# block 1

===== config.mk =====
export PLATFORM = sky130hd
export DESIGN_NAME = multi_channel_mixer
export DESIGN_NICKNAME = d
export VERILOG_FILES = /design/src/rtl/mixer_pkg.sv /design/src/rtl/mix_mult_pipe.sv /design/src/rtl/multi_channel_mixer.sv
export SDC_FILE = /design/constraint.sdc
export NUM_CORES = 1
export LEC_CHECK = 0
export CAP_MARGIN = 25
export CORE_MARGIN = 4
export CORE_UTILIZATION = 35
export DETAILED_ROUTE_END_ITERATION = 12
export GPL_ROUTABILITY_DRIVEN = 0
export PLACE_DENSITY = 0.57
export SLEW_MARGIN = 20
export SYNTH_ARGS = -nofsm -noshare
export SYNTH_HDL_FRONTEND = slang
export SYNTH_SLANG_ARGS = --single-unit

===== constraint.sdc =====
create_clock -name clk -period 6.8 [get_ports clk]
set_input_delay 0.68 -clock clk [delete_from_list [all_inputs] [get_ports clk]]
set_output_delay 0.68 -clock clk [all_outputs]
set_load 0.02 [all_outputs]

===== src/rtl/mixer_pkg.sv =====
// Shared types and arithmetic for the multi-channel offset-binary mixer.
// Build option: define MIXER_SAT_EN to clamp each combine result to [0, F-1];
// leave it undefined to keep the low W bits of each result (wrap).
package mixer_pkg;

    // Sequencer states: wait for a frame, fold voices one by one, present the result
    typedef enum logic [1:0] {
        ST_IDLE = 2'd0,
        ST_STEP = 2'd1,
        ST_OUT  = 2'd2
    } mix_state_t;

    // Mid-scale (silence) code M = 2^(w-1)
    function automatic longint mix_mid(input int unsigned w);
        return longint'(1) << (w - 1);
    endfunction

    // Full-scale span F = 2^w
    function automatic longint mix_full(input int unsigned w);
        return longint'(1) << w;
    endfunction

    // Signed width needed by the combine intermediate
    function automatic int unsigned mix_iw(input int unsigned w);
        return w + 3;
    endfunction

    // f(a,b) given p = (a*b) >> (w-1); 64-bit signed math contains the w+3 bit intermediate
    function automatic longint mix_combine(input int unsigned w, input longint a,
                                           input longint b, input longint p);
        longint mid;
        longint full;
        longint z;
        mid  = mix_mid(w);
        full = mix_full(w);
        if ((a < mid) && (b < mid)) begin
            z = p;
        end else begin
            z = 2 * a + 2 * b - p - full;
        end
`ifdef MIXER_SAT_EN
        if (z < 0) begin
            z = 0;
        end else if (z > full - 1) begin
            z = full - 1;
        end
`else
        z = z & (full - 1);
`endif
        return z;
    endfunction

endpackage


===== src/rtl/mix_mult_pipe.sv =====
// Unsigned WxW -> 2W multiplier with MULT_LAT register stages.
// The datapath carries no reset; the sequencer only samples o_p once the
// operands have been stable for MULT_LAT cycles, so stale contents never matter.
module mix_mult_pipe #(
    parameter int unsigned W        = 18,
    parameter int unsigned MULT_LAT = 3
) (
    input  logic           clk,
    input  logic [W-1:0]   i_a,
    input  logic [W-1:0]   i_b,
    output logic [2*W-1:0] o_p
);

    logic [2*W-1:0] r_pipe [MULT_LAT];

    // Multiply into the first stage, then shift down the remaining stages
    always_ff @(posedge clk) begin
        r_pipe[0] <= (2*W)'(i_a) * (2*W)'(i_b);
        for (int i = 1; i < int'(MULT_LAT); i++) begin
            r_pipe[i] <= r_pipe[i-1];
        end
    end

    assign o_p = r_pipe[MULT_LAT-1];

endmodule


===== src/rtl/multi_channel_mixer.sv =====
// N-voice offset-binary mixer: folds CHANNELS samples through f(acc,x) using one
// shared pipelined multiplier. Result range handling follows MIXER_SAT_EN
// (clamp when defined, wrap otherwise).
module multi_channel_mixer
    import mixer_pkg::*;
#(
    parameter int unsigned W        = 18,
    parameter int unsigned CHANNELS = 4,
    parameter int unsigned MULT_LAT = 3
) (
    input  logic                  clk,
    input  logic                  rst_n,
    input  logic                  s_valid,
    output logic                  s_ready,
    input  logic [CHANNELS*W-1:0] s_data,
    input  logic [CHANNELS-1:0]   chan_en,
    output logic                  m_valid,
    input  logic                  m_ready,
    output logic [W-1:0]          m_data,
    output logic                  busy
);

    localparam int unsigned KW = (CHANNELS > 1) ? $clog2(CHANNELS) : 1;
    localparam int unsigned LW = $clog2(MULT_LAT + 1);
    localparam logic [W-1:0]  MID      = W'(mix_mid(W));
    localparam logic [KW-1:0] K_LAST   = KW'(CHANNELS - 1);
    localparam logic [LW-1:0] LAT_LAST = LW'(MULT_LAT);

    mix_state_t            r_state;
    logic [KW-1:0]         r_k;
    logic [LW-1:0]         r_lat;
    logic [W-1:0]          r_acc;
    logic [CHANNELS*W-1:0] r_data;
    logic [CHANNELS-1:0]   r_en;
    logic                  r_s_ready;
    logic                  r_m_valid;
    logic [W-1:0]          r_m_data;
    logic                  r_busy;

    logic [W-1:0]          w_x;
    logic [2*W-1:0]        w_prod;
    logic [W:0]            w_p;
    logic [W-1:0]          w_z;

    // Current voice operand; a disabled voice becomes silence, the identity of f
    assign w_x = r_en[r_k] ? r_data[r_k*W +: W] : MID;

    mix_mult_pipe #(
        .W        (W),
        .MULT_LAT (MULT_LAT)
    ) u_mult (
        .clk (clk),
        .i_a (r_acc),
        .i_b (w_x),
        .o_p (w_prod)
    );

    // Scaled product and next accumulator value
    assign w_p = (W+1)'(w_prod >> (W - 1));
    assign w_z = W'(mix_combine(W, longint'(r_acc), longint'(w_x), longint'(w_p)));

    // Sequencer: accept a frame, one step of MULT_LAT+1 cycles per voice, then publish
    always_ff @(posedge clk or negedge rst_n) begin
        if (!rst_n) begin
            r_state   <= ST_IDLE;
            r_k       <= '0;
            r_lat     <= '0;
            r_acc     <= MID;
            r_data    <= '0;
            r_en      <= '0;
            r_s_ready <= 1'b1;
            r_m_valid <= 1'b0;
            r_m_data  <= MID;
            r_busy    <= 1'b0;
        end else begin
            case (r_state)
                ST_IDLE: begin
                    if (s_valid && r_s_ready) begin
                        r_data    <= s_data;
                        r_en      <= chan_en;
                        r_acc     <= MID;
                        r_k       <= '0;
                        r_lat     <= '0;
                        r_s_ready <= 1'b0;
                        r_busy    <= 1'b1;
                        r_state   <= ST_STEP;
                    end
                end
                ST_STEP: begin
                    if (r_lat == LAT_LAST) begin
                        r_acc <= w_z;
                        r_lat <= '0;
                        if (r_k == K_LAST) begin
                            r_state <= ST_OUT;
                        end else begin
                            r_k <= r_k + KW'(1);
                        end
                    end else begin
                        r_lat <= r_lat + LW'(1);
                    end
                end
                ST_OUT: begin
                    // First OUT cycle loads the output register; then hold until taken
                    if (!r_m_valid) begin
                        r_m_valid <= 1'b1;
                        r_m_data  <= r_acc;
                    end else if (m_ready) begin
                        r_m_valid <= 1'b0;
                        r_s_ready <= 1'b1;
                        r_busy    <= 1'b0;
                        r_state   <= ST_IDLE;
                    end
                end
                default: begin
                    r_state <= ST_IDLE;
                end
            endcase
        end
    end

    assign s_ready = r_s_ready;
    assign m_valid = r_m_valid;
    assign m_data  = r_m_data;
    assign busy    = r_busy;

endmodule

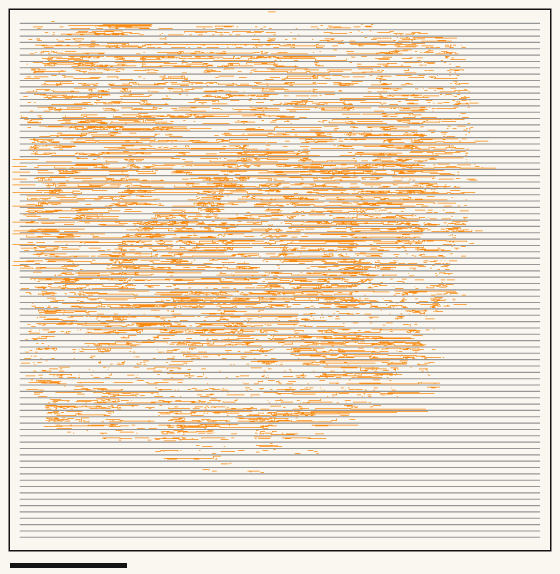
(block_1/met1.png)
The bar under the picture is 50 um long. Supply wires on this layer in gray.
longest straight run: 57.5 um
nets with wire on the layer: 2248
main direction: horizontal

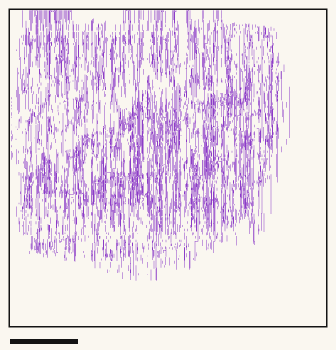
(block_1/met2.png)
The bar under the picture is 50 um long.
main direction: vertical
nets with wire on the layer: 2121

==> impl_metrics.toml <==
# yosys + openroad results
[floorplanning]
die_x_um = 232
num_rows = 81
dieArea_mm2 = 0.0536
chipHeight_um = 232
coreArea_mm2 = 0.0492
floorplan.core_util = 0.356
ios = 101

[clock_network]
root_buffer = "clkbuf_16"
insertion_delay_ns = 0.47
cts_buffers = 17
clock-sinks = 175

[sta]
hold_ws_ns = 0.320
setup_viol = 0
post-route-worst-setup-slack_ns = 0.165
slew_headroom = 0.382
finalCritPeriodShare = 0.976

[yosys]
flop_cell = "dfrtp_1"
postSynthSeqShare = 0.235
yosys_warnings = 0
synth.most_common_cell = "nand2_1"
synth_flops = 175
ys_area_mm2 = 0.0175
syn-cell-area_mm2 = 0.0175
common_cells = "nand2_1, inv_1, fa_1"
top_area_cell = "fa_1"

[worst_setup_path]
critPathKind = "reg -> reg"
crit_required_ns = 7.19
crit_start = "r_k[0]$_DFFE_PN0P_"
cp-endpoint = "u_mult.r_pipe[0][26]$_DFF_P_"
crit_path_frequent_cell = "fa_1"
reg2reg_to = "u_mult.r_pipe[0][26]$_DFF_P_"
reg2reg_depth = 26

[finish]
final_common_cell = "nand2_1"
signal_buffers = 183
seq_cell_count = 175
seqCellArea_mm2 = 0.00411
comb_area_mm2 = 0.0119
regMostFlops = "r_data"
comb_share = 0.580
largest_reg_flops = 72
drive_gt1_frac = 0.0977
clkbuf_count = 17
final_area_mm2 = 0.0205

[global_routing]
grt_first_pass_wirelength_um = 73400
grt.total_usage = 0.174
overflow = 0
grt_max_degree = 79
antenna_found_initial = 1

[pwr]
clkPwrFrac = 0.492
powerDensity_mw_per_mm2 = 105
power.share.switching = 0.253

[outcome]
status = "completed"

[drt]
post_drt_wl_per_cell_um = 17.0
vias = 12800
drcViolationCount = 0

[place]
dp.cells = 2613
dpl-instance-area_mm2 = 0.0197

[job]
drv_cap = 0
per-layer routing:
layer | global-route usage | vias up | routed length, um
met5 | 0 | - | 0
met4 | 0.0558 | 0 | 1330
met3 | 0.0256 | 58 | 1880
met2 | 0.295 | 312 | 22400
met1 | 0.229 | 6559 | 19500
li1 | - | 5847 | -
logic make-up after synthesis:
family / synth area share
fa+ha+maj: 0.396
flops: 0.235
simple gates: 0.175
xor+xnor: 0.0160
compound gates: 0.0456
buf+inv: 0.0940
mux: 0.0389

# block 2

File: config.mk
export PLATFORM = sky130hd
export DESIGN_NAME = fetch_stage
export DESIGN_NICKNAME = d
export VERILOG_FILES = /design/src/rtl/fetch_stage_pkg.sv /design/src/rtl/fetch_skid_buffer.sv /design/src/rtl/fetch_stage.sv
export SDC_FILE = /design/constraint.sdc
export NUM_CORES = 1
export LEC_CHECK = 0
export ABC_AREA = 1
export CAP_MARGIN = 40
export CORE_ASPECT_RATIO = 1.5
export CORE_MARGIN = 5
export CORE_UTILIZATION = 48
export CTS_BUF_LIST = sky130_fd_sc_hd__clkbuf_4 sky130_fd_sc_hd__clkbuf_8 sky130_fd_sc_hd__clkbuf_16
export DETAILED_ROUTE_END_ITERATION = 6
export PLACE_DENSITY = 0.75
export REMOVE_ABC_BUFFERS = 1
export SETUP_SLACK_MARGIN = 0.02
export SKIP_CTS_REPAIR_TIMING = 1
export SLEW_MARGIN = 10
export SYNTH_ARGS = -nofsm -noshare
export SYNTH_HDL_FRONTEND = slang
export SYNTH_SLANG_ARGS = --single-unit
File: constraint.sdc
create_clock -name clk -period 2.75 [get_ports clk]
set_clock_uncertainty 0.1 [all_clocks]
set_input_delay 0.4125 -clock clk [delete_from_list [all_inputs] [get_ports clk]]
set_output_delay 0.4125 -clock clk [all_outputs]
set_load 0.05 [all_outputs]
File: src/rtl/fetch_stage_pkg.sv
// Shared fetch-stage constants, opcode encodings and buffer entry type.
// Included by fetch_stage and fetch_skid_buffer.
package fetch_stage_pkg;

   localparam logic [31:0] FETCH_RESET_PC  = 32'h4000_0000;
   localparam logic [31:0] FETCH_NOP_INSTR = 32'h0000_0013;

   typedef enum logic [6:0] {
      OP_LUI    = 7'b0110111,
      OP_AUIPC  = 7'b0010111,
      OP_JAL    = 7'b1101111,
      OP_JALR   = 7'b1100111,
      OP_BRANCH = 7'b1100011,
      OP_LOAD   = 7'b0000011,
      OP_STORE  = 7'b0100011,
      OP_IMM    = 7'b0010011,
      OP_REG    = 7'b0110011
   } opcode_e;

   typedef struct packed {
      logic [31:0] pc;
      logic [31:0] instr;
   } fetch_entry_t;

   function automatic logic [31:0] word_align(input logic [31:0] addr);
      return addr & 32'hFFFF_FFFC;
   endfunction

endpackage

File: src/rtl/fetch_skid_buffer.sv
// Two-entry FIFO of {pc, instr} between the imem response and decode.
// Entry 0 is always the head; flush takes priority over push/pop.
module fetch_skid_buffer
   import fetch_stage_pkg::*;
(
   input  logic        clk,
   input  logic        rst_n,
   input  logic        push,
   input  logic        pop,
   input  logic        flush,
   input  logic [31:0] push_pc,
   input  logic [31:0] push_instr,
   output logic [1:0]  count,
   output logic [31:0] head_pc,
   output logic [31:0] head_instr
);

   fetch_entry_t entry0, entry1, wr_entry;

   assign wr_entry   = '{pc: push_pc, instr: push_instr};
   assign head_pc    = entry0.pc;
   assign head_instr = entry0.instr;

   always_ff @(posedge clk or negedge rst_n) begin
      if (!rst_n) begin
         count  <= 2'd0;
         entry0 <= '0;
         entry1 <= '0;
      end else if (flush) begin
         count <= 2'd0;
      end else begin
         case ({push, pop})
            2'b10: begin
               if (count == 2'd0) entry0 <= wr_entry;
               else               entry1 <= wr_entry;
               count <= count + 2'd1;
            end
            2'b01: begin
               entry0 <= entry1;
               count  <= count - 2'd1;
            end
            2'b11: begin
               // count unchanged; the new word lands behind whatever remains
               if (count == 2'd1) begin
                  entry0 <= wr_entry;
               end else begin
                  entry0 <= entry1;
                  entry1 <= wr_entry;
               end
            end
            default: ;
         endcase
      end
   end

endmodule

File: src/rtl/fetch_stage.sv
// Instruction fetch front end: PC, one-outstanding imem requests, skid buffer to decode.
// Build with FETCH_PERF_CNT_EN to add the instruction/bubble performance counters.
module fetch_stage
   import fetch_stage_pkg::*;
#(
   parameter logic [31:0] RESET_PC  = FETCH_RESET_PC,
   parameter logic [31:0] NOP_INSTR = FETCH_NOP_INSTR
) (
   input  logic        clk,
   input  logic        rst_n,
   input  logic        stall,
   input  logic        redirect,
   input  logic [31:0] redirect_pc,
   output logic        imem_req_valid,
   input  logic        imem_req_ready,
   output logic [31:0] imem_addr,
   input  logic        imem_resp_valid,
   input  logic [31:0] imem_resp_data,
   output logic [31:0] instr,
   output logic [31:0] instr_pc,
   output logic        bubble
`ifdef FETCH_PERF_CNT_EN
   ,
   output logic [31:0] perf_instr_cnt,
   output logic [31:0] perf_bubble_cnt
`endif
);

   logic        run;
   logic        outstanding;
   logic        kill;
   logic [31:0] pc;
   logic [31:0] req_pc;
   logic [1:0]  count;
   logic [31:0] head_pc;
   logic [31:0] head_instr;
   logic        resp;
   logic        pop;
   logic        push;
   logic        accept;
   logic [2:0]  occ_after_pop;

   // Responses with nothing outstanding (e.g. left over from before reset) are ignored.
   assign resp          = imem_resp_valid && outstanding;
   assign bubble        = (count == 2'd0);
   assign pop           = !bubble && !stall;
   assign push          = resp && !kill && !redirect;
   assign occ_after_pop = {1'b0, count} + {2'b00, outstanding} - {2'b00, pop};

   assign imem_req_valid = run && !redirect && (occ_after_pop <= 3'd1) && (!outstanding || resp);
   assign imem_addr      = pc;
   assign accept         = imem_req_valid && imem_req_ready;

   assign instr    = bubble ? NOP_INSTR : head_instr;
   assign instr_pc = bubble ? 32'h0 : head_pc;

   fetch_skid_buffer u_skid (
      .clk        (clk),
      .rst_n      (rst_n),
      .push       (push),
      .pop        (pop),
      .flush      (redirect),
      .push_pc    (req_pc),
      .push_instr (imem_resp_data),
      .count      (count),
      .head_pc    (head_pc),
      .head_instr (head_instr)
   );

   always_ff @(posedge clk or negedge rst_n) begin
      if (!rst_n) begin
         run         <= 1'b0;
         pc          <= RESET_PC;
         req_pc      <= 32'h0;
         outstanding <= 1'b0;
         kill        <= 1'b0;
      end else begin
         run <= 1'b1;
         if (redirect) begin
            // an in-flight request whose answer has not arrived must be dropped later
            pc          <= word_align(redirect_pc);
            kill        <= outstanding && !resp;
            outstanding <= outstanding && !resp;
         end else begin
            if (accept) begin
               pc          <= pc + 32'd4;
               req_pc      <= pc;
               outstanding <= 1'b1;
            end else if (resp) begin
               outstanding <= 1'b0;
            end
            if (resp && kill) kill <= 1'b0;
         end
      end
   end

`ifdef FETCH_PERF_CNT_EN
   always_ff @(posedge clk or negedge rst_n) begin
      if (!rst_n) begin
         perf_instr_cnt  <= 32'h0;
         perf_bubble_cnt <= 32'h0;
      end else begin
         if (pop)              perf_instr_cnt  <= perf_instr_cnt + 32'd1;
         if (bubble && !stall) perf_bubble_cnt <= perf_bubble_cnt + 32'd1;
      end
   end
`endif

endmodule
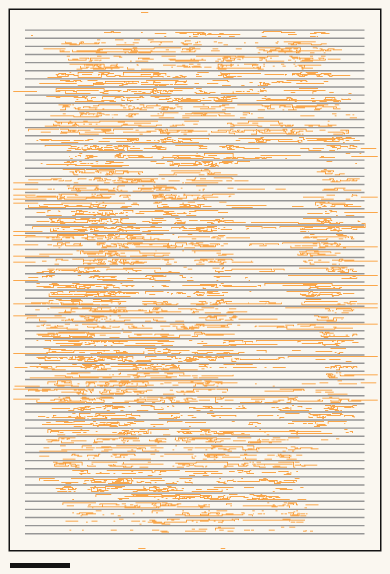
(block_2/met1.png)
The bar under the picture is 20 um long. Supply wires on this layer in gray.
main direction: horizontal
nets with wire on the layer: 1343
share of all routed wire: 40%

[worst max-delay path: cells and delay by family (launching register included)]
family / cells / cell delay (ns)
AND/OR/NAND/NOR: 3 / 0.44
buffers and inverters: 4 / 0.28
adder cells (fa/ha/maj): 4 / 1.01
flip-flops: 1 / 0.37
[metal layers]
metal / track usage / vias up
met1: 0.257 / 4008
li1: - / 4167
met2: 0.364 / 243
met4: 0.0798 / 0
met5: 0 / -
met3: 0.0354 / 54
==> impl_metrics.toml <==
# yosys + openroad results
[finish]
regMostFlops = "u_skid.entry1"
seqAreaFraction = 0.379
clk_share = 0.0469

[sta]
setup_tns_ns = -7.43
setup_viol = 61
post-route-worst-setup-slack_ns = -0.289
slew_headroom = 0.494

[worst_setup_path]
cpPeakStageDelay_ns = 0.51
r2r_start = "u_skid.count[1]$_DFFE_PN0P_"

[yosys]
flop_cell = "dfrtp_1"
top_cell_area_share = 0.504

[pwr]
powerDensity_mw_per_mm2 = 1050
power_leader = "combinational cells"

[worst_hold_path]
worstHoldStart = "u_skid.entry1[19]$_DFFE_PN0P_"

[outcome]
status = "finished, violations left"
violations = "negative setup slack"

[clock_network]
insertion_delay_ns = 0.44
clk_pin_slew_ns = 0.07

[drt]
post_drt_wl_per_cell_um = 15.0
vias = 8472

[global_routing]
grt_pass1_vias = 7932

# block 3

==> block_3/met1.png <==
The bar under the picture is 20 um long. Supply wires on this layer in gray.
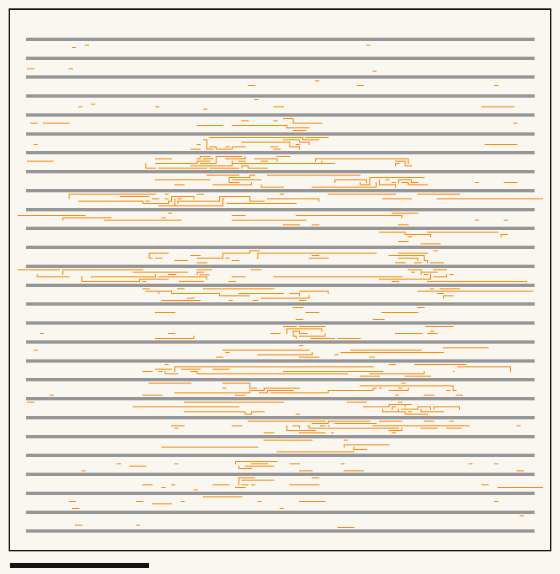
==> block_3/met2.png <==
The bar under the picture is 20 um long.
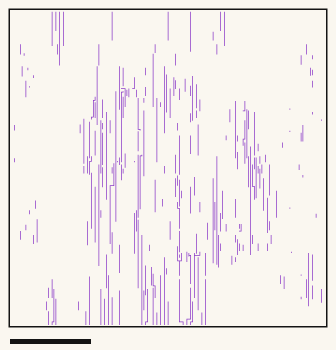
[src/rtl/ixu_pkg.sv]
// ixu_pkg: shared branch-info pack sizing and index types
package ixu_pkg;
  localparam int BINFO_DEPTH = 16;
  localparam int BINFO_PTR_W = 4;
  typedef logic [BINFO_PTR_W-1:0] pack_t;
  typedef logic [BINFO_PTR_W:0] pack_ext_t;
endpackage

[src/rtl/ixu_binfo_alloc.sv]
// ixu_binfo_alloc: branch-info pack allocator with commit free and mispredict rollback; IXU_BINFO_ALLOC_STATS_EN adds stall/high-watermark counters
module ixu_binfo_alloc
  import ixu_pkg::*;
#(
  parameter int DEPTH = BINFO_DEPTH,
  parameter int PTR_W = BINFO_PTR_W
) (
  input  logic             core_clock_i,
  input  logic             core_reset_n_i,
  input  logic             rn_alloc_vld_i,
  output logic             rn_alloc_rdy_o,
  output logic [PTR_W-1:0] rn_btb_pack_o,
  output logic             rn_btb_wen_o,
  input  logic             cmt_free_i,
  output logic [PTR_W-1:0] cmt_pack_o,
  input  logic             flush_i,
  input  logic             bmiss_i,
  input  logic [PTR_W-1:0] bmiss_pack_i,
  output logic             empty_o,
  output logic             full_o,
  output logic [PTR_W:0]   count_o,
  output logic             err_o,
  output logic [31:0]      stat_stall_o,
  output logic [PTR_W:0]   stat_hwm_o
);
  localparam logic [PTR_W:0] FULL_CNT = (PTR_W+1)'(DEPTH);
  function automatic logic [PTR_W:0] ext_pack(input logic [PTR_W:0] h, input logic [PTR_W-1:0] p);
    return {h[PTR_W] ^ (p < h[PTR_W-1:0]), p};
  endfunction
  function automatic logic in_live(input logic [PTR_W:0] h, input logic [PTR_W:0] t, input logic [PTR_W:0] e);
    return (PTR_W+1)'(e - h) < (PTR_W+1)'(t - h);
  endfunction
  logic [PTR_W:0] head_q, tail_q, bm_ext, head_nx, tail_nx;
  logic do_free, bm_act, bm_ok, bm_err;
  assign count_o        = tail_q - head_q;
  assign empty_o        = count_o == '0;
  assign full_o         = count_o == FULL_CNT;
  assign rn_alloc_rdy_o = !full_o & !flush_i & !bmiss_i;
  assign rn_btb_wen_o   = rn_alloc_vld_i & rn_alloc_rdy_o;
  assign rn_btb_pack_o  = tail_q[PTR_W-1:0];
  assign cmt_pack_o     = head_q[PTR_W-1:0];
  assign do_free        = cmt_free_i & !empty_o;
  assign bm_act         = bmiss_i & !flush_i;
  assign bm_ext         = ext_pack(head_q, bmiss_pack_i);
  assign bm_ok          = in_live(head_q, tail_q, bm_ext);
  assign bm_err         = bm_act & !bm_ok;
  // next pointers: flush collapses tail onto the post-free head, a valid mispredict truncates after the faulting pack
  always_comb begin
    head_nx = head_q + (PTR_W+1)'(do_free);
    tail_nx = flush_i ? head_nx : (bm_act & bm_ok) ? bm_ext + 1'b1 : tail_q + (PTR_W+1)'(rn_btb_wen_o);
  end
  // pointer and sticky error state
  always_ff @(posedge core_clock_i or negedge core_reset_n_i) begin
    if (!core_reset_n_i) begin
      head_q <= '0;
      tail_q <= '0;
      err_o  <= 1'b0;
    end else begin
      head_q <= head_nx;
      tail_q <= tail_nx;
      err_o  <= err_o | (cmt_free_i & empty_o) | bm_err;
    end
  end
`ifdef IXU_BINFO_ALLOC_STATS_EN
  logic [31:0]    stall_q;
  logic [PTR_W:0] hwm_q;
  // saturating stall counter and occupancy high-watermark
  always_ff @(posedge core_clock_i or negedge core_reset_n_i) begin
    if (!core_reset_n_i) begin
      stall_q <= '0;
      hwm_q   <= '0;
    end else begin
      if (rn_alloc_vld_i & !rn_alloc_rdy_o & ~&stall_q) stall_q <= stall_q + 32'd1;
      if (count_o > hwm_q) hwm_q <= count_o;
    end
  end
  assign stat_stall_o = stall_q;
  assign stat_hwm_o   = hwm_q;
`else
  assign stat_stall_o = '0;
  assign stat_hwm_o   = '0;
`endif
endmodule
[config.mk]
export PLATFORM = sky130hd
export DESIGN_NAME = ixu_binfo_alloc
export DESIGN_NICKNAME = d
export VERILOG_FILES = /design/src/rtl/ixu_pkg.sv /design/src/rtl/ixu_binfo_alloc.sv
export SDC_FILE = /design/constraint.sdc
export NUM_CORES = 1
export LEC_CHECK = 0
export CAP_MARGIN = 20
export CORE_MARGIN = 2
export CORE_UTILIZATION = 25
export CTS_CLUSTER_DIAMETER = 60
export CTS_CLUSTER_SIZE = 16
export DETAILED_ROUTE_END_ITERATION = 10
export GPL_ROUTABILITY_DRIVEN = 0
export GPL_TIMING_DRIVEN = 0
export PLACE_DENSITY_LB_ADDON = 0.05
export SLEW_MARGIN = 20
export SYNTH_ARGS = -nofsm -noshare
export SYNTH_HDL_FRONTEND = slang
export SYNTH_SLANG_ARGS = --single-unit
export TNS_END_PERCENT = 100
[constraint.sdc]
create_clock -name core_clock_i -period 4.65 [get_ports core_clock_i]
set_input_delay 0.93 -clock core_clock_i [delete_from_list [all_inputs] [get_ports core_clock_i]]
set_output_delay 0.93 -clock core_clock_i [all_outputs]
set_load 0.01 [all_outputs]
==> impl_metrics.toml <==
# yosys + openroad results
[worst_setup_path]
cp_data_arrival_time_ns = 3.07
cp_max_fo = 3
crit_start = "tail_q[0]$_DFF_PN0_"
r2r_start = "tail_q[0]$_DFF_PN0_"

[drt]
via_per_inst = 3.64
vias = 1053
wl_met1_um = 1330
post_drt_wl_per_cell_um = 9.84

[yosys]
synthDistinctLibCells = 28
edf_count = 0
synthCells = 151
synth.most_common_cell = "buf_4"

[global_routing]
top_usage_layer = "met2"
overflow = 0

[worst_hold_path]
min_to = "err_o$_DFF_PN0_"

[pwr]
seqPwrFrac = 0.141

[sta]
setup_viol = 0
rsz0062_at_grt = "no"

[place]
dpl-instance-area_mm2 = 0.00185

[outcome]
status = "completed"

[finish]
seq_cell_count = 11
dominant_cells = "logic gates"
clkbuf_count = 4

[clock_network]
clock-sinks = 11
cts_buffers = 3
Notes on block_3/met1.png above:
wire length on this layer: 1330 um
nets with wire on the layer: 199
main direction: horizontal

Notes on block_3/met2.png above:
nets with wire on the layer: 202
share of all routed wire: 47%
main direction: vertical
longest straight run: 32.0 um

-- state kept, by name (all words and copies together) (netlist names) --
signal / count
head_q: 5
tail_q: 5
err_o: 1
-- kinds of logic (layout without fill, tap and decap cells) --
kind of cell | count (synthesis) | after routing | share of synthesized area
AND-OR/OR-AND | 20 | 20 | 0.104
XOR/XNOR | 16 | 16 | 0.114
adder cells (fa/ha/maj) | 19 | 19 | 0.186
buffers and inverters | 59 | 90 | 0.288
flip-flops | 11 | 11 | 0.203
multiplexers | 1 | 1 | 0.00738
other | 1 | 38 | 0.00276
AND/OR/NAND/NOR | 24 | 24 | 0.0941

# block 4

===== config.mk =====
export PLATFORM = sky130hd
export DESIGN_NAME = sensors_intf_nios2_qsys_0_oci_dct_packer
export DESIGN_NICKNAME = d
export VERILOG_FILES = /design/src/rtl/sensors_intf_nios2_qsys_0_oci_dct_packer.sv
export SDC_FILE = /design/constraint.sdc
export NUM_CORES = 1
export LEC_CHECK = 0
export CELL_PAD_IN_SITES_DETAIL_PLACEMENT = 1
export CELL_PAD_IN_SITES_GLOBAL_PLACEMENT = 1
export CORE_ASPECT_RATIO = 0.7
export CORE_MARGIN = 2
export CORE_UTILIZATION = 30
export DETAILED_ROUTE_END_ITERATION = 8
export GPL_ROUTABILITY_DRIVEN = 0
export PLACE_DENSITY_LB_ADDON = 0.1
export SLEW_MARGIN = 10
export SYNTH_ARGS = -nofsm -noshare
export SYNTH_HDL_FRONTEND = slang
export SYNTH_SLANG_ARGS = --single-unit

===== constraint.sdc =====
create_clock -name clk -period 1.95 [get_ports clk]
set_input_delay 0.195 -clock clk [delete_from_list [all_inputs] [get_ports clk]]
set_output_delay 0.195 -clock clk [all_outputs]
set_load 0.02 [all_outputs]

===== src/rtl/sensors_intf_nios2_qsys_0_oci_dct_packer.sv =====
// rtl/sensors_intf_nios2_qsys_0_oci_dct_packer.sv - packs 2-bit trace atoms into 30-bit words; optional DCT_IDLE_FLUSH_EN
module sensors_intf_nios2_qsys_0_oci_dct_packer #(
  parameter int unsigned SLOTS       = 15,
  parameter int unsigned IDLE_CYCLES = 32
) (
  input  logic        clk,
  input  logic        reset_n,
  input  logic        atom_valid,
  input  logic [1:0]  atom,
  output logic        atom_ready,
  input  logic        flush,
  output logic [29:0] dct_buffer,
  output logic [3:0]  dct_count,
  output logic        dct_valid,
  input  logic        dct_ready,
  output logic        test_ending,
  output logic        test_has_ended
);

  typedef enum logic [1:0] {RUN, DRAIN, DONE} state_t;

  localparam logic [3:0] FULL = 4'(SLOTS);

  // Word layout is fixed at 15 two-bit slots; reject any other sizing at elaboration.
  if (SLOTS * 2 != 30 || SLOTS > 15 || IDLE_CYCLES == 0) begin : g_bad_params
    $error("dct_packer: SLOTS must be 15 and IDLE_CYCLES nonzero");
  end

  state_t      state, state_n;
  logic [29:0] acc_buf, acc_buf_n;
  logic [3:0]  acc_cnt, acc_cnt_n;
  logic        out_free, accept, ship, timeout;

  assign out_free   = !dct_valid || dct_ready;
  assign atom_ready = (state != DRAIN) && (acc_cnt != FULL);
  assign accept     = atom_valid && atom_ready;

`ifdef DCT_IDLE_FLUSH_EN
  localparam int IW = $clog2(IDLE_CYCLES + 1);
  logic [IW-1:0] idle_cnt;

  assign timeout = (idle_cnt == IW'(IDLE_CYCLES));

  // Idle counter: runs while a partial word sits in RUN, saturates at the timeout until shipped.
  always_ff @(posedge clk or negedge reset_n) begin
    if (!reset_n) begin
      idle_cnt <= '0;
    end else if (accept || ship) begin
      idle_cnt <= '0;
    end else if (state == RUN && acc_cnt != 4'd0 && acc_cnt != FULL && !timeout) begin
      idle_cnt <= idle_cnt + IW'(1);
    end
  end
`else
  assign timeout = 1'b0;
`endif

  // Ship decision, accumulator update and next FSM state.
  always_comb begin
    ship      = out_free && (acc_cnt != 4'd0) &&
                ((acc_cnt == FULL) || (state == DRAIN) ||
                 (timeout && state == RUN && !accept));
    acc_buf_n = acc_buf;
    acc_cnt_n = acc_cnt;
    state_n   = state;
    if (ship) begin
      acc_buf_n = '0;
      acc_cnt_n = 4'd0;
    end else if (accept) begin
      for (int k = 0; k < 15; k++) begin
        if (acc_cnt == 4'(k)) acc_buf_n[2*k +: 2] = atom;
      end
      acc_cnt_n = acc_cnt + 4'd1;
    end
    case (state)
      RUN:     if (flush) state_n = DRAIN;
      DRAIN:   if (acc_cnt == 4'd0 && !dct_valid) state_n = DONE;
      DONE:    if (accept) state_n = RUN;
      default: state_n = RUN;
    endcase
  end

  // Accumulator and FSM state registers.
  always_ff @(posedge clk or negedge reset_n) begin
    if (!reset_n) begin
      acc_buf <= '0;
      acc_cnt <= 4'd0;
      state   <= RUN;
    end else begin
      acc_buf <= acc_buf_n;
      acc_cnt <= acc_cnt_n;
      state   <= state_n;
    end
  end

  // Output word register: load on ship, otherwise hold until the sink takes it.
  always_ff @(posedge clk or negedge reset_n) begin
    if (!reset_n) begin
      dct_buffer <= '0;
      dct_count  <= 4'd0;
      dct_valid  <= 1'b0;
    end else if (ship) begin
      dct_buffer <= acc_buf;
      dct_count  <= acc_cnt;
      dct_valid  <= 1'b1;
    end else if (dct_ready) begin
      dct_valid  <= 1'b0;
    end
  end

  // Registered end-of-test status, tracking the FSM state exactly.
  always_ff @(posedge clk or negedge reset_n) begin
    if (!reset_n) begin
      test_ending    <= 1'b0;
      test_has_ended <= 1'b0;
    end else begin
      test_ending    <= (state_n == DRAIN);
      test_has_ended <= (state_n == DONE);
    end
  end

endmodule


==> impl_metrics.toml <==
# yosys + openroad results
[drt]
via_per_inst = 5.10
first_iter_violations = 92

[sta]
skew_ns = 0.00606
setup_tns_ns = 0

[finish]
signal_buffers = 79
nFillCells = 1181
comb_share = 0.324
seq_cell_count = 73
nMultiInputCombCells = 177
clkbuf_count = 10
comb_area_mm2 = 0.00152
drive_gt1_frac = 0.317
dominant_cells = "sequential cells"

[clock_network]
clockBufferDepth = 2
cts_buffers = 9
tritoncts = "done"
post-cts-setup-buffers = 0
ctsResizeCount = 1
root_buffer = "clkbuf_16"

[pwr]
ir_drop_mv = 0.649
clkPwrFrac = 0.264
power_leader = "combinational cells"
sequentialPower_mw = 1.98
p_sw_mw = 2.46

[yosys]
postSynthSeqShare = 0.524
synthDistinctLibCells = 36
flop_cell = "dfrtp_1"
mux_area_frac = 0.128
yosys_warnings = 0
common_cells = "dfrtp_1, nand4_1, o31ai_1"
syn-num-nets = 299

[floorplanning]
coreArea_mm2 = 0.0112
floorplan.core_util = 0.312
tap_cells = 153

[worst_setup_path]
crit_path_top_delay_cell = "dfrtp_1"
crit_family = "flip-flops"
critPathKind = "reg -> reg"
reg2reg_to = "dct_buffer[0]$_DFFE_PN0N_"
cp-endpoint = "dct_buffer[0]$_DFFE_PN0N_"
r2r_start = "acc_cnt[1]$_DFFE_PN0P_"
worst_setup_path_start_kind = "flip-flop"
cp.depth = 6
worstSetupEndpointType = "flip-flop"
cp_data_arrival_time_ns = 2.13

[outcome]
status = "completed"

[global_routing]
grt.total_usage = 0.156
met3_usage = 0.0383
top_usage_layer = "met1"
grt_first_pass_wirelength_um = 15000
layout by cell type, fill, tap and decap left out, drive strengths merged, types with 3 or more instances in the layout:
master / Yosys / final
o21ai: 6 / 6
and2: 4 / 4
inv: 8 / 8
buf: 16 / 32
dfrtp: 73 / 73
clkdlybuf4s50: 0 / 42
nand2b: 3 / 3
o221ai: 3 / 3
o31ai: 30 / 30
nor2b: 4 / 4
ha: 4 / 4
a21oi: 28 / 28
nand4: 34 / 34
nand3: 6 / 6
clkbuf: 14 / 13
mux2: 34 / 34
nand2: 5 / 5
clkinv: 0 / 3
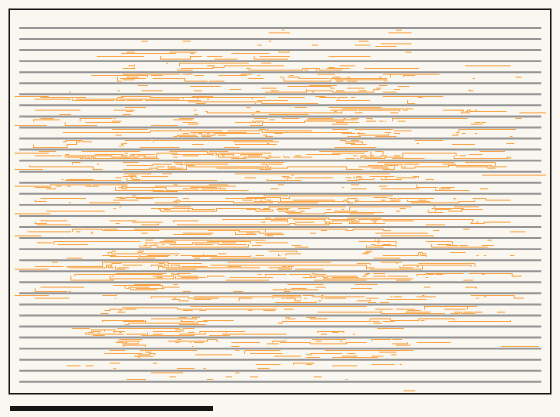
(block_4/met1.png)
The bar under the picture is 50 um long. Supply wires on this layer in gray.
main direction: horizontal
nets with wire on the layer: 326
longest straight run: 52.4 um

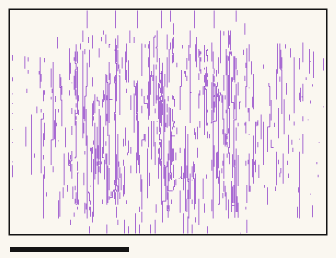
(block_4/met2.png)
The bar under the picture is 50 um long.
share of all routed wire: 42%
longest straight run: 40.6 um
main direction: vertical
wire length on this layer: 3990 um


# block 5

## src/rtl/video_capture_if.sv

```systemverilog
// Video capture bus: raw video input, framebuffer write port and the
// frame-done / frame-flipped handshake with the double-buffer logic.
interface video_capture_if;
    logic        aHorizontalSync;
    logic        aVerticalSync;
    logic        aDisplayEnabled;
    logic [7:0]  aRed;
    logic [7:0]  aGreen;
    logic [7:0]  aBlue;
    logic        aFrameFlipped;
    logic [17:0] anOutWriteAddress;
    logic [2:0]  anOutWriteData;
    logic        anOutWriteEnable;
    logic        anOutFrameDone;
    logic        anOutShortFrame;
    logic [7:0]  anOutDroppedFrames;

    // Capture side: consumes video, drives the framebuffer write port.
    modport master (
        input  aHorizontalSync, aVerticalSync, aDisplayEnabled,
        input  aRed, aGreen, aBlue, aFrameFlipped,
        output anOutWriteAddress, anOutWriteData, anOutWriteEnable,
        output anOutFrameDone, anOutShortFrame, anOutDroppedFrames
    );

    // Top-level side: supplies video and flip pulses, observes writes.
    modport slave (
        output aHorizontalSync, aVerticalSync, aDisplayEnabled,
        output aRed, aGreen, aBlue, aFrameFlipped,
        input  anOutWriteAddress, anOutWriteData, anOutWriteEnable,
        input  anOutFrameDone, anOutShortFrame, anOutDroppedFrames
    );
endinterface

```

## src/rtl/video_capture.sv

```systemverilog
// Video capture: downscales an RGB888 stream 2:1 in X and Y into 3-bit
// framebuffer pixels and hands finished frames to the double-buffer logic.
module video_capture #(
    parameter int SRC_WIDTH       = 640,
    parameter int SRC_HEIGHT      = 480,
    parameter int DST_WIDTH       = 320,
    parameter int SYNC_ACTIVE_LOW = 1
) (
    input logic             aClock,
    input logic             aReset,
    video_capture_if.master aBus
);
    localparam logic [1:0]  IDLE      = 2'd0;
    localparam logic [1:0]  ARMED     = 2'd1;
    localparam logic [1:0]  CAPTURE   = 2'd2;
    localparam logic [1:0]  DONE      = 2'd3;
    localparam logic [9:0]  SRC_W     = 10'(SRC_WIDTH);
    localparam logic [8:0]  SRC_H     = 9'(SRC_HEIGHT);
    localparam logic [8:0]  LAST_LINE = 9'(SRC_HEIGHT - 1);
    localparam logic [17:0] ROW_STEP  = 18'(DST_WIDTH);
    localparam logic        SYNC_INV  = (SYNC_ACTIVE_LOW != 0);

    logic [1:0]  state;
    logic        vSync_p0, vSync_p1;
    logic        de_p0, de_p1;
    logic        flip_p0;
    logic [2:0]  pixMsb_p0;
    logic [9:0]  srcX;
    logic [8:0]  srcY;
    logic [17:0] rowBase;
    logic        vsyncStart, lineEnd, lastLineEnd, sampleHit;
    logic        writeEnable_p1;
    logic [17:0] writeAddress_p1;
    logic [2:0]  writeData_p1;
    logic        shortFrame;
    logic [7:0]  droppedFrames;
    logic        unusedInputs;

    // Horizontal sync and the colour LSBs carry nothing the 3-bit format needs.
    assign unusedInputs = ^{aBus.aHorizontalSync, aBus.aRed[6:0],
                            aBus.aGreen[6:0], aBus.aBlue[6:0]};

    // ---- stage p0: input register, syncs normalised to active-high ----
    // Register control inputs; keep one extra delay for edge detection.
    always_ff @(posedge aClock or negedge aReset) begin
        if (!aReset) begin
            vSync_p0 <= 1'b0;
            vSync_p1 <= 1'b0;
            de_p0    <= 1'b0;
            de_p1    <= 1'b0;
            flip_p0  <= 1'b0;
        end else begin
            vSync_p0 <= aBus.aVerticalSync ^ SYNC_INV;
            vSync_p1 <= vSync_p0;
            de_p0    <= aBus.aDisplayEnabled;
            de_p1    <= de_p0;
            flip_p0  <= aBus.aFrameFlipped;
        end
    end

    // Register the colour MSBs that form the framebuffer pixel.
    always_ff @(posedge aClock) begin
        pixMsb_p0 <= {aBus.aRed[7], aBus.aGreen[7], aBus.aBlue[7]};
    end

    assign vsyncStart  = vSync_p0 & ~vSync_p1;
    assign lineEnd     = de_p1 & ~de_p0;
    assign lastLineEnd = lineEnd && (srcY == LAST_LINE);
    assign sampleHit   = (state == CAPTURE) && de_p0 && !srcX[0] && !srcY[0] &&
                         (srcX < SRC_W) && (srcY < SRC_H);

    // Track source position; counters saturate so oversized input cannot wrap
    // back into the active window.
    always_ff @(posedge aClock or negedge aReset) begin
        if (!aReset) begin
            srcX    <= '0;
            srcY    <= '0;
            rowBase <= '0;
        end else begin
            if (lineEnd)
                srcX <= '0;
            else if (de_p0 && srcX != '1)
                srcX <= srcX + 10'd1;

            if (vsyncStart) begin
                srcY    <= '0;
                rowBase <= '0;
            end else if (lineEnd) begin
                if (srcY != '1)
                    srcY <= srcY + 9'd1;
                if (srcY[0] && srcY < SRC_H)
                    rowBase <= rowBase + ROW_STEP;
            end
        end
    end

    // Frame sequencing: arm on a frame boundary, capture, wait for the flip.
    always_ff @(posedge aClock or negedge aReset) begin
        if (!aReset) begin
            state         <= IDLE;
            shortFrame    <= 1'b0;
            droppedFrames <= '0;
        end else begin
            shortFrame <= 1'b0;
            case (state)
                IDLE:    if (vsyncStart) state <= ARMED;
                ARMED:   if (vsyncStart) state <= CAPTURE;
                CAPTURE: begin
                    if (lastLineEnd) begin
                        state <= DONE;
                    end else if (vsyncStart) begin
                        state <= ARMED;
                        if (srcY < LAST_LINE)
                            shortFrame <= 1'b1;
                    end
                end
                DONE: begin
                    // A flip coinciding with vsync is not a frame start.
                    if (flip_p0)
                        state <= ARMED;
                    else if (vsyncStart && droppedFrames != 8'hFF)
                        droppedFrames <= droppedFrames + 8'd1;
                end
                default: state <= IDLE;
            endcase
        end
    end

    // ---- stage p1: framebuffer write port ----
    // Issue one write per kept pixel, one cycle after the input register.
    always_ff @(posedge aClock or negedge aReset) begin
        if (!aReset) begin
            writeEnable_p1  <= 1'b0;
            writeAddress_p1 <= '0;
            writeData_p1    <= '0;
        end else begin
            writeEnable_p1 <= sampleHit;
            if (sampleHit) begin
                writeAddress_p1 <= rowBase + {9'd0, srcX[9:1]};
                writeData_p1    <= pixMsb_p0;
            end
        end
    end

    assign aBus.anOutWriteEnable   = writeEnable_p1;
    assign aBus.anOutWriteAddress  = writeAddress_p1;
    assign aBus.anOutWriteData     = writeData_p1;
    assign aBus.anOutFrameDone     = (state == DONE);
    assign aBus.anOutShortFrame    = shortFrame;
    assign aBus.anOutDroppedFrames = droppedFrames;
endmodule

```

## src/flat_wrapper.sv

```systemverilog
// flat-port wrapper written by rule: the top's interface ports become plain ports
module video_capture_flat 
#(
    parameter int SRC_WIDTH       = 640,
    parameter int SRC_HEIGHT      = 480,
    parameter int DST_WIDTH       = 320,
    parameter int SYNC_ACTIVE_LOW = 1
)
  (aClock, aReset, aBus_aHorizontalSync, aBus_aVerticalSync, aBus_aDisplayEnabled, aBus_aRed, aBus_aGreen, aBus_aBlue, aBus_aFrameFlipped, aBus_anOutWriteAddress, aBus_anOutWriteData, aBus_anOutWriteEnable, aBus_anOutFrameDone, aBus_anOutShortFrame, aBus_anOutDroppedFrames);
  video_capture_if aBus_i ();
  input logic aClock;
  input logic aReset;
  input wire logic [$bits(aBus_i.aHorizontalSync)-1:0] aBus_aHorizontalSync;
  input wire logic [$bits(aBus_i.aVerticalSync)-1:0] aBus_aVerticalSync;
  input wire logic [$bits(aBus_i.aDisplayEnabled)-1:0] aBus_aDisplayEnabled;
  input wire logic [$bits(aBus_i.aRed)-1:0] aBus_aRed;
  input wire logic [$bits(aBus_i.aGreen)-1:0] aBus_aGreen;
  input wire logic [$bits(aBus_i.aBlue)-1:0] aBus_aBlue;
  input wire logic [$bits(aBus_i.aFrameFlipped)-1:0] aBus_aFrameFlipped;
  output wire logic [$bits(aBus_i.anOutWriteAddress)-1:0] aBus_anOutWriteAddress;
  output wire logic [$bits(aBus_i.anOutWriteData)-1:0] aBus_anOutWriteData;
  output wire logic [$bits(aBus_i.anOutWriteEnable)-1:0] aBus_anOutWriteEnable;
  output wire logic [$bits(aBus_i.anOutFrameDone)-1:0] aBus_anOutFrameDone;
  output wire logic [$bits(aBus_i.anOutShortFrame)-1:0] aBus_anOutShortFrame;
  output wire logic [$bits(aBus_i.anOutDroppedFrames)-1:0] aBus_anOutDroppedFrames;
  assign aBus_i.aHorizontalSync = aBus_aHorizontalSync;
  assign aBus_i.aVerticalSync = aBus_aVerticalSync;
  assign aBus_i.aDisplayEnabled = aBus_aDisplayEnabled;
  assign aBus_i.aRed = aBus_aRed;
  assign aBus_i.aGreen = aBus_aGreen;
  assign aBus_i.aBlue = aBus_aBlue;
  assign aBus_i.aFrameFlipped = aBus_aFrameFlipped;
  assign aBus_anOutWriteAddress = aBus_i.anOutWriteAddress;
  assign aBus_anOutWriteData = aBus_i.anOutWriteData;
  assign aBus_anOutWriteEnable = aBus_i.anOutWriteEnable;
  assign aBus_anOutFrameDone = aBus_i.anOutFrameDone;
  assign aBus_anOutShortFrame = aBus_i.anOutShortFrame;
  assign aBus_anOutDroppedFrames = aBus_i.anOutDroppedFrames;
  video_capture #(.SRC_WIDTH(SRC_WIDTH), .SRC_HEIGHT(SRC_HEIGHT), .DST_WIDTH(DST_WIDTH), .SYNC_ACTIVE_LOW(SYNC_ACTIVE_LOW)) u_core (.aClock(aClock), .aReset(aReset), .aBus(aBus_i));
endmodule
```

## config.mk

```make
export PLATFORM = sky130hd
export DESIGN_NAME = video_capture_flat
export DESIGN_NICKNAME = d
export VERILOG_FILES = /design/src/rtl/video_capture_if.sv /design/src/rtl/video_capture.sv /design/src/flat_wrapper.sv
export SDC_FILE = /design/constraint.sdc
export NUM_CORES = 1
export LEC_CHECK = 0
export CAP_MARGIN = 20
export CORE_AREA = 2 2 86 88
export DETAILED_ROUTE_END_ITERATION = 6
export DIE_AREA = 0 0 88 90
export GPL_TIMING_DRIVEN = 0
export MAX_ROUTING_LAYER = met4
export PLACE_DENSITY_LB_ADDON = 0.2
export RECOVER_POWER = 100
export REMOVE_ABC_BUFFERS = 1
export SYNTH_ARGS = -nofsm -noshare
export SYNTH_HDL_FRONTEND = slang
export SYNTH_SLANG_ARGS = --single-unit
```

## constraint.sdc

```tcl
create_clock -name aClock -period 2.5 [get_ports aClock]
set_input_delay 0.25 -clock aClock [delete_from_list [all_inputs] [get_ports aClock]]
set_output_delay 0.25 -clock aClock [all_outputs]
set_load 0.01 [all_outputs]
```

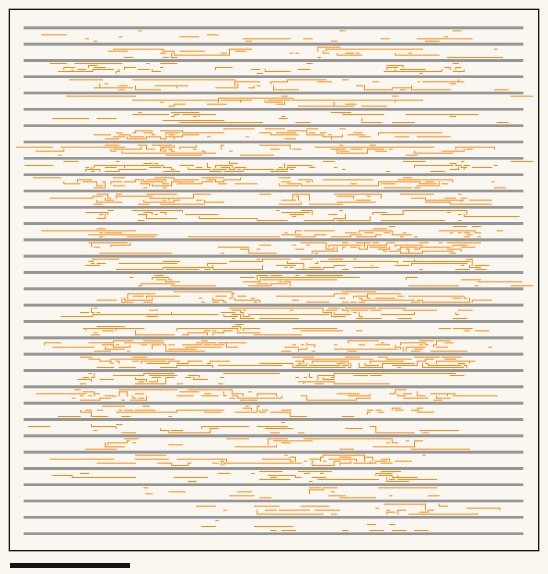
(block_5/met1.png)
The bar under the picture is 20 um long. Supply wires on this layer in gray.
wire length on this layer: 3210 um
nets with wire on the layer: 378
longest straight run: 21.6 um
main direction: horizontal

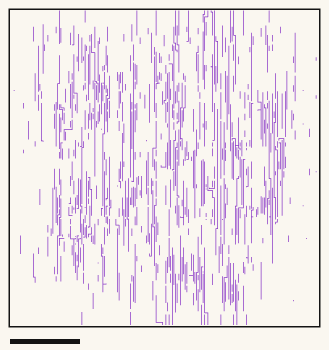
(block_5/met2.png)
The bar under the picture is 20 um long.
wire length on this layer: 3460 um
main direction: vertical
longest straight run: 34.0 um
share of all routed wire: 50%

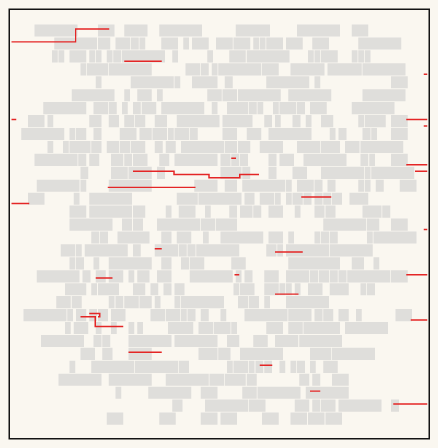
(block_5/met3.png)
main direction: horizontal
wire length on this layer: 154 um

==> impl_metrics.toml <==
# yosys + openroad results
[global_routing]
met3_usage = 0.0459
met1_usage = 0.259

[worst_setup_path]
crit_start = "u_core.srcY[0]$_DFFE_PN0P_"
path_buffers = 0
cp_cell_sequence = "ha_1 -> nand3_1 -> nor2_1 -> ha_1 -> nor3b_4 -> nor4b_1 -> xnor2_1 -> nor2_1"
cpPeakStageDelay_ns = 0.48
worst_setup_path_start_kind = "flip-flop"
reg2reg_to = "u_core.srcY[7]$_DFFE_PN0P_"
reg2reg_depth = 8
crit_path_top_delay_cell = "dfrtp_1"
critPathKind = "reg -> reg"

[drt]
drt_wl_total_um = 6940
drcViolationCount = 0
vias = 2745

[clock_network]
postCtsHoldBufs = 0
root_buffer = "clkbuf_8"
cts_buffers = 9
clock-sinks = 72

[outcome]
status = "finished, violations left"
violations = "max-capacitance violations, max-slew violations"

[floorplanning]
dieArea_mm2 = 0.00792
die_x_um = 88
coreArea_mm2 = 0.00702

[job]
drv_cap = 1

[pwr]
p_int_mw = 2.18
seqPwrFrac = 0.487
ir_drop_mv = 0.267
power.share.switching = 0.292

[finish]
comb_area_mm2 = 0.00165
seqCellArea_mm2 = 0.00179
drive_gt1_frac = 0.0653
antennaDiodeCount = 0
nets = 432

[sta]
drv_slew = 70
skew_ns = 0.00705
min_period_ns = 2.23
finalCritPeriodShare = 0.893

[yosys]
top_cell_area_share = 0.479
mux_area_frac = 0.0115
ys_top_cells_by_area = "dfrtp_1, nand2_1, xnor2_1"
[metrics by stage]
stage / setup TNS [ns] / utilization / instance area (um2) / setup WS, ns / power, mW
after detailed placement: 0 / 0.579 / 4060 / 0.156 / 2.28
after global routing: 0 / 0.598 / 4200 / 0.0500 / 3.28
final: 0 / 0.598 / 4200 / 0.267 / 3.07
after CTS: 0 / 0.606 / 4250 / 0.144 / 3.19
after global placement: -92.25 / 0.574 / 4030 / -1.23 / 2.25
after floorplan: 0 / - / 3520 / 0.291 / 1.87
[timing repair]
item / CTS / global route
endpoints found under the setup margin: 0 / 4
gates resized: 0 / 1
hold endpoints to repair: 0 / 0

# block 6

### src/rtl/regfile_dump_tx_if.sv
// Signal bundle between the register-file dump engine and its surroundings:
// start/status handshake, register-file read port and UART line.
interface regfile_dump_tx_if;
  logic        start;
  logic        busy;
  logic        done;
  logic        tx;
  logic [4:0]  rd_addr;
  logic [31:0] rd_data;

  modport master (
    input  start,
    input  rd_data,
    output rd_addr,
    output tx,
    output busy,
    output done
  );

  modport slave (
    output start,
    output rd_data,
    input  rd_addr,
    input  tx,
    input  busy,
    input  done
  );
endinterface

### src/rtl/regfile_dump_tx.sv
// Register-file dump engine: walks indices 0..31 through a read port and
// streams HEADER plus 32 big-endian words as 8N1 UART bytes.
module regfile_dump_tx #(
  parameter int          CLKS_PER_BIT = 868,
  parameter logic [7:0]  HEADER       = 8'hA5
) (
  input  logic           clk,
  input  logic           reset,
  regfile_dump_tx_if.master bus
);

  localparam int                BAUD_W    = (CLKS_PER_BIT > 1) ? $clog2(CLKS_PER_BIT) : 1;
  localparam logic [BAUD_W-1:0] BAUD_LAST = BAUD_W'(CLKS_PER_BIT - 1);

  typedef enum logic [2:0] {
    S_IDLE,
    S_HDR,
    S_FETCH,
    S_LOAD,
    S_SEND,
    S_DONE
  } state_t;

  state_t            r_state;
  state_t            w_next;
  logic [BAUD_W-1:0] r_baud;
  logic [3:0]        r_bit;
  logic [1:0]        r_byte;
  logic [4:0]        r_idx;
  logic [31:0]       r_word;
  logic [9:0]        r_shift;
  logic              w_tx_active;
  logic              w_bit_end;
  logic              w_byte_end;
  logic              w_word_end;

  // Line image of one byte, shifted out LSB first: start 0, data, stop 1.
  function automatic logic [9:0] frame_byte(input logic [7:0] b);
    return {1'b1, b, 1'b0};
  endfunction

  assign w_tx_active = (r_state == S_HDR) || (r_state == S_SEND);
  assign w_bit_end   = w_tx_active && (r_baud == BAUD_LAST);
  assign w_byte_end  = w_bit_end && (r_bit == 4'd9);
  assign w_word_end  = w_byte_end && (r_byte == 2'd3);
  assign bus.rd_addr = r_idx;

  always_ff @(posedge clk or posedge reset) begin
    if (reset) begin
      r_state <= S_IDLE;
    end else begin
      r_state <= w_next;
    end
  end

  always_comb begin
    w_next   = r_state;
    bus.tx   = 1'b1;
    bus.busy = 1'b1;
    bus.done = 1'b0;
    case (r_state)
      S_IDLE: begin
        bus.busy = 1'b0;
        if (bus.start) begin
          w_next = S_HDR;
        end
      end
      S_HDR: begin
        bus.tx = r_shift[0];
        if (w_byte_end) begin
          w_next = S_FETCH;
        end
      end
      S_FETCH: begin
        w_next = S_LOAD;
      end
      S_LOAD: begin
        w_next = S_SEND;
      end
      S_SEND: begin
        bus.tx = r_shift[0];
        if (w_word_end) begin
          w_next = (r_idx == 5'd31) ? S_DONE : S_FETCH;
        end
      end
      S_DONE: begin
        bus.done = 1'b1;
        w_next   = S_IDLE;
      end
      default: begin
        w_next = S_IDLE;
      end
    endcase
  end

  // Baud and bit counters run only while a byte is on the line.
  always_ff @(posedge clk or posedge reset) begin
    if (reset) begin
      r_baud <= '0;
      r_bit  <= '0;
    end else if (!w_tx_active) begin
      r_baud <= '0;
      r_bit  <= '0;
    end else if (w_bit_end) begin
      r_baud <= '0;
      r_bit  <= (r_bit == 4'd9) ? 4'd0 : r_bit + 4'd1;
    end else begin
      r_baud <= r_baud + BAUD_W'(1);
    end
  end

  always_ff @(posedge clk or posedge reset) begin
    if (reset) begin
      r_shift <= '0;
      r_word  <= '0;
      r_byte  <= '0;
      r_idx   <= '0;
    end else begin
      case (r_state)
        S_IDLE: begin
          if (bus.start) begin
            r_shift <= frame_byte(HEADER);
          end
        end
        S_HDR: begin
          if (w_bit_end) begin
            r_shift <= {1'b1, r_shift[9:1]};
          end
        end
        S_LOAD: begin
          r_word  <= bus.rd_data;
          r_shift <= frame_byte(bus.rd_data[31:24]);
          r_byte  <= '0;
        end
        S_SEND: begin
          if (w_word_end) begin
            if (r_idx != 5'd31) begin
              r_idx <= r_idx + 5'd1;
            end
          end else if (w_byte_end) begin
            // Next-lower byte moves to the top of the buffer as it is sent.
            r_byte  <= r_byte + 2'd1;
            r_shift <= frame_byte(r_word[23:16]);
            r_word  <= {r_word[23:0], 8'h00};
          end else if (w_bit_end) begin
            r_shift <= {1'b1, r_shift[9:1]};
          end
        end
        S_DONE: begin
          r_idx <= '0;
        end
        default: begin
        end
      endcase
    end
  end

endmodule

### src/flat_wrapper.sv
// flat-port wrapper written by rule: the top's interface ports become plain ports
module regfile_dump_tx_flat 
#(
  parameter int          CLKS_PER_BIT = 868,
  parameter logic [7:0]  HEADER       = 8'hA5
)
  (clk, reset, bus_start, bus_rd_data, bus_rd_addr, bus_tx, bus_busy, bus_done);
  regfile_dump_tx_if bus_i ();
  input  logic clk;
  input  logic reset;
  input wire logic [$bits(bus_i.start)-1:0] bus_start;
  input wire logic [$bits(bus_i.rd_data)-1:0] bus_rd_data;
  output wire logic [$bits(bus_i.rd_addr)-1:0] bus_rd_addr;
  output wire logic [$bits(bus_i.tx)-1:0] bus_tx;
  output wire logic [$bits(bus_i.busy)-1:0] bus_busy;
  output wire logic [$bits(bus_i.done)-1:0] bus_done;
  assign bus_i.start = bus_start;
  assign bus_i.rd_data = bus_rd_data;
  assign bus_rd_addr = bus_i.rd_addr;
  assign bus_tx = bus_i.tx;
  assign bus_busy = bus_i.busy;
  assign bus_done = bus_i.done;
  regfile_dump_tx #(.CLKS_PER_BIT(CLKS_PER_BIT), .HEADER(HEADER)) u_core (.clk(clk), .reset(reset), .bus(bus_i));
endmodule
### config.mk
export PLATFORM = sky130hd
export DESIGN_NAME = regfile_dump_tx_flat
export DESIGN_NICKNAME = d
export VERILOG_FILES = /design/src/rtl/regfile_dump_tx_if.sv /design/src/rtl/regfile_dump_tx.sv /design/src/flat_wrapper.sv
export SDC_FILE = /design/constraint.sdc
export NUM_CORES = 1
export LEC_CHECK = 0
export CAP_MARGIN = 20
export CORE_MARGIN = 2
export CORE_UTILIZATION = 55
export CTS_CLUSTER_DIAMETER = 200
export DETAILED_ROUTE_END_ITERATION = 6
export HOLD_SLACK_MARGIN = 0.06
export MAX_ROUTING_LAYER = met4
export PLACE_DENSITY = 0.81
export SYNTH_ARGS = -nofsm -noshare
export SYNTH_HDL_FRONTEND = slang
export SYNTH_SLANG_ARGS = --single-unit
### constraint.sdc
create_clock -name clk -period 5.25 [get_ports clk]
set_input_delay 1.05 -clock clk [delete_from_list [all_inputs] [get_ports clk]]
set_output_delay 1.05 -clock clk [all_outputs]
set_load 0.05 [all_outputs]
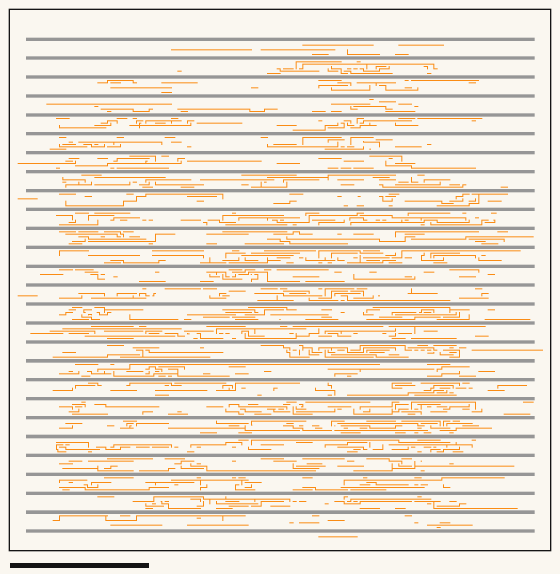
(block_6/met1.png)
The bar under the picture is 20 um long. Supply wires on this layer in gray.
wire length on this layer: 2970 um
longest straight run: 35.9 um
share of all routed wire: 48%
main direction: horizontal

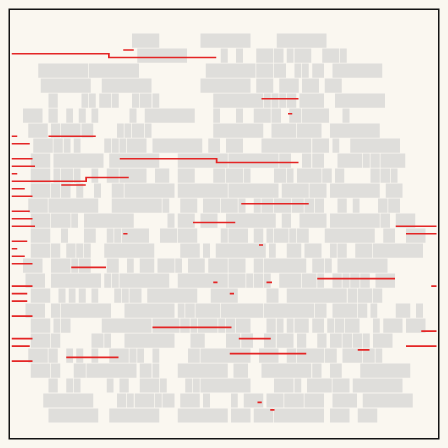
(block_6/met3.png)
main direction: horizontal
wire length on this layer: 277 um

==> impl_metrics.toml <==
# yosys + openroad results
[pwr]
p_int_mw = 0.709

[yosys]
ys_sh_simple = 0.233
top_cell_area_share = 0.487
ys_sh_xor = 0.0294
compound_area_frac = 0.163
postSynth.asyncResetShare = 1.00
synth.most_common_cell = "dfrtp_1"

[sta]
finalCritPeriodShare = 0.632
post-route-worst-setup-slack_ns = 1.93
skew_ns = 0.00764

[drt]
first_iter_violations = 157
drt_wl_total_um = 6170
post_drt_wl_per_cell_um = 14.2

[finish]
final_common_cell = "dfrtp_1"
comb_area_mm2 = 0.00139
seq_cell_count = 58
dominant_cells = "sequential cells"
buffer_area_frac = 0.123

[global_routing]
grt.total_usage = 0.234

[place]
dpl-instance-area_mm2 = 0.00342

[worst_setup_path]
rrSetupSlack_ns = 2.85
reg2reg_to = "u_core.r_shift[0]$_DFFE_PP0P_"

[clock_network]
insertion_delay_ns = 0.34

[outcome]
status = "completed"
==> metal layers <==
| layer | vias to the layer above | track usage | wire length, um | part of all wire |
|---|---|---|---|---|
| met5 | - | - | 0 | 0 |
| met4 | 0 | 0.132 | 169 | 0.027 |
| met2 | 61 | 0.340 | 2760 | 0.45 |
| met3 | 15 | 0.0442 | 276 | 0.045 |
| li1 | 1209 | - | - | - |
| met1 | 1167 | 0.308 | 2970 | 0.48 |
==> critical path: stages (launching register included) <==
cell	delay [ns]
dfrtp_1	0.63
xor2_1	0.27
nor2b_1	0.24
nand2b_1	0.09
clkdlybuf4s50_1	0.71

# block 7

==> block_7/met1.png <==
The bar under the picture is 20 um long. Supply wires on this layer in gray.
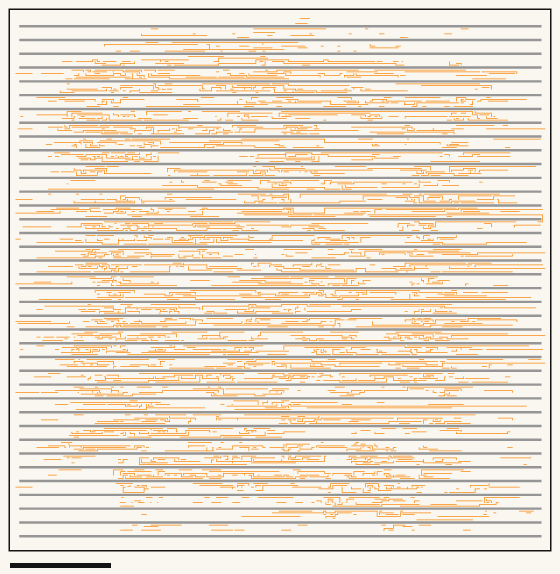
$ cat src/rtl/mux_arb_n_1.sv
// Registered N-to-1 multiplexer with fixed-priority or round-robin arbitration.
// The winning operand is held in an output register under a valid/ack handshake.
module mux_arb_n_1 #(
  parameter int WIDTH    = 24,
  parameter int CHANNELS = 4,
  parameter int MODE     = 1
) (
  input  logic                             clk,
  input  logic                             rst,
  input  logic                             enb,
  input  logic [0:CHANNELS-1]              req,
  input  logic [0:CHANNELS*WIDTH-1]        a,
  input  logic                             ack,
  output logic [0:CHANNELS-1]              grant,
  output logic [0:WIDTH-1]                 y,
  output logic                             vld,
  output logic [0:$clog2(CHANNELS)-1]      sel
);

  localparam int SW = $clog2(CHANNELS);

  logic [0:WIDTH-1]    y_q, y_d;
  logic [0:SW-1]       sel_q, sel_d;
  logic                vld_q, vld_d;
  logic [0:CHANNELS-1] grant_q, grant_d;
  logic [SW-1:0]       ptr_q, ptr_d;

  logic [SW-1:0]       start;
  logic [SW:0]         cand;
  logic [SW-1:0]       win;
  logic                win_found;
  logic                cap;

  // Search CHANNELS candidates starting at the pointer; the wrap is an explicit
  // subtract so non-power-of-two channel counts never alias onto a missing channel.
  always_comb begin
    start     = (MODE != 0) ? ptr_q : '0;
    cand      = '0;
    win       = '0;
    win_found = 1'b0;
    for (int i = 0; i < CHANNELS; i++) begin
      cand = {1'b0, start} + (SW+1)'(i);
      if (cand >= (SW+1)'(CHANNELS)) begin
        cand = cand - (SW+1)'(CHANNELS);
      end
      if (!win_found && req[cand[SW-1:0]]) begin
        win_found = 1'b1;
        win       = cand[SW-1:0];
      end
    end
  end

  assign cap = enb & (|req) & (~vld_q | ack);

  always_comb begin
    y_d     = y_q;
    sel_d   = sel_q;
    vld_d   = vld_q;
    grant_d = '0;
    ptr_d   = ptr_q;
    if (cap) begin
      y_d        = a[win*WIDTH +: WIDTH];
      sel_d      = win;
      vld_d      = 1'b1;
      grant_d[win] = 1'b1;
      if (MODE != 0) begin
        ptr_d = (win == SW'(CHANNELS-1)) ? '0 : win + 1'b1;
      end
    end else if (vld_q && ack) begin
      vld_d = 1'b0;
    end
  end

  always_ff @(posedge clk or negedge rst) begin
    if (!rst) begin
      y_q     <= '0;
      sel_q   <= '0;
      vld_q   <= 1'b0;
      grant_q <= '0;
      ptr_q   <= '0;
    end else begin
      y_q     <= y_d;
      sel_q   <= sel_d;
      vld_q   <= vld_d;
      grant_q <= grant_d;
      ptr_q   <= ptr_d;
    end
  end

  assign y     = y_q;
  assign sel   = sel_q;
  assign vld   = vld_q;
  assign grant = grant_q;

endmodule

$ cat config.mk
export PLATFORM = sky130hd
export DESIGN_NAME = mux_arb_n_1
export DESIGN_NICKNAME = d
export VERILOG_FILES = /design/src/rtl/mux_arb_n_1.sv
export SDC_FILE = /design/constraint.sdc
export NUM_CORES = 1
export LEC_CHECK = 0
export ABC_AREA = 1
export CAP_MARGIN = 20
export CORE_MARGIN = 1.5
export CORE_UTILIZATION = 40
export CTS_BUF_LIST = sky130_fd_sc_hd__clkbuf_16
export DETAILED_ROUTE_END_ITERATION = 10
export PLACE_DENSITY_LB_ADDON = 0.15
export SYNTH_ARGS = -nofsm -noshare
export SYNTH_HDL_FRONTEND = slang
export SYNTH_SLANG_ARGS = --single-unit
$ cat constraint.sdc
create_clock -name clk -period 7.4 [get_ports clk]
set_input_delay 1.48 -clock clk [delete_from_list [all_inputs] [get_ports clk]]
set_output_delay 1.48 -clock clk [all_outputs]
set_load 0.05 [all_outputs]
==> impl_metrics.toml <==
# yosys + openroad results
[yosys]
netlist_logic_family_top = "simple AND/OR/NAND/NOR gates"
syn_avg_cell_area_um2 = 5.44
top_area_cell = "nand3_1"
syn-num-nets = 899
ys_sh_xor = 0
synthDistinctLibCells = 28
ys_area_mm2 = 0.00429
yosys_cells = 789

[finish]
area_growth_pct = 34.6
clkbuf_count = 5
num-nonclk-inverters = 147
nFillCells = 1081
comb_area_mm2 = 0.00267
seq_cell_count = 33
nets = 998
comb_share = 0.463
seqAreaFraction = 0.143
final_common_cell = "nand3_1"
clk_share = 0.0247
nMultiInputCombCells = 558

[place]
dp.cells = 1016
place.detailed.hpwl_um = 11000
pre_cts_slack_ns = 1.99
dpl-instance-area_mm2 = 0.00563

[worst_hold_path]
holdCritPathClass = "reg -> reg"
worstHoldStart = "sel[1]$_DFFE_PN0P_"

[sta]
setup_tns_ns = 0
hold_ws_ns = 0.490
finalCritPeriodShare = 0.696
final_hold_viol_count = 0
worstMarginPinSlew_ns = 1.06

[floorplanning]
coreArea_mm2 = 0.0104
dieArea_mm2 = 0.0114
floorplan.core_util = 0.414
die_x_um = 107

[worst_setup_path]
crit_family = "buffers and inverters"
worstSetupEndpointType = "flip-flop"
crit_required_ns = 7.60
crit_path_top_delay_cell = "clkdlybuf4s50_1"
cp-endpoint = "y[23]$_DFFE_PN0P_"
cp_max_fo = 42
cp.depth = 21

[drt]
wl_met1_um = 7290
wl_met3_um = 1240
via_per_inst = 5.20
first_pass_iters = 5
dr.max_layer_used = "met4"
first_iter_violations = 492

[global_routing]
grt.total_usage = 0.271
grtUsageMet2 = 0.402
grt_pass1_vias = 4966
antenna_found_initial = 0
met1_usage = 0.412
overflow = 0

[clock_network]
insertion_delay_ns = 0.28
ctsResizeCount = 0
tritoncts = "done"
post-cts-setup-buffers = 0
root_buffer = "clkbuf_16"

[outcome]
status = "completed"

[job]
log.warning_count = 31
## Picture notes: block_7/met1.png
share of all routed wire: 48%
wire length on this layer: 7290 um

cells in the mapped netlist, drive strengths merged:
cell type	number
or2	24
o41ai	1
ha	6
dfrtp	33
clkinv	1
inv	146
nand3	222
a21boi	8
nor3	2
nand2	180
a21oi	25
o2111ai	1
nand3b	5
o21ai	39
nor2	43
nand4	1
buf	29
o21a	1
clkbuf	22
sequential cells by signal, summed over array words and instances, names as in the netlist:
signal,flops
sel,2
y,24
grant,4
ptr_q,2
vld,1

# block 8

==> block_8/met1.png <==
The bar under the picture is 20 um long. Supply wires on this layer in gray.
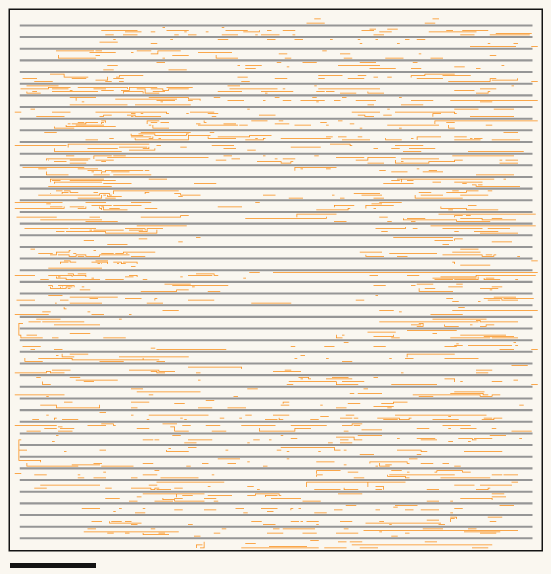
==> block_8/met2.png <==
The bar under the picture is 20 um long.
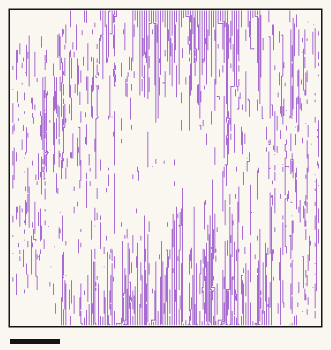
### src/rtl/mips_pkg.sv
// mips_pkg: shared definitions for the five-stage MIPS core.
//   - primary opcode constants
//   - ALU-op class constants carried from the decoder to EX
//   - packed control bundle latched by the ID/EX register
//   - RUN/HOLD state encoding for the ID/EX hazard FSM
package mips_pkg;

    // Primary opcodes (instr[31:26])
    localparam logic [5:0] OP_RTYPE = 6'h00;
    localparam logic [5:0] OP_J     = 6'h02;
    localparam logic [5:0] OP_BEQ   = 6'h04;
    localparam logic [5:0] OP_BNE   = 6'h05;
    localparam logic [5:0] OP_ADDI  = 6'h08;
    localparam logic [5:0] OP_ANDI  = 6'h0C;
    localparam logic [5:0] OP_LW    = 6'h23;
    localparam logic [5:0] OP_SW    = 6'h2B;

    // ALU-op classes
    localparam logic [1:0] ALU_ADD   = 2'b00;
    localparam logic [1:0] ALU_SUB   = 2'b01;
    localparam logic [1:0] ALU_FUNCT = 2'b10;
    localparam logic [1:0] ALU_AND   = 2'b11;

    // Control bits that travel from ID into EX (id_jump stays in ID)
    typedef struct packed {
        logic       reg_dst;
        logic       branch;
        logic       mem_read;
        logic       mem_to_reg;
        logic       mem_write;
        logic       alu_src;
        logic       reg_write;
        logic       beq;
        logic [1:0] alu_op;
    } ctrl_t;

    localparam int CTRL_W = $bits(ctrl_t);

    // Hazard FSM states
    typedef enum logic [0:0] {
        RUN  = 1'b0,
        HOLD = 1'b1
    } state_e;

endpackage

### src/rtl/id_ex_hazard.sv
// id_ex_hazard: hazard detection and bubble-insertion FSM for the ID/EX register.
//   Detects load-use hazards and, when ID_EX_BRANCH_HAZARD_EN is defined,
//   branch-in-ID operand hazards. A RUN/HOLD state machine stretches a
//   branch-after-load hazard to two bubbles.
// Ports:
//   clk, rst_n                 clock, asynchronous active-low reset
//   ex_mem_read, ex_reg_write  registered controls of the instruction in EX
//   ex_wreg                    destination register of the instruction in EX
//   id_rs, id_rt               source indices of the instruction in ID
//   id_alu_src, id_mem_write,
//   id_branch                  ID controls that decide whether rt is read
//   id_flush                   squash the ID instruction
//   stall                      hold PC and IF/ID (combinational)
//   bubble                     load a bubble into ID/EX this cycle
// Configuration macro: ID_EX_BRANCH_HAZARD_EN
module id_ex_hazard
    import mips_pkg::*;
#(
    parameter int RW = 5
) (
    input  logic          clk,
    input  logic          rst_n,
    input  logic          ex_mem_read,
    input  logic          ex_reg_write,
    input  logic [RW-1:0] ex_wreg,
    input  logic [RW-1:0] id_rs,
    input  logic [RW-1:0] id_rt,
    input  logic          id_alu_src,
    input  logic          id_mem_write,
    input  logic          id_branch,
    input  logic          id_flush,
    output logic          stall,
    output logic          bubble
);

    state_e state_q;
    state_e state_d;
    logic   uses_rt_s;
    logic   wreg_nz_s;
    logic   load_use_s;
    logic   br_haz_s;
    logic   need_two_s;
    logic   hazard_s;
    logic   stall_s;
    logic   bubble_s;

    // rt is a real source for R-type ALU ops, store data and branch compares
    assign uses_rt_s  = ~id_alu_src | id_mem_write | id_branch;
    assign wreg_nz_s  = (ex_wreg != {RW{1'b0}});
    assign load_use_s = ex_mem_read & wreg_nz_s &
                        ((ex_wreg == id_rs) | (uses_rt_s & (ex_wreg == id_rt)));

`ifdef ID_EX_BRANCH_HAZARD_EN
    // Branch compares in ID, so any in-flight writer of its operands must
    // drain first; a load needs one extra cycle to reach the forwarding point.
    assign br_haz_s   = id_branch & ex_reg_write & wreg_nz_s &
                        ((ex_wreg == id_rs) | (ex_wreg == id_rt));
    assign need_two_s = br_haz_s & ex_mem_read;
`else
    logic unused_reg_write_s;
    assign unused_reg_write_s = ex_reg_write;
    assign br_haz_s   = 1'b0;
    assign need_two_s = 1'b0;
`endif

    assign hazard_s = load_use_s | br_haz_s;

    // State register
    always_ff @(posedge clk or negedge rst_n) begin
        if (!rst_n) begin
            state_q <= RUN;
        end else begin
            state_q <= state_d;
        end
    end

    // Next-state and stall/bubble decode
    always_comb begin
        state_d  = state_q;
        stall_s  = 1'b0;
        bubble_s = 1'b0;
        case (state_q)
            RUN: begin
                if (hazard_s) begin
                    // A coinciding flush is absorbed by the bubble; stall still wins
                    stall_s  = 1'b1;
                    bubble_s = 1'b1;
                    if (need_two_s) begin
                        state_d = HOLD;
                    end else begin
                        state_d = RUN;
                    end
                end else if (id_flush) begin
                    bubble_s = 1'b1;
                end else begin
                    bubble_s = 1'b0;
                end
            end
            HOLD: begin
                // Second bubble; detection is off because EX already holds a bubble
                stall_s  = 1'b1;
                bubble_s = 1'b1;
                state_d  = RUN;
            end
            default: begin
                state_d = RUN;
            end
        endcase
    end

    assign stall  = stall_s;
    assign bubble = bubble_s;

endmodule

### src/rtl/id_ex_stage.sv
// id_ex_stage: ID/EX pipeline register of the five-stage MIPS core.
//   Latches decoder controls and operand data into EX every cycle, replacing
//   the controls (and ex_wreg) with zero when id_ex_hazard requests a bubble.
// Ports:
//   clk, rst_n        clock, asynchronous active-low reset
//   id_*              decoder controls, operands and register indices from ID
//   id_flush          squash the ID instruction
//   stall             hold PC and IF/ID (combinational)
//   ex_*              registered controls/data for EX; ex_wreg is the
//                     resolved destination (id_reg_dst ? id_rd : id_rt)
// Configuration macro: ID_EX_BRANCH_HAZARD_EN (enables branch-in-ID hazards)
module id_ex_stage
    import mips_pkg::*;
#(
    parameter int DW = 32,
    parameter int RW = 5
) (
    input  logic          clk,
    input  logic          rst_n,
    input  logic          id_reg_dst,
    input  logic          id_jump,
    input  logic          id_branch,
    input  logic          id_mem_read,
    input  logic          id_mem_to_reg,
    input  logic          id_mem_write,
    input  logic          id_alu_src,
    input  logic          id_reg_write,
    input  logic          id_beq,
    input  logic [1:0]    id_alu_op,
    input  logic [DW-1:0] id_pc4,
    input  logic [DW-1:0] id_rs_data,
    input  logic [DW-1:0] id_rt_data,
    input  logic [DW-1:0] id_imm,
    input  logic [RW-1:0] id_rs,
    input  logic [RW-1:0] id_rt,
    input  logic [RW-1:0] id_rd,
    input  logic          id_flush,
    output logic          stall,
    output logic          ex_reg_dst,
    output logic          ex_branch,
    output logic          ex_mem_read,
    output logic          ex_mem_to_reg,
    output logic          ex_mem_write,
    output logic          ex_alu_src,
    output logic          ex_reg_write,
    output logic          ex_beq,
    output logic [1:0]    ex_alu_op,
    output logic [DW-1:0] ex_pc4,
    output logic [DW-1:0] ex_rs_data,
    output logic [DW-1:0] ex_rt_data,
    output logic [DW-1:0] ex_imm,
    output logic [RW-1:0] ex_rs,
    output logic [RW-1:0] ex_rt,
    output logic [RW-1:0] ex_wreg
);

    ctrl_t         ctrl_q,    ctrl_d;
    logic [RW-1:0] wreg_q,    wreg_d;
    logic [DW-1:0] pc4_q,     pc4_d;
    logic [DW-1:0] rs_data_q, rs_data_d;
    logic [DW-1:0] rt_data_q, rt_data_d;
    logic [DW-1:0] imm_q,     imm_d;
    logic [RW-1:0] rs_q,      rs_d;
    logic [RW-1:0] rt_q,      rt_d;
    logic          bubble_s;

    // Jumps resolve in ID and never reach EX
    logic unused_jump_s;
    assign unused_jump_s = id_jump;

    id_ex_hazard #(.RW(RW)) u_hazard (
        .clk          (clk),
        .rst_n        (rst_n),
        .ex_mem_read  (ctrl_q.mem_read),
        .ex_reg_write (ctrl_q.reg_write),
        .ex_wreg      (wreg_q),
        .id_rs        (id_rs),
        .id_rt        (id_rt),
        .id_alu_src   (id_alu_src),
        .id_mem_write (id_mem_write),
        .id_branch    (id_branch),
        .id_flush     (id_flush),
        .stall        (stall),
        .bubble       (bubble_s)
    );

    // Next contents of the register bank: data always flows, controls are
    // zeroed on a bubble so EX sees a harmless nop
    always_comb begin
        ctrl_d    = ctrl_t'({CTRL_W{1'b0}});
        wreg_d    = {RW{1'b0}};
        pc4_d     = id_pc4;
        rs_data_d = id_rs_data;
        rt_data_d = id_rt_data;
        imm_d     = id_imm;
        rs_d      = id_rs;
        rt_d      = id_rt;
        if (!bubble_s) begin
            ctrl_d.reg_dst    = id_reg_dst;
            ctrl_d.branch     = id_branch;
            ctrl_d.mem_read   = id_mem_read;
            ctrl_d.mem_to_reg = id_mem_to_reg;
            ctrl_d.mem_write  = id_mem_write;
            ctrl_d.alu_src    = id_alu_src;
            ctrl_d.reg_write  = id_reg_write;
            ctrl_d.beq        = id_beq;
            ctrl_d.alu_op     = id_alu_op;
            wreg_d            = id_reg_dst ? id_rd : id_rt;
        end else begin
            ctrl_d = ctrl_t'({CTRL_W{1'b0}});
            wreg_d = {RW{1'b0}};
        end
    end

    // ID/EX register bank
    always_ff @(posedge clk or negedge rst_n) begin
        if (!rst_n) begin
            ctrl_q    <= ctrl_t'({CTRL_W{1'b0}});
            wreg_q    <= {RW{1'b0}};
            pc4_q     <= {DW{1'b0}};
            rs_data_q <= {DW{1'b0}};
            rt_data_q <= {DW{1'b0}};
            imm_q     <= {DW{1'b0}};
            rs_q      <= {RW{1'b0}};
            rt_q      <= {RW{1'b0}};
        end else begin
            ctrl_q    <= ctrl_d;
            wreg_q    <= wreg_d;
            pc4_q     <= pc4_d;
            rs_data_q <= rs_data_d;
            rt_data_q <= rt_data_d;
            imm_q     <= imm_d;
            rs_q      <= rs_d;
            rt_q      <= rt_d;
        end
    end

    assign ex_reg_dst    = ctrl_q.reg_dst;
    assign ex_branch     = ctrl_q.branch;
    assign ex_mem_read   = ctrl_q.mem_read;
    assign ex_mem_to_reg = ctrl_q.mem_to_reg;
    assign ex_mem_write  = ctrl_q.mem_write;
    assign ex_alu_src    = ctrl_q.alu_src;
    assign ex_reg_write  = ctrl_q.reg_write;
    assign ex_beq        = ctrl_q.beq;
    assign ex_alu_op     = ctrl_q.alu_op;
    assign ex_pc4        = pc4_q;
    assign ex_rs_data    = rs_data_q;
    assign ex_rt_data    = rt_data_q;
    assign ex_imm        = imm_q;
    assign ex_rs         = rs_q;
    assign ex_rt         = rt_q;
    assign ex_wreg       = wreg_q;

endmodule
### config.mk
export PLATFORM = sky130hd
export DESIGN_NAME = id_ex_stage
export DESIGN_NICKNAME = d
export VERILOG_FILES = /design/src/rtl/mips_pkg.sv /design/src/rtl/id_ex_hazard.sv /design/src/rtl/id_ex_stage.sv
export SDC_FILE = /design/constraint.sdc
export NUM_CORES = 1
export LEC_CHECK = 0
export CAP_MARGIN = 20
export CORE_AREA = 2 2 122 124
export DETAILED_ROUTE_END_ITERATION = 8
export DIE_AREA = 0 0 124 126
export HOLD_SLACK_MARGIN = 0.12
export PLACE_DENSITY_LB_ADDON = 0.1
export RECOVER_POWER = 100
export SLEW_MARGIN = 20
export SYNTH_ARGS = -nofsm -noshare
export SYNTH_HDL_FRONTEND = slang
export SYNTH_SLANG_ARGS = --single-unit
### constraint.sdc
create_clock -name clk -period 2.23 [get_ports clk]
set_input_delay 0.3345 -clock clk [delete_from_list [all_inputs] [get_ports clk]]
set_output_delay 0.3345 -clock clk [all_outputs]
set_load 0.03 [all_outputs]
==> impl_metrics.toml <==
# yosys + openroad results
[outcome]
violations = "max-capacitance violations, max-slew violations"
status = "finished, violations left"

[yosys]
yosys_cells = 206
ys_area_mm2 = 0.00426
syn_avg_cell_area_um2 = 20.7
common_cells = "dfrtp_1, nand2b_1, a21oi_2, xnor2_1"
compound_area_frac = 0.0356

[place]
portBuffers = 309
place.detailed.hpwl_um = 10100
globalplace.congestion = 0.791

[drt]
dr.max_layer_used = "met4"
first_pass_iters = 5
via_per_inst = 4.09

[pwr]
p_comb_frac = 0.140
clkPwrFrac = 0.419
ir_drop_mv = 0.520
power_leader = "registers"

[global_routing]
grtUsageMet2 = 0.292
grt_first_pass_wirelength_um = 18900

[worst_setup_path]
crit_required_ns = 1.90
reg2reg_depth = 6
path_buffers = 1
critPathKind = "reg -> out"

[finish]
layout_top_cells = "dlygate4sd3_1, dfrtp_1, clkbuf_16"
drive_gt1_frac = 0.0817
final_area_mm2 = 0.00821

[floorplanning]
dieArea_mm2 = 0.0156
num_rows = 44

[clock_network]
post-cts-setup-buffers = 3
cts_buffers = 17

[sta]
setup_tns_ns = 0
setup_viol = 0
drv_slew = 60

[job]
drv_cap = 1
About block_8/met1.png:
wire length on this layer: 4130 um
share of all routed wire: 32%

About block_8/met2.png:
wire length on this layer: 6800 um
longest straight run: 53.2 um
main direction: vertical

[worst max-delay path by stage]
stage / slack, ns / endpoint / cells after the start / startpoint
finish: 0.07 / stall / 4 / ex_wreg[1]$_DFF_PN0_
floorplan: 0.33 / stall / 3 / ex_wreg[4]$_DFF_PN0_
global route: 0.01 / ex_rt_data[18]$_DFF_PN0_ / 3 / rst_n
detailed placement: 0.26 / stall / 6 / id_rt[4]
global placement: 0.26 / stall / 6 / id_rt[4]
CTS: 0.02 / stall / 4 / ex_wreg[4]$_DFF_PN0_

# block 9

==> block_9/met1.png <==
The bar under the picture is 20 um long. Supply wires on this layer in gray.
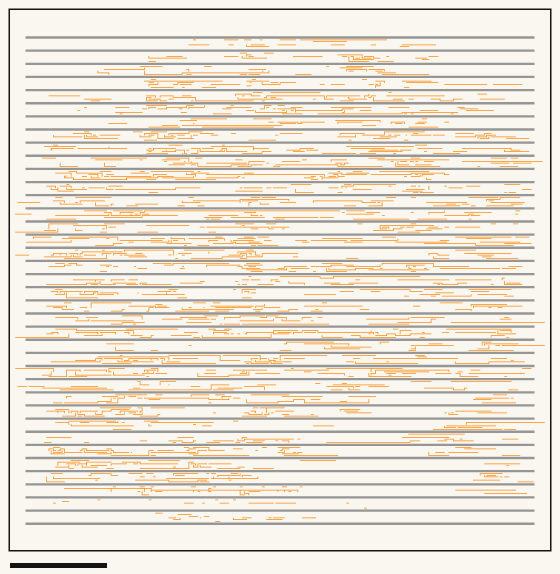
==> block_9/met2.png <==
The bar under the picture is 20 um long.
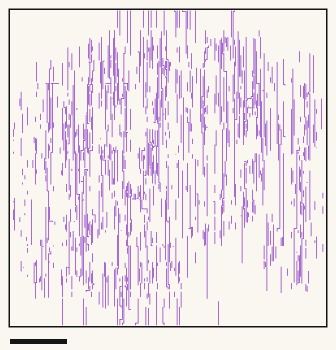
### src/rtl/jfpjc_pkg.sv
// Shared constants, reader state encoding and the output beat format for the
// camera-to-JPEG block path.
package jfpjc_pkg;

    localparam int unsigned WIDTH_PIX  = 320;
    localparam int unsigned HEIGHT_PIX = 240;
    localparam int unsigned NUM_EBR    = 5;
    localparam int unsigned EBR_SIZE   = 512;

    localparam int unsigned WIDTH_MCU  = WIDTH_PIX / 8;
    localparam int unsigned HEIGHT_MCU = HEIGHT_PIX / 8;
    localparam int unsigned MCU_PIXELS = 64;
    localparam int unsigned EBR_ADDR_W = $clog2(EBR_SIZE);

    typedef enum logic [1:0] {
        StIdle,
        StStream,
        StDrain
    } reader_state_e;

    typedef struct packed {
        logic [7:0] pixval;
        logic       first;
        logic       last;
        logic [5:0] index;
        logic       obfuscate;
    } mcu_beat_t;

    localparam int unsigned BEAT_W = $bits(mcu_beat_t);

    // MCU k sits in EBR block k mod NUM_EBR, address group k div NUM_EBR.
    function automatic logic [5:0] mcu_index_of(input logic [2:0] grp, input logic [2:0] blk);
        return 6'(grp) * 6'(NUM_EBR) + 6'(blk);
    endfunction

endpackage

### src/rtl/mcu_skid_buffer.sv
// Two-entry valid/ready FIFO; occupancy is exported so the producer can run
// credit-based flow control around its read latency.
module mcu_skid_buffer #(
    parameter int unsigned Width = 8
) (
    input  logic             clock,
    input  logic             nreset,
    input  logic             i_push,
    input  logic [Width-1:0] i_data,
    output logic             o_valid,
    input  logic             i_ready,
    output logic [Width-1:0] o_data,
    output logic [1:0]       o_occupancy
);

    logic [Width-1:0] r_mem [2];
    logic             r_rd_ptr;
    logic             r_wr_ptr;
    logic [1:0]       r_count;
    logic             w_push;
    logic             w_pop;

    assign o_valid     = (r_count != 2'd0);
    assign o_data      = r_mem[r_rd_ptr];
    assign o_occupancy = r_count;
    assign w_pop       = o_valid && i_ready;
    assign w_push      = i_push && (r_count != 2'd2);

    always_ff @(posedge clock or negedge nreset) begin
        if (!nreset) begin
            r_mem[0] <= '0;
            r_mem[1] <= '0;
            r_rd_ptr <= 1'b0;
            r_wr_ptr <= 1'b0;
            r_count  <= 2'd0;
        end else begin
            if (w_push) begin
                r_mem[r_wr_ptr] <= i_data;
                r_wr_ptr        <= ~r_wr_ptr;
            end
            if (w_pop) begin
                r_rd_ptr <= ~r_rd_ptr;
            end
            r_count <= r_count + {1'b0, w_push} - {1'b0, w_pop};
        end
    end

endmodule

### src/rtl/mcu_row_reader.sv
// Streams one completed MCU row out of the EBR backbuffer, MCU by MCU.
// Optional MCU_READER_OBFUSCATE_ZERO_EN blanks pixels of obfuscated MCUs.
module mcu_row_reader
    import jfpjc_pkg::*;
(
    input  logic        clock,
    input  logic        nreset,
    input  logic        frontbuffer_select,
    input  logic [39:0] obfuscation_map_in,
    output logic        ebr_buffer_select,
    output logic [2:0]  ebr_block_select,
    output logic [8:0]  ebr_read_addr,
    output logic        ebr_rden,
    input  logic [7:0]  ebr_read_data,
    output logic [7:0]  mcu_pixval,
    output logic        mcu_valid,
    input  logic        mcu_ready,
    output logic        mcu_first,
    output logic        mcu_last,
    output logic [5:0]  mcu_index,
    output logic        mcu_obfuscate,
    output logic        row_done,
    output logic        overrun
);

    localparam logic [2:0] BLK_MAX = 3'(NUM_EBR - 1);

    reader_state_e r_state, w_state_next;
    logic          r_fb_prev;
    logic          r_buf_sel;
    logic          r_overrun;
    logic [39:0]   r_map;
    logic [2:0]    r_px, r_py, r_blk, r_grp;
    logic          r_rd_vld, r_rd_first, r_rd_last, r_rd_obf;
    logic [5:0]    r_rd_index;

    logic          w_toggle, w_issue, w_start, w_row_done, w_last_addr;
    logic          w_credit, w_pop, w_skid_valid;
    logic [1:0]    w_occ;
    logic [2:0]    w_occ_eff;
    logic [5:0]    w_issue_index;
    mcu_beat_t     w_push_beat, w_head;

    assign w_toggle      = (frontbuffer_select != r_fb_prev);
    assign w_pop         = w_skid_valid && mcu_ready;
    assign w_issue_index = mcu_index_of(r_grp, r_blk);
    assign w_last_addr   = (r_grp == 3'd7) && (r_blk == BLK_MAX) && (r_py == 3'd7)
                           && (r_px == 3'd7);
    // Entries committed once this cycle settles, counting the read already returning.
    assign w_occ_eff     = {1'b0, w_occ} + {2'b0, r_rd_vld} - {2'b0, w_pop};
    assign w_credit      = (w_occ_eff < 3'd2);

    always_comb begin
        w_state_next = r_state;
        w_issue      = 1'b0;
        w_start      = 1'b0;
        w_row_done   = 1'b0;
        case (r_state)
            StIdle: begin
                if (w_toggle) begin
                    w_start      = 1'b1;
                    w_state_next = StStream;
                end
            end
            StStream: begin
                if (w_credit) begin
                    w_issue = 1'b1;
                    if (w_last_addr) w_state_next = StDrain;
                end
            end
            StDrain: begin
                if (w_pop && w_head.last && (w_head.index == 6'(WIDTH_MCU - 1))) begin
                    w_row_done   = 1'b1;
                    w_state_next = StIdle;
                end
            end
            default: w_state_next = StIdle;
        endcase
    end

    always_ff @(posedge clock or negedge nreset) begin
        if (!nreset) begin
            r_state   <= StIdle;
            r_fb_prev <= 1'b0;
            r_buf_sel <= 1'b0;
            r_overrun <= 1'b0;
            r_map     <= '0;
        end else begin
            r_state   <= w_state_next;
            r_fb_prev <= frontbuffer_select;
            if (w_start) begin
                r_buf_sel <= r_fb_prev;
                r_map     <= obfuscation_map_in;
            end
            if (w_toggle && (r_state != StIdle)) r_overrun <= 1'b1;
        end
    end

    always_ff @(posedge clock or negedge nreset) begin
        if (!nreset) begin
            r_px  <= 3'd0;
            r_py  <= 3'd0;
            r_blk <= 3'd0;
            r_grp <= 3'd0;
        end else if (w_start) begin
            r_px  <= 3'd0;
            r_py  <= 3'd0;
            r_blk <= 3'd0;
            r_grp <= 3'd0;
        end else if (w_issue) begin
            r_px <= r_px + 3'd1;
            if (r_px == 3'd7) begin
                r_py <= r_py + 3'd1;
                if (r_py == 3'd7) begin
                    if (r_blk == BLK_MAX) begin
                        r_blk <= 3'd0;
                        r_grp <= r_grp + 3'd1;
                    end else begin
                        r_blk <= r_blk + 3'd1;
                    end
                end
            end
        end
    end

    // Sideband travels alongside the one-cycle EBR read latency.
    always_ff @(posedge clock or negedge nreset) begin
        if (!nreset) begin
            r_rd_vld   <= 1'b0;
            r_rd_first <= 1'b0;
            r_rd_last  <= 1'b0;
            r_rd_index <= 6'd0;
            r_rd_obf   <= 1'b0;
        end else begin
            r_rd_vld <= w_issue;
            if (w_issue) begin
                r_rd_first <= (r_px == 3'd0) && (r_py == 3'd0);
                r_rd_last  <= (r_px == 3'd7) && (r_py == 3'd7);
                r_rd_index <= w_issue_index;
                r_rd_obf   <= r_map[w_issue_index];
            end
        end
    end

    always_comb begin
        w_push_beat.first     = r_rd_first;
        w_push_beat.last      = r_rd_last;
        w_push_beat.index     = r_rd_index;
        w_push_beat.obfuscate = r_rd_obf;
`ifdef MCU_READER_OBFUSCATE_ZERO_EN
        w_push_beat.pixval    = r_rd_obf ? 8'h00 : ebr_read_data;
`else
        w_push_beat.pixval    = ebr_read_data;
`endif
    end

    mcu_skid_buffer #(
        .Width (BEAT_W)
    ) u_skid (
        .clock       (clock),
        .nreset      (nreset),
        .i_push      (r_rd_vld),
        .i_data      (w_push_beat),
        .o_valid     (w_skid_valid),
        .i_ready     (mcu_ready),
        .o_data      (w_head),
        .o_occupancy (w_occ)
    );

    assign ebr_buffer_select = r_buf_sel;
    assign ebr_block_select  = r_blk;
    assign ebr_read_addr     = {r_grp, r_py, r_px};
    assign ebr_rden          = w_issue;
    assign mcu_pixval        = w_head.pixval;
    assign mcu_valid         = w_skid_valid;
    assign mcu_first         = w_head.first;
    assign mcu_last          = w_head.last;
    assign mcu_index         = w_head.index;
    assign mcu_obfuscate     = w_head.obfuscate;
    assign row_done          = w_row_done;
    assign overrun           = r_overrun;

endmodule

### config.mk
export PLATFORM = sky130hd
export DESIGN_NAME = mcu_row_reader
export DESIGN_NICKNAME = d
export VERILOG_FILES = /design/src/rtl/jfpjc_pkg.sv /design/src/rtl/mcu_skid_buffer.sv /design/src/rtl/mcu_row_reader.sv
export SDC_FILE = /design/constraint.sdc
export NUM_CORES = 1
export LEC_CHECK = 0
export CAP_MARGIN = 20
export CORE_MARGIN = 3
export CORE_UTILIZATION = 47
export DETAILED_ROUTE_END_ITERATION = 8
export MAX_ROUTING_LAYER = met4
export PLACE_DENSITY = 0.71
export SLEW_MARGIN = 40
export SYNTH_ARGS = -nofsm -noshare
export SYNTH_HDL_FRONTEND = slang
export SYNTH_HIERARCHICAL = 1
export SYNTH_SLANG_ARGS = --single-unit
### constraint.sdc
create_clock -name clock -period 3 [get_ports clock]
set_input_delay 0.3 -clock clock [delete_from_list [all_inputs] [get_ports clock]]
set_output_delay 0.3 -clock clock [all_outputs]
set_load 0.05 [all_outputs]
==> impl_metrics.toml <==
# yosys + openroad results
[outcome]
status = "completed"

[worst_setup_path]
cp_max_fo = 4
cpPeakStageDelay_ns = 0.41
cp.depth = 11
crit_start = "u_skid/o_occupancy[1]$_DFF_PN0_"
cp-endpoint = "ebr_rden"

[clock_network]
htreeDepth = 3
tritoncts = "done"

[yosys]
ys_sh_simple = 0.160
top_area_cell = "dfrtp_1"
postSynthSeqShare = 0.500

[finish]
final_common_cell = "nand2_1"
layout_top_cells = "nand2_1, dfrtp_1, clkdlybuf4s50_1"
instances_no_fill = 701
drive_gt1_frac = 0.186
area_growth_pct = 24.1

[sta]
setup_viol = 0

[floorplanning]
num_rows = 37

[drt]
drt_wl_total_um = 10600

[pwr]
sequentialPower_mw = 1.84

[place]
place.detailed.hpwl_um = 7750
## Picture notes: block_9/met1.png
nets with wire on the layer: 556
longest straight run: 40.5 um
main direction: horizontal
share of all routed wire: 46%
wire length on this layer: 4860 um

## Picture notes: block_9/met2.png
share of all routed wire: 49%
nets with wire on the layer: 523

## area by class of cell
cell class	instances	area [um2]	share of cell area
Clock buffer	11	141	0.0217
Clock inverter	5	55.1	0.00844
Tap cell	136	170	0.0261
Sequential cell	105	2630	0.403
Inverter	12	47.5	0.00729
Timing Repair Buffer	105	1040	0.160
Multi-Input combinational cell	327	2440	0.374
## metal layers
metal | vias to the layer above | GRT usage | share of wire
li1 | 1759 | - | -
met3 | 12 | 0.0380 | 0.041
met2 | 83 | 0.293 | 0.49
met1 | 1738 | 0.243 | 0.46
met4 | 0 | 0.0535 | 0.013
met5 | - | - | 0

# block 10

==> block_10/met1.png <==
The bar under the picture is 50 um long. Supply wires on this layer in gray.
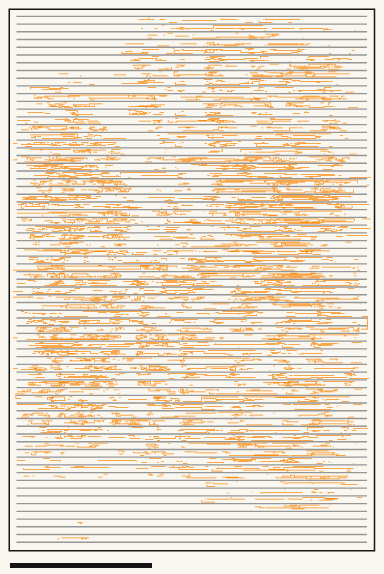
==> block_10/met2.png <==
The bar under the picture is 50 um long.
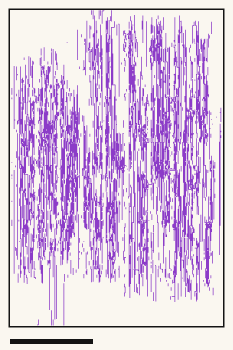
==> block_10/met3.png <==
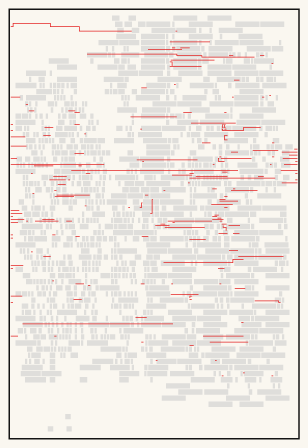
--- src/rtl/rs232_rx_fifo.sv ---
// RS232 receiver with majority-voted sampling feeding a first-word-fall-through receive FIFO.
// Latency: a character enters the FIFO in the middle of its stop bit; rdy rises the cycle after that.
// Backpressure: none on the line side; a character that arrives while the FIFO is full is dropped and sets sticky ovr.
//
// Ports:
//   clk, rst_n          system clock, asynchronous active-low reset
//   rxd                 asynchronous serial input, idle high
//   div                 bit period in clk cycles (>= 16), sampled live
//   par_mode            00 none, 01 odd, 10 even, 11 none
//   done                pop the head entry (ignored when empty)
//   clr_ovr             clear the sticky overrun flag
//   rdy                 FIFO holds at least one entry
//   data_out, fe, pe    head character and its framing/parity error flags (0 when empty)
//   ovr                 sticky: a complete character was dropped on a full FIFO
//   count               FIFO occupancy

module rs232_rx_fifo #(
  parameter int DATA_BITS  = 8,
  parameter int FIFO_DEPTH = 16
) (
  input  logic                          clk,
  input  logic                          rst_n,
  input  logic                          rxd,
  input  logic [15:0]                   div,
  input  logic [1:0]                    par_mode,
  input  logic                          done,
  input  logic                          clr_ovr,
  output logic                          rdy,
  output logic [7:0]                    data_out,
  output logic                          fe,
  output logic                          pe,
  output logic                          ovr,
  output logic [$clog2(FIFO_DEPTH):0]   count
);

  localparam int AW = $clog2(FIFO_DEPTH);
  localparam int CW = AW + 1;
  localparam int EW = DATA_BITS + 2;  // {pe, fe, data}

  localparam logic [2:0] ST_IDLE   = 3'd0;
  localparam logic [2:0] ST_START  = 3'd1;
  localparam logic [2:0] ST_DATA   = 3'd2;
  localparam logic [2:0] ST_PARITY = 3'd3;
  localparam logic [2:0] ST_STOP   = 3'd4;

  localparam logic [2:0]    LAST_BIT = 3'(DATA_BITS - 1);
  localparam logic [CW-1:0] FULL_CNT = CW'(FIFO_DEPTH);
  localparam logic [CW-1:0] CNT_ONE  = CW'(1);
  localparam logic [AW-1:0] PTR_ONE  = AW'(1);

  // ------------------------------------------------------------------
  // Line synchroniser and edge detect
  // ------------------------------------------------------------------
  logic rx_s0;
  logic rx_s1;
  logic rx_s1_d;
  logic fall;

  always_ff @(posedge clk or negedge rst_n) begin
    if (!rst_n) begin
      rx_s0   <= 1'b1;
      rx_s1   <= 1'b1;
      rx_s1_d <= 1'b1;
    end else begin
      rx_s0   <= rxd;
      rx_s1   <= rx_s0;
      rx_s1_d <= rx_s1;
    end
  end

  // Only a high-to-low transition starts a frame, so after a break the
  // receiver stays idle until the line has gone high again.
  assign fall = rx_s1_d & ~rx_s1;

  // ------------------------------------------------------------------
  // Bit timing and majority sampling
  // ------------------------------------------------------------------
  logic [2:0]           state;
  logic [15:0]          tick;
  logic [15:0]          tick_nxt;
  logic [2:0]           bitcnt;
  logic                 smp_a;
  logic                 smp_b;
  logic [DATA_BITS-1:0] shreg;
  logic                 pe_r;

  logic [15:0] half;
  logic [15:0] half_m1;
  logic [15:0] half_p1;
  logic [15:0] div_m1;
  logic        bit_end;
  logic        at_a;
  logic        at_b;
  logic        at_smp;
  logic        smp_val;
  logic        par_en;

  always_comb begin
    half     = div >> 1;
    half_m1  = half - 16'd1;
    half_p1  = half + 16'd1;
    div_m1   = div - 16'd1;
    bit_end  = (tick == div_m1);
    at_a     = (tick == half_m1);
    at_b     = (tick == half);
    at_smp   = (tick == half_p1);
    tick_nxt = bit_end ? 16'd0 : tick + 16'd1;
    // Two earlier samples are held in smp_a/smp_b; the third is the live s1.
    smp_val  = (smp_a & smp_b) | (smp_a & rx_s1) | (smp_b & rx_s1);
    par_en   = (par_mode == 2'b01) || (par_mode == 2'b10);
  end

  // ------------------------------------------------------------------
  // Receive FSM
  // ------------------------------------------------------------------
  always_ff @(posedge clk or negedge rst_n) begin
    if (!rst_n) begin
      state  <= ST_IDLE;
      tick   <= 16'd0;
      bitcnt <= 3'd0;
      smp_a  <= 1'b1;
      smp_b  <= 1'b1;
      shreg  <= '0;
      pe_r   <= 1'b0;
    end else begin
      if (at_a) smp_a <= rx_s1;
      if (at_b) smp_b <= rx_s1;

      case (state)
        ST_IDLE: begin
          tick   <= 16'd0;
          bitcnt <= 3'd0;
          if (fall) begin
            state <= ST_START;
            pe_r  <= 1'b0;
          end
        end

        ST_START: begin
          tick <= tick_nxt;
          if (at_smp && smp_val) begin
            // Line was back high by mid-bit: treat as a glitch.
            state <= ST_IDLE;
            tick  <= 16'd0;
          end else if (bit_end) begin
            state  <= ST_DATA;
            bitcnt <= 3'd0;
          end
        end

        ST_DATA: begin
          tick <= tick_nxt;
          // LSB arrives first, so shift in from the top; after DATA_BITS
          // samples the first bit sits at shreg[0].
          if (at_smp) shreg <= {smp_val, shreg[DATA_BITS-1:1]};
          if (bit_end) begin
            if (bitcnt == LAST_BIT) begin
              state <= par_en ? ST_PARITY : ST_STOP;
            end else begin
              bitcnt <= bitcnt + 3'd1;
            end
          end
        end

        ST_PARITY: begin
          tick <= tick_nxt;
          // Total ones (data + parity bit) must be odd for odd mode, even for even mode.
          if (at_smp) pe_r <= ((^shreg) ^ smp_val) != (par_mode == 2'b01);
          if (bit_end) state <= ST_STOP;
        end

        ST_STOP: begin
          tick <= tick_nxt;
          // Leave at the stop-bit sample point so the next start edge,
          // which may follow the stop bit directly, is not missed.
          if (at_smp) begin
            state <= ST_IDLE;
            tick  <= 16'd0;
          end
        end

        default: begin
          state <= ST_IDLE;
          tick  <= 16'd0;
        end
      endcase
    end
  end

  // ------------------------------------------------------------------
  // Receive FIFO (first-word fall-through)
  // ------------------------------------------------------------------
  logic [EW-1:0] mem [FIFO_DEPTH];
  logic [AW-1:0] wr_ptr;
  logic [AW-1:0] rd_ptr;
  logic          push_req;
  logic [EW-1:0] push_dat;
  logic          full;
  logic          empty;
  logic          pop;
  logic          wr_en;
  logic          drop;
  logic [EW-1:0] head;

  always_comb begin
    push_req = (state == ST_STOP) && at_smp;
    push_dat = {pe_r, ~smp_val, shreg};
    full     = (count == FULL_CNT);
    empty    = (count == '0);
    pop      = done && !empty;
    // A pop in the same cycle frees the slot, so a full FIFO still accepts.
    wr_en    = push_req && (!full || pop);
    drop     = push_req && full && !pop;
  end

  always_ff @(posedge clk) begin
    if (wr_en) mem[wr_ptr] <= push_dat;
  end

  always_ff @(posedge clk or negedge rst_n) begin
    if (!rst_n) begin
      wr_ptr <= '0;
      rd_ptr <= '0;
      count  <= '0;
      ovr    <= 1'b0;
    end else begin
      if (wr_en) wr_ptr <= wr_ptr + PTR_ONE;
      if (pop)   rd_ptr <= rd_ptr + PTR_ONE;

      if (wr_en && !pop)      count <= count + CNT_ONE;
      else if (!wr_en && pop) count <= count - CNT_ONE;

      // A drop wins over a simultaneous clear so the loss is never hidden.
      if (drop)         ovr <= 1'b1;
      else if (clr_ovr) ovr <= 1'b0;
    end
  end

  // Head is shown straight from storage; outputs read 0 while empty so the
  // reset state is clean without clearing the array.
  always_comb begin
    head     = mem[rd_ptr];
    rdy      = !empty;
    data_out = 8'd0;
    fe       = 1'b0;
    pe       = 1'b0;
    if (!empty) begin
      data_out[DATA_BITS-1:0] = head[DATA_BITS-1:0];
      fe                      = head[DATA_BITS];
      pe                      = head[DATA_BITS+1];
    end
  end

endmodule

--- config.mk ---
export PLATFORM = sky130hd
export DESIGN_NAME = rs232_rx_fifo
export DESIGN_NICKNAME = d
export VERILOG_FILES = /design/src/rtl/rs232_rx_fifo.sv
export SDC_FILE = /design/constraint.sdc
export NUM_CORES = 1
export LEC_CHECK = 0
export ABC_AREA = 1
export CORE_ASPECT_RATIO = 1.5
export CORE_MARGIN = 2
export CORE_UTILIZATION = 47
export CTS_BUF_LIST = sky130_fd_sc_hd__clkbuf_16
export DETAILED_ROUTE_END_ITERATION = 10
export GPL_ROUTABILITY_DRIVEN = 0
export GPL_TIMING_DRIVEN = 0
export PLACE_DENSITY = 0.66
export SLEW_MARGIN = 5
export SYNTH_ARGS = -nofsm -noshare
export SYNTH_HDL_FRONTEND = slang
export SYNTH_SLANG_ARGS = --single-unit
--- constraint.sdc ---
create_clock -name clk -period 3.3 [get_ports clk]
set_input_delay 0.495 -clock clk [delete_from_list [all_inputs] [get_ports clk]]
set_output_delay 0.495 -clock clk [all_outputs]
set_load 0.02 [all_outputs]
==> impl_metrics.toml <==
# yosys + openroad results
[outcome]
status = "finished, violations left"
violations = "negative hold slack"

[sta]
finalCritPeriodShare = 0.971
final_hold_viol_count = 3
worstMarginPinSlew_ns = 0.948
fmaxAchievable_mhz = 312
hold_ws_ns = -0.00514

[worst_setup_path]
cp_data_arrival_time_ns = 3.57
worst_setup_path_start_kind = "primary input"
critPathKind = "in -> reg"
reg2reg_depth = 22
worstSetupEndpointType = "flip-flop"
crit_required_ns = 3.66
rrSetupSlack_ns = 0.12
crit_start = "div[3]"

[floorplanning]
num_rows = 68
floorplan.core_util = 0.475

[finish]
final_util = 0.553
instances_no_fill = 1523
regMostFlops = "mem"

[pwr]
p_comb_frac = 0.392
p_sw_mw = 3.26
cellLeakagePower_nw = 5.08
seqPwrFrac = 0.360
p_total_mw = 8.50

[yosys]
edf_count = 160
postSynthSeqShare = 0.560
top_cell_area_share = 0.444
ys_sh_simple = 0.219
ys_sh_adder = 0.0203
top_area_cell = "edfxtp_1"
synth.most_common_cell = "nand2_1"
ys_top_cells_by_area = "edfxtp_1, dfrtp_1, nand2_1"
synthDistinctLibCells = 42

[global_routing]
grt_pass1_vias = 8398
grt_first_pass_wirelength_um = 43800

[clock_network]
post-cts-setup-buffers = 1

[place]
portBuffers = 28
## Picture notes: block_10/met1.png
longest straight run: 37.3 um
nets with wire on the layer: 1189
share of all routed wire: 35%
wire length on this layer: 10100 um

## Picture notes: block_10/met2.png
longest straight run: 92.7 um
main direction: vertical

## Picture notes: block_10/met3.png
nets with wire on the layer: 107
share of all routed wire: 3.7%
wire length on this layer: 1060 um
main direction: horizontal

[final cells by class]
type / instances / area, um2 / area share
buffer: 46 / 283 / 0.0224
clock buffer: 21 / 526 / 0.0417
clock inverter: 15 / 70.1 / 0.00556
inverter: 102 / 387 / 0.0307
multi-input combinational: 797 / 4420 / 0.351
sequential: 210 / 6070 / 0.482
tap: 280 / 350 / 0.0278
timing repair buffer: 52 / 499 / 0.0396
[layer usage]
layer,part of all wire,wire length [um],vias up,track usage
met5,0,0,-,0
met4,0.065,1860,0,0.135
met3,0.037,1060,92,0.0262
met1,0.35,10100,3990,0.245
li1,-,-,4054,-
met2,0.55,15600,234,0.451

# block 11

`config.mk`:
```
export PLATFORM = sky130hd
export DESIGN_NAME = vram_cpu_port
export DESIGN_NICKNAME = d
export VERILOG_FILES = /design/src/rtl/vram_cpu_port.sv
export SDC_FILE = /design/constraint.sdc
export NUM_CORES = 1
export LEC_CHECK = 0
export ABC_AREA = 1
export CAP_MARGIN = 15
export CORE_MARGIN = 8
export CORE_UTILIZATION = 49
export DETAILED_ROUTE_END_ITERATION = 6
export MAX_ROUTING_LAYER = met4
export PLACE_DENSITY_LB_ADDON = 0.08
export SYNTH_ARGS = -nofsm -noshare
export SYNTH_HDL_FRONTEND = slang
export SYNTH_SLANG_ARGS = --single-unit
```
`constraint.sdc`:
```
create_clock -name clock -period 1.8 [get_ports clock]
set_input_delay 0.27 -clock clock [delete_from_list [all_inputs] [get_ports clock]]
set_output_delay 0.27 -clock clock [all_outputs]
set_load 0.1 [all_outputs]
```
`src/rtl/vram_cpu_port.sv`:
```
// Host-side VRAM initiator: MAWR/MARR/VWR/VRR register ops become single re/we cycles on MA/MD.
// Latency: write issues on first free slot after accept; read data lands in VRR one cycle after re.
// Backpressure: req_ready only in IDLE; a stalled slot holds the FSM with no op lost or queued.
module vram_cpu_port #(
    parameter int ADDR_W     = 16,
    parameter int DATA_W     = 16,
    parameter int VRAM_WORDS = 32768
) (
    input  logic              clock,
    input  logic              reset_N,
    input  logic              req_valid,
    output logic              req_ready,
    input  logic [1:0]        req_op,
    input  logic [DATA_W-1:0] req_data,
    input  logic [1:0]        inc_sel,
    input  logic              slot_free,
    output logic [DATA_W-1:0] rd_data,
    output logic              rd_valid,
    output logic [ADDR_W-1:0] MA,
    output logic              re,
    output logic              we,
    output logic [DATA_W-1:0] MD_out,
    input  logic [DATA_W-1:0] MD_in
);

    typedef enum logic [1:0] {
        S_IDLE,
        S_WR_ISSUE,
        S_RD_ISSUE,
        S_RD_CAPTURE
    } state_t;

    localparam logic [ADDR_W:0] VRAM_LIM = (ADDR_W+1)'(VRAM_WORDS);

    state_t            state, state_nxt;
    logic [ADDR_W-1:0] mawr, marr, step_q, ma_q;
    logic [DATA_W-1:0] vwr, vrr, md_q;
    logic              rd_pop_q;
    logic              accept, wr_pop, rd_pop;

    function automatic logic [ADDR_W-1:0] step_of(input logic [1:0] sel);
        case (sel)
            2'd0:    step_of = ADDR_W'(1);
            2'd1:    step_of = ADDR_W'(32);
            2'd2:    step_of = ADDR_W'(64);
            default: step_of = ADDR_W'(128);
        endcase
    endfunction

    assign accept = req_valid & req_ready;
    assign wr_pop = ({1'b0, mawr} < VRAM_LIM);
    assign rd_pop = ({1'b0, marr} < VRAM_LIM);

    always_comb begin
        state_nxt = state;
        req_ready = 1'b0;
        re        = 1'b0;
        we        = 1'b0;
        case (state)
            S_IDLE: begin
                req_ready = 1'b1;
                if (req_valid) begin
                    case (req_op)
                        2'd0:    state_nxt = S_IDLE;
                        2'd2:    state_nxt = S_WR_ISSUE;
                        default: state_nxt = S_RD_ISSUE;
                    endcase
                end
            end
            S_WR_ISSUE: begin
                if (slot_free) begin
                    we        = wr_pop;
                    state_nxt = S_IDLE;
                end
            end
            S_RD_ISSUE: begin
                if (slot_free) begin
                    re        = rd_pop;
                    state_nxt = S_RD_CAPTURE;
                end
            end
            default: state_nxt = S_IDLE;
        endcase
    end

    // The bus is only driven with a new address/data on an actual strobe; otherwise it holds.
    assign MA     = we ? mawr : (re ? marr : ma_q);
    assign MD_out = we ? vwr : md_q;

    always_ff @(posedge clock or negedge reset_N) begin
        if (!reset_N) begin
            state    <= S_IDLE;
            mawr     <= '0;
            marr     <= '0;
            vwr      <= '0;
            vrr      <= '0;
            step_q   <= ADDR_W'(1);
            ma_q     <= '0;
            md_q     <= '0;
            rd_data  <= '0;
            rd_valid <= 1'b0;
            rd_pop_q <= 1'b0;
        end else begin
            state    <= state_nxt;
            ma_q     <= MA;
            md_q     <= MD_out;
            rd_valid <= 1'b0;
            if (accept) begin
                step_q <= step_of(inc_sel);
                case (req_op)
                    2'd0: mawr <= ADDR_W'(req_data);
                    2'd1: marr <= ADDR_W'(req_data);
                    2'd2: vwr  <= req_data;
                    default: begin
                        rd_valid <= 1'b1;
                        rd_data  <= vrr;
                    end
                endcase
            end
            // Address advances even when the target is unpopulated and no strobe was issued.
            if (state == S_WR_ISSUE && slot_free) begin
                mawr <= mawr + step_q;
            end
            if (state == S_RD_ISSUE && slot_free) begin
                rd_pop_q <= rd_pop;
            end
            if (state == S_RD_CAPTURE) begin
                vrr  <= rd_pop_q ? MD_in : '0;
                marr <= marr + step_q;
            end
        end
    end

endmodule

```
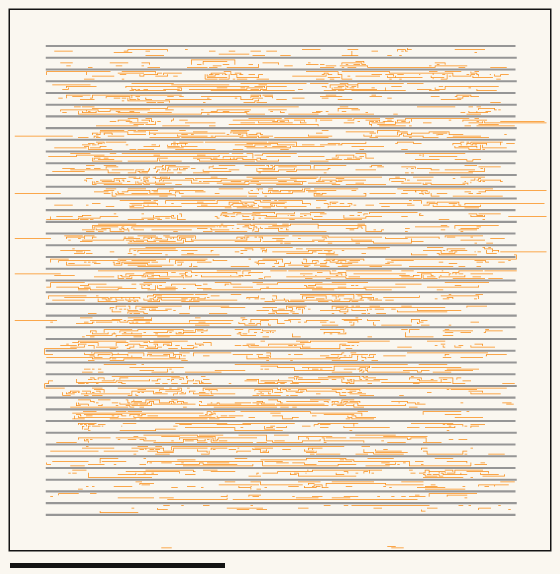
(block_11/met1.png)
The bar under the picture is 50 um long. Supply wires on this layer in gray.
share of all routed wire: 41%
main direction: horizontal

[through the flow]
stage          hold WS (ns)   util
2_1_floorplan       -0.0256      -
3_3_place_gp          0.244  0.677
3_5_place_dp          0.248  0.677
4_1_cts               0.350  0.762
5_1_grt               0.372  0.786
6_report              0.345  0.786
==> impl_metrics.toml <==
# yosys + openroad results
[outcome]
status = "finished, violations left"
violations = "negative setup slack"

[global_routing]
grt_first_pass_wirelength_um = 30300

[finish]
layout_top_cells = "nand2_1, dfrtp_1, inv_1"
buffer_area_frac = 0.211
nMultiInputCombCells = 501
drive_gt1_frac = 0.302
clkbuf_count = 20
signal_buffers = 162
instances_no_fill = 1048

[clock_network]
tritoncts = "done"
ctsResizeCount = 44
clockBufferDepth = 2

[yosys]
synthDistinctLibCells = 34
ys_sh_xor = 0.00897
common_cells = "nand2_1, dfrtp_1, o21ai_0"
ys_sh_adder = 0.0214
syn-cell-area_mm2 = 0.00586
ys_top_cells_by_area = "dfrtp_1, nand2_1, o21ai_0"
postSynth.asyncResetShare = 1.00
ys_area_mm2 = 0.00586
ys_sh_simple = 0.237

[job]
drv_cap = 0

[worst_setup_path]
cp-endpoint = "MA[12]"
reg2reg_depth = 9
r2r_start = "state[0]$_DFFE_PN0P_"
cp.depth = 8
worstSetupEndpointType = "primary output"
cp_cell_sequence = "or2_4 -> nor3_4 -> buf_12 -> buf_12 -> nand2_1 -> o211ai_1 -> o21ai_4 -> buf_12"

[sta]
setup_viol = 34
final_hold_viol_count = 0
post-route-worst-setup-slack_ns = -0.536
fmaxAchievable_mhz = 428

[place]
place.detailed.hpwl_um = 13100
globalplace.congestion = 0.927
portBuffers = 91

[worst_hold_path]
holdCritPathClass = "in -> async"

[drt]
first_pass_iters = 5
drt_wl_total_um = 19600

# block 12

==> block_12/met1.png <==
The bar under the picture is 50 um long. Supply wires on this layer in gray.
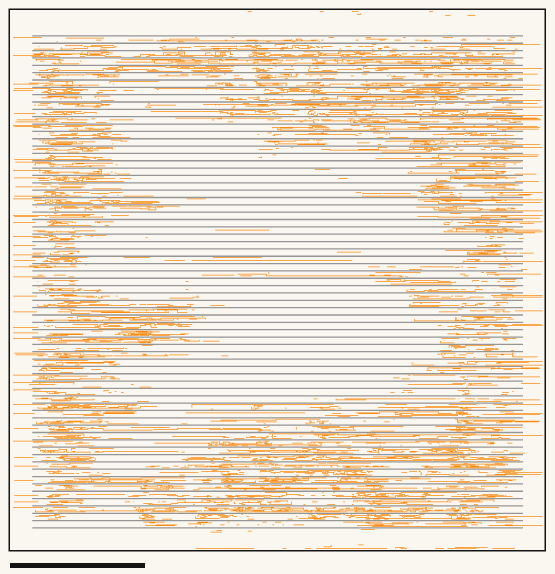
==> block_12/met2.png <==
The bar under the picture is 50 um long.
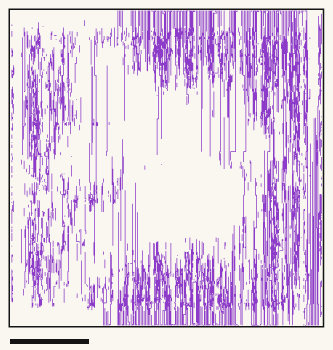
--- src/rtl/mem_arbiter_pkg.sv ---
// Shared bus and arbiter types for the fetch/data memory arbiter and its bus side.
package mem_arbiter_pkg;

   typedef enum logic [1:0] {
      ST_IDLE   = 2'd0,
      ST_BUSY_I = 2'd1,
      ST_BUSY_D = 2'd2
   } arb_state_e;

   typedef enum logic {
      OWNER_I = 1'b0,
      OWNER_D = 1'b1
   } owner_e;

   typedef struct packed {
      logic        valid;
      logic        is_write;
      logic [63:0] addr;
      logic [2:0]  size;
      logic [7:0]  strobe;
      logic [63:0] data;
   } bus_req_t;

   typedef struct packed {
      logic        ready;
      logic        last;
      logic [63:0] data;
   } bus_resp_t;

   typedef struct packed {
      logic        is_write;
      logic [63:0] addr;
      logic [2:0]  size;
      logic [7:0]  strobe;
      logic [63:0] data;
      owner_e      owner;
   } arb_req_t;

   localparam logic [2:0] FETCH_SIZE = 3'b010;

   // Instruction fetches are always 4-byte reads.
   function automatic arb_req_t fetch_req(input logic [63:0] pc);
      arb_req_t r;
      r.is_write = 1'b0;
      r.addr     = pc;
      r.size     = FETCH_SIZE;
      r.strobe   = 8'h00;
      r.data     = 64'h0;
      r.owner    = OWNER_I;
      return r;
   endfunction

   function automatic arb_req_t data_req(input logic [63:0] addr, input logic [2:0] size,
                                         input logic [7:0] strobe, input logic [63:0] data);
      arb_req_t r;
      r.is_write = (strobe != 8'h00);
      r.addr     = addr;
      r.size     = size;
      r.strobe   = strobe;
      r.data     = data;
      r.owner    = OWNER_D;
      return r;
   endfunction

endpackage

--- src/rtl/mem_arbiter.sv ---
// Two-requester (fetch/data) arbiter onto a single-beat bus, one transaction outstanding.
// Bus request comes from a register latched at grant; data_ok is combinational on cresp_last.
module mem_arbiter
   import mem_arbiter_pkg::*;
(
   input  logic        clk,
   input  logic        reset,
   input  logic        ireq_valid,
   input  logic [63:0] ireq_addr,
   output logic        iresp_data_ok,
   output logic [31:0] iresp_data,
   input  logic        dreq_valid,
   input  logic [63:0] dreq_addr,
   input  logic [2:0]  dreq_size,
   input  logic [7:0]  dreq_strobe,
   input  logic [63:0] dreq_data,
   output logic        dresp_data_ok,
   output logic [63:0] dresp_data,
   output logic        creq_valid,
   output logic        creq_is_write,
   output logic [63:0] creq_addr,
   output logic [2:0]  creq_size,
   output logic [7:0]  creq_strobe,
   output logic [63:0] creq_data,
   input  logic        cresp_ready,
   input  logic        cresp_last,
   input  logic [63:0] cresp_data
);

   arb_state_e state_q, state_d;
   owner_e     last_grant_q, last_grant_d;
   arb_req_t   req_q, req_d;
   bus_req_t   creq;
   logic       sel_i, sel_d, done;

   // Data wins a tie unless it also won the previous grant.
   always_comb begin
      sel_i = 1'b0;
      sel_d = 1'b0;
      if (ireq_valid && dreq_valid) begin
         if (last_grant_q == OWNER_D) sel_i = 1'b1;
         else                         sel_d = 1'b1;
      end else begin
         sel_i = ireq_valid;
         sel_d = dreq_valid;
      end
   end

   assign done = cresp_ready && cresp_last;

   always_comb begin
      state_d      = state_q;
      last_grant_d = last_grant_q;
      req_d        = req_q;
      case (state_q)
         ST_IDLE: begin
            if (sel_i) begin
               state_d      = ST_BUSY_I;
               last_grant_d = OWNER_I;
               req_d        = fetch_req(ireq_addr);
            end else if (sel_d) begin
               state_d      = ST_BUSY_D;
               last_grant_d = OWNER_D;
               req_d        = data_req(dreq_addr, dreq_size, dreq_strobe, dreq_data);
            end
         end
         ST_BUSY_I, ST_BUSY_D: begin
            if (done) state_d = ST_IDLE;
         end
         default: state_d = ST_IDLE;
      endcase
   end

   always_ff @(posedge clk) begin
      if (reset) begin
         state_q      <= ST_IDLE;
         last_grant_q <= OWNER_I;
         req_q        <= '0;
      end else begin
         state_q      <= state_d;
         last_grant_q <= last_grant_d;
         req_q        <= req_d;
      end
   end

   assign creq.valid    = (state_q != ST_IDLE);
   assign creq.is_write = req_q.is_write;
   assign creq.addr     = req_q.addr;
   assign creq.size     = req_q.size;
   assign creq.strobe   = req_q.strobe;
   assign creq.data     = req_q.data;

   assign creq_valid    = creq.valid;
   assign creq_is_write = creq.is_write;
   assign creq_addr     = creq.addr;
   assign creq_size     = creq.size;
   assign creq_strobe   = creq.strobe;
   assign creq_data     = creq.data;

   // A requester that dropped valid (flush) still lets the bus finish but gets no pulse.
   assign iresp_data_ok = creq.valid && (req_q.owner == OWNER_I) && done && ireq_valid;
   assign dresp_data_ok = creq.valid && (req_q.owner == OWNER_D) && done && dreq_valid;

   assign iresp_data = req_q.addr[2] ? cresp_data[63:32] : cresp_data[31:0];
   assign dresp_data = cresp_data;

endmodule
--- config.mk ---
export PLATFORM = sky130hd
export DESIGN_NAME = mem_arbiter
export DESIGN_NICKNAME = d
export VERILOG_FILES = /design/src/rtl/mem_arbiter_pkg.sv /design/src/rtl/mem_arbiter.sv
export SDC_FILE = /design/constraint.sdc
export NUM_CORES = 1
export LEC_CHECK = 0
export CAP_MARGIN = 30
export CORE_AREA = 8 8 190 192
export CTS_CLUSTER_DIAMETER = 50
export DETAILED_ROUTE_END_ITERATION = 7
export DIE_AREA = 0 0 198 200
export SYNTH_ARGS = -nofsm -noshare
export SYNTH_HDL_FRONTEND = slang
export SYNTH_SLANG_ARGS = --single-unit
--- constraint.sdc ---
create_clock -name clk -period 1.6 [get_ports clk]
set_input_delay 0.4 -clock clk [delete_from_list [all_inputs] [get_ports clk]]
set_output_delay 0.4 -clock clk [all_outputs]
set_load 0.01 [all_outputs]
==> impl_metrics.toml <==
# yosys + openroad results
[outcome]
status = "finished, violations left"
violations = "negative setup slack"

[finish]
signal_buffers = 608
nFillCells = 3289

[global_routing]
grt.total_usage = 0.187
top_usage_layer = "met2"

[worst_setup_path]
r2r_start = "state_q[1]$_SDFFE_PP0P_"
cp.depth = 4
path_buffers = 3
cp_max_fo = 8

[worst_hold_path]
worstHoldPathCells = 2
holdCritPathClass = "in -> reg"

[drt]
first_iter_violations = 373

[job]
drv_cap = 0

[clock_network]
tritoncts = "done"

[place]
portBuffers = 511

[sta]
post-route-worst-setup-slack_ns = -0.369
setup_viol = 38
About block_12/met1.png:
main direction: horizontal
longest straight run: 59.3 um

About block_12/met2.png:
wire length on this layer: 20.7 mm
nets with wire on the layer: 1340
share of all routed wire: 50%
longest straight run: 131 um
main direction: vertical

## cell usage after synthesis (all sizes together) (3+ instances only)
library cell | n | area, um2
nand3 | 64 | 320
dfxtp | 143 | 2860
o21ai | 67 | 335
nand2 | 4 | 15.0
mux2 | 32 | 360
nor2 | 140 | 526
clkbuf | 39 | 146
a32oi | 74 | 648
a21oi | 3 | 15.0
or4 | 3 | 22.5
a311oi | 66 | 578
buf | 113 | 776
inv | 5 | 18.8

# block 13

==> block_13/met4.png <==
The bar under the picture is 50 um long. Supply wires on this layer in gray.
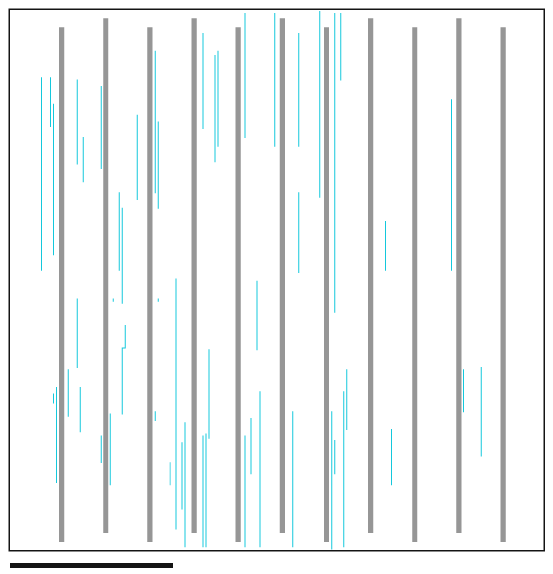
### config.mk
export PLATFORM = sky130hd
export DESIGN_NAME = mem_access
export DESIGN_NICKNAME = d
export VERILOG_FILES = /design/src/rtl/mem_access_pkg.sv /design/src/rtl/mem_access_dbus_req_gen.sv /design/src/rtl/mem_access.sv
export SDC_FILE = /design/constraint.sdc
export NUM_CORES = 1
export LEC_CHECK = 0
export ABC_AREA = 1
export CORE_AREA = 2 2 162 164
export DETAILED_ROUTE_END_ITERATION = 10
export DIE_AREA = 0 0 164 166
export GPL_TIMING_DRIVEN = 0
export PLACE_DENSITY = 0.75
export SETUP_SLACK_MARGIN = 0.3
export SLEW_MARGIN = 20
export SYNTH_ARGS = -nofsm -noshare
export SYNTH_HDL_FRONTEND = slang
export SYNTH_SLANG_ARGS = --single-unit
### constraint.sdc
create_clock -name clk -period 1.98 [get_ports clk]
set_input_delay 0.396 -clock clk [delete_from_list [all_inputs] [get_ports clk]]
set_output_delay 0.396 -clock clk [all_outputs]
set_load 0.01 [all_outputs]
### src/rtl/mem_access_pkg.sv
// Types shared by the memory-access stage: data-bus request/response, the
// execute and write-back bundles, and the stage FSM encoding.
package mem_access_pkg;
    typedef logic [63:0] word_t;
    typedef logic [4:0]  creg_addr_t;
    typedef logic [2:0]  msize_t;
    typedef logic [7:0]  strobe_t;

    localparam msize_t MSIZE1 = 3'd0;
    localparam msize_t MSIZE2 = 3'd1;
    localparam msize_t MSIZE4 = 3'd2;
    localparam msize_t MSIZE8 = 3'd3;

    typedef struct packed {
        logic    valid;
        word_t   addr;
        msize_t  size;
        strobe_t strobe;
        word_t   data;
    } dbus_req_t;

    typedef struct packed {
        logic  addr_ok;
        logic  data_ok;
        word_t data;
    } dbus_resp_t;

    typedef struct packed {
        word_t      result;
        word_t      wdata;
        logic       memwrite;
        creg_addr_t dst;
        logic       regwrite;
    } excute_data_t;

    typedef struct packed {
        word_t      result;
        creg_addr_t dst;
        logic       regwrite;
    } wb_data_t;

    typedef logic [0:0] mem_state_t;
    localparam mem_state_t IDLE = 1'b0;
    localparam mem_state_t BUS  = 1'b1;

    function automatic wb_data_t to_wb(word_t result, creg_addr_t dst, logic regwrite);
        wb_data_t w;
        w.result   = result;
        w.dst      = dst;
        w.regwrite = regwrite;
        return w;
    endfunction
endpackage

### src/rtl/mem_access_dbus_req_gen.sv
// Combinational data-bus request builder; the request is a pure function of
// the latched bundle and state, so it stays constant for the whole transaction.
module dbus_req_gen
    import mem_access_pkg::*;
#(
    parameter msize_t DBUS_SIZE = MSIZE8
) (
    input  mem_state_t state,
    input  word_t      addr,
    input  word_t      wdata,
    input  logic       is_store,
    output dbus_req_t  dreq
);
    always_comb begin
        dreq = '0;
        if (state == BUS) begin
            dreq.valid = 1'b1;
            dreq.addr  = addr;
            dreq.size  = DBUS_SIZE;
            if (is_store) begin
                dreq.strobe = 8'hFF;
                dreq.data   = wdata;
            end
        end
    end
endmodule

### src/rtl/mem_access.sv
// Memory-access stage: passes ALU results through in one cycle and performs
// doubleword loads/stores over a valid/data_ok bus, stalling execute meanwhile.
module mem_access
    import mem_access_pkg::*;
#(
    parameter msize_t DBUS_SIZE = MSIZE8
) (
    input  logic         clk,
    input  logic         reset,
    input  logic         in_valid,
    output logic         in_ready,
    input  excute_data_t in_data,
    input  logic         in_memread,
    output logic         out_valid,
    input  logic         out_ready,
    output wb_data_t     out_data,
    output dbus_req_t    dreq,
    input  dbus_resp_t   dresp
);
    mem_state_t   state;
    excute_data_t lat;
    logic         out_free;
    logic         accept;
    logic         is_mem;
    logic         unused_addr_ok;

    // Requests are held until data_ok, so addr_ok carries no information here.
    assign unused_addr_ok = dresp.addr_ok;

    assign out_free = !out_valid || out_ready;
    assign in_ready = (state == IDLE) && out_free;
    assign accept   = in_valid && in_ready;
    assign is_mem   = in_data.memwrite || in_memread;

    always_ff @(posedge clk) begin
        if (reset) begin
            state     <= IDLE;
            lat       <= '0;
            out_valid <= 1'b0;
            out_data  <= '0;
        end else begin
            if (out_free)
                out_valid <= 1'b0;
            if (state == IDLE) begin
                if (accept) begin
                    if (is_mem) begin
                        state <= BUS;
                        lat   <= in_data;
                    end else begin
                        out_valid <= 1'b1;
                        out_data  <= to_wb(in_data.result, in_data.dst, in_data.regwrite);
                    end
                end
            end else if (dresp.data_ok && out_free) begin
                // Stores report their address as the result, loads the bus data.
                state     <= IDLE;
                out_valid <= 1'b1;
                out_data  <= to_wb(lat.memwrite ? lat.result : dresp.data, lat.dst, lat.regwrite);
            end
        end
    end

    dbus_req_gen #(.DBUS_SIZE(DBUS_SIZE)) u_req_gen (
        .state    (state),
        .addr     (lat.result),
        .wdata    (lat.wdata),
        .is_store (lat.memwrite),
        .dreq     (dreq)
    );
endmodule

==> impl_metrics.toml <==
# yosys + openroad results
[global_routing]
antenna_found_initial = 5

[drt]
first_pass_iters = 6
vias = 12200
first_iter_violations = 961

[floorplanning]
die_x_um = 164

[pwr]
seqPwrFrac = 0.378
p_sw_mw = 3.69

[yosys]
synth_flops = 207
flop_cell = "dfxtp_1"

[job]
drv_cap = 0

[sta]
hold_ws_ns = 0.468
post-route-worst-setup-slack_ns = -0.0796
setup_tns_ns = -3.00
setup_viol = 82

[worst_setup_path]
rrSetupSlack_ns = 0.15
path_buffers = 6
r2r_start = "state$_SDFF_PP0_"
cp_max_fo = 8

[worst_hold_path]
worstHoldStart = "lat[17]$_SDFFE_PP0P_"
holdCritPathClass = "reg -> reg"

[clock_network]
clockBufferDepth = 3

[finish]
instances_no_fill = 2455
final_common_cell = "nor2_1"
comb_share = 0.303

[outcome]
status = "finished, violations left"
violations = "negative setup slack"
About block_13/met4.png:
main direction: vertical
share of all routed wire: 3.5%
nets with wire on the layer: 42

## kinds of logic (layout without fill, tap and decap cells)
kind of cell    after synthesis  after routing  synth area share
compound gates              250            250             0.128
simple gates                867            867             0.346
buf+inv                     260            790             0.113
other cells                   1              5          0.000372
flops                       207            207             0.411
mux                           1              1          0.000994
## tightest hold or removal path: stages (launching register included)
cell	delay (ns)
dfxtp_1	0.32
nor2_1	0.05
nor2_1	0.06
## state kept, by name, summed over array words and instances, names as in the netlist, named ones only
register and flops:
state 1, lat 135, out_data 70

# block 14

## src/rtl/vid_tx.sv

```systemverilog
// Video timing generator with a pixel FIFO; locks the incoming stream to the
// raster at (0,0) on an SOF pixel and falls back to IDLE on underflow or a stray SOF.
module vid_tx #(
    parameter int unsigned H_ACTIVE   = 640,
    parameter int unsigned H_FP       = 16,
    parameter int unsigned H_SYNC     = 96,
    parameter int unsigned H_BP       = 48,
    parameter int unsigned V_ACTIVE   = 480,
    parameter int unsigned V_FP       = 10,
    parameter int unsigned V_SYNC     = 2,
    parameter int unsigned V_BP       = 33,
    parameter bit          SYNC_POL   = 1'b1,
    parameter int unsigned FIFO_DEPTH = 16,
    parameter logic [23:0] BLANK      = 24'h000000
) (
    input  logic        clk,
    input  logic        rst,
    input  logic [23:0] s_data,
    input  logic        s_sof,
    input  logic        s_vld,
    output logic        s_rdy,
    output logic [23:0] data_o,
    output logic        vde_o,
    output logic        hsync_o,
    output logic        vsync_o,
    output logic        locked_o,
    output logic        underflow_o
);

    localparam int unsigned H_TOTAL = H_ACTIVE + H_FP + H_SYNC + H_BP;
    localparam int unsigned V_TOTAL = V_ACTIVE + V_FP + V_SYNC + V_BP;
    // One spare bit so the sync end bound never wraps when the back porch is zero.
    localparam int unsigned HW = $clog2(H_TOTAL + 1);
    localparam int unsigned VW = $clog2(V_TOTAL + 1);
    localparam int unsigned AW = $clog2(FIFO_DEPTH);

    localparam logic [HW-1:0] H_LAST   = HW'(H_TOTAL - 1);
    localparam logic [HW-1:0] H_ACT    = HW'(H_ACTIVE);
    localparam logic [HW-1:0] HS_START = HW'(H_ACTIVE + H_FP);
    localparam logic [HW-1:0] HS_END   = HW'(H_ACTIVE + H_FP + H_SYNC);
    localparam logic [VW-1:0] V_LAST   = VW'(V_TOTAL - 1);
    localparam logic [VW-1:0] V_ACT    = VW'(V_ACTIVE);
    localparam logic [VW-1:0] VS_START = VW'(V_ACTIVE + V_FP);
    localparam logic [VW-1:0] VS_END   = VW'(V_ACTIVE + V_FP + V_SYNC);
    localparam logic [AW:0]   FULL_CNT = (AW + 1)'(FIFO_DEPTH);

    typedef enum logic [0:0] {StIdle, StStream} state_e;

    logic [HW-1:0] hcnt;
    logic [VW-1:0] vcnt;
    logic          act, hs, vs, at_origin;

    logic [24:0]   mem [FIFO_DEPTH];
    logic [AW-1:0] wr_ptr, rd_ptr;
    logic [AW:0]   count;
    logic          full, empty, push, pop;
    logic          head_sof;
    logic [23:0]   head_data;

    state_e        state_q, state_d;
    logic [23:0]   pix;
    logic          uf_set;

    // Raster counters free-run; nothing downstream can stall them.
    always_ff @(posedge clk) begin
        if (rst) begin
            hcnt <= '0;
            vcnt <= '0;
        end else if (hcnt == H_LAST) begin
            hcnt <= '0;
            vcnt <= (vcnt == V_LAST) ? '0 : vcnt + VW'(1);
        end else begin
            hcnt <= hcnt + HW'(1);
        end
    end

    assign act       = (hcnt < H_ACT) && (vcnt < V_ACT);
    assign hs        = (hcnt >= HS_START) && (hcnt < HS_END);
    assign vs        = (vcnt >= VS_START) && (vcnt < VS_END);
    assign at_origin = (hcnt == '0) && (vcnt == '0);

    assign full  = (count == FULL_CNT);
    assign empty = (count == '0);
    assign s_rdy = !rst && !full;
    assign push  = s_vld && s_rdy;

    assign head_sof  = mem[rd_ptr][24];
    assign head_data = mem[rd_ptr][23:0];

    always_ff @(posedge clk) begin
        if (push) begin
            mem[wr_ptr] <= {s_sof, s_data};
        end
    end

    always_ff @(posedge clk) begin
        if (rst) begin
            wr_ptr <= '0;
            rd_ptr <= '0;
            count  <= '0;
        end else begin
            if (push) begin
                wr_ptr <= wr_ptr + AW'(1);
            end
            if (pop) begin
                rd_ptr <= rd_ptr + AW'(1);
            end
            if (push && !pop) begin
                count <= count + (AW + 1)'(1);
            end else if (pop && !push) begin
                count <= count - (AW + 1)'(1);
            end
        end
    end

    always_comb begin
        state_d = state_q;
        pop     = 1'b0;
        pix     = BLANK;
        uf_set  = 1'b0;
        unique case (state_q)
            StIdle: begin
                if (!empty) begin
                    if (!head_sof) begin
                        pop = 1'b1;
                    end else if (at_origin) begin
                        pop     = 1'b1;
                        pix     = head_data;
                        state_d = StStream;
                    end
                end
            end
            StStream: begin
                if (act) begin
                    if (empty || (head_sof && !at_origin)) begin
                        // Stray SOF stays queued so it can start the next frame.
                        uf_set  = 1'b1;
                        state_d = StIdle;
                    end else begin
                        pop = 1'b1;
                        pix = head_data;
                    end
                end
            end
        endcase
    end

    always_ff @(posedge clk) begin
        if (rst) begin
            state_q     <= StIdle;
            data_o      <= BLANK;
            vde_o       <= 1'b0;
            hsync_o     <= !SYNC_POL;
            vsync_o     <= !SYNC_POL;
            locked_o    <= 1'b0;
            underflow_o <= 1'b0;
        end else begin
            state_q     <= state_d;
            data_o      <= act ? pix : BLANK;
            vde_o       <= act;
            hsync_o     <= hs ? SYNC_POL : !SYNC_POL;
            vsync_o     <= vs ? SYNC_POL : !SYNC_POL;
            locked_o    <= (state_q == StStream);
            underflow_o <= underflow_o | uf_set;
        end
    end

endmodule

```

## config.mk

```make
export PLATFORM = sky130hd
export DESIGN_NAME = vid_tx
export DESIGN_NICKNAME = d
export VERILOG_FILES = /design/src/rtl/vid_tx.sv
export SDC_FILE = /design/constraint.sdc
export NUM_CORES = 1
export LEC_CHECK = 0
export CAP_MARGIN = 25
export CORE_UTILIZATION = 55
export CTS_CLUSTER_SIZE = 30
export DETAILED_ROUTE_END_ITERATION = 10
export GPL_TIMING_DRIVEN = 0
export PLACE_DENSITY_LB_ADDON = 0.2
export SETUP_SLACK_MARGIN = 0.5
export SYNTH_ARGS = -nofsm -noshare
export SYNTH_HDL_FRONTEND = slang
export SYNTH_SLANG_ARGS = --single-unit
```

## constraint.sdc

```tcl
create_clock -name clk -period 4.1 [get_ports clk]
set_clock_uncertainty 0.2 [all_clocks]
set_input_delay 0.82 -clock clk [delete_from_list [all_inputs] [get_ports clk]]
set_output_delay 0.82 -clock clk [all_outputs]
set_load 0.005 [all_outputs]
```

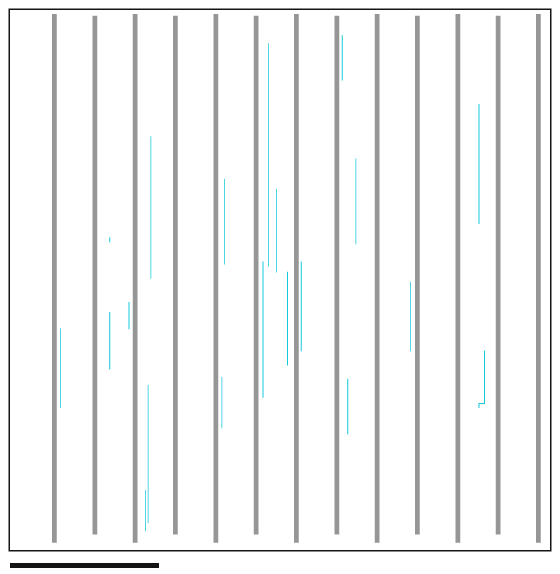
(block_14/met4.png)
The bar under the picture is 50 um long. Supply wires on this layer in gray.
longest straight run: 74.8 um
nets with wire on the layer: 11

==> metal layers <==
| layer | global-route usage | vias up |
|---|---|---|
| met3 | 0.0363 | 45 |
| li1 | - | 3731 |
| met4 | 0.0542 | 2 |
| met1 | 0.338 | 4584 |
| met5 | 0 | - |
| met2 | 0.365 | 292 |
==> cell type report <==
class	instances	area, um2	area share
Timing Repair Buffer	76	1020	0.0486
Tap cell	402	503	0.0240
Sequential cell	467	13400	0.638
Inverter	13	51.3	0.00245
Buffer	40	213	0.0102
Multi-Input combinational cell	336	4350	0.208
Clock buffer	60	1240	0.0595
Clock inverter	25	204	0.00974
==> impl_metrics.toml <==
# yosys + openroad results
[finish]
final_area_mm2 = 0.0209
area_growth_pct = 17.9
final_util = 0.662
layout_top_cells = "edfxtp_1, mux4_2, dfxtp_1"
instances_no_fill = 1419

[clock_network]
clk_pin_slew_ns = 0.06
ctsResizeCount = 7
postCtsHoldBufs = 0
clock-sinks = 467

[yosys]
synth.most_common_cell = "edfxtp_1"
syn-num-nets = 898
ys_sh_xor = 0.0109
top_area_cell = "edfxtp_1"
postSynthSeqShare = 0.752
netlist_logic_family_top = "multiplexers"
mux_area_frac = 0.158
syn-cell-area_mm2 = 0.0178
synth_flops = 467
postSynth.asyncResetShare = 0
ys_top_cells_by_area = "edfxtp_1, mux4_2, dfxtp_1"

[global_routing]
grt_first_pass_wirelength_um = 54700
antenna_found_initial = 1
grt.total_usage = 0.229
grt_pass1_vias = 8890

[worst_setup_path]
reg2reg_to = "count[4]$_SDFFE_PP0P_"
crit_required_ns = 4.37
reg2reg_depth = 16
cpPeakStageDelay_ns = 0.47
cp_max_fo = 6
cp-endpoint = "count[4]$_SDFFE_PP0P_"
cp_cell_sequence = "inv_1 -> ha_1 -> or4b_4 -> nor3_4 -> and4_4 -> nor3_4 -> nor2_2 -> nand2_1 -> ha_4 -> inv_4 -> ha_4 -> a21o_1 -> a21oi_2 -> xnor2_1 -> or3_1 -> a21oi_2"
r2r_start = "vcnt[0]$_SDFFE_PP0P_"
crit_family = "simple AND/OR/NAND/NOR gates"
crit_path_top_delay_cell = "or4b_4"

[sta]
post-route-worst-setup-slack_ns = 0.659
final_hold_viol_count = 0
fmaxAchievable_mhz = 291
slew_headroom = 0.298
setup_viol = 0

[pwr]
clkPwrFrac = 0.347
ir_drop_mv = 0.307
p_int_mw = 8.78
power.share.switching = 0.244
p_clk_mw = 4.03
powerComb_mw = 2.23
power_leader = "registers"
p_sw_mw = 2.83

[floorplanning]
die_x_um = 182
chipHeight_um = 182
num_rows = 65
coreArea_mm2 = 0.0316

[drt]
first_iter_violations = 787
drt_wl_total_um = 36100
drcViolationCount = 0
wl_met3_um = 2380

[outcome]
status = "completed"

[place]
dpl-instance-area_mm2 = 0.0194
globalplace.congestion = 0.755

[worst_hold_path]
holdCritPathClass = "reg -> reg"
worstHoldStart = "hcnt[0]$_SDFF_PP0_"

[job]
drv_cap = 0

# block 15

==> block_15/met1.png <==
The bar under the picture is 10 um long. Supply wires on this layer in gray.
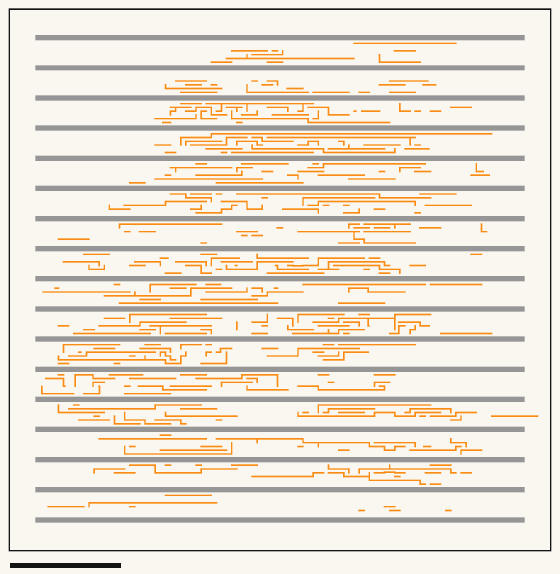
### src/rtl/traffic_pkg.sv
// Shared light codes, phase-state encoding and field widths
// for the intersection phase scheduler.
package traffic_pkg;

  localparam int LW = 2;

  localparam logic [LW-1:0] RED    = 2'd0;
  localparam logic [LW-1:0] YELLOW = 2'd1;
  localparam logic [LW-1:0] GREEN  = 2'd2;

  typedef enum logic [1:0] {
    PH_GREEN  = 2'd0,
    PH_YELLOW = 2'd1,
    PH_ALLRED = 2'd2,
    PH_WALK   = 2'd3
  } phase_t;

endpackage

### src/rtl/rr_next_pick.sv
// Round-robin search for the next approach to serve after the
// active one; falls back to the home approach 0 when nobody waits.
module rr_next_pick #(
  parameter int N_APPR = 4,
  parameter int IDX_W  = $clog2(N_APPR)
) (
  input  logic [N_APPR-1:0] req,
  input  logic [IDX_W-1:0]  active,
  output logic [IDX_W-1:0]  tgt,
  output logic              valid
);

  always_comb begin
    tgt   = '0;
    valid = 1'b0;
    // descending so the nearest requester after active wins
    for (int k = N_APPR - 1; k >= 1; k--) begin
      if (req[(int'(active) + k) % N_APPR]) begin
        tgt   = IDX_W'((int'(active) + k) % N_APPR);
        valid = 1'b1;
      end
    end
    if (!valid && active != '0) begin
      tgt   = '0;
      valid = 1'b1;
    end
  end

endmodule

### src/rtl/intersection_phase_scheduler.sv
// Round-robin green/yellow/all-red phase scheduler for one intersection.
// Optional pedestrian walk phase: define PED_WALK_EN.
import traffic_pkg::*;

module intersection_phase_scheduler #(
  parameter int N_APPR    = 4,
  parameter int MIN_GREEN = 5,
  parameter int MAX_GREEN = 20,
  parameter int YELLOW_T  = 3,
  parameter int ALLRED_T  = 1,
  parameter int WALK_T    = 6,
  parameter int IDX_W     = $clog2(N_APPR)
) (
  input  logic                 clk,
  input  logic                 clear,
  input  logic                 tick,
  input  logic [N_APPR-1:0]    req,
  output logic [2*N_APPR-1:0]  lights,
  output logic [IDX_W-1:0]     active,
  output logic                 phase_start
`ifdef PED_WALK_EN
  ,
  input  logic                 ped_req,
  output logic                 walk
`endif
);

  localparam int TW = $clog2(MAX_GREEN + 1);
  localparam logic [TW-1:0] TMR_MAX = TW'(MAX_GREEN);
  localparam logic [TW-1:0] Y_LAST  = TW'(YELLOW_T - 1);
  localparam logic [TW-1:0] A_LAST  = TW'(ALLRED_T - 1);

  phase_t           state;
  logic [TW-1:0]    tmr;
  logic [IDX_W-1:0] nxt;
  logic             fresh;
  logic [IDX_W-1:0] rr_tgt;
  logic             rr_valid;
  logic [IDX_W-1:0] tgt;
  logic             has_tgt;
  logic             go;
  int               tmr_p1;

  rr_next_pick #(
    .N_APPR (N_APPR),
    .IDX_W  (IDX_W)
  ) u_pick (
    .req    (req),
    .active (active),
    .tgt    (rr_tgt),
    .valid  (rr_valid)
  );

`ifdef PED_WALK_EN
  localparam logic [TW-1:0] W_LAST = TW'(WALK_T - 1);
  logic ped_pend;
  logic post_walk;

  assign has_tgt = rr_valid | ped_pend;
  assign tgt     = rr_valid ? rr_tgt : active;
  assign walk    = (state == PH_WALK);
`else
  assign has_tgt = rr_valid;
  assign tgt     = rr_tgt;
`endif

  always_comb begin
    tmr_p1 = int'(tmr) + 1;
    go = (state == PH_GREEN) && has_tgt
      && (tmr_p1 >= MIN_GREEN)
      && (!req[active] || tmr_p1 >= MAX_GREEN);
  end

  always_ff @(posedge clk) begin
    if (clear) begin
      state       <= PH_GREEN;
      active      <= '0;
      tmr         <= '0;
      nxt         <= '0;
      phase_start <= 1'b0;
      fresh       <= 1'b1;
`ifdef PED_WALK_EN
      ped_pend    <= 1'b0;
      post_walk   <= 1'b0;
`endif
    end else begin
      phase_start <= fresh;
      fresh       <= 1'b0;
      if (tick) begin
        if (tmr != TMR_MAX) tmr <= tmr + 1'b1;
        unique case (state)
          PH_GREEN: if (go) begin
            state <= PH_YELLOW;
            nxt   <= tgt;
            tmr   <= '0;
          end
          PH_YELLOW: if (tmr == Y_LAST) begin
            state <= PH_ALLRED;
            tmr   <= '0;
          end
          PH_ALLRED: if (tmr == A_LAST) begin
            tmr <= '0;
`ifdef PED_WALK_EN
            if (ped_pend && !post_walk) begin
              state    <= PH_WALK;
              ped_pend <= 1'b0;
            end else begin
              state       <= PH_GREEN;
              active      <= nxt;
              phase_start <= 1'b1;
              post_walk   <= 1'b0;
            end
`else
            state       <= PH_GREEN;
            active      <= nxt;
            phase_start <= 1'b1;
`endif
          end
          PH_WALK: begin
`ifdef PED_WALK_EN
            if (tmr == W_LAST) begin
              state     <= PH_ALLRED;
              tmr       <= '0;
              post_walk <= 1'b1;
            end
`else
            state <= PH_GREEN;
`endif
          end
          default: state <= PH_GREEN;
        endcase
      end
`ifdef PED_WALK_EN
      // a request during walk entry re-arms the next walk
      if (ped_req) ped_pend <= 1'b1;
`endif
    end
  end

  always_comb begin
    lights = '0;
    for (int i = 0; i < N_APPR; i++) begin
      if (i == int'(active)) begin
        if (state == PH_GREEN)
          lights[2*i +: LW] = GREEN;
        else if (state == PH_YELLOW)
          lights[2*i +: LW] = YELLOW;
        else
          lights[2*i +: LW] = RED;
      end
    end
  end

endmodule

### config.mk
export PLATFORM = sky130hd
export DESIGN_NAME = intersection_phase_scheduler
export DESIGN_NICKNAME = d
export VERILOG_FILES = /design/src/rtl/traffic_pkg.sv /design/src/rtl/rr_next_pick.sv /design/src/rtl/intersection_phase_scheduler.sv
export SDC_FILE = /design/constraint.sdc
export NUM_CORES = 1
export LEC_CHECK = 0
export CORE_MARGIN = 2
export CORE_UTILIZATION = 50
export DETAILED_ROUTE_END_ITERATION = 16
export PLACE_DENSITY_LB_ADDON = 0.12
export SLEW_MARGIN = 20
export SYNTH_ARGS = -nofsm -noshare
export SYNTH_HDL_FRONTEND = slang
export SYNTH_HIERARCHICAL = 1
export SYNTH_SLANG_ARGS = --single-unit
### constraint.sdc
create_clock -name clk -period 3.85 [get_ports clk]
set_clock_uncertainty 0.05 [all_clocks]
set_input_delay 1.155 -clock clk [delete_from_list [all_inputs] [get_ports clk]]
set_output_delay 1.155 -clock clk [all_outputs]
set_load 0.1 [all_outputs]
==> impl_metrics.toml <==
# yosys + openroad results
[outcome]
status = "completed"

[finish]
seqCellArea_um2 = 260
final_util = 0.631
signal_buffers = 17
clkbuf_count = 4
comb_area_um2 = 713

[pwr]
cellLeakagePower_nw = 0.473
sequentialPower_mw = 0.143

[yosys]
synthDistinctLibCells = 41
common_cells = "dfxtp_1, nor2_1, a21oi_1, inv_1, nand2_1"

[worst_setup_path]
cp_data_arrival_time_ns = 1.70
path_buffers = 1

[drt]
post_drt_wl_per_cell_um = 13.9
drcViolationCount = 0

[clock_network]
ctsResizeCount = 0

[global_routing]
grt_max_degree = 17
met1_usage = 0.274

[sta]
min_period_ns = 2.90

[floorplanning]
floorplan.core_util = 0.521
tap_cells = 27
Notes on block_15/met1.png above:
share of all routed wire: 46%
longest straight run: 25.3 um
wire length on this layer: 1070 um
nets with wire on the layer: 137

[kinds of logic (layout without fill, tap and decap cells)]
group                    after synthesis  count (layout)  share of synthesized area
AND/OR/NAND/NOR                       51              51                      0.281
AND-OR/OR-AND                         27              27                      0.203
buffers and inverters                 14              30                     0.0537
flip-flops                            13              13                      0.260
multiplexers                          11              11                      0.126
adder cells (fa/ha/maj)                4               4                     0.0500
XOR/XNOR                               3               3                     0.0263

# block 16

==> block_16/met1.png <==
The bar under the picture is 50 um long. Supply wires on this layer in gray.
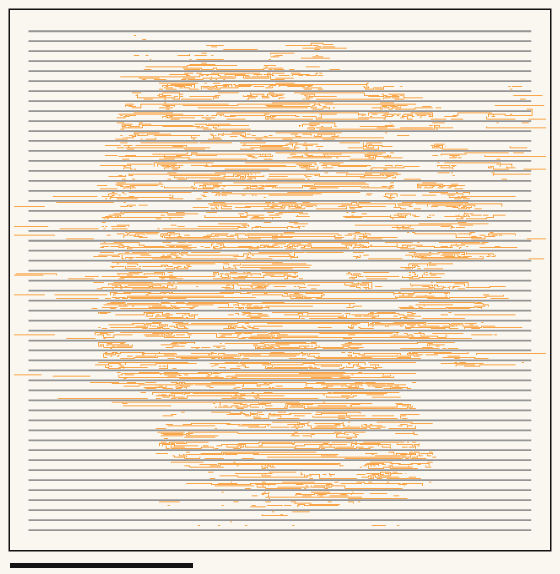
==> block_16/met2.png <==
The bar under the picture is 50 um long.
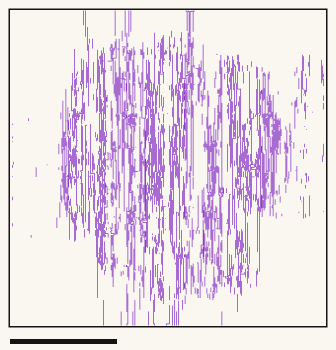
--- config.mk ---
export PLATFORM = sky130hd
export DESIGN_NAME = nova_alu
export DESIGN_NICKNAME = d
export VERILOG_FILES = /design/src/rtl/nova_defs.sv /design/src/rtl/nova_alu.sv
export SDC_FILE = /design/constraint.sdc
export NUM_CORES = 1
export LEC_CHECK = 0
export CAP_MARGIN = 40
export CORE_MARGIN = 5
export CORE_UTILIZATION = 25
export DETAILED_ROUTE_END_ITERATION = 10
export PLACE_DENSITY_LB_ADDON = 0.12
export SYNTH_ARGS = -nofsm -noshare
export SYNTH_HDL_FRONTEND = slang
export SYNTH_SLANG_ARGS = --single-unit
--- constraint.sdc ---
create_clock -name pclk -period 10.7 [get_ports pclk]
set_input_delay 1.07 -clock pclk [delete_from_list [all_inputs] [get_ports pclk]]
set_output_delay 1.07 -clock pclk [all_outputs]
set_load 0.05 [all_outputs]
--- src/rtl/nova_defs.sv ---
// Shared field positions and code points for Nova compute instructions.
// Bit 0 of an instruction word is the MSB, so every field is given as [msb_idx:lsb_idx].
package nova_defs;

  localparam int CM_COMPUTE       = 0;
  localparam int CM_SRCACC_MSB    = 1;
  localparam int CM_SRCACC_LSB    = 2;
  localparam int CM_DSTACC_MSB    = 3;
  localparam int CM_DSTACC_LSB    = 4;
  localparam int CM_FUNC_MSB      = 5;
  localparam int CM_FUNC_LSB      = 7;
  localparam int CM_SHIFT_MSB     = 8;
  localparam int CM_SHIFT_LSB     = 9;
  localparam int CM_CARRY_MSB     = 10;
  localparam int CM_CARRY_LSB     = 11;
  localparam int CM_LOAD          = 12;
  localparam int CM_SKIP_MSB      = 13;
  localparam int CM_SKIP_LSB      = 15;

  typedef enum logic [2:0] {
    FN_COM = 3'd0,
    FN_NEG = 3'd1,
    FN_MOV = 3'd2,
    FN_INC = 3'd3,
    FN_ADC = 3'd4,
    FN_SUB = 3'd5,
    FN_ADD = 3'd6,
    FN_AND = 3'd7
  } func_e;

  typedef enum logic [1:0] {
    SH_NONE = 2'd0,
    SH_L    = 2'd1,
    SH_R    = 2'd2,
    SH_S    = 2'd3
  } shift_e;

  typedef enum logic [1:0] {
    CB_CUR  = 2'd0,
    CB_ZERO = 2'd1,
    CB_ONE  = 2'd2,
    CB_COMP = 2'd3
  } cbase_e;

  typedef enum logic [2:0] {
    SK_NEVER = 3'd0,
    SK_SKP   = 3'd1,
    SK_SZC   = 3'd2,
    SK_SNC   = 3'd3,
    SK_SZR   = 3'd4,
    SK_SNR   = 3'd5,
    SK_SEZ   = 3'd6,
    SK_SBN   = 3'd7
  } skip_e;

  // 17-bit sum whose MSB is the carry out of the 16-bit add.
  function automatic logic [16:0] add17(input logic [15:0] a, input logic [15:0] b,
                                        input logic cin);
    return {1'b0, a} + {1'b0, b} + {16'd0, cin};
  endfunction

endpackage

--- src/rtl/nova_alu.sv ---
// Nova compute-instruction ALU: combinational result/skip, registered Carry flag.
// Result and skip are zero-latency; Carry commits on the exec edge, no backpressure.
module nova_alu
  import nova_defs::*;
(
  input  logic        pclk,
  input  logic        prst,
  input  logic [0:15] inst,
  input  logic [0:15] op1,
  input  logic [0:15] op2,
  input  logic        exec,
  output logic [0:15] result,
  output logic        skip,
  output logic        carry
);

  func_e       func;
  shift_e      shift;
  cbase_e      cbase;
  skip_e       skcond;
  logic        cb;
  logic [16:0] sum;
  logic [0:15] v;
  logic        c;
  logic [0:15] r;
  logic        c_sh;
  logic        r_zero;
  logic        commit;
  logic        carry_d;
  logic        carry_q;

  // Accumulator selects are decoded by the CPU; the ALU only sees their values.
  logic        unused_acc_fields;
  assign unused_acc_fields = ^{inst[CM_SRCACC_MSB:CM_SRCACC_LSB],
                               inst[CM_DSTACC_MSB:CM_DSTACC_LSB]};

  assign func   = func_e'(inst[CM_FUNC_MSB:CM_FUNC_LSB]);
  assign shift  = shift_e'(inst[CM_SHIFT_MSB:CM_SHIFT_LSB]);
  assign cbase  = cbase_e'(inst[CM_CARRY_MSB:CM_CARRY_LSB]);
  assign skcond = skip_e'(inst[CM_SKIP_MSB:CM_SKIP_LSB]);

  always_comb begin
    cb = carry_q;
    case (cbase)
      CB_CUR:  cb = carry_q;
      CB_ZERO: cb = 1'b0;
      CB_ONE:  cb = 1'b1;
      CB_COMP: cb = ~carry_q;
      default: cb = carry_q;
    endcase
  end

  // Arithmetic functions toggle the base carry on a 16-bit carry out.
  always_comb begin
    sum = 17'd0;
    v   = op1;
    c   = cb;
    case (func)
      FN_COM: begin
        v = ~op1;
      end
      FN_NEG: begin
        sum = add17(~op1, 16'd0, 1'b1);
        v   = sum[15:0];
        c   = cb ^ sum[16];
      end
      FN_MOV: begin
        v = op1;
      end
      FN_INC: begin
        sum = add17(op1, 16'd0, 1'b1);
        v   = sum[15:0];
        c   = cb ^ sum[16];
      end
      FN_ADC: begin
        sum = add17(~op1, op2, 1'b0);
        v   = sum[15:0];
        c   = cb ^ sum[16];
      end
      FN_SUB: begin
        sum = add17(op2, ~op1, 1'b1);
        v   = sum[15:0];
        c   = cb ^ sum[16];
      end
      FN_ADD: begin
        sum = add17(op1, op2, 1'b0);
        v   = sum[15:0];
        c   = cb ^ sum[16];
      end
      FN_AND: begin
        v = op1 & op2;
      end
      default: begin
        v = op1;
      end
    endcase
  end

  always_comb begin
    r    = v;
    c_sh = c;
    case (shift)
      SH_NONE: begin
        r    = v;
        c_sh = c;
      end
      SH_L: begin
        r    = {v[1:15], c};
        c_sh = v[0];
      end
      SH_R: begin
        r    = {c, v[0:14]};
        c_sh = v[15];
      end
      SH_S: begin
        r    = {v[8:15], v[0:7]};
        c_sh = c;
      end
      default: begin
        r    = v;
        c_sh = c;
      end
    endcase
  end

  assign r_zero = (r == 16'd0);

  // Skip is decided on the post-shift pair even when no-load suppresses the store.
  always_comb begin
    skip = 1'b0;
    case (skcond)
      SK_NEVER: skip = 1'b0;
      SK_SKP:   skip = 1'b1;
      SK_SZC:   skip = ~c_sh;
      SK_SNC:   skip = c_sh;
      SK_SZR:   skip = r_zero;
      SK_SNR:   skip = ~r_zero;
      SK_SEZ:   skip = ~c_sh | r_zero;
      SK_SBN:   skip = c_sh & ~r_zero;
      default:  skip = 1'b0;
    endcase
  end

  assign result  = r;
  assign commit  = exec & inst[CM_COMPUTE] & ~inst[CM_LOAD];
  assign carry_d = commit ? c_sh : carry_q;

  always_ff @(posedge pclk or negedge prst) begin
    if (!prst) begin
      carry_q <= 1'b0;
    end else begin
      carry_q <= carry_d;
    end
  end

  assign carry = carry_q;

endmodule

==> impl_metrics.toml <==
# yosys + openroad results
[finish]
final_common_cell = "nand2_1"
drive_gt1_frac = 0.0501
nets = 852
antennaDiodeCount = 0

[yosys]
top_cell_area_share = 0.104
mux_area_frac = 0.0300
edf_count = 0
yosys_warnings = 0
postSynthSeqShare = 0.00531
syn-cell-area_mm2 = 0.00471
ys_top_cells_by_area = "ha_1, nand2_1, nor2_1"
netlist_logic_family_top = "AND-OR/OR-AND gates"
ys_sh_xor = 0.0651
compound_area_frac = 0.382
ys_area_mm2 = 0.00471
synth_flops = 1
synthDistinctLibCells = 82
syn-num-nets = 824
yosys_cells = 732
ys_sh_simple = 0.328

[global_routing]
overflow = 0
grt.total_usage = 0.180
grt_pass1_vias = 5610
met1_usage = 0.264
grt_first_pass_wirelength_um = 31900
grt_max_degree = 41

[floorplanning]
chipHeight_um = 147
dieArea_mm2 = 0.0217
coreArea_mm2 = 0.0186
ios = 69

[pwr]
powerDensity_mw_per_mm2 = 69.4
p_total_mw = 0.382
ir_drop_mv = 0.0165

[place]
globalplace.congestion = 0.898
pre_cts_slack_ns = 2.10
dp.cells = 992

[job]
drv_cap = 0

[drt]
first_iter_violations = 436
drcViolationCount = 0
post_drt_wl_per_cell_um = 20.6

[worst_setup_path]
crit_required_ns = 9.63
crit_path_frequent_cell = "or4_1"
crit_start = "op1[15]"
worst_setup_path_start_kind = "primary input"
crit_family = "simple AND/OR/NAND/NOR gates"
critPathKind = "in -> out"
cp_data_arrival_time_ns = 7.57
cpPeakStageDelay_ns = 0.82
cp_max_fo = 9
path_buffers = 4

[sta]
hold_ws_ns = 0.539
final_hold_viol_count = 0
setup_tns_ns = 0
rsz0062_at_grt = "no"
slew_headroom = 0.376

[clock_network]
post-cts-setup-buffers = 0
clk_pin_slew_ns = 0
postCtsHoldBufs = 0
ctsResizeCount = 0

[outcome]
status = "completed"
About block_16/met1.png:
longest straight run: 52.9 um
nets with wire on the layer: 771
share of all routed wire: 48%

About block_16/met2.png:
main direction: vertical
wire length on this layer: 9350 um
longest straight run: 56.8 um
share of all routed wire: 46%

[metal layers]
layer,vias up,part of all wire
met5,-,0
met2,208,0.46
li1,2830,-
met3,11,0.052
met4,0,0.0075
met1,2764,0.48
[report_power, final]
group,switching (mW),internal [mW]
Sequential,0.00106,0.00515
Clock,0,0
Combinational,0.241,0.135
Total,0.242,0.140
[cell type report]
class	count	area, um2
sequential	1	25.0
fill	2110	13100
multi-input combinational	640	4320
tap	234	293
timing repair buffer	73	702
inverter	44	165

# block 17

File: src/rtl/pipeline_hazard_ctrl_pkg.sv
// Shared types for the pipeline hazard sequencer: register ids, FSM states
// and the bundle of per-latch control bits with a few canned patterns.
package pipeline_hazard_ctrl_pkg;

    typedef logic [4:0] regbits_t;

    typedef enum logic [1:0] {
        RUN    = 2'd0,
        DWAIT  = 2'd1,
        DRAIN  = 2'd2,
        HALTED = 2'd3
    } hazard_state_t;

    localparam int DRAIN_W = 3;

    typedef struct packed {
        logic pc_en;
        logic ifid_en;
        logic idex_en;
        logic exmem_en;
        logic memwb_en;
        logic ifid_flush;
        logic idex_flush;
        logic exmem_flush;
    } hazard_ctrl_t;

    localparam hazard_ctrl_t CTRL_FREEZE = '{default: 1'b0};

    localparam hazard_ctrl_t CTRL_ADVANCE = '{
        pc_en: 1'b1, ifid_en: 1'b1, idex_en: 1'b1, exmem_en: 1'b1, memwb_en: 1'b1,
        ifid_flush: 1'b0, idex_flush: 1'b0, exmem_flush: 1'b0
    };

    // Drain keeps MEM/WB retiring while everything younger becomes bubbles.
    localparam hazard_ctrl_t CTRL_DRAIN = '{
        pc_en: 1'b0, ifid_en: 1'b1, idex_en: 1'b1, exmem_en: 1'b1, memwb_en: 1'b1,
        ifid_flush: 1'b1, idex_flush: 1'b1, exmem_flush: 1'b1
    };

endpackage

File: src/rtl/pipeline_hazard_ctrl_if.sv
// Datapath-facing bundle of the hazard sequencer: hazard sources in,
// latch/PC controls and performance counters out.
interface pipeline_hazard_ctrl_if #(
    parameter int CNT_W = 32
);
    import pipeline_hazard_ctrl_pkg::*;

    logic             ihit;
    logic             dhit;
    logic             dREN;
    logic             dWEN;
    regbits_t         IDrs;
    regbits_t         IDrt;
    regbits_t         EXwsel;
    logic             EXMemRd;
    logic             EXRegWr;
    logic             branch_taken;
    logic             jump;
    logic             MEMhalt;

    logic             pc_en;
    logic             IFID_en;
    logic             IDEX_en;
    logic             EXMEM_en;
    logic             MEMWB_en;
    logic             IFID_flush;
    logic             IDEX_flush;
    logic             EXMEM_flush;
    logic             halt;
    logic [CNT_W-1:0] stall_cnt;
    logic [CNT_W-1:0] flush_cnt;

    modport hc (
        input  ihit, dhit, dREN, dWEN, IDrs, IDrt, EXwsel, EXMemRd, EXRegWr,
               branch_taken, jump, MEMhalt,
        output pc_en, IFID_en, IDEX_en, EXMEM_en, MEMWB_en,
               IFID_flush, IDEX_flush, EXMEM_flush, halt, stall_cnt, flush_cnt
    );

    modport hctb (
        output ihit, dhit, dREN, dWEN, IDrs, IDrt, EXwsel, EXMemRd, EXRegWr,
               branch_taken, jump, MEMhalt,
        input  pc_en, IFID_en, IDEX_en, EXMEM_en, MEMWB_en,
               IFID_flush, IDEX_flush, EXMEM_flush, halt, stall_cnt, flush_cnt
    );

endinterface

File: src/rtl/pipeline_hazard_ctrl_perf_counter.sv
// Saturating up-counter for the hazard statistics; sticks at all-ones
// rather than wrapping so long runs never under-report.
module hazard_perf_counter #(
    parameter int CNT_W = 32
) (
    input  logic             CLK,
    input  logic             nRST,
    input  logic             inc,
    output logic [CNT_W-1:0] count
);

    always_ff @(posedge CLK or negedge nRST) begin
        if (!nRST) begin
            count <= '0;
        end else if (inc && (count != '1)) begin
            count <= count + CNT_W'(1);
        end
    end

endmodule

File: src/rtl/pipeline_hazard_ctrl.sv
// Stall/flush sequencer for the 5-stage pipeline: resolves the hazards the
// forwarding unit cannot, drains the pipe on halt and counts lost cycles.
module pipeline_hazard_ctrl
    import pipeline_hazard_ctrl_pkg::*;
#(
    parameter int DRAIN_CYCLES = 2,
    parameter int CNT_W        = 32
) (
    input  logic                  CLK,
    input  logic                  nRST,
    pipeline_hazard_ctrl_if.hc    hif
);

    localparam logic [DRAIN_W-1:0] DRAIN_INIT = DRAIN_W'(DRAIN_CYCLES - 1);

    hazard_state_t      state;
    hazard_state_t      next_state;
    logic [DRAIN_W-1:0] drain_cnt;
    logic [DRAIN_W-1:0] next_drain;
    logic               halt_q;
    hazard_ctrl_t       ctrl;
    logic               stall_inc;
    logic               flush_inc;
    logic               mem_busy;
    logic               load_use;

    assign mem_busy = (hif.dREN | hif.dWEN) & ~hif.dhit;
    assign load_use = hif.EXMemRd & hif.EXRegWr & (hif.EXwsel != '0) &
                      ((hif.EXwsel == hif.IDrs) | (hif.EXwsel == hif.IDrt));

    always_ff @(posedge CLK or negedge nRST) begin
        if (!nRST) begin
            state     <= RUN;
            drain_cnt <= '0;
            halt_q    <= 1'b0;
        end else begin
            state     <= next_state;
            drain_cnt <= next_drain;
            if (next_state == HALTED) begin
                halt_q <= 1'b1;
            end
        end
    end

    always_comb begin
        next_state = state;
        next_drain = drain_cnt;
        case (state)
            RUN: begin
                if (mem_busy) begin
                    next_state = DWAIT;
                end else if (hif.MEMhalt) begin
                    next_state = DRAIN;
                    next_drain = DRAIN_INIT;
                end
            end
            DWAIT: begin
                if (hif.dhit) begin
                    next_state = RUN;
                end
            end
            DRAIN: begin
                // An outstanding data access freezes the countdown too.
                if (!mem_busy) begin
                    if (drain_cnt == '0) begin
                        next_state = HALTED;
                    end else begin
                        next_drain = drain_cnt - DRAIN_W'(1);
                    end
                end
            end
            HALTED:  next_state = HALTED;
            default: next_state = RUN;
        endcase
    end

    always_comb begin
        ctrl      = CTRL_FREEZE;
        flush_inc = 1'b0;
        if (nRST) begin
            case (state)
                RUN: begin
                    if (mem_busy) begin
                        ctrl = CTRL_FREEZE;
                    end else if (hif.MEMhalt) begin
                        ctrl = CTRL_DRAIN;
                    end else if (hif.branch_taken) begin
                        // A jump in ID is younger than the branch, so it is squashed too.
                        ctrl            = CTRL_ADVANCE;
                        ctrl.ifid_flush = 1'b1;
                        ctrl.idex_flush = 1'b1;
                        flush_inc       = 1'b1;
                    end else if (hif.jump) begin
                        ctrl            = CTRL_ADVANCE;
                        ctrl.ifid_flush = 1'b1;
                        flush_inc       = 1'b1;
                    end else if (load_use) begin
                        ctrl            = CTRL_ADVANCE;
                        ctrl.pc_en      = 1'b0;
                        ctrl.ifid_en    = 1'b0;
                        ctrl.idex_flush = 1'b1;
                    end else if (!hif.ihit) begin
                        ctrl            = CTRL_ADVANCE;
                        ctrl.pc_en      = 1'b0;
                        ctrl.ifid_flush = 1'b1;
                    end else begin
                        ctrl = CTRL_ADVANCE;
                    end
                end
                DWAIT: begin
                    if (hif.dhit) begin
                        ctrl       = CTRL_ADVANCE;
                        ctrl.pc_en = hif.ihit;
                    end
                end
                DRAIN: begin
                    if (!mem_busy) begin
                        ctrl = CTRL_DRAIN;
                    end
                end
                default: ctrl = CTRL_FREEZE;
            endcase
        end
        stall_inc = nRST & ((state == RUN) | (state == DWAIT)) & ~ctrl.pc_en;
    end

    assign hif.pc_en       = ctrl.pc_en;
    assign hif.IFID_en     = ctrl.ifid_en;
    assign hif.IDEX_en     = ctrl.idex_en;
    assign hif.EXMEM_en    = ctrl.exmem_en;
    assign hif.MEMWB_en    = ctrl.memwb_en;
    assign hif.IFID_flush  = ctrl.ifid_flush;
    assign hif.IDEX_flush  = ctrl.idex_flush;
    assign hif.EXMEM_flush = ctrl.exmem_flush;
    assign hif.halt        = halt_q;

    hazard_perf_counter #(.CNT_W(CNT_W)) u_stall_cnt (
        .CLK   (CLK),
        .nRST  (nRST),
        .inc   (stall_inc),
        .count (hif.stall_cnt)
    );

    hazard_perf_counter #(.CNT_W(CNT_W)) u_flush_cnt (
        .CLK   (CLK),
        .nRST  (nRST),
        .inc   (flush_inc),
        .count (hif.flush_cnt)
    );

endmodule

File: src/flat_wrapper.sv
// flat-port wrapper written by rule: the top's interface ports become plain ports
module pipeline_hazard_ctrl_flat import pipeline_hazard_ctrl_pkg::*;
#(
    parameter int DRAIN_CYCLES = 2,
    parameter int CNT_W        = 32
)
  (CLK, nRST, hif_ihit, hif_dhit, hif_dREN, hif_dWEN, hif_IDrs, hif_IDrt, hif_EXwsel, hif_EXMemRd, hif_EXRegWr, hif_branch_taken, hif_jump, hif_MEMhalt, hif_pc_en, hif_IFID_en, hif_IDEX_en, hif_EXMEM_en, hif_MEMWB_en, hif_IFID_flush, hif_IDEX_flush, hif_EXMEM_flush, hif_halt, hif_stall_cnt, hif_flush_cnt);
  pipeline_hazard_ctrl_if #(.CNT_W(CNT_W)) hif_i ();
  input  logic CLK;
  input  logic nRST;
  input wire logic [$bits(hif_i.ihit)-1:0] hif_ihit;
  input wire logic [$bits(hif_i.dhit)-1:0] hif_dhit;
  input wire logic [$bits(hif_i.dREN)-1:0] hif_dREN;
  input wire logic [$bits(hif_i.dWEN)-1:0] hif_dWEN;
  input wire logic [$bits(hif_i.IDrs)-1:0] hif_IDrs;
  input wire logic [$bits(hif_i.IDrt)-1:0] hif_IDrt;
  input wire logic [$bits(hif_i.EXwsel)-1:0] hif_EXwsel;
  input wire logic [$bits(hif_i.EXMemRd)-1:0] hif_EXMemRd;
  input wire logic [$bits(hif_i.EXRegWr)-1:0] hif_EXRegWr;
  input wire logic [$bits(hif_i.branch_taken)-1:0] hif_branch_taken;
  input wire logic [$bits(hif_i.jump)-1:0] hif_jump;
  input wire logic [$bits(hif_i.MEMhalt)-1:0] hif_MEMhalt;
  output wire logic [$bits(hif_i.pc_en)-1:0] hif_pc_en;
  output wire logic [$bits(hif_i.IFID_en)-1:0] hif_IFID_en;
  output wire logic [$bits(hif_i.IDEX_en)-1:0] hif_IDEX_en;
  output wire logic [$bits(hif_i.EXMEM_en)-1:0] hif_EXMEM_en;
  output wire logic [$bits(hif_i.MEMWB_en)-1:0] hif_MEMWB_en;
  output wire logic [$bits(hif_i.IFID_flush)-1:0] hif_IFID_flush;
  output wire logic [$bits(hif_i.IDEX_flush)-1:0] hif_IDEX_flush;
  output wire logic [$bits(hif_i.EXMEM_flush)-1:0] hif_EXMEM_flush;
  output wire logic [$bits(hif_i.halt)-1:0] hif_halt;
  output wire logic [$bits(hif_i.stall_cnt)-1:0] hif_stall_cnt;
  output wire logic [$bits(hif_i.flush_cnt)-1:0] hif_flush_cnt;
  assign hif_i.ihit = hif_ihit;
  assign hif_i.dhit = hif_dhit;
  assign hif_i.dREN = hif_dREN;
  assign hif_i.dWEN = hif_dWEN;
  assign hif_i.IDrs = hif_IDrs;
  assign hif_i.IDrt = hif_IDrt;
  assign hif_i.EXwsel = hif_EXwsel;
  assign hif_i.EXMemRd = hif_EXMemRd;
  assign hif_i.EXRegWr = hif_EXRegWr;
  assign hif_i.branch_taken = hif_branch_taken;
  assign hif_i.jump = hif_jump;
  assign hif_i.MEMhalt = hif_MEMhalt;
  assign hif_pc_en = hif_i.pc_en;
  assign hif_IFID_en = hif_i.IFID_en;
  assign hif_IDEX_en = hif_i.IDEX_en;
  assign hif_EXMEM_en = hif_i.EXMEM_en;
  assign hif_MEMWB_en = hif_i.MEMWB_en;
  assign hif_IFID_flush = hif_i.IFID_flush;
  assign hif_IDEX_flush = hif_i.IDEX_flush;
  assign hif_EXMEM_flush = hif_i.EXMEM_flush;
  assign hif_halt = hif_i.halt;
  assign hif_stall_cnt = hif_i.stall_cnt;
  assign hif_flush_cnt = hif_i.flush_cnt;
  pipeline_hazard_ctrl #(.DRAIN_CYCLES(DRAIN_CYCLES), .CNT_W(CNT_W)) u_core (.CLK(CLK), .nRST(nRST), .hif(hif_i));
endmodule
File: config.mk
export PLATFORM = sky130hd
export DESIGN_NAME = pipeline_hazard_ctrl_flat
export DESIGN_NICKNAME = d
export VERILOG_FILES = /design/src/rtl/pipeline_hazard_ctrl_pkg.sv /design/src/rtl/pipeline_hazard_ctrl_if.sv /design/src/rtl/pipeline_hazard_ctrl_perf_counter.sv /design/src/rtl/pipeline_hazard_ctrl.sv /design/src/flat_wrapper.sv
export SDC_FILE = /design/constraint.sdc
export NUM_CORES = 1
export LEC_CHECK = 0
export CORE_MARGIN = 2
export CORE_UTILIZATION = 53
export DETAILED_ROUTE_END_ITERATION = 8
export GPL_ROUTABILITY_DRIVEN = 0
export PLACE_DENSITY_LB_ADDON = 0.12
export SYNTH_ARGS = -nofsm -noshare
export SYNTH_HDL_FRONTEND = slang
export SYNTH_SLANG_ARGS = --single-unit
File: constraint.sdc
create_clock -name CLK -period 5.21 [get_ports CLK]
set_input_delay 1.563 -clock CLK [delete_from_list [all_inputs] [get_ports CLK]]
set_output_delay 1.563 -clock CLK [all_outputs]
set_load 0.02 [all_outputs]
==> impl_metrics.toml <==
# yosys + openroad results
[outcome]
status = "completed"

[worst_setup_path]
crit_required_ns = 3.65
r2r_start = "u_core.u_stall_cnt.count[0]$_DFFE_PN0P_"
path_buffers = 3
crit_family = "buffers and inverters"
rrSetupSlack_ns = 2.54
crit_path_top_delay_cell = "or4_1"
cp_max_fo = 2
critPathKind = "in -> out"
worstSetupEndpointType = "primary output"

[global_routing]
met3_usage = 0.0452
overflow = 0
met1_usage = 0.321
grt.total_usage = 0.236

[pwr]
powerComb_mw = 0.152
power.share.switching = 0.260
sequentialPower_mw = 0.593

[finish]
signal_buffers = 110
layout_top_cells = "clkdlybuf4s50_1, dfrtp_1, xor2_1"
antennaDiodeCount = 0
drive_gt1_frac = 0.104
clkbuf_count = 10
seqCellArea_mm2 = 0.00175
nMultiInputCombCells = 287

[yosys]
flop_cell = "dfrtp_1"

[drt]
drt_wl_total_um = 8740
wl_met3_um = 431
vias = 3224
via_per_inst = 5.46
first_pass_iters = 5

[floorplanning]
tap_cells = 99
floorplan.core_util = 0.538
ios = 99

[clock_network]
ctsResizeCount = 4
htreeDepth = 3

[sta]
slew_headroom = 0.520
post-route-worst-setup-slack_ns = 0.0772
setup_viol = 0
fmaxAchievable_mhz = 195

[worst_hold_path]
worstHoldPathCells = 1
worstHoldStart = "u_core.hif.halt$_DFFE_PN0N_"

[place]
place.detailed.hpwl_um = 6390
-- metrics by stage --
| step | hold WS [ns] | util | TNS [ns] | cells |
|---|---|---|---|---|
| 6_report | 0.464 | 0.724 | 0 | 591 |
| 5_1_grt | 0.481 | 0.724 | 0 | 591 |
| 4_1_cts | 0.472 | 0.724 | 0 | 591 |
| 3_5_place_dp | 0.451 | 0.694 | -0.363 | 575 |
| 3_3_place_gp | 0.454 | 0.694 | -0.164 | 575 |
| 2_1_floorplan | 0.473 | - | 0 | 379 |
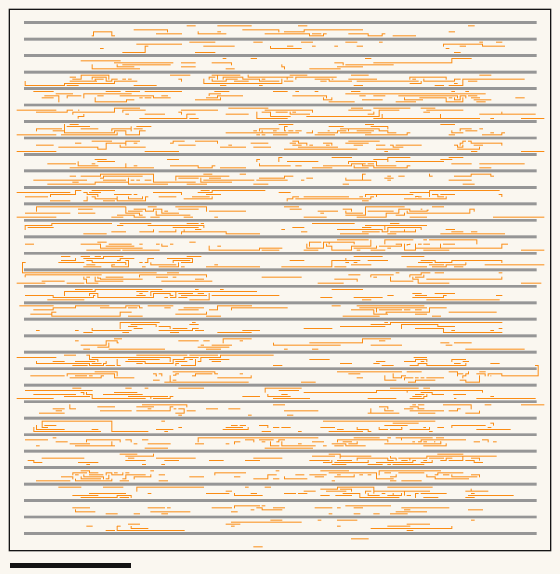
(block_17/met1.png)
The bar under the picture is 20 um long. Supply wires on this layer in gray.
longest straight run: 23.0 um
share of all routed wire: 44%
main direction: horizontal
nets with wire on the layer: 464

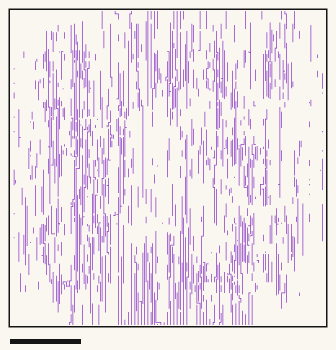
(block_17/met2.png)
The bar under the picture is 20 um long.
longest straight run: 34.0 um
nets with wire on the layer: 459
main direction: vertical
share of all routed wire: 48%

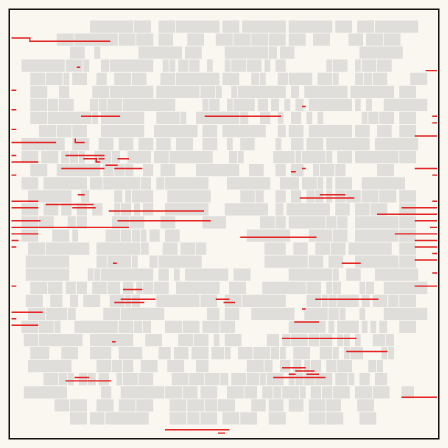
(block_17/met3.png)
nets with wire on the layer: 67
share of all routed wire: 4.9%
longest straight run: 24.1 um
wire length on this layer: 431 um


# block 18

**config.mk**
```make
export PLATFORM = sky130hd
export DESIGN_NAME = pipeline_stall_controller
export DESIGN_NICKNAME = d
export VERILOG_FILES = /design/src/rtl/pipeline_stall_controller.sv
export SDC_FILE = /design/constraint.sdc
export NUM_CORES = 1
export LEC_CHECK = 0
export CAP_MARGIN = 20
export CORE_MARGIN = 2
export CORE_UTILIZATION = 58
export CTS_CLUSTER_DIAMETER = 80
export DETAILED_ROUTE_END_ITERATION = 8
export GPL_TIMING_DRIVEN = 1
export HOLD_SLACK_MARGIN = 0.1
export PLACE_DENSITY = 0.86
export SLEW_MARGIN = 0
export SYNTH_ARGS = -nofsm -noshare
export SYNTH_HDL_FRONTEND = slang
export SYNTH_SLANG_ARGS = --single-unit
```
**constraint.sdc**
```tcl
create_clock -name clk -period 3.3 [get_ports clk]
set_clock_uncertainty 0.2 [all_clocks]
set_input_delay 0.495 -clock clk [delete_from_list [all_inputs] [get_ports clk]]
set_output_delay 0.495 -clock clk [all_outputs]
set_load 0.01 [all_outputs]
```
**src/rtl/pipeline_stall_controller.sv**
```systemverilog
// Pipeline stall/flush controller: combines load-use stalls, EX redirects and
// data-memory busy into per-stage enables/flushes, with perf counters and a hung-memory watchdog.
module pipeline_stall_controller #(
  parameter int unsigned LOAD_STALL_CYCLES = 1,
  parameter int unsigned MEM_TIMEOUT       = 255,
  parameter int unsigned CNT_W             = 32
) (
  input  logic             clk,
  input  logic             rst_n,
  input  logic             stall_req,
  input  logic             redirect_req,
  input  logic             mem_busy,
  output logic             pc_write_en,
  output logic             if_id_write_en,
  output logic             if_id_flush,
  output logic             id_ex_flush,
  output logic             ex_mem_write_en,
  output logic             mem_timeout,
  output logic [1:0]       ctrl_state,
  output logic [CNT_W-1:0] stall_count,
  output logic [CNT_W-1:0] flush_count
);

  typedef enum logic [1:0] {
    RUN        = 2'd0,
    LOAD_STALL = 2'd1,
    MEM_WAIT   = 2'd2
  } state_t;

  localparam logic [15:0] TO_LIMIT = 16'(MEM_TIMEOUT);
  localparam logic [2:0]  STALL_RELOAD = 3'(LOAD_STALL_CYCLES - 1);

  state_t      state;
  state_t      saved_state;
  state_t      eff_state;
  logic [2:0]  remaining;
  logic [15:0] busy_cnt;
  logic        stall_cycle;

  // Once mem_busy drops, MEM_WAIT behaves as the state it interrupted in that same cycle.
  always_comb begin
    eff_state   = (state == MEM_WAIT) ? saved_state : state;
    stall_cycle = (eff_state == LOAD_STALL) || ((eff_state == RUN) && stall_req);
  end

  always_comb begin
    pc_write_en     = 1'b1;
    if_id_write_en  = 1'b1;
    if_id_flush     = 1'b0;
    id_ex_flush     = 1'b0;
    ex_mem_write_en = 1'b1;
    if (!rst_n) begin
      pc_write_en     = 1'b0;
      if_id_write_en  = 1'b0;
      ex_mem_write_en = 1'b0;
      if_id_flush     = 1'b1;
      id_ex_flush     = 1'b1;
    end else if (mem_busy) begin
      pc_write_en     = 1'b0;
      if_id_write_en  = 1'b0;
      ex_mem_write_en = 1'b0;
    end else if (redirect_req) begin
      if_id_flush = 1'b1;
      id_ex_flush = 1'b1;
    end else if (stall_cycle) begin
      pc_write_en    = 1'b0;
      if_id_write_en = 1'b0;
      id_ex_flush    = 1'b1;
    end
  end

  assign ctrl_state = state;

  always_ff @(posedge clk or negedge rst_n) begin
    if (!rst_n) begin
      state       <= RUN;
      saved_state <= RUN;
      remaining   <= '0;
      busy_cnt    <= '0;
      mem_timeout <= 1'b0;
      stall_count <= '0;
      flush_count <= '0;
    end else begin
      if (mem_busy) begin
        state <= MEM_WAIT;
        if (state != MEM_WAIT) saved_state <= state;
      end else if (redirect_req) begin
        state     <= RUN;
        remaining <= '0;
        if (flush_count != '1) flush_count <= flush_count + CNT_W'(1);
      end else if (eff_state == LOAD_STALL) begin
        if (remaining <= 3'd1) begin
          state     <= RUN;
          remaining <= '0;
        end else begin
          state     <= LOAD_STALL;
          remaining <= remaining - 3'd1;
        end
      end else if (stall_req && (LOAD_STALL_CYCLES > 1)) begin
        state     <= LOAD_STALL;
        remaining <= STALL_RELOAD;
      end else begin
        state <= RUN;
      end

      if (!pc_write_en && (stall_count != '1)) stall_count <= stall_count + CNT_W'(1);

      if (!mem_busy) begin
        busy_cnt <= '0;
      end else if (busy_cnt != TO_LIMIT) begin
        busy_cnt <= busy_cnt + 16'd1;
        if ((busy_cnt + 16'd1) == TO_LIMIT) mem_timeout <= 1'b1;
      end
    end
  end

endmodule

```
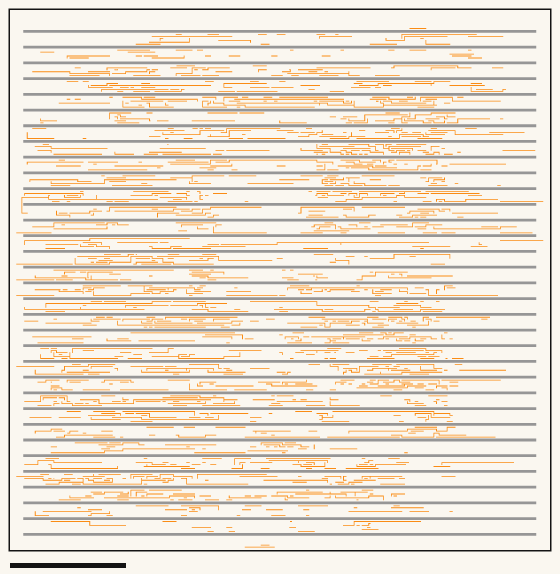
(block_18/met1.png)
The bar under the picture is 20 um long. Supply wires on this layer in gray.
share of all routed wire: 44%
nets with wire on the layer: 469

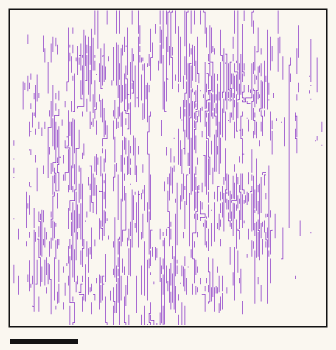
(block_18/met2.png)
The bar under the picture is 20 um long.
share of all routed wire: 49%
wire length on this layer: 4750 um
nets with wire on the layer: 478

==> impl_metrics.toml <==
# yosys + openroad results
[outcome]
status = "completed"

[worst_setup_path]
cp_max_fo = 12
cpPeakStageDelay_ns = 0.70
crit_start = "mem_busy"
worst_setup_path_start_kind = "primary input"
rrSetupSlack_ns = 0.91
cp-endpoint = "id_ex_flush"
cp_cell_sequence = "clkdlybuf4s50_1 -> nand2b_1 -> nand2_1 -> o21bai_1 -> clkdlybuf4s50_1"

[global_routing]
overflow = 0
grt_pass1_vias = 3475
antenna_found_initial = 0
met1_usage = 0.317

[drt]
drt_wl_total_um = 9770
drcViolationCount = 0
post_drt_wl_per_cell_um = 15.7
wl_met3_um = 528

[yosys]
top_area_cell = "dfrtp_1"
synth_flops = 88
compound_area_frac = 0.0590
edf_count = 0
mux_area_frac = 0.00458

[finish]
dominant_cells = "logic gates"
area_growth_pct = 21.9
seq_cell_count = 88
buffer_area_frac = 0.138
signal_buffers = 79
seqCellArea_mm2 = 0.00220

[clock_network]
postCtsHoldBufs = 1
post-cts-setup-buffers = 0
htreeDepth = 3
insertion_delay_ns = 0.36

[sta]
fmaxAchievable_mhz = 334
rsz0062_at_grt = "no"
setup_tns_ns = 0
worstMarginPinSlew_ns = 0.974
finalCritPeriodShare = 0.908

[worst_hold_path]
worstHoldPathCells = 2
holdCritPathClass = "reg -> reg"

[pwr]
powerDensity_mw_per_mm2 = 450

[floorplanning]
dieArea_mm2 = 0.00874
-- power by group --
group / internal, mW / leakage (nW) / switching, mW / total, mW
Clock: 0.439 / 0.101 / 0.372 / 0.811
Sequential: 1.17 / 1.18 / 0.117 / 1.28
Combinational: 0.251 / 1.07 / 0.199 / 0.450
-- worst register-to-register path: stages, from the launching register on --
cell and delay (ns):
dfrtp_1 0.45, and4_1 0.30, and4_1 0.45, nand4_4 0.32
nand2_1 0.22, mux2_2 0.34
-- cell families after synthesis --
kind of cell,Yosys count
flops,88
compound gates,38
fa+ha+maj,6
simple gates,207
buf+inv,29
mux,2
xor+xnor,73

# block 19

==> block_19/met1.png <==
The bar under the picture is 10 um long. Supply wires on this layer in gray.
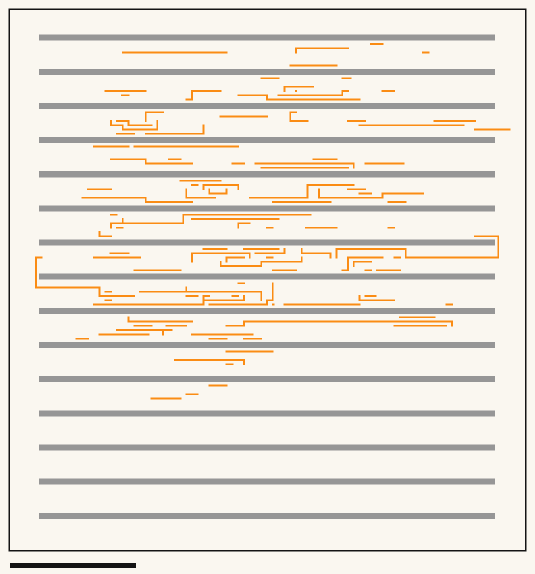
==> block_19/met2.png <==
The bar under the picture is 10 um long.
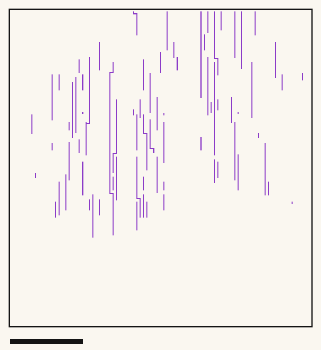
==> src/rtl/updown_counter_param.sv <==
// Parametrised up/down counter with programmable modulus, parallel load, wrap/saturate mode,
// terminal-count, one-cycle wrap pulse and sticky overflow flag.
module updown_counter_param #(
  parameter int unsigned WIDTH   = 3,
  parameter int unsigned MOD_MAX = (1 << WIDTH) - 1
) (
  input  logic             in_clk,
  input  logic             in_rst,
  input  logic             in_en,
  input  logic             in_m,
  input  logic             in_sat,
  input  logic             in_load,
  input  logic [WIDTH-1:0] in_d,
  input  logic             in_clr_ovf,
  output logic [WIDTH-1:0] o_q,
  output logic             o_tc,
  output logic             o_wrap,
  output logic             o_ovf
);

  localparam logic [WIDTH-1:0] MaxVal = WIDTH'(MOD_MAX);

  logic [WIDTH-1:0] q_q, q_d;
  logic             wrap_q, wrap_d;
  logic             ovf_q, ovf_d;
  logic             at_max, at_zero;
  logic             limit_evt;

  assign at_max  = (q_q == MaxVal);
  assign at_zero = (q_q == '0);

  always_comb begin
    q_d       = q_q;
    wrap_d    = 1'b0;
    limit_evt = 1'b0;
    if (in_load) begin
      q_d = (in_d > MaxVal) ? MaxVal : in_d;
    end else if (in_en) begin
      if (in_m) begin
        if (at_max) begin
          limit_evt = 1'b1;
          if (!in_sat) begin
            q_d    = '0;
            wrap_d = 1'b1;
          end
        end else begin
          q_d = q_q + 1'b1;
        end
      end else begin
        if (at_zero) begin
          limit_evt = 1'b1;
          if (!in_sat) begin
            q_d    = MaxVal;
            wrap_d = 1'b1;
          end
        end else begin
          q_d = q_q - 1'b1;
        end
      end
    end
  end

  // A wrap or limit in the same cycle as a clear keeps the flag set.
  always_comb begin
    ovf_d = ovf_q;
    if (limit_evt) begin
      ovf_d = 1'b1;
    end else if (in_clr_ovf) begin
      ovf_d = 1'b0;
    end
  end

  always_ff @(posedge in_clk) begin
    if (in_rst) begin
      q_q    <= '0;
      wrap_q <= 1'b0;
      ovf_q  <= 1'b0;
    end else begin
      q_q    <= q_d;
      wrap_q <= wrap_d;
      ovf_q  <= ovf_d;
    end
  end

  assign o_q    = q_q;
  assign o_wrap = wrap_q;
  assign o_ovf  = ovf_q;
  assign o_tc   = in_en & ~in_load & ((in_m & at_max) | (~in_m & at_zero));

endmodule

==> config.mk <==
export PLATFORM = sky130hd
export DESIGN_NAME = updown_counter_param
export DESIGN_NICKNAME = d
export VERILOG_FILES = /design/src/rtl/updown_counter_param.sv
export SDC_FILE = /design/constraint.sdc
export NUM_CORES = 1
export LEC_CHECK = 0
export CORE_AREA = 2 2 39 41
export DETAILED_ROUTE_END_ITERATION = 10
export DIE_AREA = 0 0 41 43
export GPL_TIMING_DRIVEN = 0
export PLACE_DENSITY = 0.57
export REMOVE_ABC_BUFFERS = 1
export SYNTH_ARGS = -nofsm -noshare
export SYNTH_HDL_FRONTEND = slang
export SYNTH_SLANG_ARGS = --single-unit
==> constraint.sdc <==
create_clock -name in_clk -period 4 [get_ports in_clk]
set_clock_uncertainty 0.05 [all_clocks]
set_input_delay 0.8 -clock in_clk [delete_from_list [all_inputs] [get_ports in_clk]]
set_output_delay 0.8 -clock in_clk [all_outputs]
set_load 0.01 [all_outputs]
==> impl_metrics.toml <==
# yosys + openroad results
[yosys]
mux_area_frac = 0.0283
top_cell_area_share = 0.283
ys_top_cells_by_area = "dfxtp_1, ha_1, nand2_1"
synthDistinctLibCells = 22
ys_sh_simple = 0.276
netlist_logic_family_top = "simple AND/OR/NAND/NOR gates"
syn_avg_cell_area_um2 = 8.85
edf_count = 0
ys_sh_adder = 0.141
common_cells = "dfxtp_1, nand2_1, ha_1, inv_1"
yosys_cells = 40
syn-cell-area_um2 = 354

[sta]
fmaxAchievable_mhz = 295
min_period_ns = 3.39
finalCritPeriodShare = 0.848
final_hold_viol_count = 0
drv_slew = 0
setup_viol = 0
rsz0062_at_grt = "no"

[pwr]
powerComb_mw = 0.0499
powerDensity_mw_per_mm2 = 302
ir_drop_mv = 0.156
sequentialPower_mw = 0.0578
cellLeakagePower_nw = 0.236
seqPwrFrac = 0.347

[drt]
drtAntennaViolNets = 0
dr.max_layer_used = "met3"
vias = 342
post_drt_wl_per_cell_um = 10.3
drcViolationCount = 0
wl_met1_um = 389
drt_wl_total_um = 772
wl_met3_um = 62
first_iter_violations = 5
first_pass_iters = 3
via_per_inst = 4.56

[finish]
seqCellArea_um2 = 100
antennaDiodeCount = 0
layout_top_cells = "clkdlybuf4s50_1, nand2_1, dfxtp_1"
largest_reg_flops = 3
final_common_cell = "clkdlybuf4s50_1"
drive_gt1_frac = 0.119
comb_area_um2 = 239
final_area_um2 = 551

[job]
log.warning_count = 27

[worst_setup_path]
reg2reg_depth = 6
worstSetupEndpointType = "primary output"
cp.depth = 6
cp-endpoint = "o_tc"
cp_data_arrival_time_ns = 2.54
crit_path_top_delay_cell = "clkdlybuf4s50_1"
cp_max_fo = 6
crit_family = "buffers and inverters"
cp_cell_sequence = "clkdlybuf4s50_1 -> or3b_4 -> nand2_1 -> nand3_1 -> inv_1 -> clkdlybuf4s50_1"

[global_routing]
overflow = 0
met3_usage = 0.0785
grt_max_degree = 7
grt_first_pass_wirelength_um = 1210

[floorplanning]
floorplan.core_util = 0.256
coreArea_mm2 = 0.00138

[clock_network]
root_buffer = "clkbuf_4"
postCtsHoldBufs = 0
clk_pin_slew_ns = 0.04
clock-sinks = 5
htreeDepth = 1
tritoncts = "done"

[place]
place.detailed.hpwl_um = 594
dpl-instance-area_um2 = 524

[worst_hold_path]
worstHoldStart = "o_ovf$_SDFFE_PP0P_"

[outcome]
status = "completed"
## Picture notes: block_19/met1.png
main direction: horizontal
nets with wire on the layer: 63

## Picture notes: block_19/met2.png
share of all routed wire: 42%
main direction: vertical

## area by class of cell
cell class | count | share of cell area
multi-input cells | 31 | 0.434
repair buffers | 15 | 0.273
flip-flops and latches | 5 | 0.182
clock buffers | 4 | 0.0477
well taps | 16 | 0.0364
inverters | 4 | 0.0273
## stage by stage
step                utilization  total power, mW  std cells  worst slack (ns)
floorplan                     -           0.0862         40              1.70
global placement          0.379            0.109         71             0.609
detailed placement        0.379            0.109         71             0.610
CTS                       0.398            0.169         75             0.607
global route              0.398            0.179         75             0.527
finish                    0.398            0.166         75             0.608

# block 20

==> block_20/met1.png <==
The bar under the picture is 20 um long. Supply wires on this layer in gray.
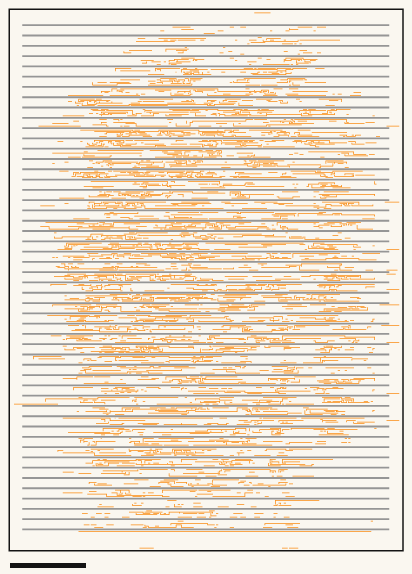
[config.mk]
export PLATFORM = sky130hd
export DESIGN_NAME = debug_cmd_decoder
export DESIGN_NICKNAME = d
export VERILOG_FILES = /design/src/rtl/debug_cmd_decoder.sv
export SDC_FILE = /design/constraint.sdc
export NUM_CORES = 1
export LEC_CHECK = 0
export ABC_CLOCK_PERIOD_IN_PS = 6850
export CORE_ASPECT_RATIO = 1.4
export CORE_MARGIN = 3
export CORE_UTILIZATION = 54
export CTS_CLUSTER_SIZE = 28
export DETAILED_ROUTE_END_ITERATION = 16
export PLACE_DENSITY = 0.87
export SETUP_SLACK_MARGIN = 0.3
export SLEW_MARGIN = 20
export SYNTH_ARGS = -nofsm -noshare
export SYNTH_HDL_FRONTEND = slang
export SYNTH_SLANG_ARGS = --single-unit
[constraint.sdc]
create_clock -name clk -period 6.85 [get_ports clk]
set_input_delay 0.685 -clock clk [delete_from_list [all_inputs] [get_ports clk]]
set_output_delay 0.685 -clock clk [all_outputs]
set_load 0.02 [all_outputs]
[src/rtl/debug_cmd_decoder.sv]
// Debug command decoder: turns debug-UART receive bytes into CPU debug control and instruction-memory writes.
// Latency: every pulse / write strobe / reply is registered and appears 1 cycle after the rx_valid of its completing byte.
// Backpressure: none on rx; one-deep tx reply held until tx_ready, a PING arriving while a reply is pending is dropped with cmd_error.
// Optional DEBUG_CMD_TIMEOUT_EN: abandons a stalled multi-byte command after TIMEOUT_CYC idle cycles.
module debug_cmd_decoder #(
    parameter int ADDR_W      = 14,
    parameter int TIMEOUT_CYC = 200000
) (
    input  logic              clk,
    input  logic              rst,
    input  logic [7:0]        rx_data,
    input  logic              rx_valid,
    output logic [7:0]        tx_data,
    output logic              tx_valid,
    input  logic              tx_ready,
    output logic              pause_pulse,
    output logic              resume_pulse,
    output logic              next_pulse,
    output logic [31:0]       bp_addr,
    output logic              prog_busy,
    output logic              prog_we,
    output logic [ADDR_W-1:0] prog_addr,
    output logic [31:0]       prog_wdata,
    output logic              cmd_error
);

    localparam logic [7:0] OP_PING    = 8'h03;
    localparam logic [7:0] OP_PAUSE   = 8'h04;
    localparam logic [7:0] OP_RESUME  = 8'h05;
    localparam logic [7:0] OP_NEXT    = 8'h06;
    localparam logic [7:0] OP_PROGRAM = 8'h07;
    localparam logic [7:0] OP_FILLER  = 8'hFF;
    localparam logic [7:0] PING_REPLY = 8'h02;

    typedef enum logic [1:0] {
        IDLE,
        BP_BYTES,
        LEN_BYTES,
        DATA_BYTES
    } state_t;

    state_t            state;
    logic [1:0]        byte_cnt;
    logic [31:0]       shadow;
    logic [31:0]       words_left;
    logic [ADDR_W-1:0] word_idx;
    // Set with the final write strobe so prog_busy falls one cycle after it.
    logic              last_word;
    // Little-endian assembly: bytes shift in from the top, so after four bytes the word is complete.
    logic [31:0]       word_full;

`ifdef DEBUG_CMD_TIMEOUT_EN
    logic [31:0]       to_cnt;
`endif

    assign word_full = {rx_data, shadow[31:8]};

    // Command FSM with all outputs registered; pulses default low every cycle.
    always_ff @(posedge clk or posedge rst) begin
        if (rst) begin
            state        <= IDLE;
            byte_cnt     <= 2'd0;
            shadow       <= 32'd0;
            words_left   <= 32'd0;
            word_idx     <= '0;
            last_word    <= 1'b0;
            tx_data      <= 8'd0;
            tx_valid     <= 1'b0;
            pause_pulse  <= 1'b0;
            resume_pulse <= 1'b0;
            next_pulse   <= 1'b0;
            bp_addr      <= 32'd0;
            prog_busy    <= 1'b0;
            prog_we      <= 1'b0;
            prog_addr    <= '0;
            prog_wdata   <= 32'd0;
            cmd_error    <= 1'b0;
`ifdef DEBUG_CMD_TIMEOUT_EN
            to_cnt       <= 32'd0;
`endif
        end else begin
            pause_pulse  <= 1'b0;
            resume_pulse <= 1'b0;
            next_pulse   <= 1'b0;
            prog_we      <= 1'b0;
            cmd_error    <= 1'b0;

            if (tx_valid && tx_ready) begin
                tx_valid <= 1'b0;
            end

            // A new PROGRAM opcode decoded below in this same cycle overrides this drop.
            if (last_word) begin
                prog_busy <= 1'b0;
                last_word <= 1'b0;
            end

            if (rx_valid) begin
                case (state)
                    IDLE: begin
                        case (rx_data)
                            OP_PING: begin
                                if (tx_valid) begin
                                    cmd_error <= 1'b1;
                                end else begin
                                    tx_valid <= 1'b1;
                                    tx_data  <= PING_REPLY;
                                end
                            end
                            OP_PAUSE:  pause_pulse <= 1'b1;
                            OP_NEXT:   next_pulse  <= 1'b1;
                            OP_RESUME: begin
                                state    <= BP_BYTES;
                                byte_cnt <= 2'd0;
                            end
                            OP_PROGRAM: begin
                                state     <= LEN_BYTES;
                                byte_cnt  <= 2'd0;
                                word_idx  <= '0;
                                prog_busy <= 1'b1;
                            end
                            OP_FILLER: ;
                            default:   cmd_error <= 1'b1;
                        endcase
                    end
                    BP_BYTES: begin
                        shadow   <= word_full;
                        byte_cnt <= byte_cnt + 2'd1;
                        if (byte_cnt == 2'd3) begin
                            bp_addr      <= word_full;
                            resume_pulse <= 1'b1;
                            state        <= IDLE;
                        end
                    end
                    LEN_BYTES: begin
                        shadow   <= word_full;
                        byte_cnt <= byte_cnt + 2'd1;
                        if (byte_cnt == 2'd3) begin
                            words_left <= word_full;
                            if (word_full == 32'd0) begin
                                state     <= IDLE;
                                prog_busy <= 1'b0;
                            end else begin
                                state <= DATA_BYTES;
                            end
                        end
                    end
                    DATA_BYTES: begin
                        shadow   <= word_full;
                        byte_cnt <= byte_cnt + 2'd1;
                        if (byte_cnt == 2'd3) begin
                            prog_we    <= 1'b1;
                            prog_wdata <= word_full;
                            // Word index is ADDR_W wide, so long transfers wrap to 0.
                            prog_addr  <= word_idx;
                            word_idx   <= word_idx + 1'b1;
                            words_left <= words_left - 32'd1;
                            if (words_left == 32'd1) begin
                                state     <= IDLE;
                                last_word <= 1'b1;
                            end
                        end
                    end
                    default: state <= IDLE;
                endcase
            end

`ifdef DEBUG_CMD_TIMEOUT_EN
            // Inter-byte watchdog: only runs while a multi-byte command is open.
            if (rx_valid || state == IDLE) begin
                to_cnt <= 32'd0;
            end else if (to_cnt == 32'(TIMEOUT_CYC - 1)) begin
                to_cnt    <= 32'd0;
                state     <= IDLE;
                byte_cnt  <= 2'd0;
                cmd_error <= 1'b1;
                prog_busy <= 1'b0;
                last_word <= 1'b0;
            end else begin
                to_cnt <= to_cnt + 32'd1;
            end
`endif
        end
    end

endmodule
==> impl_metrics.toml <==
# yosys + openroad results
[sta]
fmaxAchievable_mhz = 335
rsz0062_at_grt = "no"
worstMarginPinSlew_ns = 1.02

[pwr]
p_comb_frac = 0.271
powerComb_mw = 0.832
power.share.switching = 0.340
seqPwrFrac = 0.447

[drt]
drtAntennaViolNets = 0
met2_length_um = 9620
dr.max_layer_used = "met4"

[worst_setup_path]
cp_max_fo = 33
crit_start = "rx_valid"
r2r_start = "words_left[0]$_DFFE_PP0P_"
cp.depth = 6
reg2reg_depth = 7
reg2reg_to = "words_left[26]$_DFFE_PP0P_"
cp_cell_sequence = "clkdlybuf4s50_1 -> nand2_1 -> or3_2 -> inv_1 -> nand2_1 -> nand2_1"

[clock_network]
tritoncts = "done"
cts_buffers = 17
clock-sinks = 161

[yosys]
top_cell_area_share = 0.559
postSynth.asyncResetShare = 1.00
ys_sh_simple = 0.250
synthDistinctLibCells = 57
mux_area_frac = 0.0375
postSynthSeqShare = 0.559

[finish]
final_common_cell = "nand2_1"
buffer_area_frac = 0.116
nets = 877
instances_no_fill = 1051

[global_routing]
grtUsageMet2 = 0.452
grt.total_usage = 0.257
grt_pass1_vias = 6038
antenna_found_initial = 0
top_usage_layer = "met2"

[worst_hold_path]
holdCritPathClass = "reg -> reg"
min_to = "tx_data[1]$_DFFE_PP0P_"
worstHoldPathCells = 1

[outcome]
status = "completed"

[job]
log.warning_count = 29

[floorplanning]
ios = 105

[place]
dp.cells = 1020
## Picture notes: block_20/met1.png
share of all routed wire: 39%
nets with wire on the layer: 775
longest straight run: 77.3 um
wire length on this layer: 7350 um
main direction: horizontal

## through the flow
| stage | hold slack (ns) | util | area (um2) | setup slack [ns] |
|---|---|---|---|---|
| 6_report | 0.465 | 0.682 | 8820 | 3.86 |
| 5_1_grt | 0.498 | 0.682 | 8820 | 3.77 |
| 4_1_cts | 0.470 | 0.682 | 8820 | 3.70 |
| 3_5_place_dp | 0.456 | 0.640 | 8280 | 3.35 |
| 3_3_place_gp | 0.449 | 0.640 | 8280 | 3.51 |
| 2_1_floorplan | 0.459 | - | 7230 | 1.82 |

# block 21

<file path="config.mk">
export PLATFORM = sky130hd
export DESIGN_NAME = sha1_msg_padder_flat
export DESIGN_NICKNAME = d
export VERILOG_FILES = /design/src/rtl/sha1_pkg.sv /design/src/rtl/sha1_msg_padder_if.sv /design/src/rtl/sha1_pad_buf.sv /design/src/rtl/sha1_msg_padder.sv /design/src/flat_wrapper.sv
export SDC_FILE = /design/constraint.sdc
export NUM_CORES = 1
export LEC_CHECK = 0
export CAP_MARGIN = 20
export CORE_UTILIZATION = 45
export DETAILED_ROUTE_END_ITERATION = 16
export GPL_TIMING_DRIVEN = 0
export PLACE_DENSITY = 0.76
export RECOVER_POWER = 25
export SLEW_MARGIN = 5
export SYNTH_ARGS = -nofsm -noshare
export SYNTH_HDL_FRONTEND = slang
export SYNTH_HIERARCHICAL = 1
export SYNTH_SLANG_ARGS = --single-unit
</file>
<file path="constraint.sdc">
create_clock -name clk -period 3.7 [get_ports clk]
set_clock_uncertainty 0.15 [all_clocks]
set_input_delay 0.74 -clock clk [delete_from_list [all_inputs] [get_ports clk]]
set_output_delay 0.74 -clock clk [all_outputs]
set_load 0.02 [all_outputs]
</file>
<file path="src/rtl/sha1_pkg.sv">
// Shared widths, constants and FSM state type for the SHA-1 message padder.
package sha1_pkg;

  localparam int unsigned BLOCK_W  = 512;
  localparam int unsigned DIGEST_W = 160;
  localparam int unsigned LEN_W    = 64;
  localparam int unsigned BYTE_W   = 8;
  localparam int unsigned NBYTES   = BLOCK_W / BYTE_W;
  localparam int unsigned IDX_W    = 6;
  localparam int unsigned P_W      = 7;
  localparam int unsigned LENB_W   = LEN_W - 3;
  localparam int unsigned LEN_POS  = 56;
  localparam logic [BYTE_W-1:0] PAD_BYTE = 8'h80;

  typedef enum logic [2:0] {
    ST_COLLECT = 3'd0,
    ST_PAD     = 3'd1,
    ST_EMIT    = 3'd2,
    ST_WAIT    = 3'd3,
    ST_TAIL    = 3'd4
  } sha1_pad_state_t;

endpackage

</file>
<file path="src/rtl/sha1_msg_padder_if.sv">
// Byte-stream input and hash-core block handshake for the SHA-1 padder.
interface sha1_msg_padder_if;
  import sha1_pkg::*;

  logic               in_valid;
  logic [BYTE_W-1:0]  in_byte;
  logic               in_last;
  logic               in_ready;
  logic [BLOCK_W-1:0] blk;
  logic               blk_start;
  logic               hash_done;
  logic               msg_done;
  logic               busy;

  modport master (
    output in_valid, in_byte, in_last, hash_done,
    input  in_ready, blk, blk_start, msg_done, busy
  );

  modport slave (
    input  in_valid, in_byte, in_last, hash_done,
    output in_ready, blk, blk_start, msg_done, busy
  );

endinterface

</file>
<file path="src/rtl/sha1_pad_buf.sv">
// 64-byte block register: indexed byte write, marker + zero fill, length write, clear.
module sha1_pad_buf
  import sha1_pkg::*;
(
  input  logic               clk,
  input  logic               reset,
  input  logic               i_clr,
  input  logic               i_wr_en,
  input  logic [IDX_W-1:0]   i_wr_idx,
  input  logic [BYTE_W-1:0]  i_wr_byte,
  input  logic               i_mark_en,
  input  logic [P_W-1:0]     i_mark_p,
  input  logic               i_len_en,
  input  logic [LEN_W-1:0]   i_len,
  output logic [BLOCK_W-1:0] o_blk
);

  logic [BLOCK_W-1:0] r_buf;
  logic [BLOCK_W-1:0] w_buf_nxt;

  // Clear first so a single cycle can clear, mark and write the length together.
  always_comb begin
    w_buf_nxt = i_clr ? '0 : r_buf;
    if (i_wr_en) begin
      w_buf_nxt[BLOCK_W-1-BYTE_W*32'(i_wr_idx) -: BYTE_W] = i_wr_byte;
    end
    for (int unsigned k = 0; k < NBYTES; k++) begin
      if (i_mark_en && (P_W'(k) == i_mark_p)) begin
        w_buf_nxt[BLOCK_W-1-BYTE_W*k -: BYTE_W] = PAD_BYTE;
      end else if (i_mark_en && (P_W'(k) > i_mark_p)) begin
        w_buf_nxt[BLOCK_W-1-BYTE_W*k -: BYTE_W] = '0;
      end
    end
    if (i_len_en) begin
      w_buf_nxt[LEN_W-1:0] = i_len;
    end
  end

  always_ff @(posedge clk) begin
    if (reset) begin
      r_buf <= '0;
    end else begin
      r_buf <= w_buf_nxt;
    end
  end

  assign o_blk = r_buf;

endmodule

</file>
<file path="src/rtl/sha1_msg_padder.sv">
// SHA-1 message padder: byte stream in, FIPS 180-4 padded 512-bit blocks out to the hash core.
// Define SHA1_PAD_LEN_OUT_EN to expose the message bit length latched at PAD on len_bits_o.
module sha1_msg_padder
  import sha1_pkg::*;
(
  input  logic             clk,
  input  logic             reset,
  sha1_msg_padder_if.slave bus
`ifdef SHA1_PAD_LEN_OUT_EN
  ,
  output logic [LEN_W-1:0] len_bits_o
`endif
);

  sha1_pad_state_t    r_state, w_next;
  logic [IDX_W-1:0]   r_idx, w_idx_nxt;
  logic [LENB_W-1:0]  r_len_bytes, w_len_nxt;
  logic [P_W-1:0]     r_p, w_p_nxt;
  logic               r_final, w_final_nxt;
  logic               r_tail, w_tail_nxt;
  logic               r_done_q;
  logic               r_in_ready, r_blk_start, r_msg_done, r_busy;
  logic               w_msg_done_nxt;
  logic               w_accept, w_rise;
  logic [LEN_W-1:0]   w_len_bits;
  logic               w_clr, w_wr_en, w_mark_en, w_len_en;
  logic [P_W-1:0]     w_mark_p;
  logic [BLOCK_W-1:0] w_blk;

  // in_ready is only ever high in COLLECT, so it alone qualifies acceptance.
  assign w_accept   = bus.in_valid & r_in_ready;
  assign w_rise     = bus.hash_done & ~r_done_q;
  assign w_len_bits = {r_len_bytes, 3'b000};

  always_ff @(posedge clk) begin
    if (reset) begin
      r_state <= ST_COLLECT;
    end else begin
      r_state <= w_next;
    end
  end

  always_comb begin
    w_next = r_state;
    case (r_state)
      ST_COLLECT: begin
        if (w_accept && bus.in_last) begin
          w_next = ST_PAD;
        end else if (w_accept && (r_idx == IDX_W'(NBYTES-1))) begin
          w_next = ST_EMIT;
        end
      end
      ST_PAD:  w_next = ST_EMIT;
      ST_EMIT: w_next = ST_WAIT;
      ST_WAIT: begin
        if (w_rise) begin
          w_next = (!r_final && r_tail) ? ST_TAIL : ST_COLLECT;
        end
      end
      ST_TAIL: w_next = ST_EMIT;
      default: w_next = ST_COLLECT;
    endcase
  end

  always_comb begin
    w_idx_nxt      = r_idx;
    w_len_nxt      = r_len_bytes;
    w_p_nxt        = r_p;
    w_final_nxt    = r_final;
    w_tail_nxt     = r_tail;
    w_msg_done_nxt = 1'b0;
    w_clr          = 1'b0;
    w_wr_en        = 1'b0;
    w_mark_en      = 1'b0;
    w_mark_p       = r_p;
    w_len_en       = 1'b0;
    case (r_state)
      ST_COLLECT: begin
        if (w_accept) begin
          w_wr_en   = 1'b1;
          w_idx_nxt = r_idx + IDX_W'(1);
          w_len_nxt = r_len_bytes + LENB_W'(1);
          if (bus.in_last) begin
            w_p_nxt = P_W'(r_idx) + P_W'(1);
          end
        end
      end
      // p==64 marks nothing; 56..63 leave no room for the length in this block.
      ST_PAD: begin
        w_mark_en = 1'b1;
        if (r_p <= P_W'(LEN_POS-1)) begin
          w_len_en    = 1'b1;
          w_final_nxt = 1'b1;
        end else begin
          w_tail_nxt  = 1'b1;
        end
      end
      ST_WAIT: begin
        if (w_rise && r_final) begin
          w_msg_done_nxt = 1'b1;
          w_clr          = 1'b1;
          w_idx_nxt      = '0;
          w_len_nxt      = '0;
          w_final_nxt    = 1'b0;
        end else if (w_rise && r_tail) begin
          w_tail_nxt     = 1'b0;
        end else if (w_rise) begin
          w_clr          = 1'b1;
          w_idx_nxt      = '0;
        end
      end
      ST_TAIL: begin
        w_clr       = 1'b1;
        w_mark_en   = (r_p == P_W'(NBYTES));
        w_mark_p    = '0;
        w_len_en    = 1'b1;
        w_final_nxt = 1'b1;
      end
      default: ;
    endcase
  end

  always_ff @(posedge clk) begin
    if (reset) begin
      r_idx       <= '0;
      r_len_bytes <= '0;
      r_p         <= '0;
      r_final     <= 1'b0;
      r_tail      <= 1'b0;
      r_done_q    <= 1'b0;
      r_in_ready  <= 1'b0;
      r_blk_start <= 1'b0;
      r_msg_done  <= 1'b0;
      r_busy      <= 1'b0;
    end else begin
      r_idx       <= w_idx_nxt;
      r_len_bytes <= w_len_nxt;
      r_p         <= w_p_nxt;
      r_final     <= w_final_nxt;
      r_tail      <= w_tail_nxt;
      r_done_q    <= bus.hash_done;
      r_in_ready  <= (w_next == ST_COLLECT);
      r_blk_start <= (w_next == ST_EMIT);
      r_msg_done  <= w_msg_done_nxt;
      r_busy      <= (w_next != ST_COLLECT) || (w_idx_nxt != '0);
    end
  end

  sha1_pad_buf u_buf (
    .clk       (clk),
    .reset     (reset),
    .i_clr     (w_clr),
    .i_wr_en   (w_wr_en),
    .i_wr_idx  (r_idx),
    .i_wr_byte (bus.in_byte),
    .i_mark_en (w_mark_en),
    .i_mark_p  (w_mark_p),
    .i_len_en  (w_len_en),
    .i_len     (w_len_bits),
    .o_blk     (w_blk)
  );

`ifdef SHA1_PAD_LEN_OUT_EN
  always_ff @(posedge clk) begin
    if (reset) begin
      len_bits_o <= '0;
    end else if (r_state == ST_PAD) begin
      len_bits_o <= w_len_bits;
    end
  end
`endif

  assign bus.in_ready  = r_in_ready;
  assign bus.blk       = w_blk;
  assign bus.blk_start = r_blk_start;
  assign bus.msg_done  = r_msg_done;
  assign bus.busy      = r_busy;

endmodule

</file>
<file path="src/flat_wrapper.sv">
// flat-port wrapper written by rule: the top's interface ports become plain ports
module sha1_msg_padder_flat import sha1_pkg::*;
  (clk, reset, bus_in_valid, bus_in_byte, bus_in_last, bus_hash_done, bus_in_ready, bus_blk, bus_blk_start, bus_msg_done, bus_busy);
  sha1_msg_padder_if bus_i ();
  input  logic clk;
  input  logic reset;
  input wire logic [$bits(bus_i.in_valid)-1:0] bus_in_valid;
  input wire logic [$bits(bus_i.in_byte)-1:0] bus_in_byte;
  input wire logic [$bits(bus_i.in_last)-1:0] bus_in_last;
  input wire logic [$bits(bus_i.hash_done)-1:0] bus_hash_done;
  output wire logic [$bits(bus_i.in_ready)-1:0] bus_in_ready;
  output wire logic [$bits(bus_i.blk)-1:0] bus_blk;
  output wire logic [$bits(bus_i.blk_start)-1:0] bus_blk_start;
  output wire logic [$bits(bus_i.msg_done)-1:0] bus_msg_done;
  output wire logic [$bits(bus_i.busy)-1:0] bus_busy;
  assign bus_i.in_valid = bus_in_valid;
  assign bus_i.in_byte = bus_in_byte;
  assign bus_i.in_last = bus_in_last;
  assign bus_i.hash_done = bus_hash_done;
  assign bus_in_ready = bus_i.in_ready;
  assign bus_blk = bus_i.blk;
  assign bus_blk_start = bus_i.blk_start;
  assign bus_msg_done = bus_i.msg_done;
  assign bus_busy = bus_i.busy;
  sha1_msg_padder u_core (.clk(clk), .reset(reset), .bus(bus_i));
endmodule
</file>
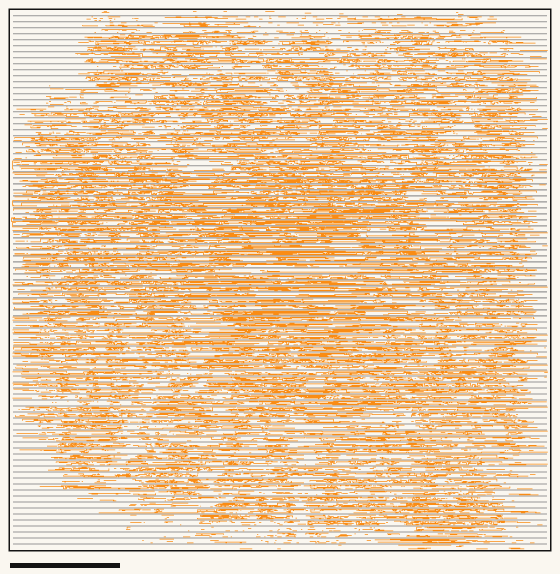
(block_21/met1.png)
The bar under the picture is 50 um long. Supply wires on this layer in gray.
share of all routed wire: 38%
wire length on this layer: 48.9 mm
nets with wire on the layer: 3695

==> impl_metrics.toml <==
# yosys + openroad results
[finish]
seqCellArea_mm2 = 0.0119
clk_share = 0.0631
instances_no_fill = 4777
layout_top_cells = "nand2_1, dfxtp_1, a21oi_1"
clkbuf_count = 102
nMultiInputCombCells = 2466
signal_buffers = 807
nFillCells = 5369

[sta]
post-route-worst-setup-slack_ns = -0.118
setup_viol = 39
slew_headroom = 0.137
rsz0062_at_grt = "yes"

[worst_setup_path]
cp_data_arrival_time_ns = 4.12
r2r_start = "u_core/r_state[0]$_SDFF_PP0_"
crit_required_ns = 4.01
worst_setup_path_start_kind = "primary input"

[drt]
vias = 30300

[job]
log.warning_count = 27

[pwr]
ir_drop_mv = 0.292
power_leader = "the clock network"
powerComb_mw = 1.07
p_comb_frac = 0.075

[yosys]
ys_sh_xor = 0.00694
top_area_cell = "dfxtp_1"
compound_area_frac = 0.194
synth.most_common_cell = "nand2_1"
postSynthSeqShare = 0.450
syn-cell-area_mm2 = 0.0265
synth_flops = 596
ys_area_mm2 = 0.0265

[outcome]
status = "finished, violations left"
violations = "negative setup slack"

[clock_network]
htreeDepth = 3
cts_buffers = 66
clk_pin_slew_ns = 0.06
postCtsHoldBufs = 0
ctsResizeCount = 21

[worst_hold_path]
min_to = "u_core/u_buf/o_blk[116]$_SDFF_PP0_"
worstHoldPathCells = 2
holdCritPathClass = "reg -> reg"

[place]
pre_cts_slack_ns = -0.811
portBuffers = 521

[floorplanning]
tap_cells = 765
dieArea_mm2 = 0.0599
chipHeight_um = 245
num_rows = 88
ios = 529
die_x_um = 245

[global_routing]
grt_pass1_vias = 27400
grt.total_usage = 0.416
sequential cells by signal, summed over array words and instances (netlist names):
signal                flops
u_core/u_buf/o_blk      512
u_core/bus.in_ready       1
u_core/r_final            1
u_core/r_idx              6
u_core/r_tail             1
u_core/bus.busy           1
u_core/bus.msg_done       1
u_core/r_len_bytes       61
u_core/r_state            3
u_core/r_done_q           1
u_core/r_p                7
u_core/bus.blk_start      1
worst max-delay path, stage by stage:
cell and delay, ns:
dlygate4sd3_1 1.24, clkbuf_1 0.64, clkbuf_1 0.68, clkbuf_1 0.71, a21oi_1 0.09

# block 22

[src/rtl/catc_serial_loader.sv]
// catc_serial_loader: assembles LSB-first serial frames into CATC {addr, data} commands and queues them in a FIFO.
// Define CATC_PARITY_EN to add a trailing odd-parity bit per frame with a CHECK state and sticky par_err.
module catc_serial_loader #(
    parameter int unsigned WORD_W     = 20,
    parameter int unsigned ADDR_W     = 4,
    parameter int unsigned FIFO_DEPTH = 4
) (
    input  logic              clk,
    input  logic              rst,
    input  logic              ser_in,
    input  logic              ser_valid,
    input  logic              ser_frame,
    output logic [WORD_W-1:0] cpu_addr,
    output logic [WORD_W-1:0] cpu_data,
    output logic              cpu_valid,
    input  logic              cpu_ready,
    input  logic              err_clr,
    output logic              overflow,
    output logic              par_err
);

    localparam int unsigned FLEN  = WORD_W + ADDR_W;
    localparam int unsigned CNT_W = $clog2(FLEN + 1);
    localparam int unsigned PTR_W = $clog2(FIFO_DEPTH);
    localparam int unsigned OCC_W = PTR_W + 1;

`ifdef CATC_PARITY_EN
    typedef enum logic [1:0] {IDLE, SHIFT, CHECK} state_t;
`else
    typedef enum logic {IDLE, SHIFT} state_t;
`endif

    state_t            state;
    logic [FLEN-1:0]   sr;
    logic [CNT_W-1:0]  bit_cnt;
    logic [FLEN-1:0]   cmd_c;
    logic              last_bit_c;
    logic              done_c;

    logic [FLEN-1:0]   mem [FIFO_DEPTH];
    logic [PTR_W-1:0]  wr_ptr;
    logic [PTR_W-1:0]  rd_ptr;
    logic [PTR_W-1:0]  rd_nxt_c;
    logic [OCC_W-1:0]  occ;
    logic [OCC_W-1:0]  occ_nxt_c;
    logic [FLEN-1:0]   head_c;
    logic              pop_c;
    logic              push_c;
    logic              full_c;
    logic              drop_c;

    // Frame completion decode; the command is taken from the shifter plus the bit on the wire.
`ifdef CATC_PARITY_EN
    logic bad_c;

    always_comb begin
        last_bit_c = (state == SHIFT) && ser_valid && !ser_frame &&
                     (bit_cnt == CNT_W'(FLEN - 1));
        cmd_c      = sr;
        done_c     = (state == CHECK) && ser_valid && !ser_frame && (^{sr, ser_in});
        bad_c      = (state == CHECK) && ser_valid && !ser_frame && !(^{sr, ser_in});
    end
`else
    always_comb begin
        last_bit_c = (state == SHIFT) && ser_valid && !ser_frame &&
                     (bit_cnt == CNT_W'(FLEN - 1));
        cmd_c      = sr | (FLEN'(ser_in) << (FLEN - 1));
        done_c     = last_bit_c;
    end
`endif

    // Receive FSM: a framed bit always restarts at bit 0, from any state.
    always_ff @(posedge clk or posedge rst) begin
        if (rst) begin
            state   <= IDLE;
            sr      <= '0;
            bit_cnt <= '0;
        end else if (ser_valid) begin
            if (ser_frame) begin
                state   <= SHIFT;
                sr      <= FLEN'(ser_in);
                bit_cnt <= CNT_W'(1);
            end else begin
                case (state)
                    SHIFT: begin
                        sr <= sr | (FLEN'(ser_in) << bit_cnt);
                        if (last_bit_c) begin
`ifdef CATC_PARITY_EN
                            state   <= CHECK;
                            bit_cnt <= CNT_W'(FLEN);
`else
                            state   <= IDLE;
                            bit_cnt <= '0;
`endif
                        end else begin
                            bit_cnt <= bit_cnt + CNT_W'(1);
                        end
                    end
`ifdef CATC_PARITY_EN
                    CHECK: begin
                        state   <= IDLE;
                        bit_cnt <= '0;
                    end
`endif
                    default: ;
                endcase
            end
        end
    end

    // FIFO control; a full FIFO still accepts a push when the head leaves on the same edge.
    always_comb begin
        pop_c     = cpu_valid && cpu_ready;
        full_c    = (occ == OCC_W'(FIFO_DEPTH));
        push_c    = done_c && (!full_c || pop_c);
        drop_c    = done_c && full_c && !pop_c;
        rd_nxt_c  = pop_c ? rd_ptr + PTR_W'(1) : rd_ptr;
        occ_nxt_c = occ + OCC_W'(push_c) - OCC_W'(pop_c);
        head_c    = (push_c && (wr_ptr == rd_nxt_c)) ? cmd_c : mem[rd_nxt_c];
    end

    // Storage plus registered head presentation.
    always_ff @(posedge clk or posedge rst) begin
        if (rst) begin
            for (int i = 0; i < int'(FIFO_DEPTH); i++) begin
                mem[i] <= '0;
            end
            wr_ptr    <= '0;
            rd_ptr    <= '0;
            occ       <= '0;
            cpu_valid <= 1'b0;
            cpu_addr  <= '0;
            cpu_data  <= '0;
        end else begin
            if (push_c) begin
                mem[wr_ptr] <= cmd_c;
                wr_ptr      <= wr_ptr + PTR_W'(1);
            end
            rd_ptr    <= rd_nxt_c;
            occ       <= occ_nxt_c;
            cpu_valid <= (occ_nxt_c != '0);
            cpu_addr  <= WORD_W'(head_c[FLEN-1:WORD_W]);
            cpu_data  <= head_c[WORD_W-1:0];
        end
    end

    // Sticky flags; a set event wins over err_clr.
    always_ff @(posedge clk or posedge rst) begin
        if (rst) begin
            overflow <= 1'b0;
        end else if (drop_c) begin
            overflow <= 1'b1;
        end else if (err_clr) begin
            overflow <= 1'b0;
        end
    end

`ifdef CATC_PARITY_EN
    always_ff @(posedge clk or posedge rst) begin
        if (rst) begin
            par_err <= 1'b0;
        end else if (bad_c) begin
            par_err <= 1'b1;
        end else if (err_clr) begin
            par_err <= 1'b0;
        end
    end
`else
    assign par_err = 1'b0;
`endif

endmodule

[config.mk]
export PLATFORM = sky130hd
export DESIGN_NAME = catc_serial_loader
export DESIGN_NICKNAME = d
export VERILOG_FILES = /design/src/rtl/catc_serial_loader.sv
export SDC_FILE = /design/constraint.sdc
export NUM_CORES = 1
export LEC_CHECK = 0
export CAP_MARGIN = 20
export CORE_MARGIN = 2
export CORE_UTILIZATION = 50
export CTS_CLUSTER_SIZE = 14
export DETAILED_ROUTE_END_ITERATION = 8
export MAX_ROUTING_LAYER = met4
export PLACE_DENSITY = 0.69
export SYNTH_ARGS = -nofsm -noshare
export SYNTH_HDL_FRONTEND = slang
export SYNTH_SLANG_ARGS = --single-unit
[constraint.sdc]
create_clock -name clk -period 15 [get_ports clk]
set_input_delay 1.5 -clock clk [delete_from_list [all_inputs] [get_ports clk]]
set_output_delay 1.5 -clock clk [all_outputs]
set_load 0.1 [all_outputs]
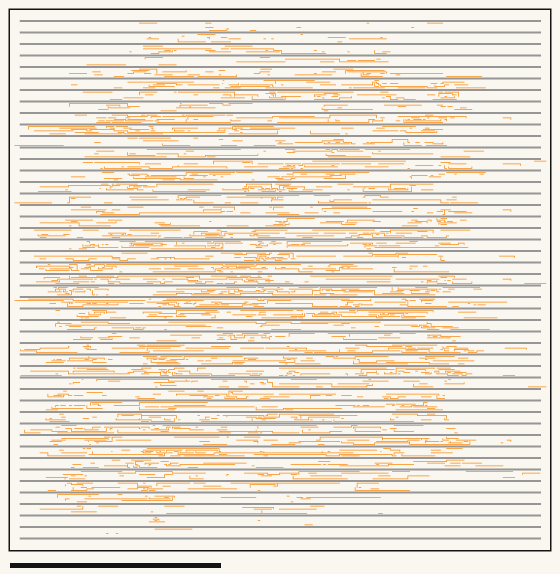
(block_22/met1.png)
The bar under the picture is 50 um long. Supply wires on this layer in gray.
wire length on this layer: 7190 um
main direction: horizontal

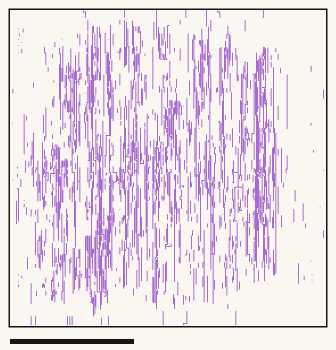
(block_22/met2.png)
The bar under the picture is 50 um long.
nets with wire on the layer: 534
wire length on this layer: 7300 um
longest straight run: 86.7 um
share of all routed wire: 47%
main direction: vertical

==> impl_metrics.toml <==
# yosys + openroad results
[floorplanning]
floorplan.core_util = 0.507
tap_cells = 188
coreArea_mm2 = 0.0151

[job]
drv_cap = 0
log.warning_count = 29

[sta]
min_period_ns = 4.07
fmaxAchievable_mhz = 246
drv_slew = 0
finalCritPeriodShare = 0.271
worstMarginPinSlew_ns = 1.10
rsz0062_at_grt = "no"

[outcome]
status = "completed"

[clock_network]
clock-sinks = 159
clk_pin_slew_ns = 0.06
htreeDepth = 4
postCtsHoldBufs = 0
insertion_delay_ns = 0.43

[drt]
dr.max_layer_used = "met4"
drtAntennaViolNets = 0
drt_wl_total_um = 15500
via_per_inst = 5.67
wl_met3_um = 660
wl_met1_um = 7190
first_iter_violations = 366

[finish]
nFillCells = 1244
comb_share = 0.375
top_regs = "mem x96, sr x24, cpu_data x20"
clk_share = 0.0662
comb_area_mm2 = 0.00321
area_growth_pct = 12.0
seq_cell_count = 159
signal_buffers = 43

[worst_setup_path]
reg2reg_depth = 11
cp-endpoint = "cpu_valid$_DFF_PP0_"
path_buffers = 3
crit_family = "adder cells"
r2r_start = "bit_cnt[0]$_DFFE_PP0P_"
cp_max_fo = 8

[pwr]
p_int_mw = 0.866
sequentialPower_mw = 0.502
p_clk_mw = 0.423
power_leader = "combinational cells"
clkPwrFrac = 0.291

[yosys]
synthCells = 586
syn-cell-area_mm2 = 0.00765
netlist_logic_family_top = "multiplexers"
ys_sh_simple = 0.0522
synth.most_common_cell = "dfrtp_1"
edf_count = 0
top_cell_area_share = 0.520
synthDistinctLibCells = 52
compound_area_frac = 0.103
common_cells = "dfrtp_1, mux2_4, mux2i_1"

[place]
place.detailed.hpwl_um = 9030
dp.cells = 780

[global_routing]
grt_first_pass_wirelength_um = 25800
grt_pass1_vias = 4760
grt_max_degree = 84
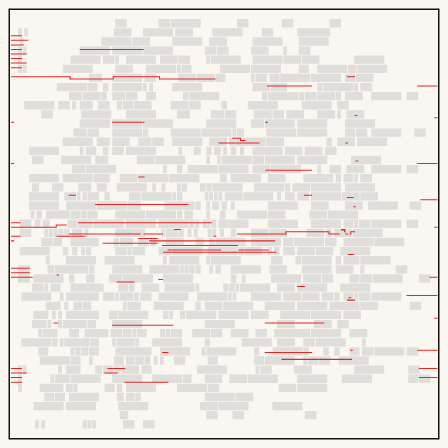
(block_22/met3.png)
main direction: horizontal
share of all routed wire: 4.3%
wire length on this layer: 661 um
longest straight run: 39.6 um
nets with wire on the layer: 57

[metrics by stage]
stage / power [mW] / instance area (um2) / worst slack (ns) / hold WS (ns) / utilization
after global placement: 1.03 / 7970 / 10.57 / 0.480 / 0.528
after global routing: 1.51 / 8570 / 10.76 / 0.515 / 0.568
after floorplan: 0.922 / 7710 / 9.21 / 0.463 / -
after CTS: 1.46 / 8540 / 10.92 / 0.509 / 0.566
after detailed placement: 1.04 / 7970 / 10.48 / 0.494 / 0.528
final: 1.45 / 8570 / 10.93 / 0.506 / 0.568

# block 23

## config.mk

```make
export PLATFORM = sky130hd
export DESIGN_NAME = pc_fetch_unit_flat
export DESIGN_NICKNAME = d
export VERILOG_FILES = /design/src/rtl/pc_fetch_pkg.sv /design/src/rtl/pc_fetch_if.sv /design/src/rtl/pc_next_logic.sv /design/src/rtl/pc_fetch_unit.sv /design/src/flat_wrapper.sv
export SDC_FILE = /design/constraint.sdc
export NUM_CORES = 1
export LEC_CHECK = 0
export ABC_CLOCK_PERIOD_IN_PS = 4200
export CORE_AREA = 2 2 142 144
export CTS_BUF_LIST = sky130_fd_sc_hd__clkbuf_8
export DETAILED_ROUTE_END_ITERATION = 10
export DIE_AREA = 0 0 144 146
export PLACE_DENSITY = 0.83
export SYNTH_ARGS = -nofsm -noshare
export SYNTH_HDL_FRONTEND = slang
export SYNTH_SLANG_ARGS = --single-unit
```

## constraint.sdc

```tcl
create_clock -name clk -period 4.2 [get_ports clk]
set_input_delay 0.42 -clock clk [delete_from_list [all_inputs] [get_ports clk]]
set_output_delay 0.42 -clock clk [all_outputs]
set_load 0.005 [all_outputs]
```

## src/rtl/pc_fetch_pkg.sv

```systemverilog
// Shared types and constants for the PC fetch unit.
// Imported by the interface, the next-PC logic and the top.
package pc_fetch_pkg;

  localparam int XLEN       = 64;
  localparam int INST_BYTES = 4;
  localparam int INST_W     = 32;

  typedef enum logic [2:0] {
    IDLE,
    REQ,
    WAIT,
    HOLD,
    FAULT
  } state_t;

  // A taken branch must land on a word boundary.
  function automatic logic
    is_misaligned(input logic [1:0] lsb);
    return lsb != 2'b00;
  endfunction

endpackage

```

## src/rtl/pc_fetch_if.sv

```systemverilog
// Instruction-memory request/response bundle.
// The fetch unit is the master, the memory the slave.
interface pc_fetch_if
  import pc_fetch_pkg::*;
#(
  parameter int XLEN = pc_fetch_pkg::XLEN
);

  logic              imem_req_valid;
  logic              imem_req_ready;
  logic [XLEN-1:0]   imem_addr;
  logic              imem_rsp_valid;
  logic [INST_W-1:0] imem_rsp_data;

  modport master (
    output imem_req_valid,
    output imem_addr,
    input  imem_req_ready,
    input  imem_rsp_valid,
    input  imem_rsp_data
  );

  modport slave (
    input  imem_req_valid,
    input  imem_addr,
    output imem_req_ready,
    output imem_rsp_valid,
    output imem_rsp_data
  );

endinterface

```

## src/rtl/pc_next_logic.sv

```systemverilog
// Combinational next-PC select: pc+4 or branch target,
// plus the alignment check on a taken branch.
module pc_next_logic
  import pc_fetch_pkg::*;
#(
  parameter int XLEN = pc_fetch_pkg::XLEN
) (
  input  logic [XLEN-1:0] pc,
  input  logic [XLEN-1:0] branch_target,
  input  logic            branch_taken,
  output logic [XLEN-1:0] pc_plus4,
  output logic [XLEN-1:0] pc_next,
  output logic            misaligned
);

  localparam logic [XLEN-1:0] STEP = XLEN'(INST_BYTES);

  // Sequential address wraps naturally modulo 2^XLEN.
  assign pc_plus4 = pc + STEP;

  assign misaligned = branch_taken
    && is_misaligned(branch_target[1:0]);

  assign pc_next = branch_taken
    ? branch_target
    : pc_plus4;

endmodule

```

## src/rtl/pc_fetch_unit.sv

```systemverilog
// PC register and single-outstanding fetch FSM.
// Issues one request, captures its word, holds it until consumed.
module pc_fetch_unit
  import pc_fetch_pkg::*;
#(
  parameter int              XLEN     = pc_fetch_pkg::XLEN,
  parameter logic [XLEN-1:0] RESET_PC = '0
) (
  input  logic              clk,
  input  logic              reset,
  pc_fetch_if.master        bus,
  input  logic [XLEN-1:0]   branch_target,
  input  logic              branch_taken,
  input  logic              stall,
  output logic              inst_valid,
  output logic [INST_W-1:0] inst,
  output logic [XLEN-1:0]   pc_out,
  output logic [XLEN-1:0]   pc_plus4,
  output logic              misalign_fault,
  output logic [31:0]       inst_count
);

  state_t            state;
  logic [XLEN-1:0]   pc;
  logic [XLEN-1:0]   pc_next;
  logic              misaligned;
  logic              req_valid;
  logic              consume;

  pc_next_logic #(
    .XLEN (XLEN)
  ) u_next (
    .pc            (pc),
    .branch_target (branch_target),
    .branch_taken  (branch_taken),
    .pc_plus4      (pc_plus4),
    .pc_next       (pc_next),
    .misaligned    (misaligned)
  );

  // Branch inputs only matter on the consume cycle.
  assign consume = (state == HOLD) && !stall;

  assign bus.imem_req_valid = req_valid;
  assign bus.imem_addr      = req_valid ? pc : '0;
  assign pc_out             = pc;

  // Fetch FSM with registered request/instruction outputs.
  always_ff @(posedge clk) begin
    if (reset) begin
      state          <= IDLE;
      pc             <= RESET_PC;
      inst           <= '0;
      inst_valid     <= 1'b0;
      req_valid      <= 1'b0;
      misalign_fault <= 1'b0;
      inst_count     <= '0;
    end else begin
      unique case (state)
        IDLE: begin
          state     <= REQ;
          req_valid <= 1'b1;
        end
        REQ: begin
          if (bus.imem_req_ready) begin
            state     <= WAIT;
            req_valid <= 1'b0;
          end
        end
        WAIT: begin
          if (bus.imem_rsp_valid) begin
            inst       <= bus.imem_rsp_data;
            inst_valid <= 1'b1;
            state      <= HOLD;
          end
        end
        HOLD: begin
          if (consume) begin
            inst_valid <= 1'b0;
            if (misaligned) begin
              misalign_fault <= 1'b1;
              state          <= FAULT;
            end else begin
              pc         <= pc_next;
              inst_count <= inst_count + 32'd1;
              req_valid  <= 1'b1;
              state      <= REQ;
            end
          end
        end
        FAULT: begin
          req_valid  <= 1'b0;
          inst_valid <= 1'b0;
        end
        default: begin
          state     <= IDLE;
          req_valid <= 1'b0;
        end
      endcase
    end
  end

endmodule

```

## src/flat_wrapper.sv

```systemverilog
// flat-port wrapper written by rule: the top's interface ports become plain ports
module pc_fetch_unit_flat import pc_fetch_pkg::*;
#(
  parameter int              XLEN     = pc_fetch_pkg::XLEN,
  parameter logic [XLEN-1:0] RESET_PC = '0
)
  (clk, reset, branch_target, branch_taken, stall, inst_valid, inst, pc_out, pc_plus4, misalign_fault, inst_count, bus_imem_req_valid, bus_imem_addr, bus_imem_req_ready, bus_imem_rsp_valid, bus_imem_rsp_data);
  pc_fetch_if #(.XLEN(XLEN)) bus_i ();
  input  logic clk;
  input  logic reset;
  input  logic [XLEN-1:0] branch_target;
  input  logic branch_taken;
  input  logic stall;
  output logic inst_valid;
  output logic [INST_W-1:0] inst;
  output logic [XLEN-1:0] pc_out;
  output logic [XLEN-1:0] pc_plus4;
  output logic misalign_fault;
  output logic [31:0] inst_count;
  output wire logic [$bits(bus_i.imem_req_valid)-1:0] bus_imem_req_valid;
  output wire logic [$bits(bus_i.imem_addr)-1:0] bus_imem_addr;
  input wire logic [$bits(bus_i.imem_req_ready)-1:0] bus_imem_req_ready;
  input wire logic [$bits(bus_i.imem_rsp_valid)-1:0] bus_imem_rsp_valid;
  input wire logic [$bits(bus_i.imem_rsp_data)-1:0] bus_imem_rsp_data;
  assign bus_imem_req_valid = bus_i.imem_req_valid;
  assign bus_imem_addr = bus_i.imem_addr;
  assign bus_i.imem_req_ready = bus_imem_req_ready;
  assign bus_i.imem_rsp_valid = bus_imem_rsp_valid;
  assign bus_i.imem_rsp_data = bus_imem_rsp_data;
  pc_fetch_unit #(.XLEN(XLEN), .RESET_PC(RESET_PC)) u_core (.clk(clk), .reset(reset), .bus(bus_i), .branch_target(branch_target), .branch_taken(branch_taken), .stall(stall), .inst_valid(inst_valid), .inst(inst), .pc_out(pc_out), .pc_plus4(pc_plus4), .misalign_fault(misalign_fault), .inst_count(inst_count));
endmodule
```

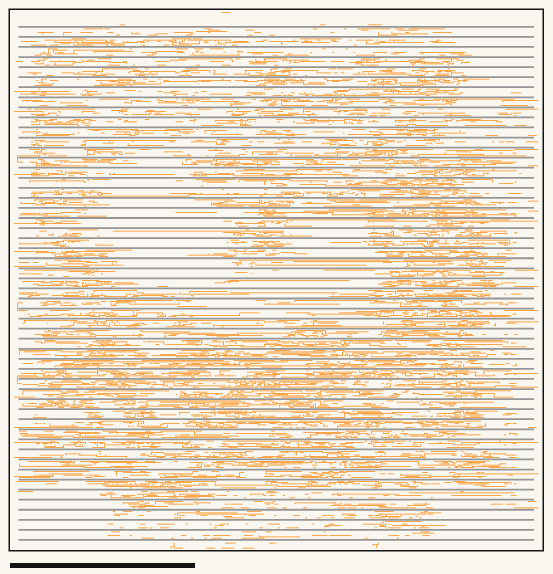
(block_23/met1.png)
The bar under the picture is 50 um long. Supply wires on this layer in gray.
main direction: horizontal
share of all routed wire: 39%
wire length on this layer: 12900 um
longest straight run: 50.1 um
nets with wire on the layer: 1350

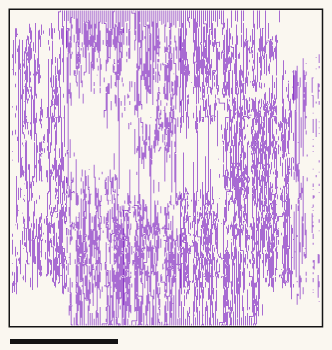
(block_23/met2.png)
The bar under the picture is 50 um long.
share of all routed wire: 48%
longest straight run: 53.9 um

==> impl_metrics.toml <==
# yosys + openroad results
[outcome]
status = "completed"

[drt]
met2_length_um = 15600
wl_met1_um = 12900
vias = 10200
post_drt_wl_per_cell_um = 19.1

[floorplanning]
coreArea_mm2 = 0.0193
tap_cells = 265
floorplan.core_util = 0.448

[worst_setup_path]
worst_setup_path_start_kind = "flip-flop"
rrSetupSlack_ns = 1.22
cp.depth = 6
r2r_start = "u_core.pc_out[18]$_SDFFE_PP0P_"
reg2reg_depth = 5

[clock_network]
root_buffer = "clkbuf_8"
postCtsHoldBufs = 0
ctsResizeCount = 0

[yosys]
ys_top_cells_by_area = "dfxtp_1, nand2_1, a21oi_1"
top_area_cell = "dfxtp_1"
netlist_logic_family_top = "simple AND/OR/NAND/NOR gates"
synth.most_common_cell = "nand2_1"
postSynthSeqShare = 0.310
ys_sh_xor = 0.0729
ys_area_mm2 = 0.00865

[global_routing]
grt_first_pass_wirelength_um = 50500
overflow = 0
top_usage_layer = "met2"
met3_usage = 0.0721
grt_pass1_vias = 9262

[pwr]
powerDensity_mw_per_mm2 = 215
p_sw_mw = 0.774
seqPwrFrac = 0.485

[sta]
post-route-worst-setup-slack_ns = 0.228
finalCritPeriodShare = 0.946
worstMarginPinSlew_ns = 1.11
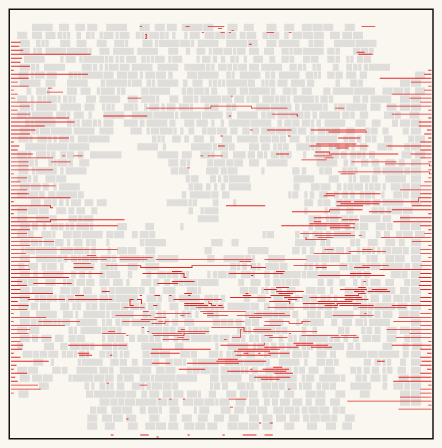
(block_23/met3.png)
wire length on this layer: 3060 um
nets with wire on the layer: 309
share of all routed wire: 9.3%

## per-stage QoR
| stage | hold slack (ns) | area, um2 | util | std cells |
|---|---|---|---|---|
| floorplan | 0.453 | 8650 | - | 1159 |
| global placement | 0.441 | 12200 | 0.633 | 1690 |
| detailed placement | 0.445 | 12200 | 0.633 | 1690 |
| CTS | 0.404 | 12700 | 0.654 | 1722 |
| global route | 0.413 | 12700 | 0.654 | 1722 |
| finish | 0.444 | 12700 | 0.654 | 1722 |

# block 24

==> block_24/met1.png <==
The bar under the picture is 20 um long. Supply wires on this layer in gray.
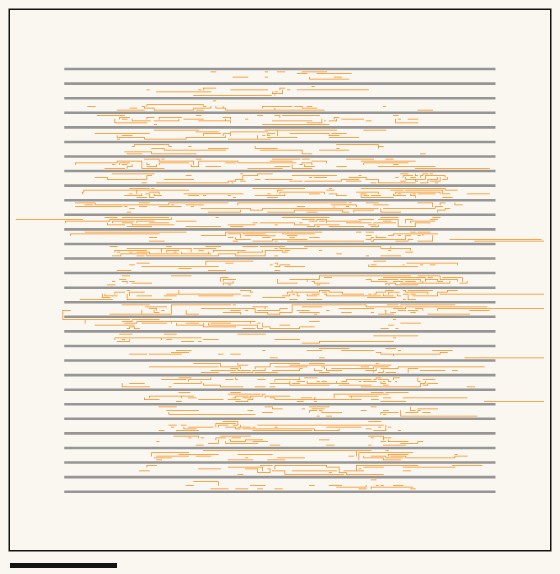
## src/rtl/crc16_encode.sv

```systemverilog
// USB transmit CRC16 generator: passes payload through, then appends the complemented CRC MSB-first.
// Optional CRC16_ENC_SELFCHECK_EN adds a receiver-side LFSR over the emitted stream to flag a bad residue.
module crc16_encode #(
  parameter int CNT_W = 16
) (
  input  logic             clock,
  input  logic             reset_n,
  input  logic             start,
  input  logic             in_bit,
  input  logic             in_valid,
  input  logic             in_last,
  output logic             in_ready,
  input  logic             stall,
  output logic             out_bit,
  output logic             out_valid,
  output logic             out_last,
  output logic             busy,
  output logic             done,
  output logic [15:0]      crc_out,
  output logic [CNT_W-1:0] pld_bits,
  output logic             selfcheck_ok
);

  typedef enum logic [1:0] {IDLE, DATA, FLUSH} state_e;

  // x^16+x^15+x^2+1, MSB-out Galois form; identical to the receiver's LFSR
  function automatic logic [15:0] lfsr_step(input logic [15:0] s, input logic b);
    logic fb;
    fb = b ^ s[15];
    return {s[14:0], 1'b0} ^ (fb ? 16'h8005 : 16'h0000);
  endfunction

  state_e           state_q, state_d;
  logic [15:0]      lfsr_q, lfsr_d;
  logic [15:0]      crc_q, crc_d;
  logic [CNT_W-1:0] pld_q, pld_d;
  logic [3:0]       cnt_q, cnt_d;
  logic             done_q, done_d;
  logic             accept;

  // start takes priority so an abort never lets a stale bit through
  always_comb begin
    in_ready  = 1'b0;
    out_valid = 1'b0;
    out_bit   = 1'b0;
    case (state_q)
      DATA: begin
        in_ready  = ~stall & ~start;
        out_valid = in_valid & ~stall & ~start;
        out_bit   = in_bit;
      end
      FLUSH: begin
        out_valid = ~stall & ~start;
        out_bit   = crc_q[4'd15 - cnt_q];
      end
      default: ;
    endcase
    accept   = (state_q == DATA) & in_valid & in_ready;
    out_last = (state_q == FLUSH) & out_valid & (cnt_q == 4'd15);
  end

  always_comb begin
    state_d = state_q;
    lfsr_d  = lfsr_q;
    crc_d   = crc_q;
    pld_d   = pld_q;
    cnt_d   = cnt_q;
    done_d  = 1'b0;
    if (start) begin
      lfsr_d = 16'hFFFF;
      pld_d  = '0;
      cnt_d  = '0;
      if (in_last & ~in_valid) begin
        // zero-length packet: CRC of nothing is ~0xFFFF
        state_d = FLUSH;
        crc_d   = 16'h0000;
      end else begin
        state_d = DATA;
      end
    end else begin
      case (state_q)
        DATA: if (accept) begin
          lfsr_d = lfsr_step(lfsr_q, in_bit);
          pld_d  = (&pld_q) ? pld_q : pld_q + {{(CNT_W-1){1'b0}}, 1'b1};
          if (in_last) begin
            crc_d   = ~lfsr_d;
            state_d = FLUSH;
          end
        end
        FLUSH: if (~stall) begin
          if (cnt_q == 4'd15) begin
            state_d = IDLE;
            cnt_d   = '0;
            done_d  = 1'b1;
          end else begin
            cnt_d = cnt_q + 4'd1;
          end
        end
        default: ;
      endcase
    end
  end

  always_ff @(posedge clock or negedge reset_n) begin
    if (!reset_n) begin
      state_q <= IDLE;
      lfsr_q  <= 16'hFFFF;
      crc_q   <= 16'h0000;
      pld_q   <= '0;
      cnt_q   <= '0;
      done_q  <= 1'b0;
    end else begin
      state_q <= state_d;
      lfsr_q  <= lfsr_d;
      crc_q   <= crc_d;
      pld_q   <= pld_d;
      cnt_q   <= cnt_d;
      done_q  <= done_d;
    end
  end

  assign busy     = (state_q != IDLE);
  assign done     = done_q;
  assign crc_out  = crc_q;
  assign pld_bits = pld_q;

`ifdef CRC16_ENC_SELFCHECK_EN
  logic [15:0] chk_q, chk_d;
  logic        sc_q, sc_d;

  // a correct packet leaves the receiver LFSR at the fixed residue 0x800D
  always_comb begin
    chk_d = chk_q;
    sc_d  = sc_q;
    if (start)          chk_d = 16'hFFFF;
    else if (out_valid) chk_d = lfsr_step(chk_q, out_bit);
    if (done_q)         sc_d  = (chk_q == 16'h800D);
  end

  always_ff @(posedge clock or negedge reset_n) begin
    if (!reset_n) begin
      chk_q <= 16'hFFFF;
      sc_q  <= 1'b1;
    end else begin
      chk_q <= chk_d;
      sc_q  <= sc_d;
    end
  end

  assign selfcheck_ok = sc_q;
`else
  assign selfcheck_ok = 1'b1;
`endif

endmodule

```

## config.mk

```make
export PLATFORM = sky130hd
export DESIGN_NAME = crc16_encode
export DESIGN_NICKNAME = d
export VERILOG_FILES = /design/src/rtl/crc16_encode.sv
export SDC_FILE = /design/constraint.sdc
export NUM_CORES = 1
export LEC_CHECK = 0
export CAP_MARGIN = 20
export CORE_MARGIN = 10
export CORE_UTILIZATION = 45
export CTS_CLUSTER_SIZE = 12
export DETAILED_ROUTE_END_ITERATION = 6
export PLACE_DENSITY = 0.69
export SETUP_SLACK_MARGIN = 0.5
export SLEW_MARGIN = 20
export SYNTH_ARGS = -nofsm -noshare
export SYNTH_HDL_FRONTEND = slang
export SYNTH_SLANG_ARGS = --single-unit
```

## constraint.sdc

```tcl
create_clock -name clock -period 5.8 [get_ports clock]
set_input_delay 1.45 -clock clock [delete_from_list [all_inputs] [get_ports clock]]
set_output_delay 1.45 -clock clock [all_outputs]
set_load 0.02 [all_outputs]
```

==> impl_metrics.toml <==
# yosys + openroad results
[drt]
drtAntennaViolNets = 0

[clock_network]
htreeDepth = 2
root_buffer = "clkbuf_8"

[yosys]
synthCells = 301
syn-cell-area_mm2 = 0.00294
compound_area_frac = 0.130
syn_avg_cell_area_um2 = 9.76

[outcome]
status = "completed"

[pwr]
clkPwrFrac = 0.252
p_comb_frac = 0.201
ir_drop_mv = 0.125
power_leader = "registers"

[floorplanning]
floorplan.core_util = 0.462

[finish]
final_util = 0.549
final_common_cell = "nand2_1"
area_growth_pct = 18.7
comb_area_mm2 = 0.00143

[worst_hold_path]
worstHoldStart = "lfsr_q[13]$_DFFE_PN1P_"

[worst_setup_path]
crit_required_ns = 4.35
cp_cell_sequence = "clkdlybuf4s50_1 -> nor2_1 -> nand2_1 -> nor2_1 -> clkdlybuf4s50_1"

[sta]
skew_ns = 0.00531
Notes on block_24/met1.png above:
longest straight run: 31.3 um
share of all routed wire: 48%
main direction: horizontal
nets with wire on the layer: 313

metal layers:
layer	global-route usage	wire [um]	vias up
met4	0.0337	41	0
met5	0	0	-
met3	0.0384	360	4
met1	0.183	3230	1136
met2	0.204	3150	43
li1	-	-	1128
area by class of cell:
type / instances / area share
multi-input combinational: 220 / 0.409
sequential: 55 / 0.401
timing repair buffer: 47 / 0.131
tap: 77 / 0.0276
clock buffer: 7 / 0.0219
inverter: 8 / 0.00861
clock inverter: 1 / 0.00144
sequential cells by signal (all words and copies together) (netlist names):
signal / flops
lfsr_q: 16
pld_bits: 16
state_q: 2
crc_out: 16
cnt_q: 4
done: 1

# block 25

==> block_25/met1.png <==
The bar under the picture is 20 um long. Supply wires on this layer in gray.
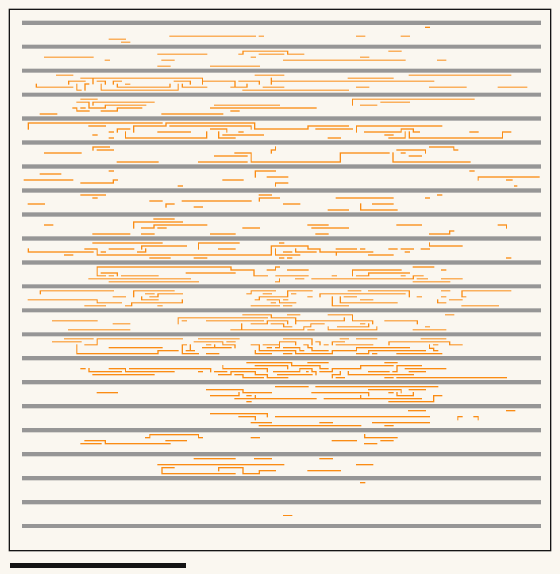
==> block_25/met2.png <==
The bar under the picture is 20 um long.
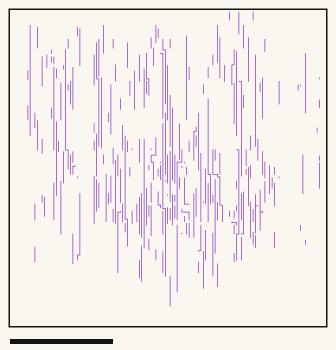
==> block_25/met3.png <==
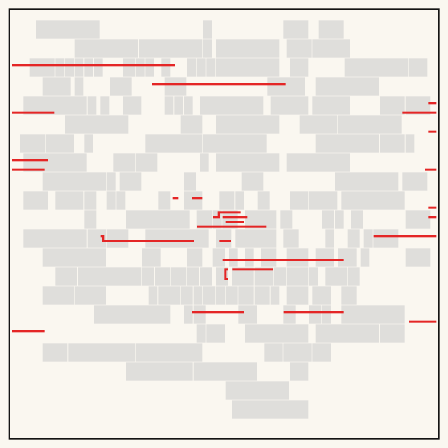
## config.mk

```make
export PLATFORM = sky130hd
export DESIGN_NAME = fpga_link_rx_flat
export DESIGN_NICKNAME = d
export VERILOG_FILES = /design/src/rtl/fpga_link_rx_if.sv /design/src/rtl/fpga_link_rx.sv /design/src/flat_wrapper.sv
export SDC_FILE = /design/constraint.sdc
export NUM_CORES = 1
export LEC_CHECK = 0
export CAP_MARGIN = 20
export CORE_UTILIZATION = 45
export CTS_CLUSTER_DIAMETER = 80
export DETAILED_ROUTE_END_ITERATION = 8
export HOLD_SLACK_MARGIN = 0.06
export PLACE_DENSITY_LB_ADDON = 0.15
export SETUP_SLACK_MARGIN = 0.1
export SKIP_CTS_REPAIR_TIMING = 1
export SYNTH_ARGS = -nofsm -noshare
export SYNTH_HDL_FRONTEND = slang
export SYNTH_SLANG_ARGS = --single-unit
```

## constraint.sdc

```tcl
create_clock -name clock -period 2.2 [get_ports clock]
set_clock_uncertainty 0.2 [all_clocks]
set_input_delay 0.44 -clock clock [delete_from_list [all_inputs] [get_ports clock]]
set_output_delay 0.44 -clock clock [all_outputs]
set_load 0.02 [all_outputs]
```

## src/rtl/fpga_link_rx_if.sv

```systemverilog
// Link-side signal bundle for the serial receiver: the peer's serial line plus
// the byte handshake and error strobes seen by the consuming logic.
interface fpga_link_rx_if;
   logic       rx_line;
   logic [7:0] data_out;
   logic       received;
   logic       processed;
   logic       rx_busy;
   logic       parity_error;
   logic       frame_error;

   // Peer/consumer side: drives the line and the ack, observes everything else
   modport master (
      output rx_line,
      output processed,
      input  data_out,
      input  received,
      input  rx_busy,
      input  parity_error,
      input  frame_error
   );

   // Receiver side
   modport slave (
      input  rx_line,
      input  processed,
      output data_out,
      output received,
      output rx_busy,
      output parity_error,
      output frame_error
   );
endinterface

```

## src/rtl/fpga_link_rx.sv

```systemverilog
// Serial link receiver: deserialises start/8-data/parity/stop frames into bytes and
// holds each byte with a received/processed handshake. rx_busy throttles the peer
// while a byte is waiting to be consumed.
module fpga_link_rx #(
   parameter int unsigned CLKS_PER_BIT = 16,
   parameter bit          PARITY_EN    = 1'b1
) (
   input  logic         clock,
   input  logic         reset,
   fpga_link_rx_if.slave link
);

   localparam int unsigned    CntW    = $clog2(CLKS_PER_BIT);
   localparam logic [CntW-1:0] CntLast = CntW'(CLKS_PER_BIT - 1);
   localparam logic [CntW-1:0] CntHalf = CntW'(CLKS_PER_BIT / 2 - 1);
   localparam logic [CntW-1:0] CntOne  = CntW'(1);

   typedef enum logic [2:0] {
      StIdle,
      StStart,
      StData,
      StParity,
      StStop,
      StBreak,
      StHold
   } state_e;

   state_e          state_q, state_d;
   logic [CntW-1:0] cnt_q, cnt_d;
   logic [2:0]      bit_idx_q, bit_idx_d;
   logic [7:0]      shift_q, shift_d;
   logic            par_err_q, par_err_d;
   logic [7:0]      data_out_q, data_out_d;
   logic            received_q, received_d;
   logic            rx_busy_q, rx_busy_d;
   logic            perr_q, perr_d;
   logic            ferr_q, ferr_d;

   // Synchroniser chain; rs_prev_q is only used for edge detection
   logic sync_q, rs_q, rs_prev_q;
   logic fall;

   // Two-flop synchroniser plus a delayed copy; idle-high after reset
   always_ff @(posedge clock or posedge reset) begin
      if (reset) begin
         sync_q    <= 1'b1;
         rs_q      <= 1'b1;
         rs_prev_q <= 1'b1;
      end else begin
         sync_q    <= link.rx_line;
         rs_q      <= sync_q;
         rs_prev_q <= rs_q;
      end
   end

   assign fall = rs_prev_q & ~rs_q;

   // State, datapath and output registers
   always_ff @(posedge clock or posedge reset) begin
      if (reset) begin
         state_q    <= StIdle;
         cnt_q      <= '0;
         bit_idx_q  <= '0;
         shift_q    <= '0;
         par_err_q  <= 1'b0;
         data_out_q <= '0;
         received_q <= 1'b0;
         rx_busy_q  <= 1'b0;
         perr_q     <= 1'b0;
         ferr_q     <= 1'b0;
      end else begin
         state_q    <= state_d;
         cnt_q      <= cnt_d;
         bit_idx_q  <= bit_idx_d;
         shift_q    <= shift_d;
         par_err_q  <= par_err_d;
         data_out_q <= data_out_d;
         received_q <= received_d;
         rx_busy_q  <= rx_busy_d;
         perr_q     <= perr_d;
         ferr_q     <= ferr_d;
      end
   end

   // Next-state, bit sampling and handshake decisions
   always_comb begin
      state_d    = state_q;
      cnt_d      = cnt_q + CntOne;
      bit_idx_d  = bit_idx_q;
      shift_d    = shift_q;
      par_err_d  = par_err_q;
      data_out_d = data_out_q;
      received_d = received_q;
      rx_busy_d  = rx_busy_q;
      perr_d     = 1'b0;
      ferr_d     = 1'b0;

      unique case (state_q)
         StIdle: begin
            cnt_d = '0;
            if (fall) begin
               state_d   = StStart;
               bit_idx_d = '0;
               par_err_d = 1'b0;
            end
         end

         // Re-check the line at mid start bit; a high here was only a glitch
         StStart: begin
            if (cnt_q == CntHalf) begin
               state_d = rs_q ? StIdle : StData;
            end
         end

         StData: begin
            if (cnt_q == CntLast) begin
               shift_d   = {rs_q, shift_q[7:1]};
               cnt_d     = '0;
               bit_idx_d = bit_idx_q + 3'd1;
               if (bit_idx_q == 3'd7) begin
                  state_d = PARITY_EN ? StParity : StStop;
               end
            end
         end

         // Even parity: data bits XOR parity bit must be zero
         StParity: begin
            if (cnt_q == CntLast) begin
               par_err_d = ^{shift_q, rs_q};
               state_d   = StStop;
            end
         end

         // A low stop bit outranks a parity mismatch
         StStop: begin
            if (cnt_q == CntLast) begin
               if (!rs_q) begin
                  ferr_d  = 1'b1;
                  state_d = StBreak;
               end else if (par_err_q) begin
                  perr_d  = 1'b1;
                  state_d = StIdle;
               end else begin
                  data_out_d = shift_q;
                  received_d = 1'b1;
                  rx_busy_d  = 1'b1;
                  state_d    = StHold;
               end
            end
         end

         // Line held low: wait for it to return high before hunting for a start edge
         StBreak: begin
            cnt_d = '0;
            if (rs_q) begin
               state_d = StIdle;
            end
         end

         // Byte is frozen until the consumer acks; line activity is ignored
         StHold: begin
            cnt_d = '0;
            if (link.processed) begin
               received_d = 1'b0;
               rx_busy_d  = 1'b0;
               state_d    = StIdle;
            end
         end

         default: begin
            cnt_d   = '0;
            state_d = StIdle;
         end
      endcase

      // Bit timing restarts on every state change
      if (state_d != state_q) begin
         cnt_d = '0;
      end
   end

   assign link.data_out     = data_out_q;
   assign link.received     = received_q;
   assign link.rx_busy      = rx_busy_q;
   assign link.parity_error = perr_q;
   assign link.frame_error  = ferr_q;

endmodule

```

## src/flat_wrapper.sv

```systemverilog
// flat-port wrapper written by rule: the top's interface ports become plain ports
module fpga_link_rx_flat 
#(
   parameter int unsigned CLKS_PER_BIT = 16,
   parameter bit          PARITY_EN    = 1'b1
)
  (clock, reset, link_rx_line, link_processed, link_data_out, link_received, link_rx_busy, link_parity_error, link_frame_error);
  fpga_link_rx_if link_i ();
  input  logic clock;
  input  logic reset;
  input wire logic [$bits(link_i.rx_line)-1:0] link_rx_line;
  input wire logic [$bits(link_i.processed)-1:0] link_processed;
  output wire logic [$bits(link_i.data_out)-1:0] link_data_out;
  output wire logic [$bits(link_i.received)-1:0] link_received;
  output wire logic [$bits(link_i.rx_busy)-1:0] link_rx_busy;
  output wire logic [$bits(link_i.parity_error)-1:0] link_parity_error;
  output wire logic [$bits(link_i.frame_error)-1:0] link_frame_error;
  assign link_i.rx_line = link_rx_line;
  assign link_i.processed = link_processed;
  assign link_data_out = link_i.data_out;
  assign link_received = link_i.received;
  assign link_rx_busy = link_i.rx_busy;
  assign link_parity_error = link_i.parity_error;
  assign link_frame_error = link_i.frame_error;
  fpga_link_rx #(.CLKS_PER_BIT(CLKS_PER_BIT), .PARITY_EN(PARITY_EN)) u_core (.clock(clock), .reset(reset), .link(link_i));
endmodule
```

==> impl_metrics.toml <==
# yosys + openroad results
[outcome]
status = "completed"

[sta]
slew_headroom = 0.660
final_hold_viol_count = 0
drv_slew = 0
post-route-worst-setup-slack_ns = 0.186
min_period_ns = 2.01
fmaxAchievable_mhz = 497
rsz0062_at_grt = "no"

[pwr]
clkPwrFrac = 0.358
powerComb_mw = 0.306
p_clk_mw = 0.561
powerDensity_mw_per_mm2 = 824
cellLeakagePower_nw = 0.929
seqPwrFrac = 0.446

[worst_hold_path]
holdCritPathClass = "reg -> reg"
min_to = "u_core.rs_q$_DFF_PP1_"
worstHoldPathCells = 0

[drt]
wl_met3_um = 158
post_drt_wl_per_cell_um = 13.1
first_pass_iters = 4
first_iter_violations = 44
wl_met1_um = 1420
met2_length_um = 1220

[clock_network]
cts_buffers = 5
clock-sinks = 33
root_buffer = "clkbuf_4"

[floorplanning]
floorplan.core_util = 0.470
num_rows = 21

[yosys]
yosys_cells = 150
postSynthSeqShare = 0.525
ys_area_mm2 = 0.00158
compound_area_frac = 0.0941
ys_sh_adder = 0.0237
syn-cell-area_mm2 = 0.00158
syn-num-nets = 157
ys_sh_xor = 0.0585
common_cells = "nand2_1, dfrtp_1, o21ai_0"
syn_avg_cell_area_um2 = 10.5
ys_sh_simple = 0.188
synth.most_common_cell = "nand2_1"
netlist_logic_family_top = "simple AND/OR/NAND/NOR gates"
synth_flops = 33
flop_cell = "dfrtp_1"
ys_top_cells_by_area = "dfrtp_1, nand2_1, dfstp_2"

[global_routing]
grt_first_pass_wirelength_um = 4710
grt.total_usage = 0.180
top_usage_layer = "met2"
overflow = 0
grt_max_degree = 34

[worst_setup_path]
cp.depth = 5
cp_cell_sequence = "ha_1 -> nand4_1 -> or3_4 -> a41oi_2 -> nor4_1"
cp_data_arrival_time_ns = 2.01
crit_family = "simple AND/OR/NAND/NOR gates"

[place]
pre_cts_slack_ns = 0.106
portBuffers = 15
place.detailed.hpwl_um = 2050

[finish]
final_common_cell = "nand2_1"
drive_gt1_frac = 0.169
layout_top_cells = "nand2_1, dfrtp_1, clkdlybuf4s50_1"
About block_25/met1.png:
main direction: horizontal
nets with wire on the layer: 159
longest straight run: 19.8 um
share of all routed wire: 50%
wire length on this layer: 1420 um

About block_25/met2.png:
nets with wire on the layer: 141
share of all routed wire: 43%
wire length on this layer: 1220 um
longest straight run: 21.4 um

About block_25/met3.png:
longest straight run: 23.0 um
share of all routed wire: 5.6%
main direction: horizontal
wire length on this layer: 159 um

## per-stage QoR
step	std cells	area, um2	hold WS, ns	total power [mW]	utilization
final	218	1900	0.160	1.57	0.565
after global routing	218	1900	0.165	1.64	0.565
after CTS	218	1900	0.161	1.58	0.564
after detailed placement	210	1790	0.147	1.01	0.533
after global placement	210	1790	0.148	1.01	0.533
after floorplan	150	1580	0.145	0.947	-
## final cells by class
type | count | area [um2]
repair buffers | 22 | 203
fillers | 317 | 1460
multi-input cells | 104 | 689
flip-flops and latches | 33 | 830
inverters | 5 | 18.8
clock inverters | 3 | 65.1
clock buffers | 5 | 37.5
well taps | 46 | 57.6


## Gallery

The metal 4 layer.
(a)
The bar under the picture is 20 um long. Supply wires on this layer in gray.
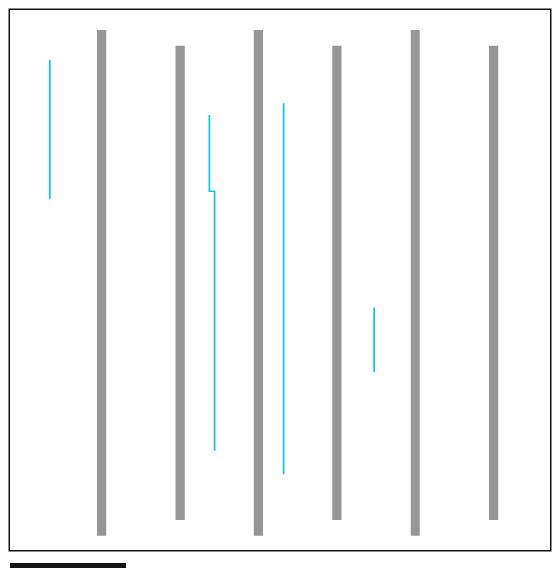
(b)
The bar under the picture is 20 um long. Supply wires on this layer in gray.
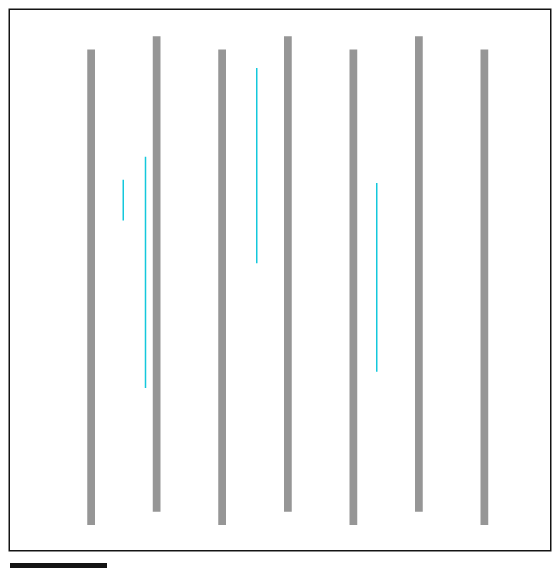
(c)
The bar under the picture is 50 um long. Supply wires on this layer in gray.
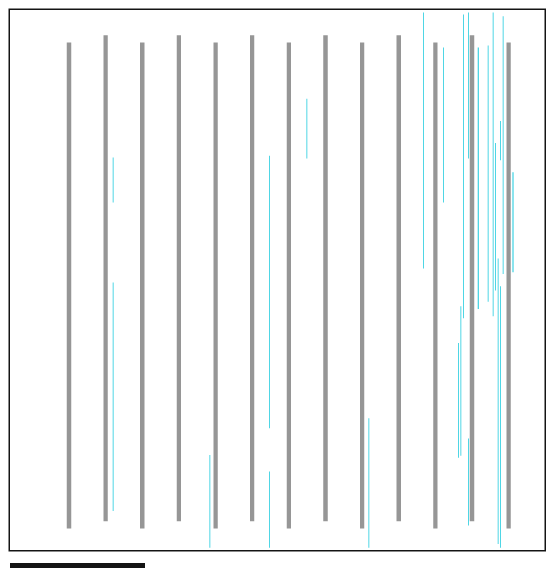
(d)
The bar under the picture is 20 um long. Supply wires on this layer in gray.
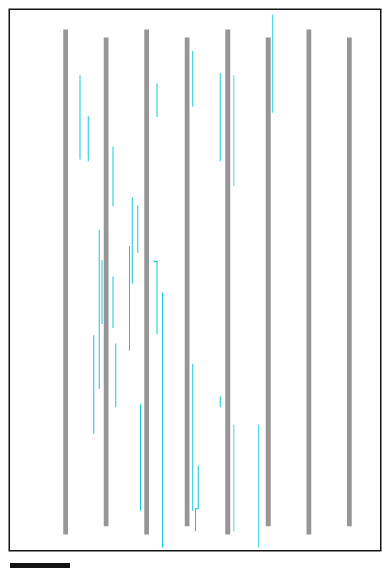
(e)
The bar under the picture is 20 um long. Supply wires on this layer in gray.
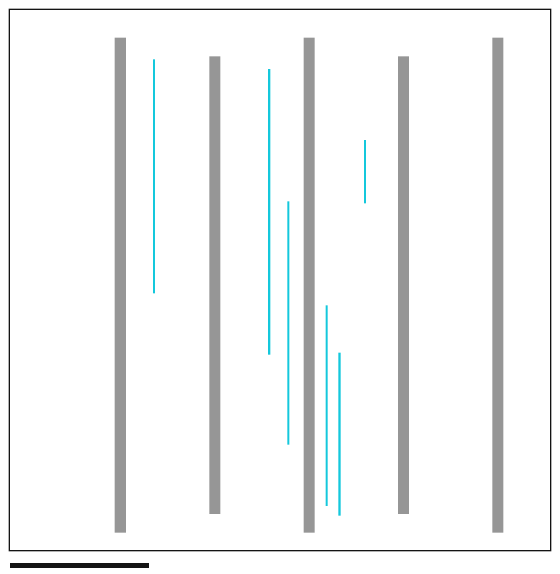
(f)
The bar under the picture is 20 um long. Supply wires on this layer in gray.
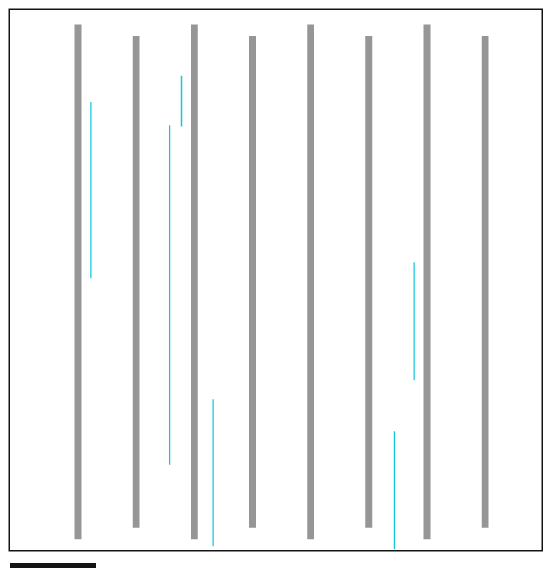
- block 6 = (e)
- block 18 = (a)
- block 8 = (f)
- block 9 = (b)
- block 2 = (d)
- block 12 = (c)
- largest die: (c)


## Gallery

The metal 4 layer.
image #1
The bar under the picture is 50 um long. Supply wires on this layer in gray.
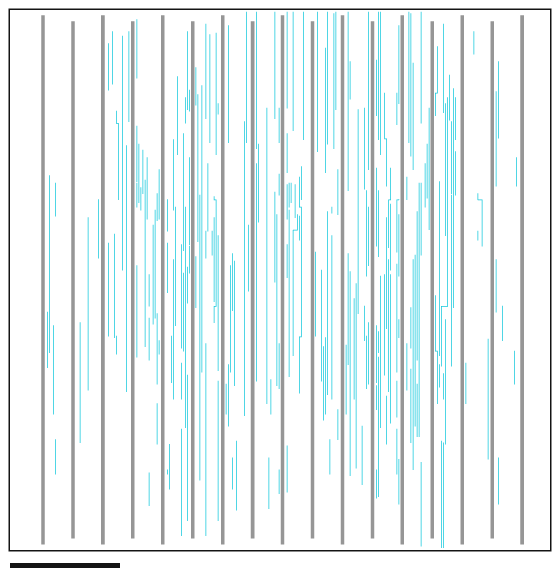
image #2
The bar under the picture is 50 um long. Supply wires on this layer in gray.
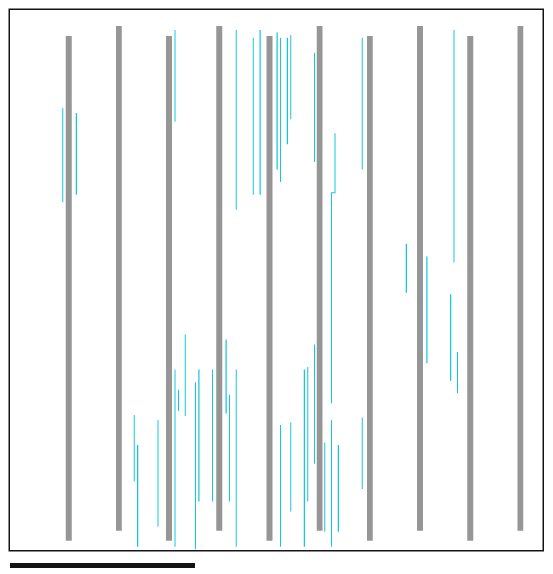
image #3
The bar under the picture is 20 um long. Supply wires on this layer in gray.
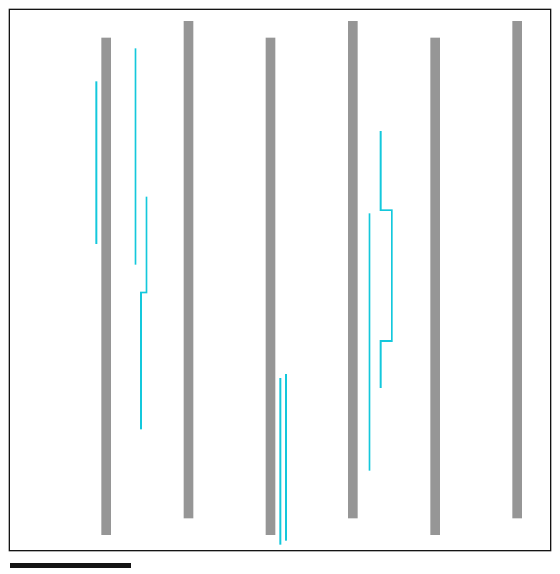
Of these, smallest die: image #3
Of these, largest die: image #1
block 17: image #3
block 23: image #2
block 21: image #1

No activity file was given, so power comes from the tool's default toggle rates.
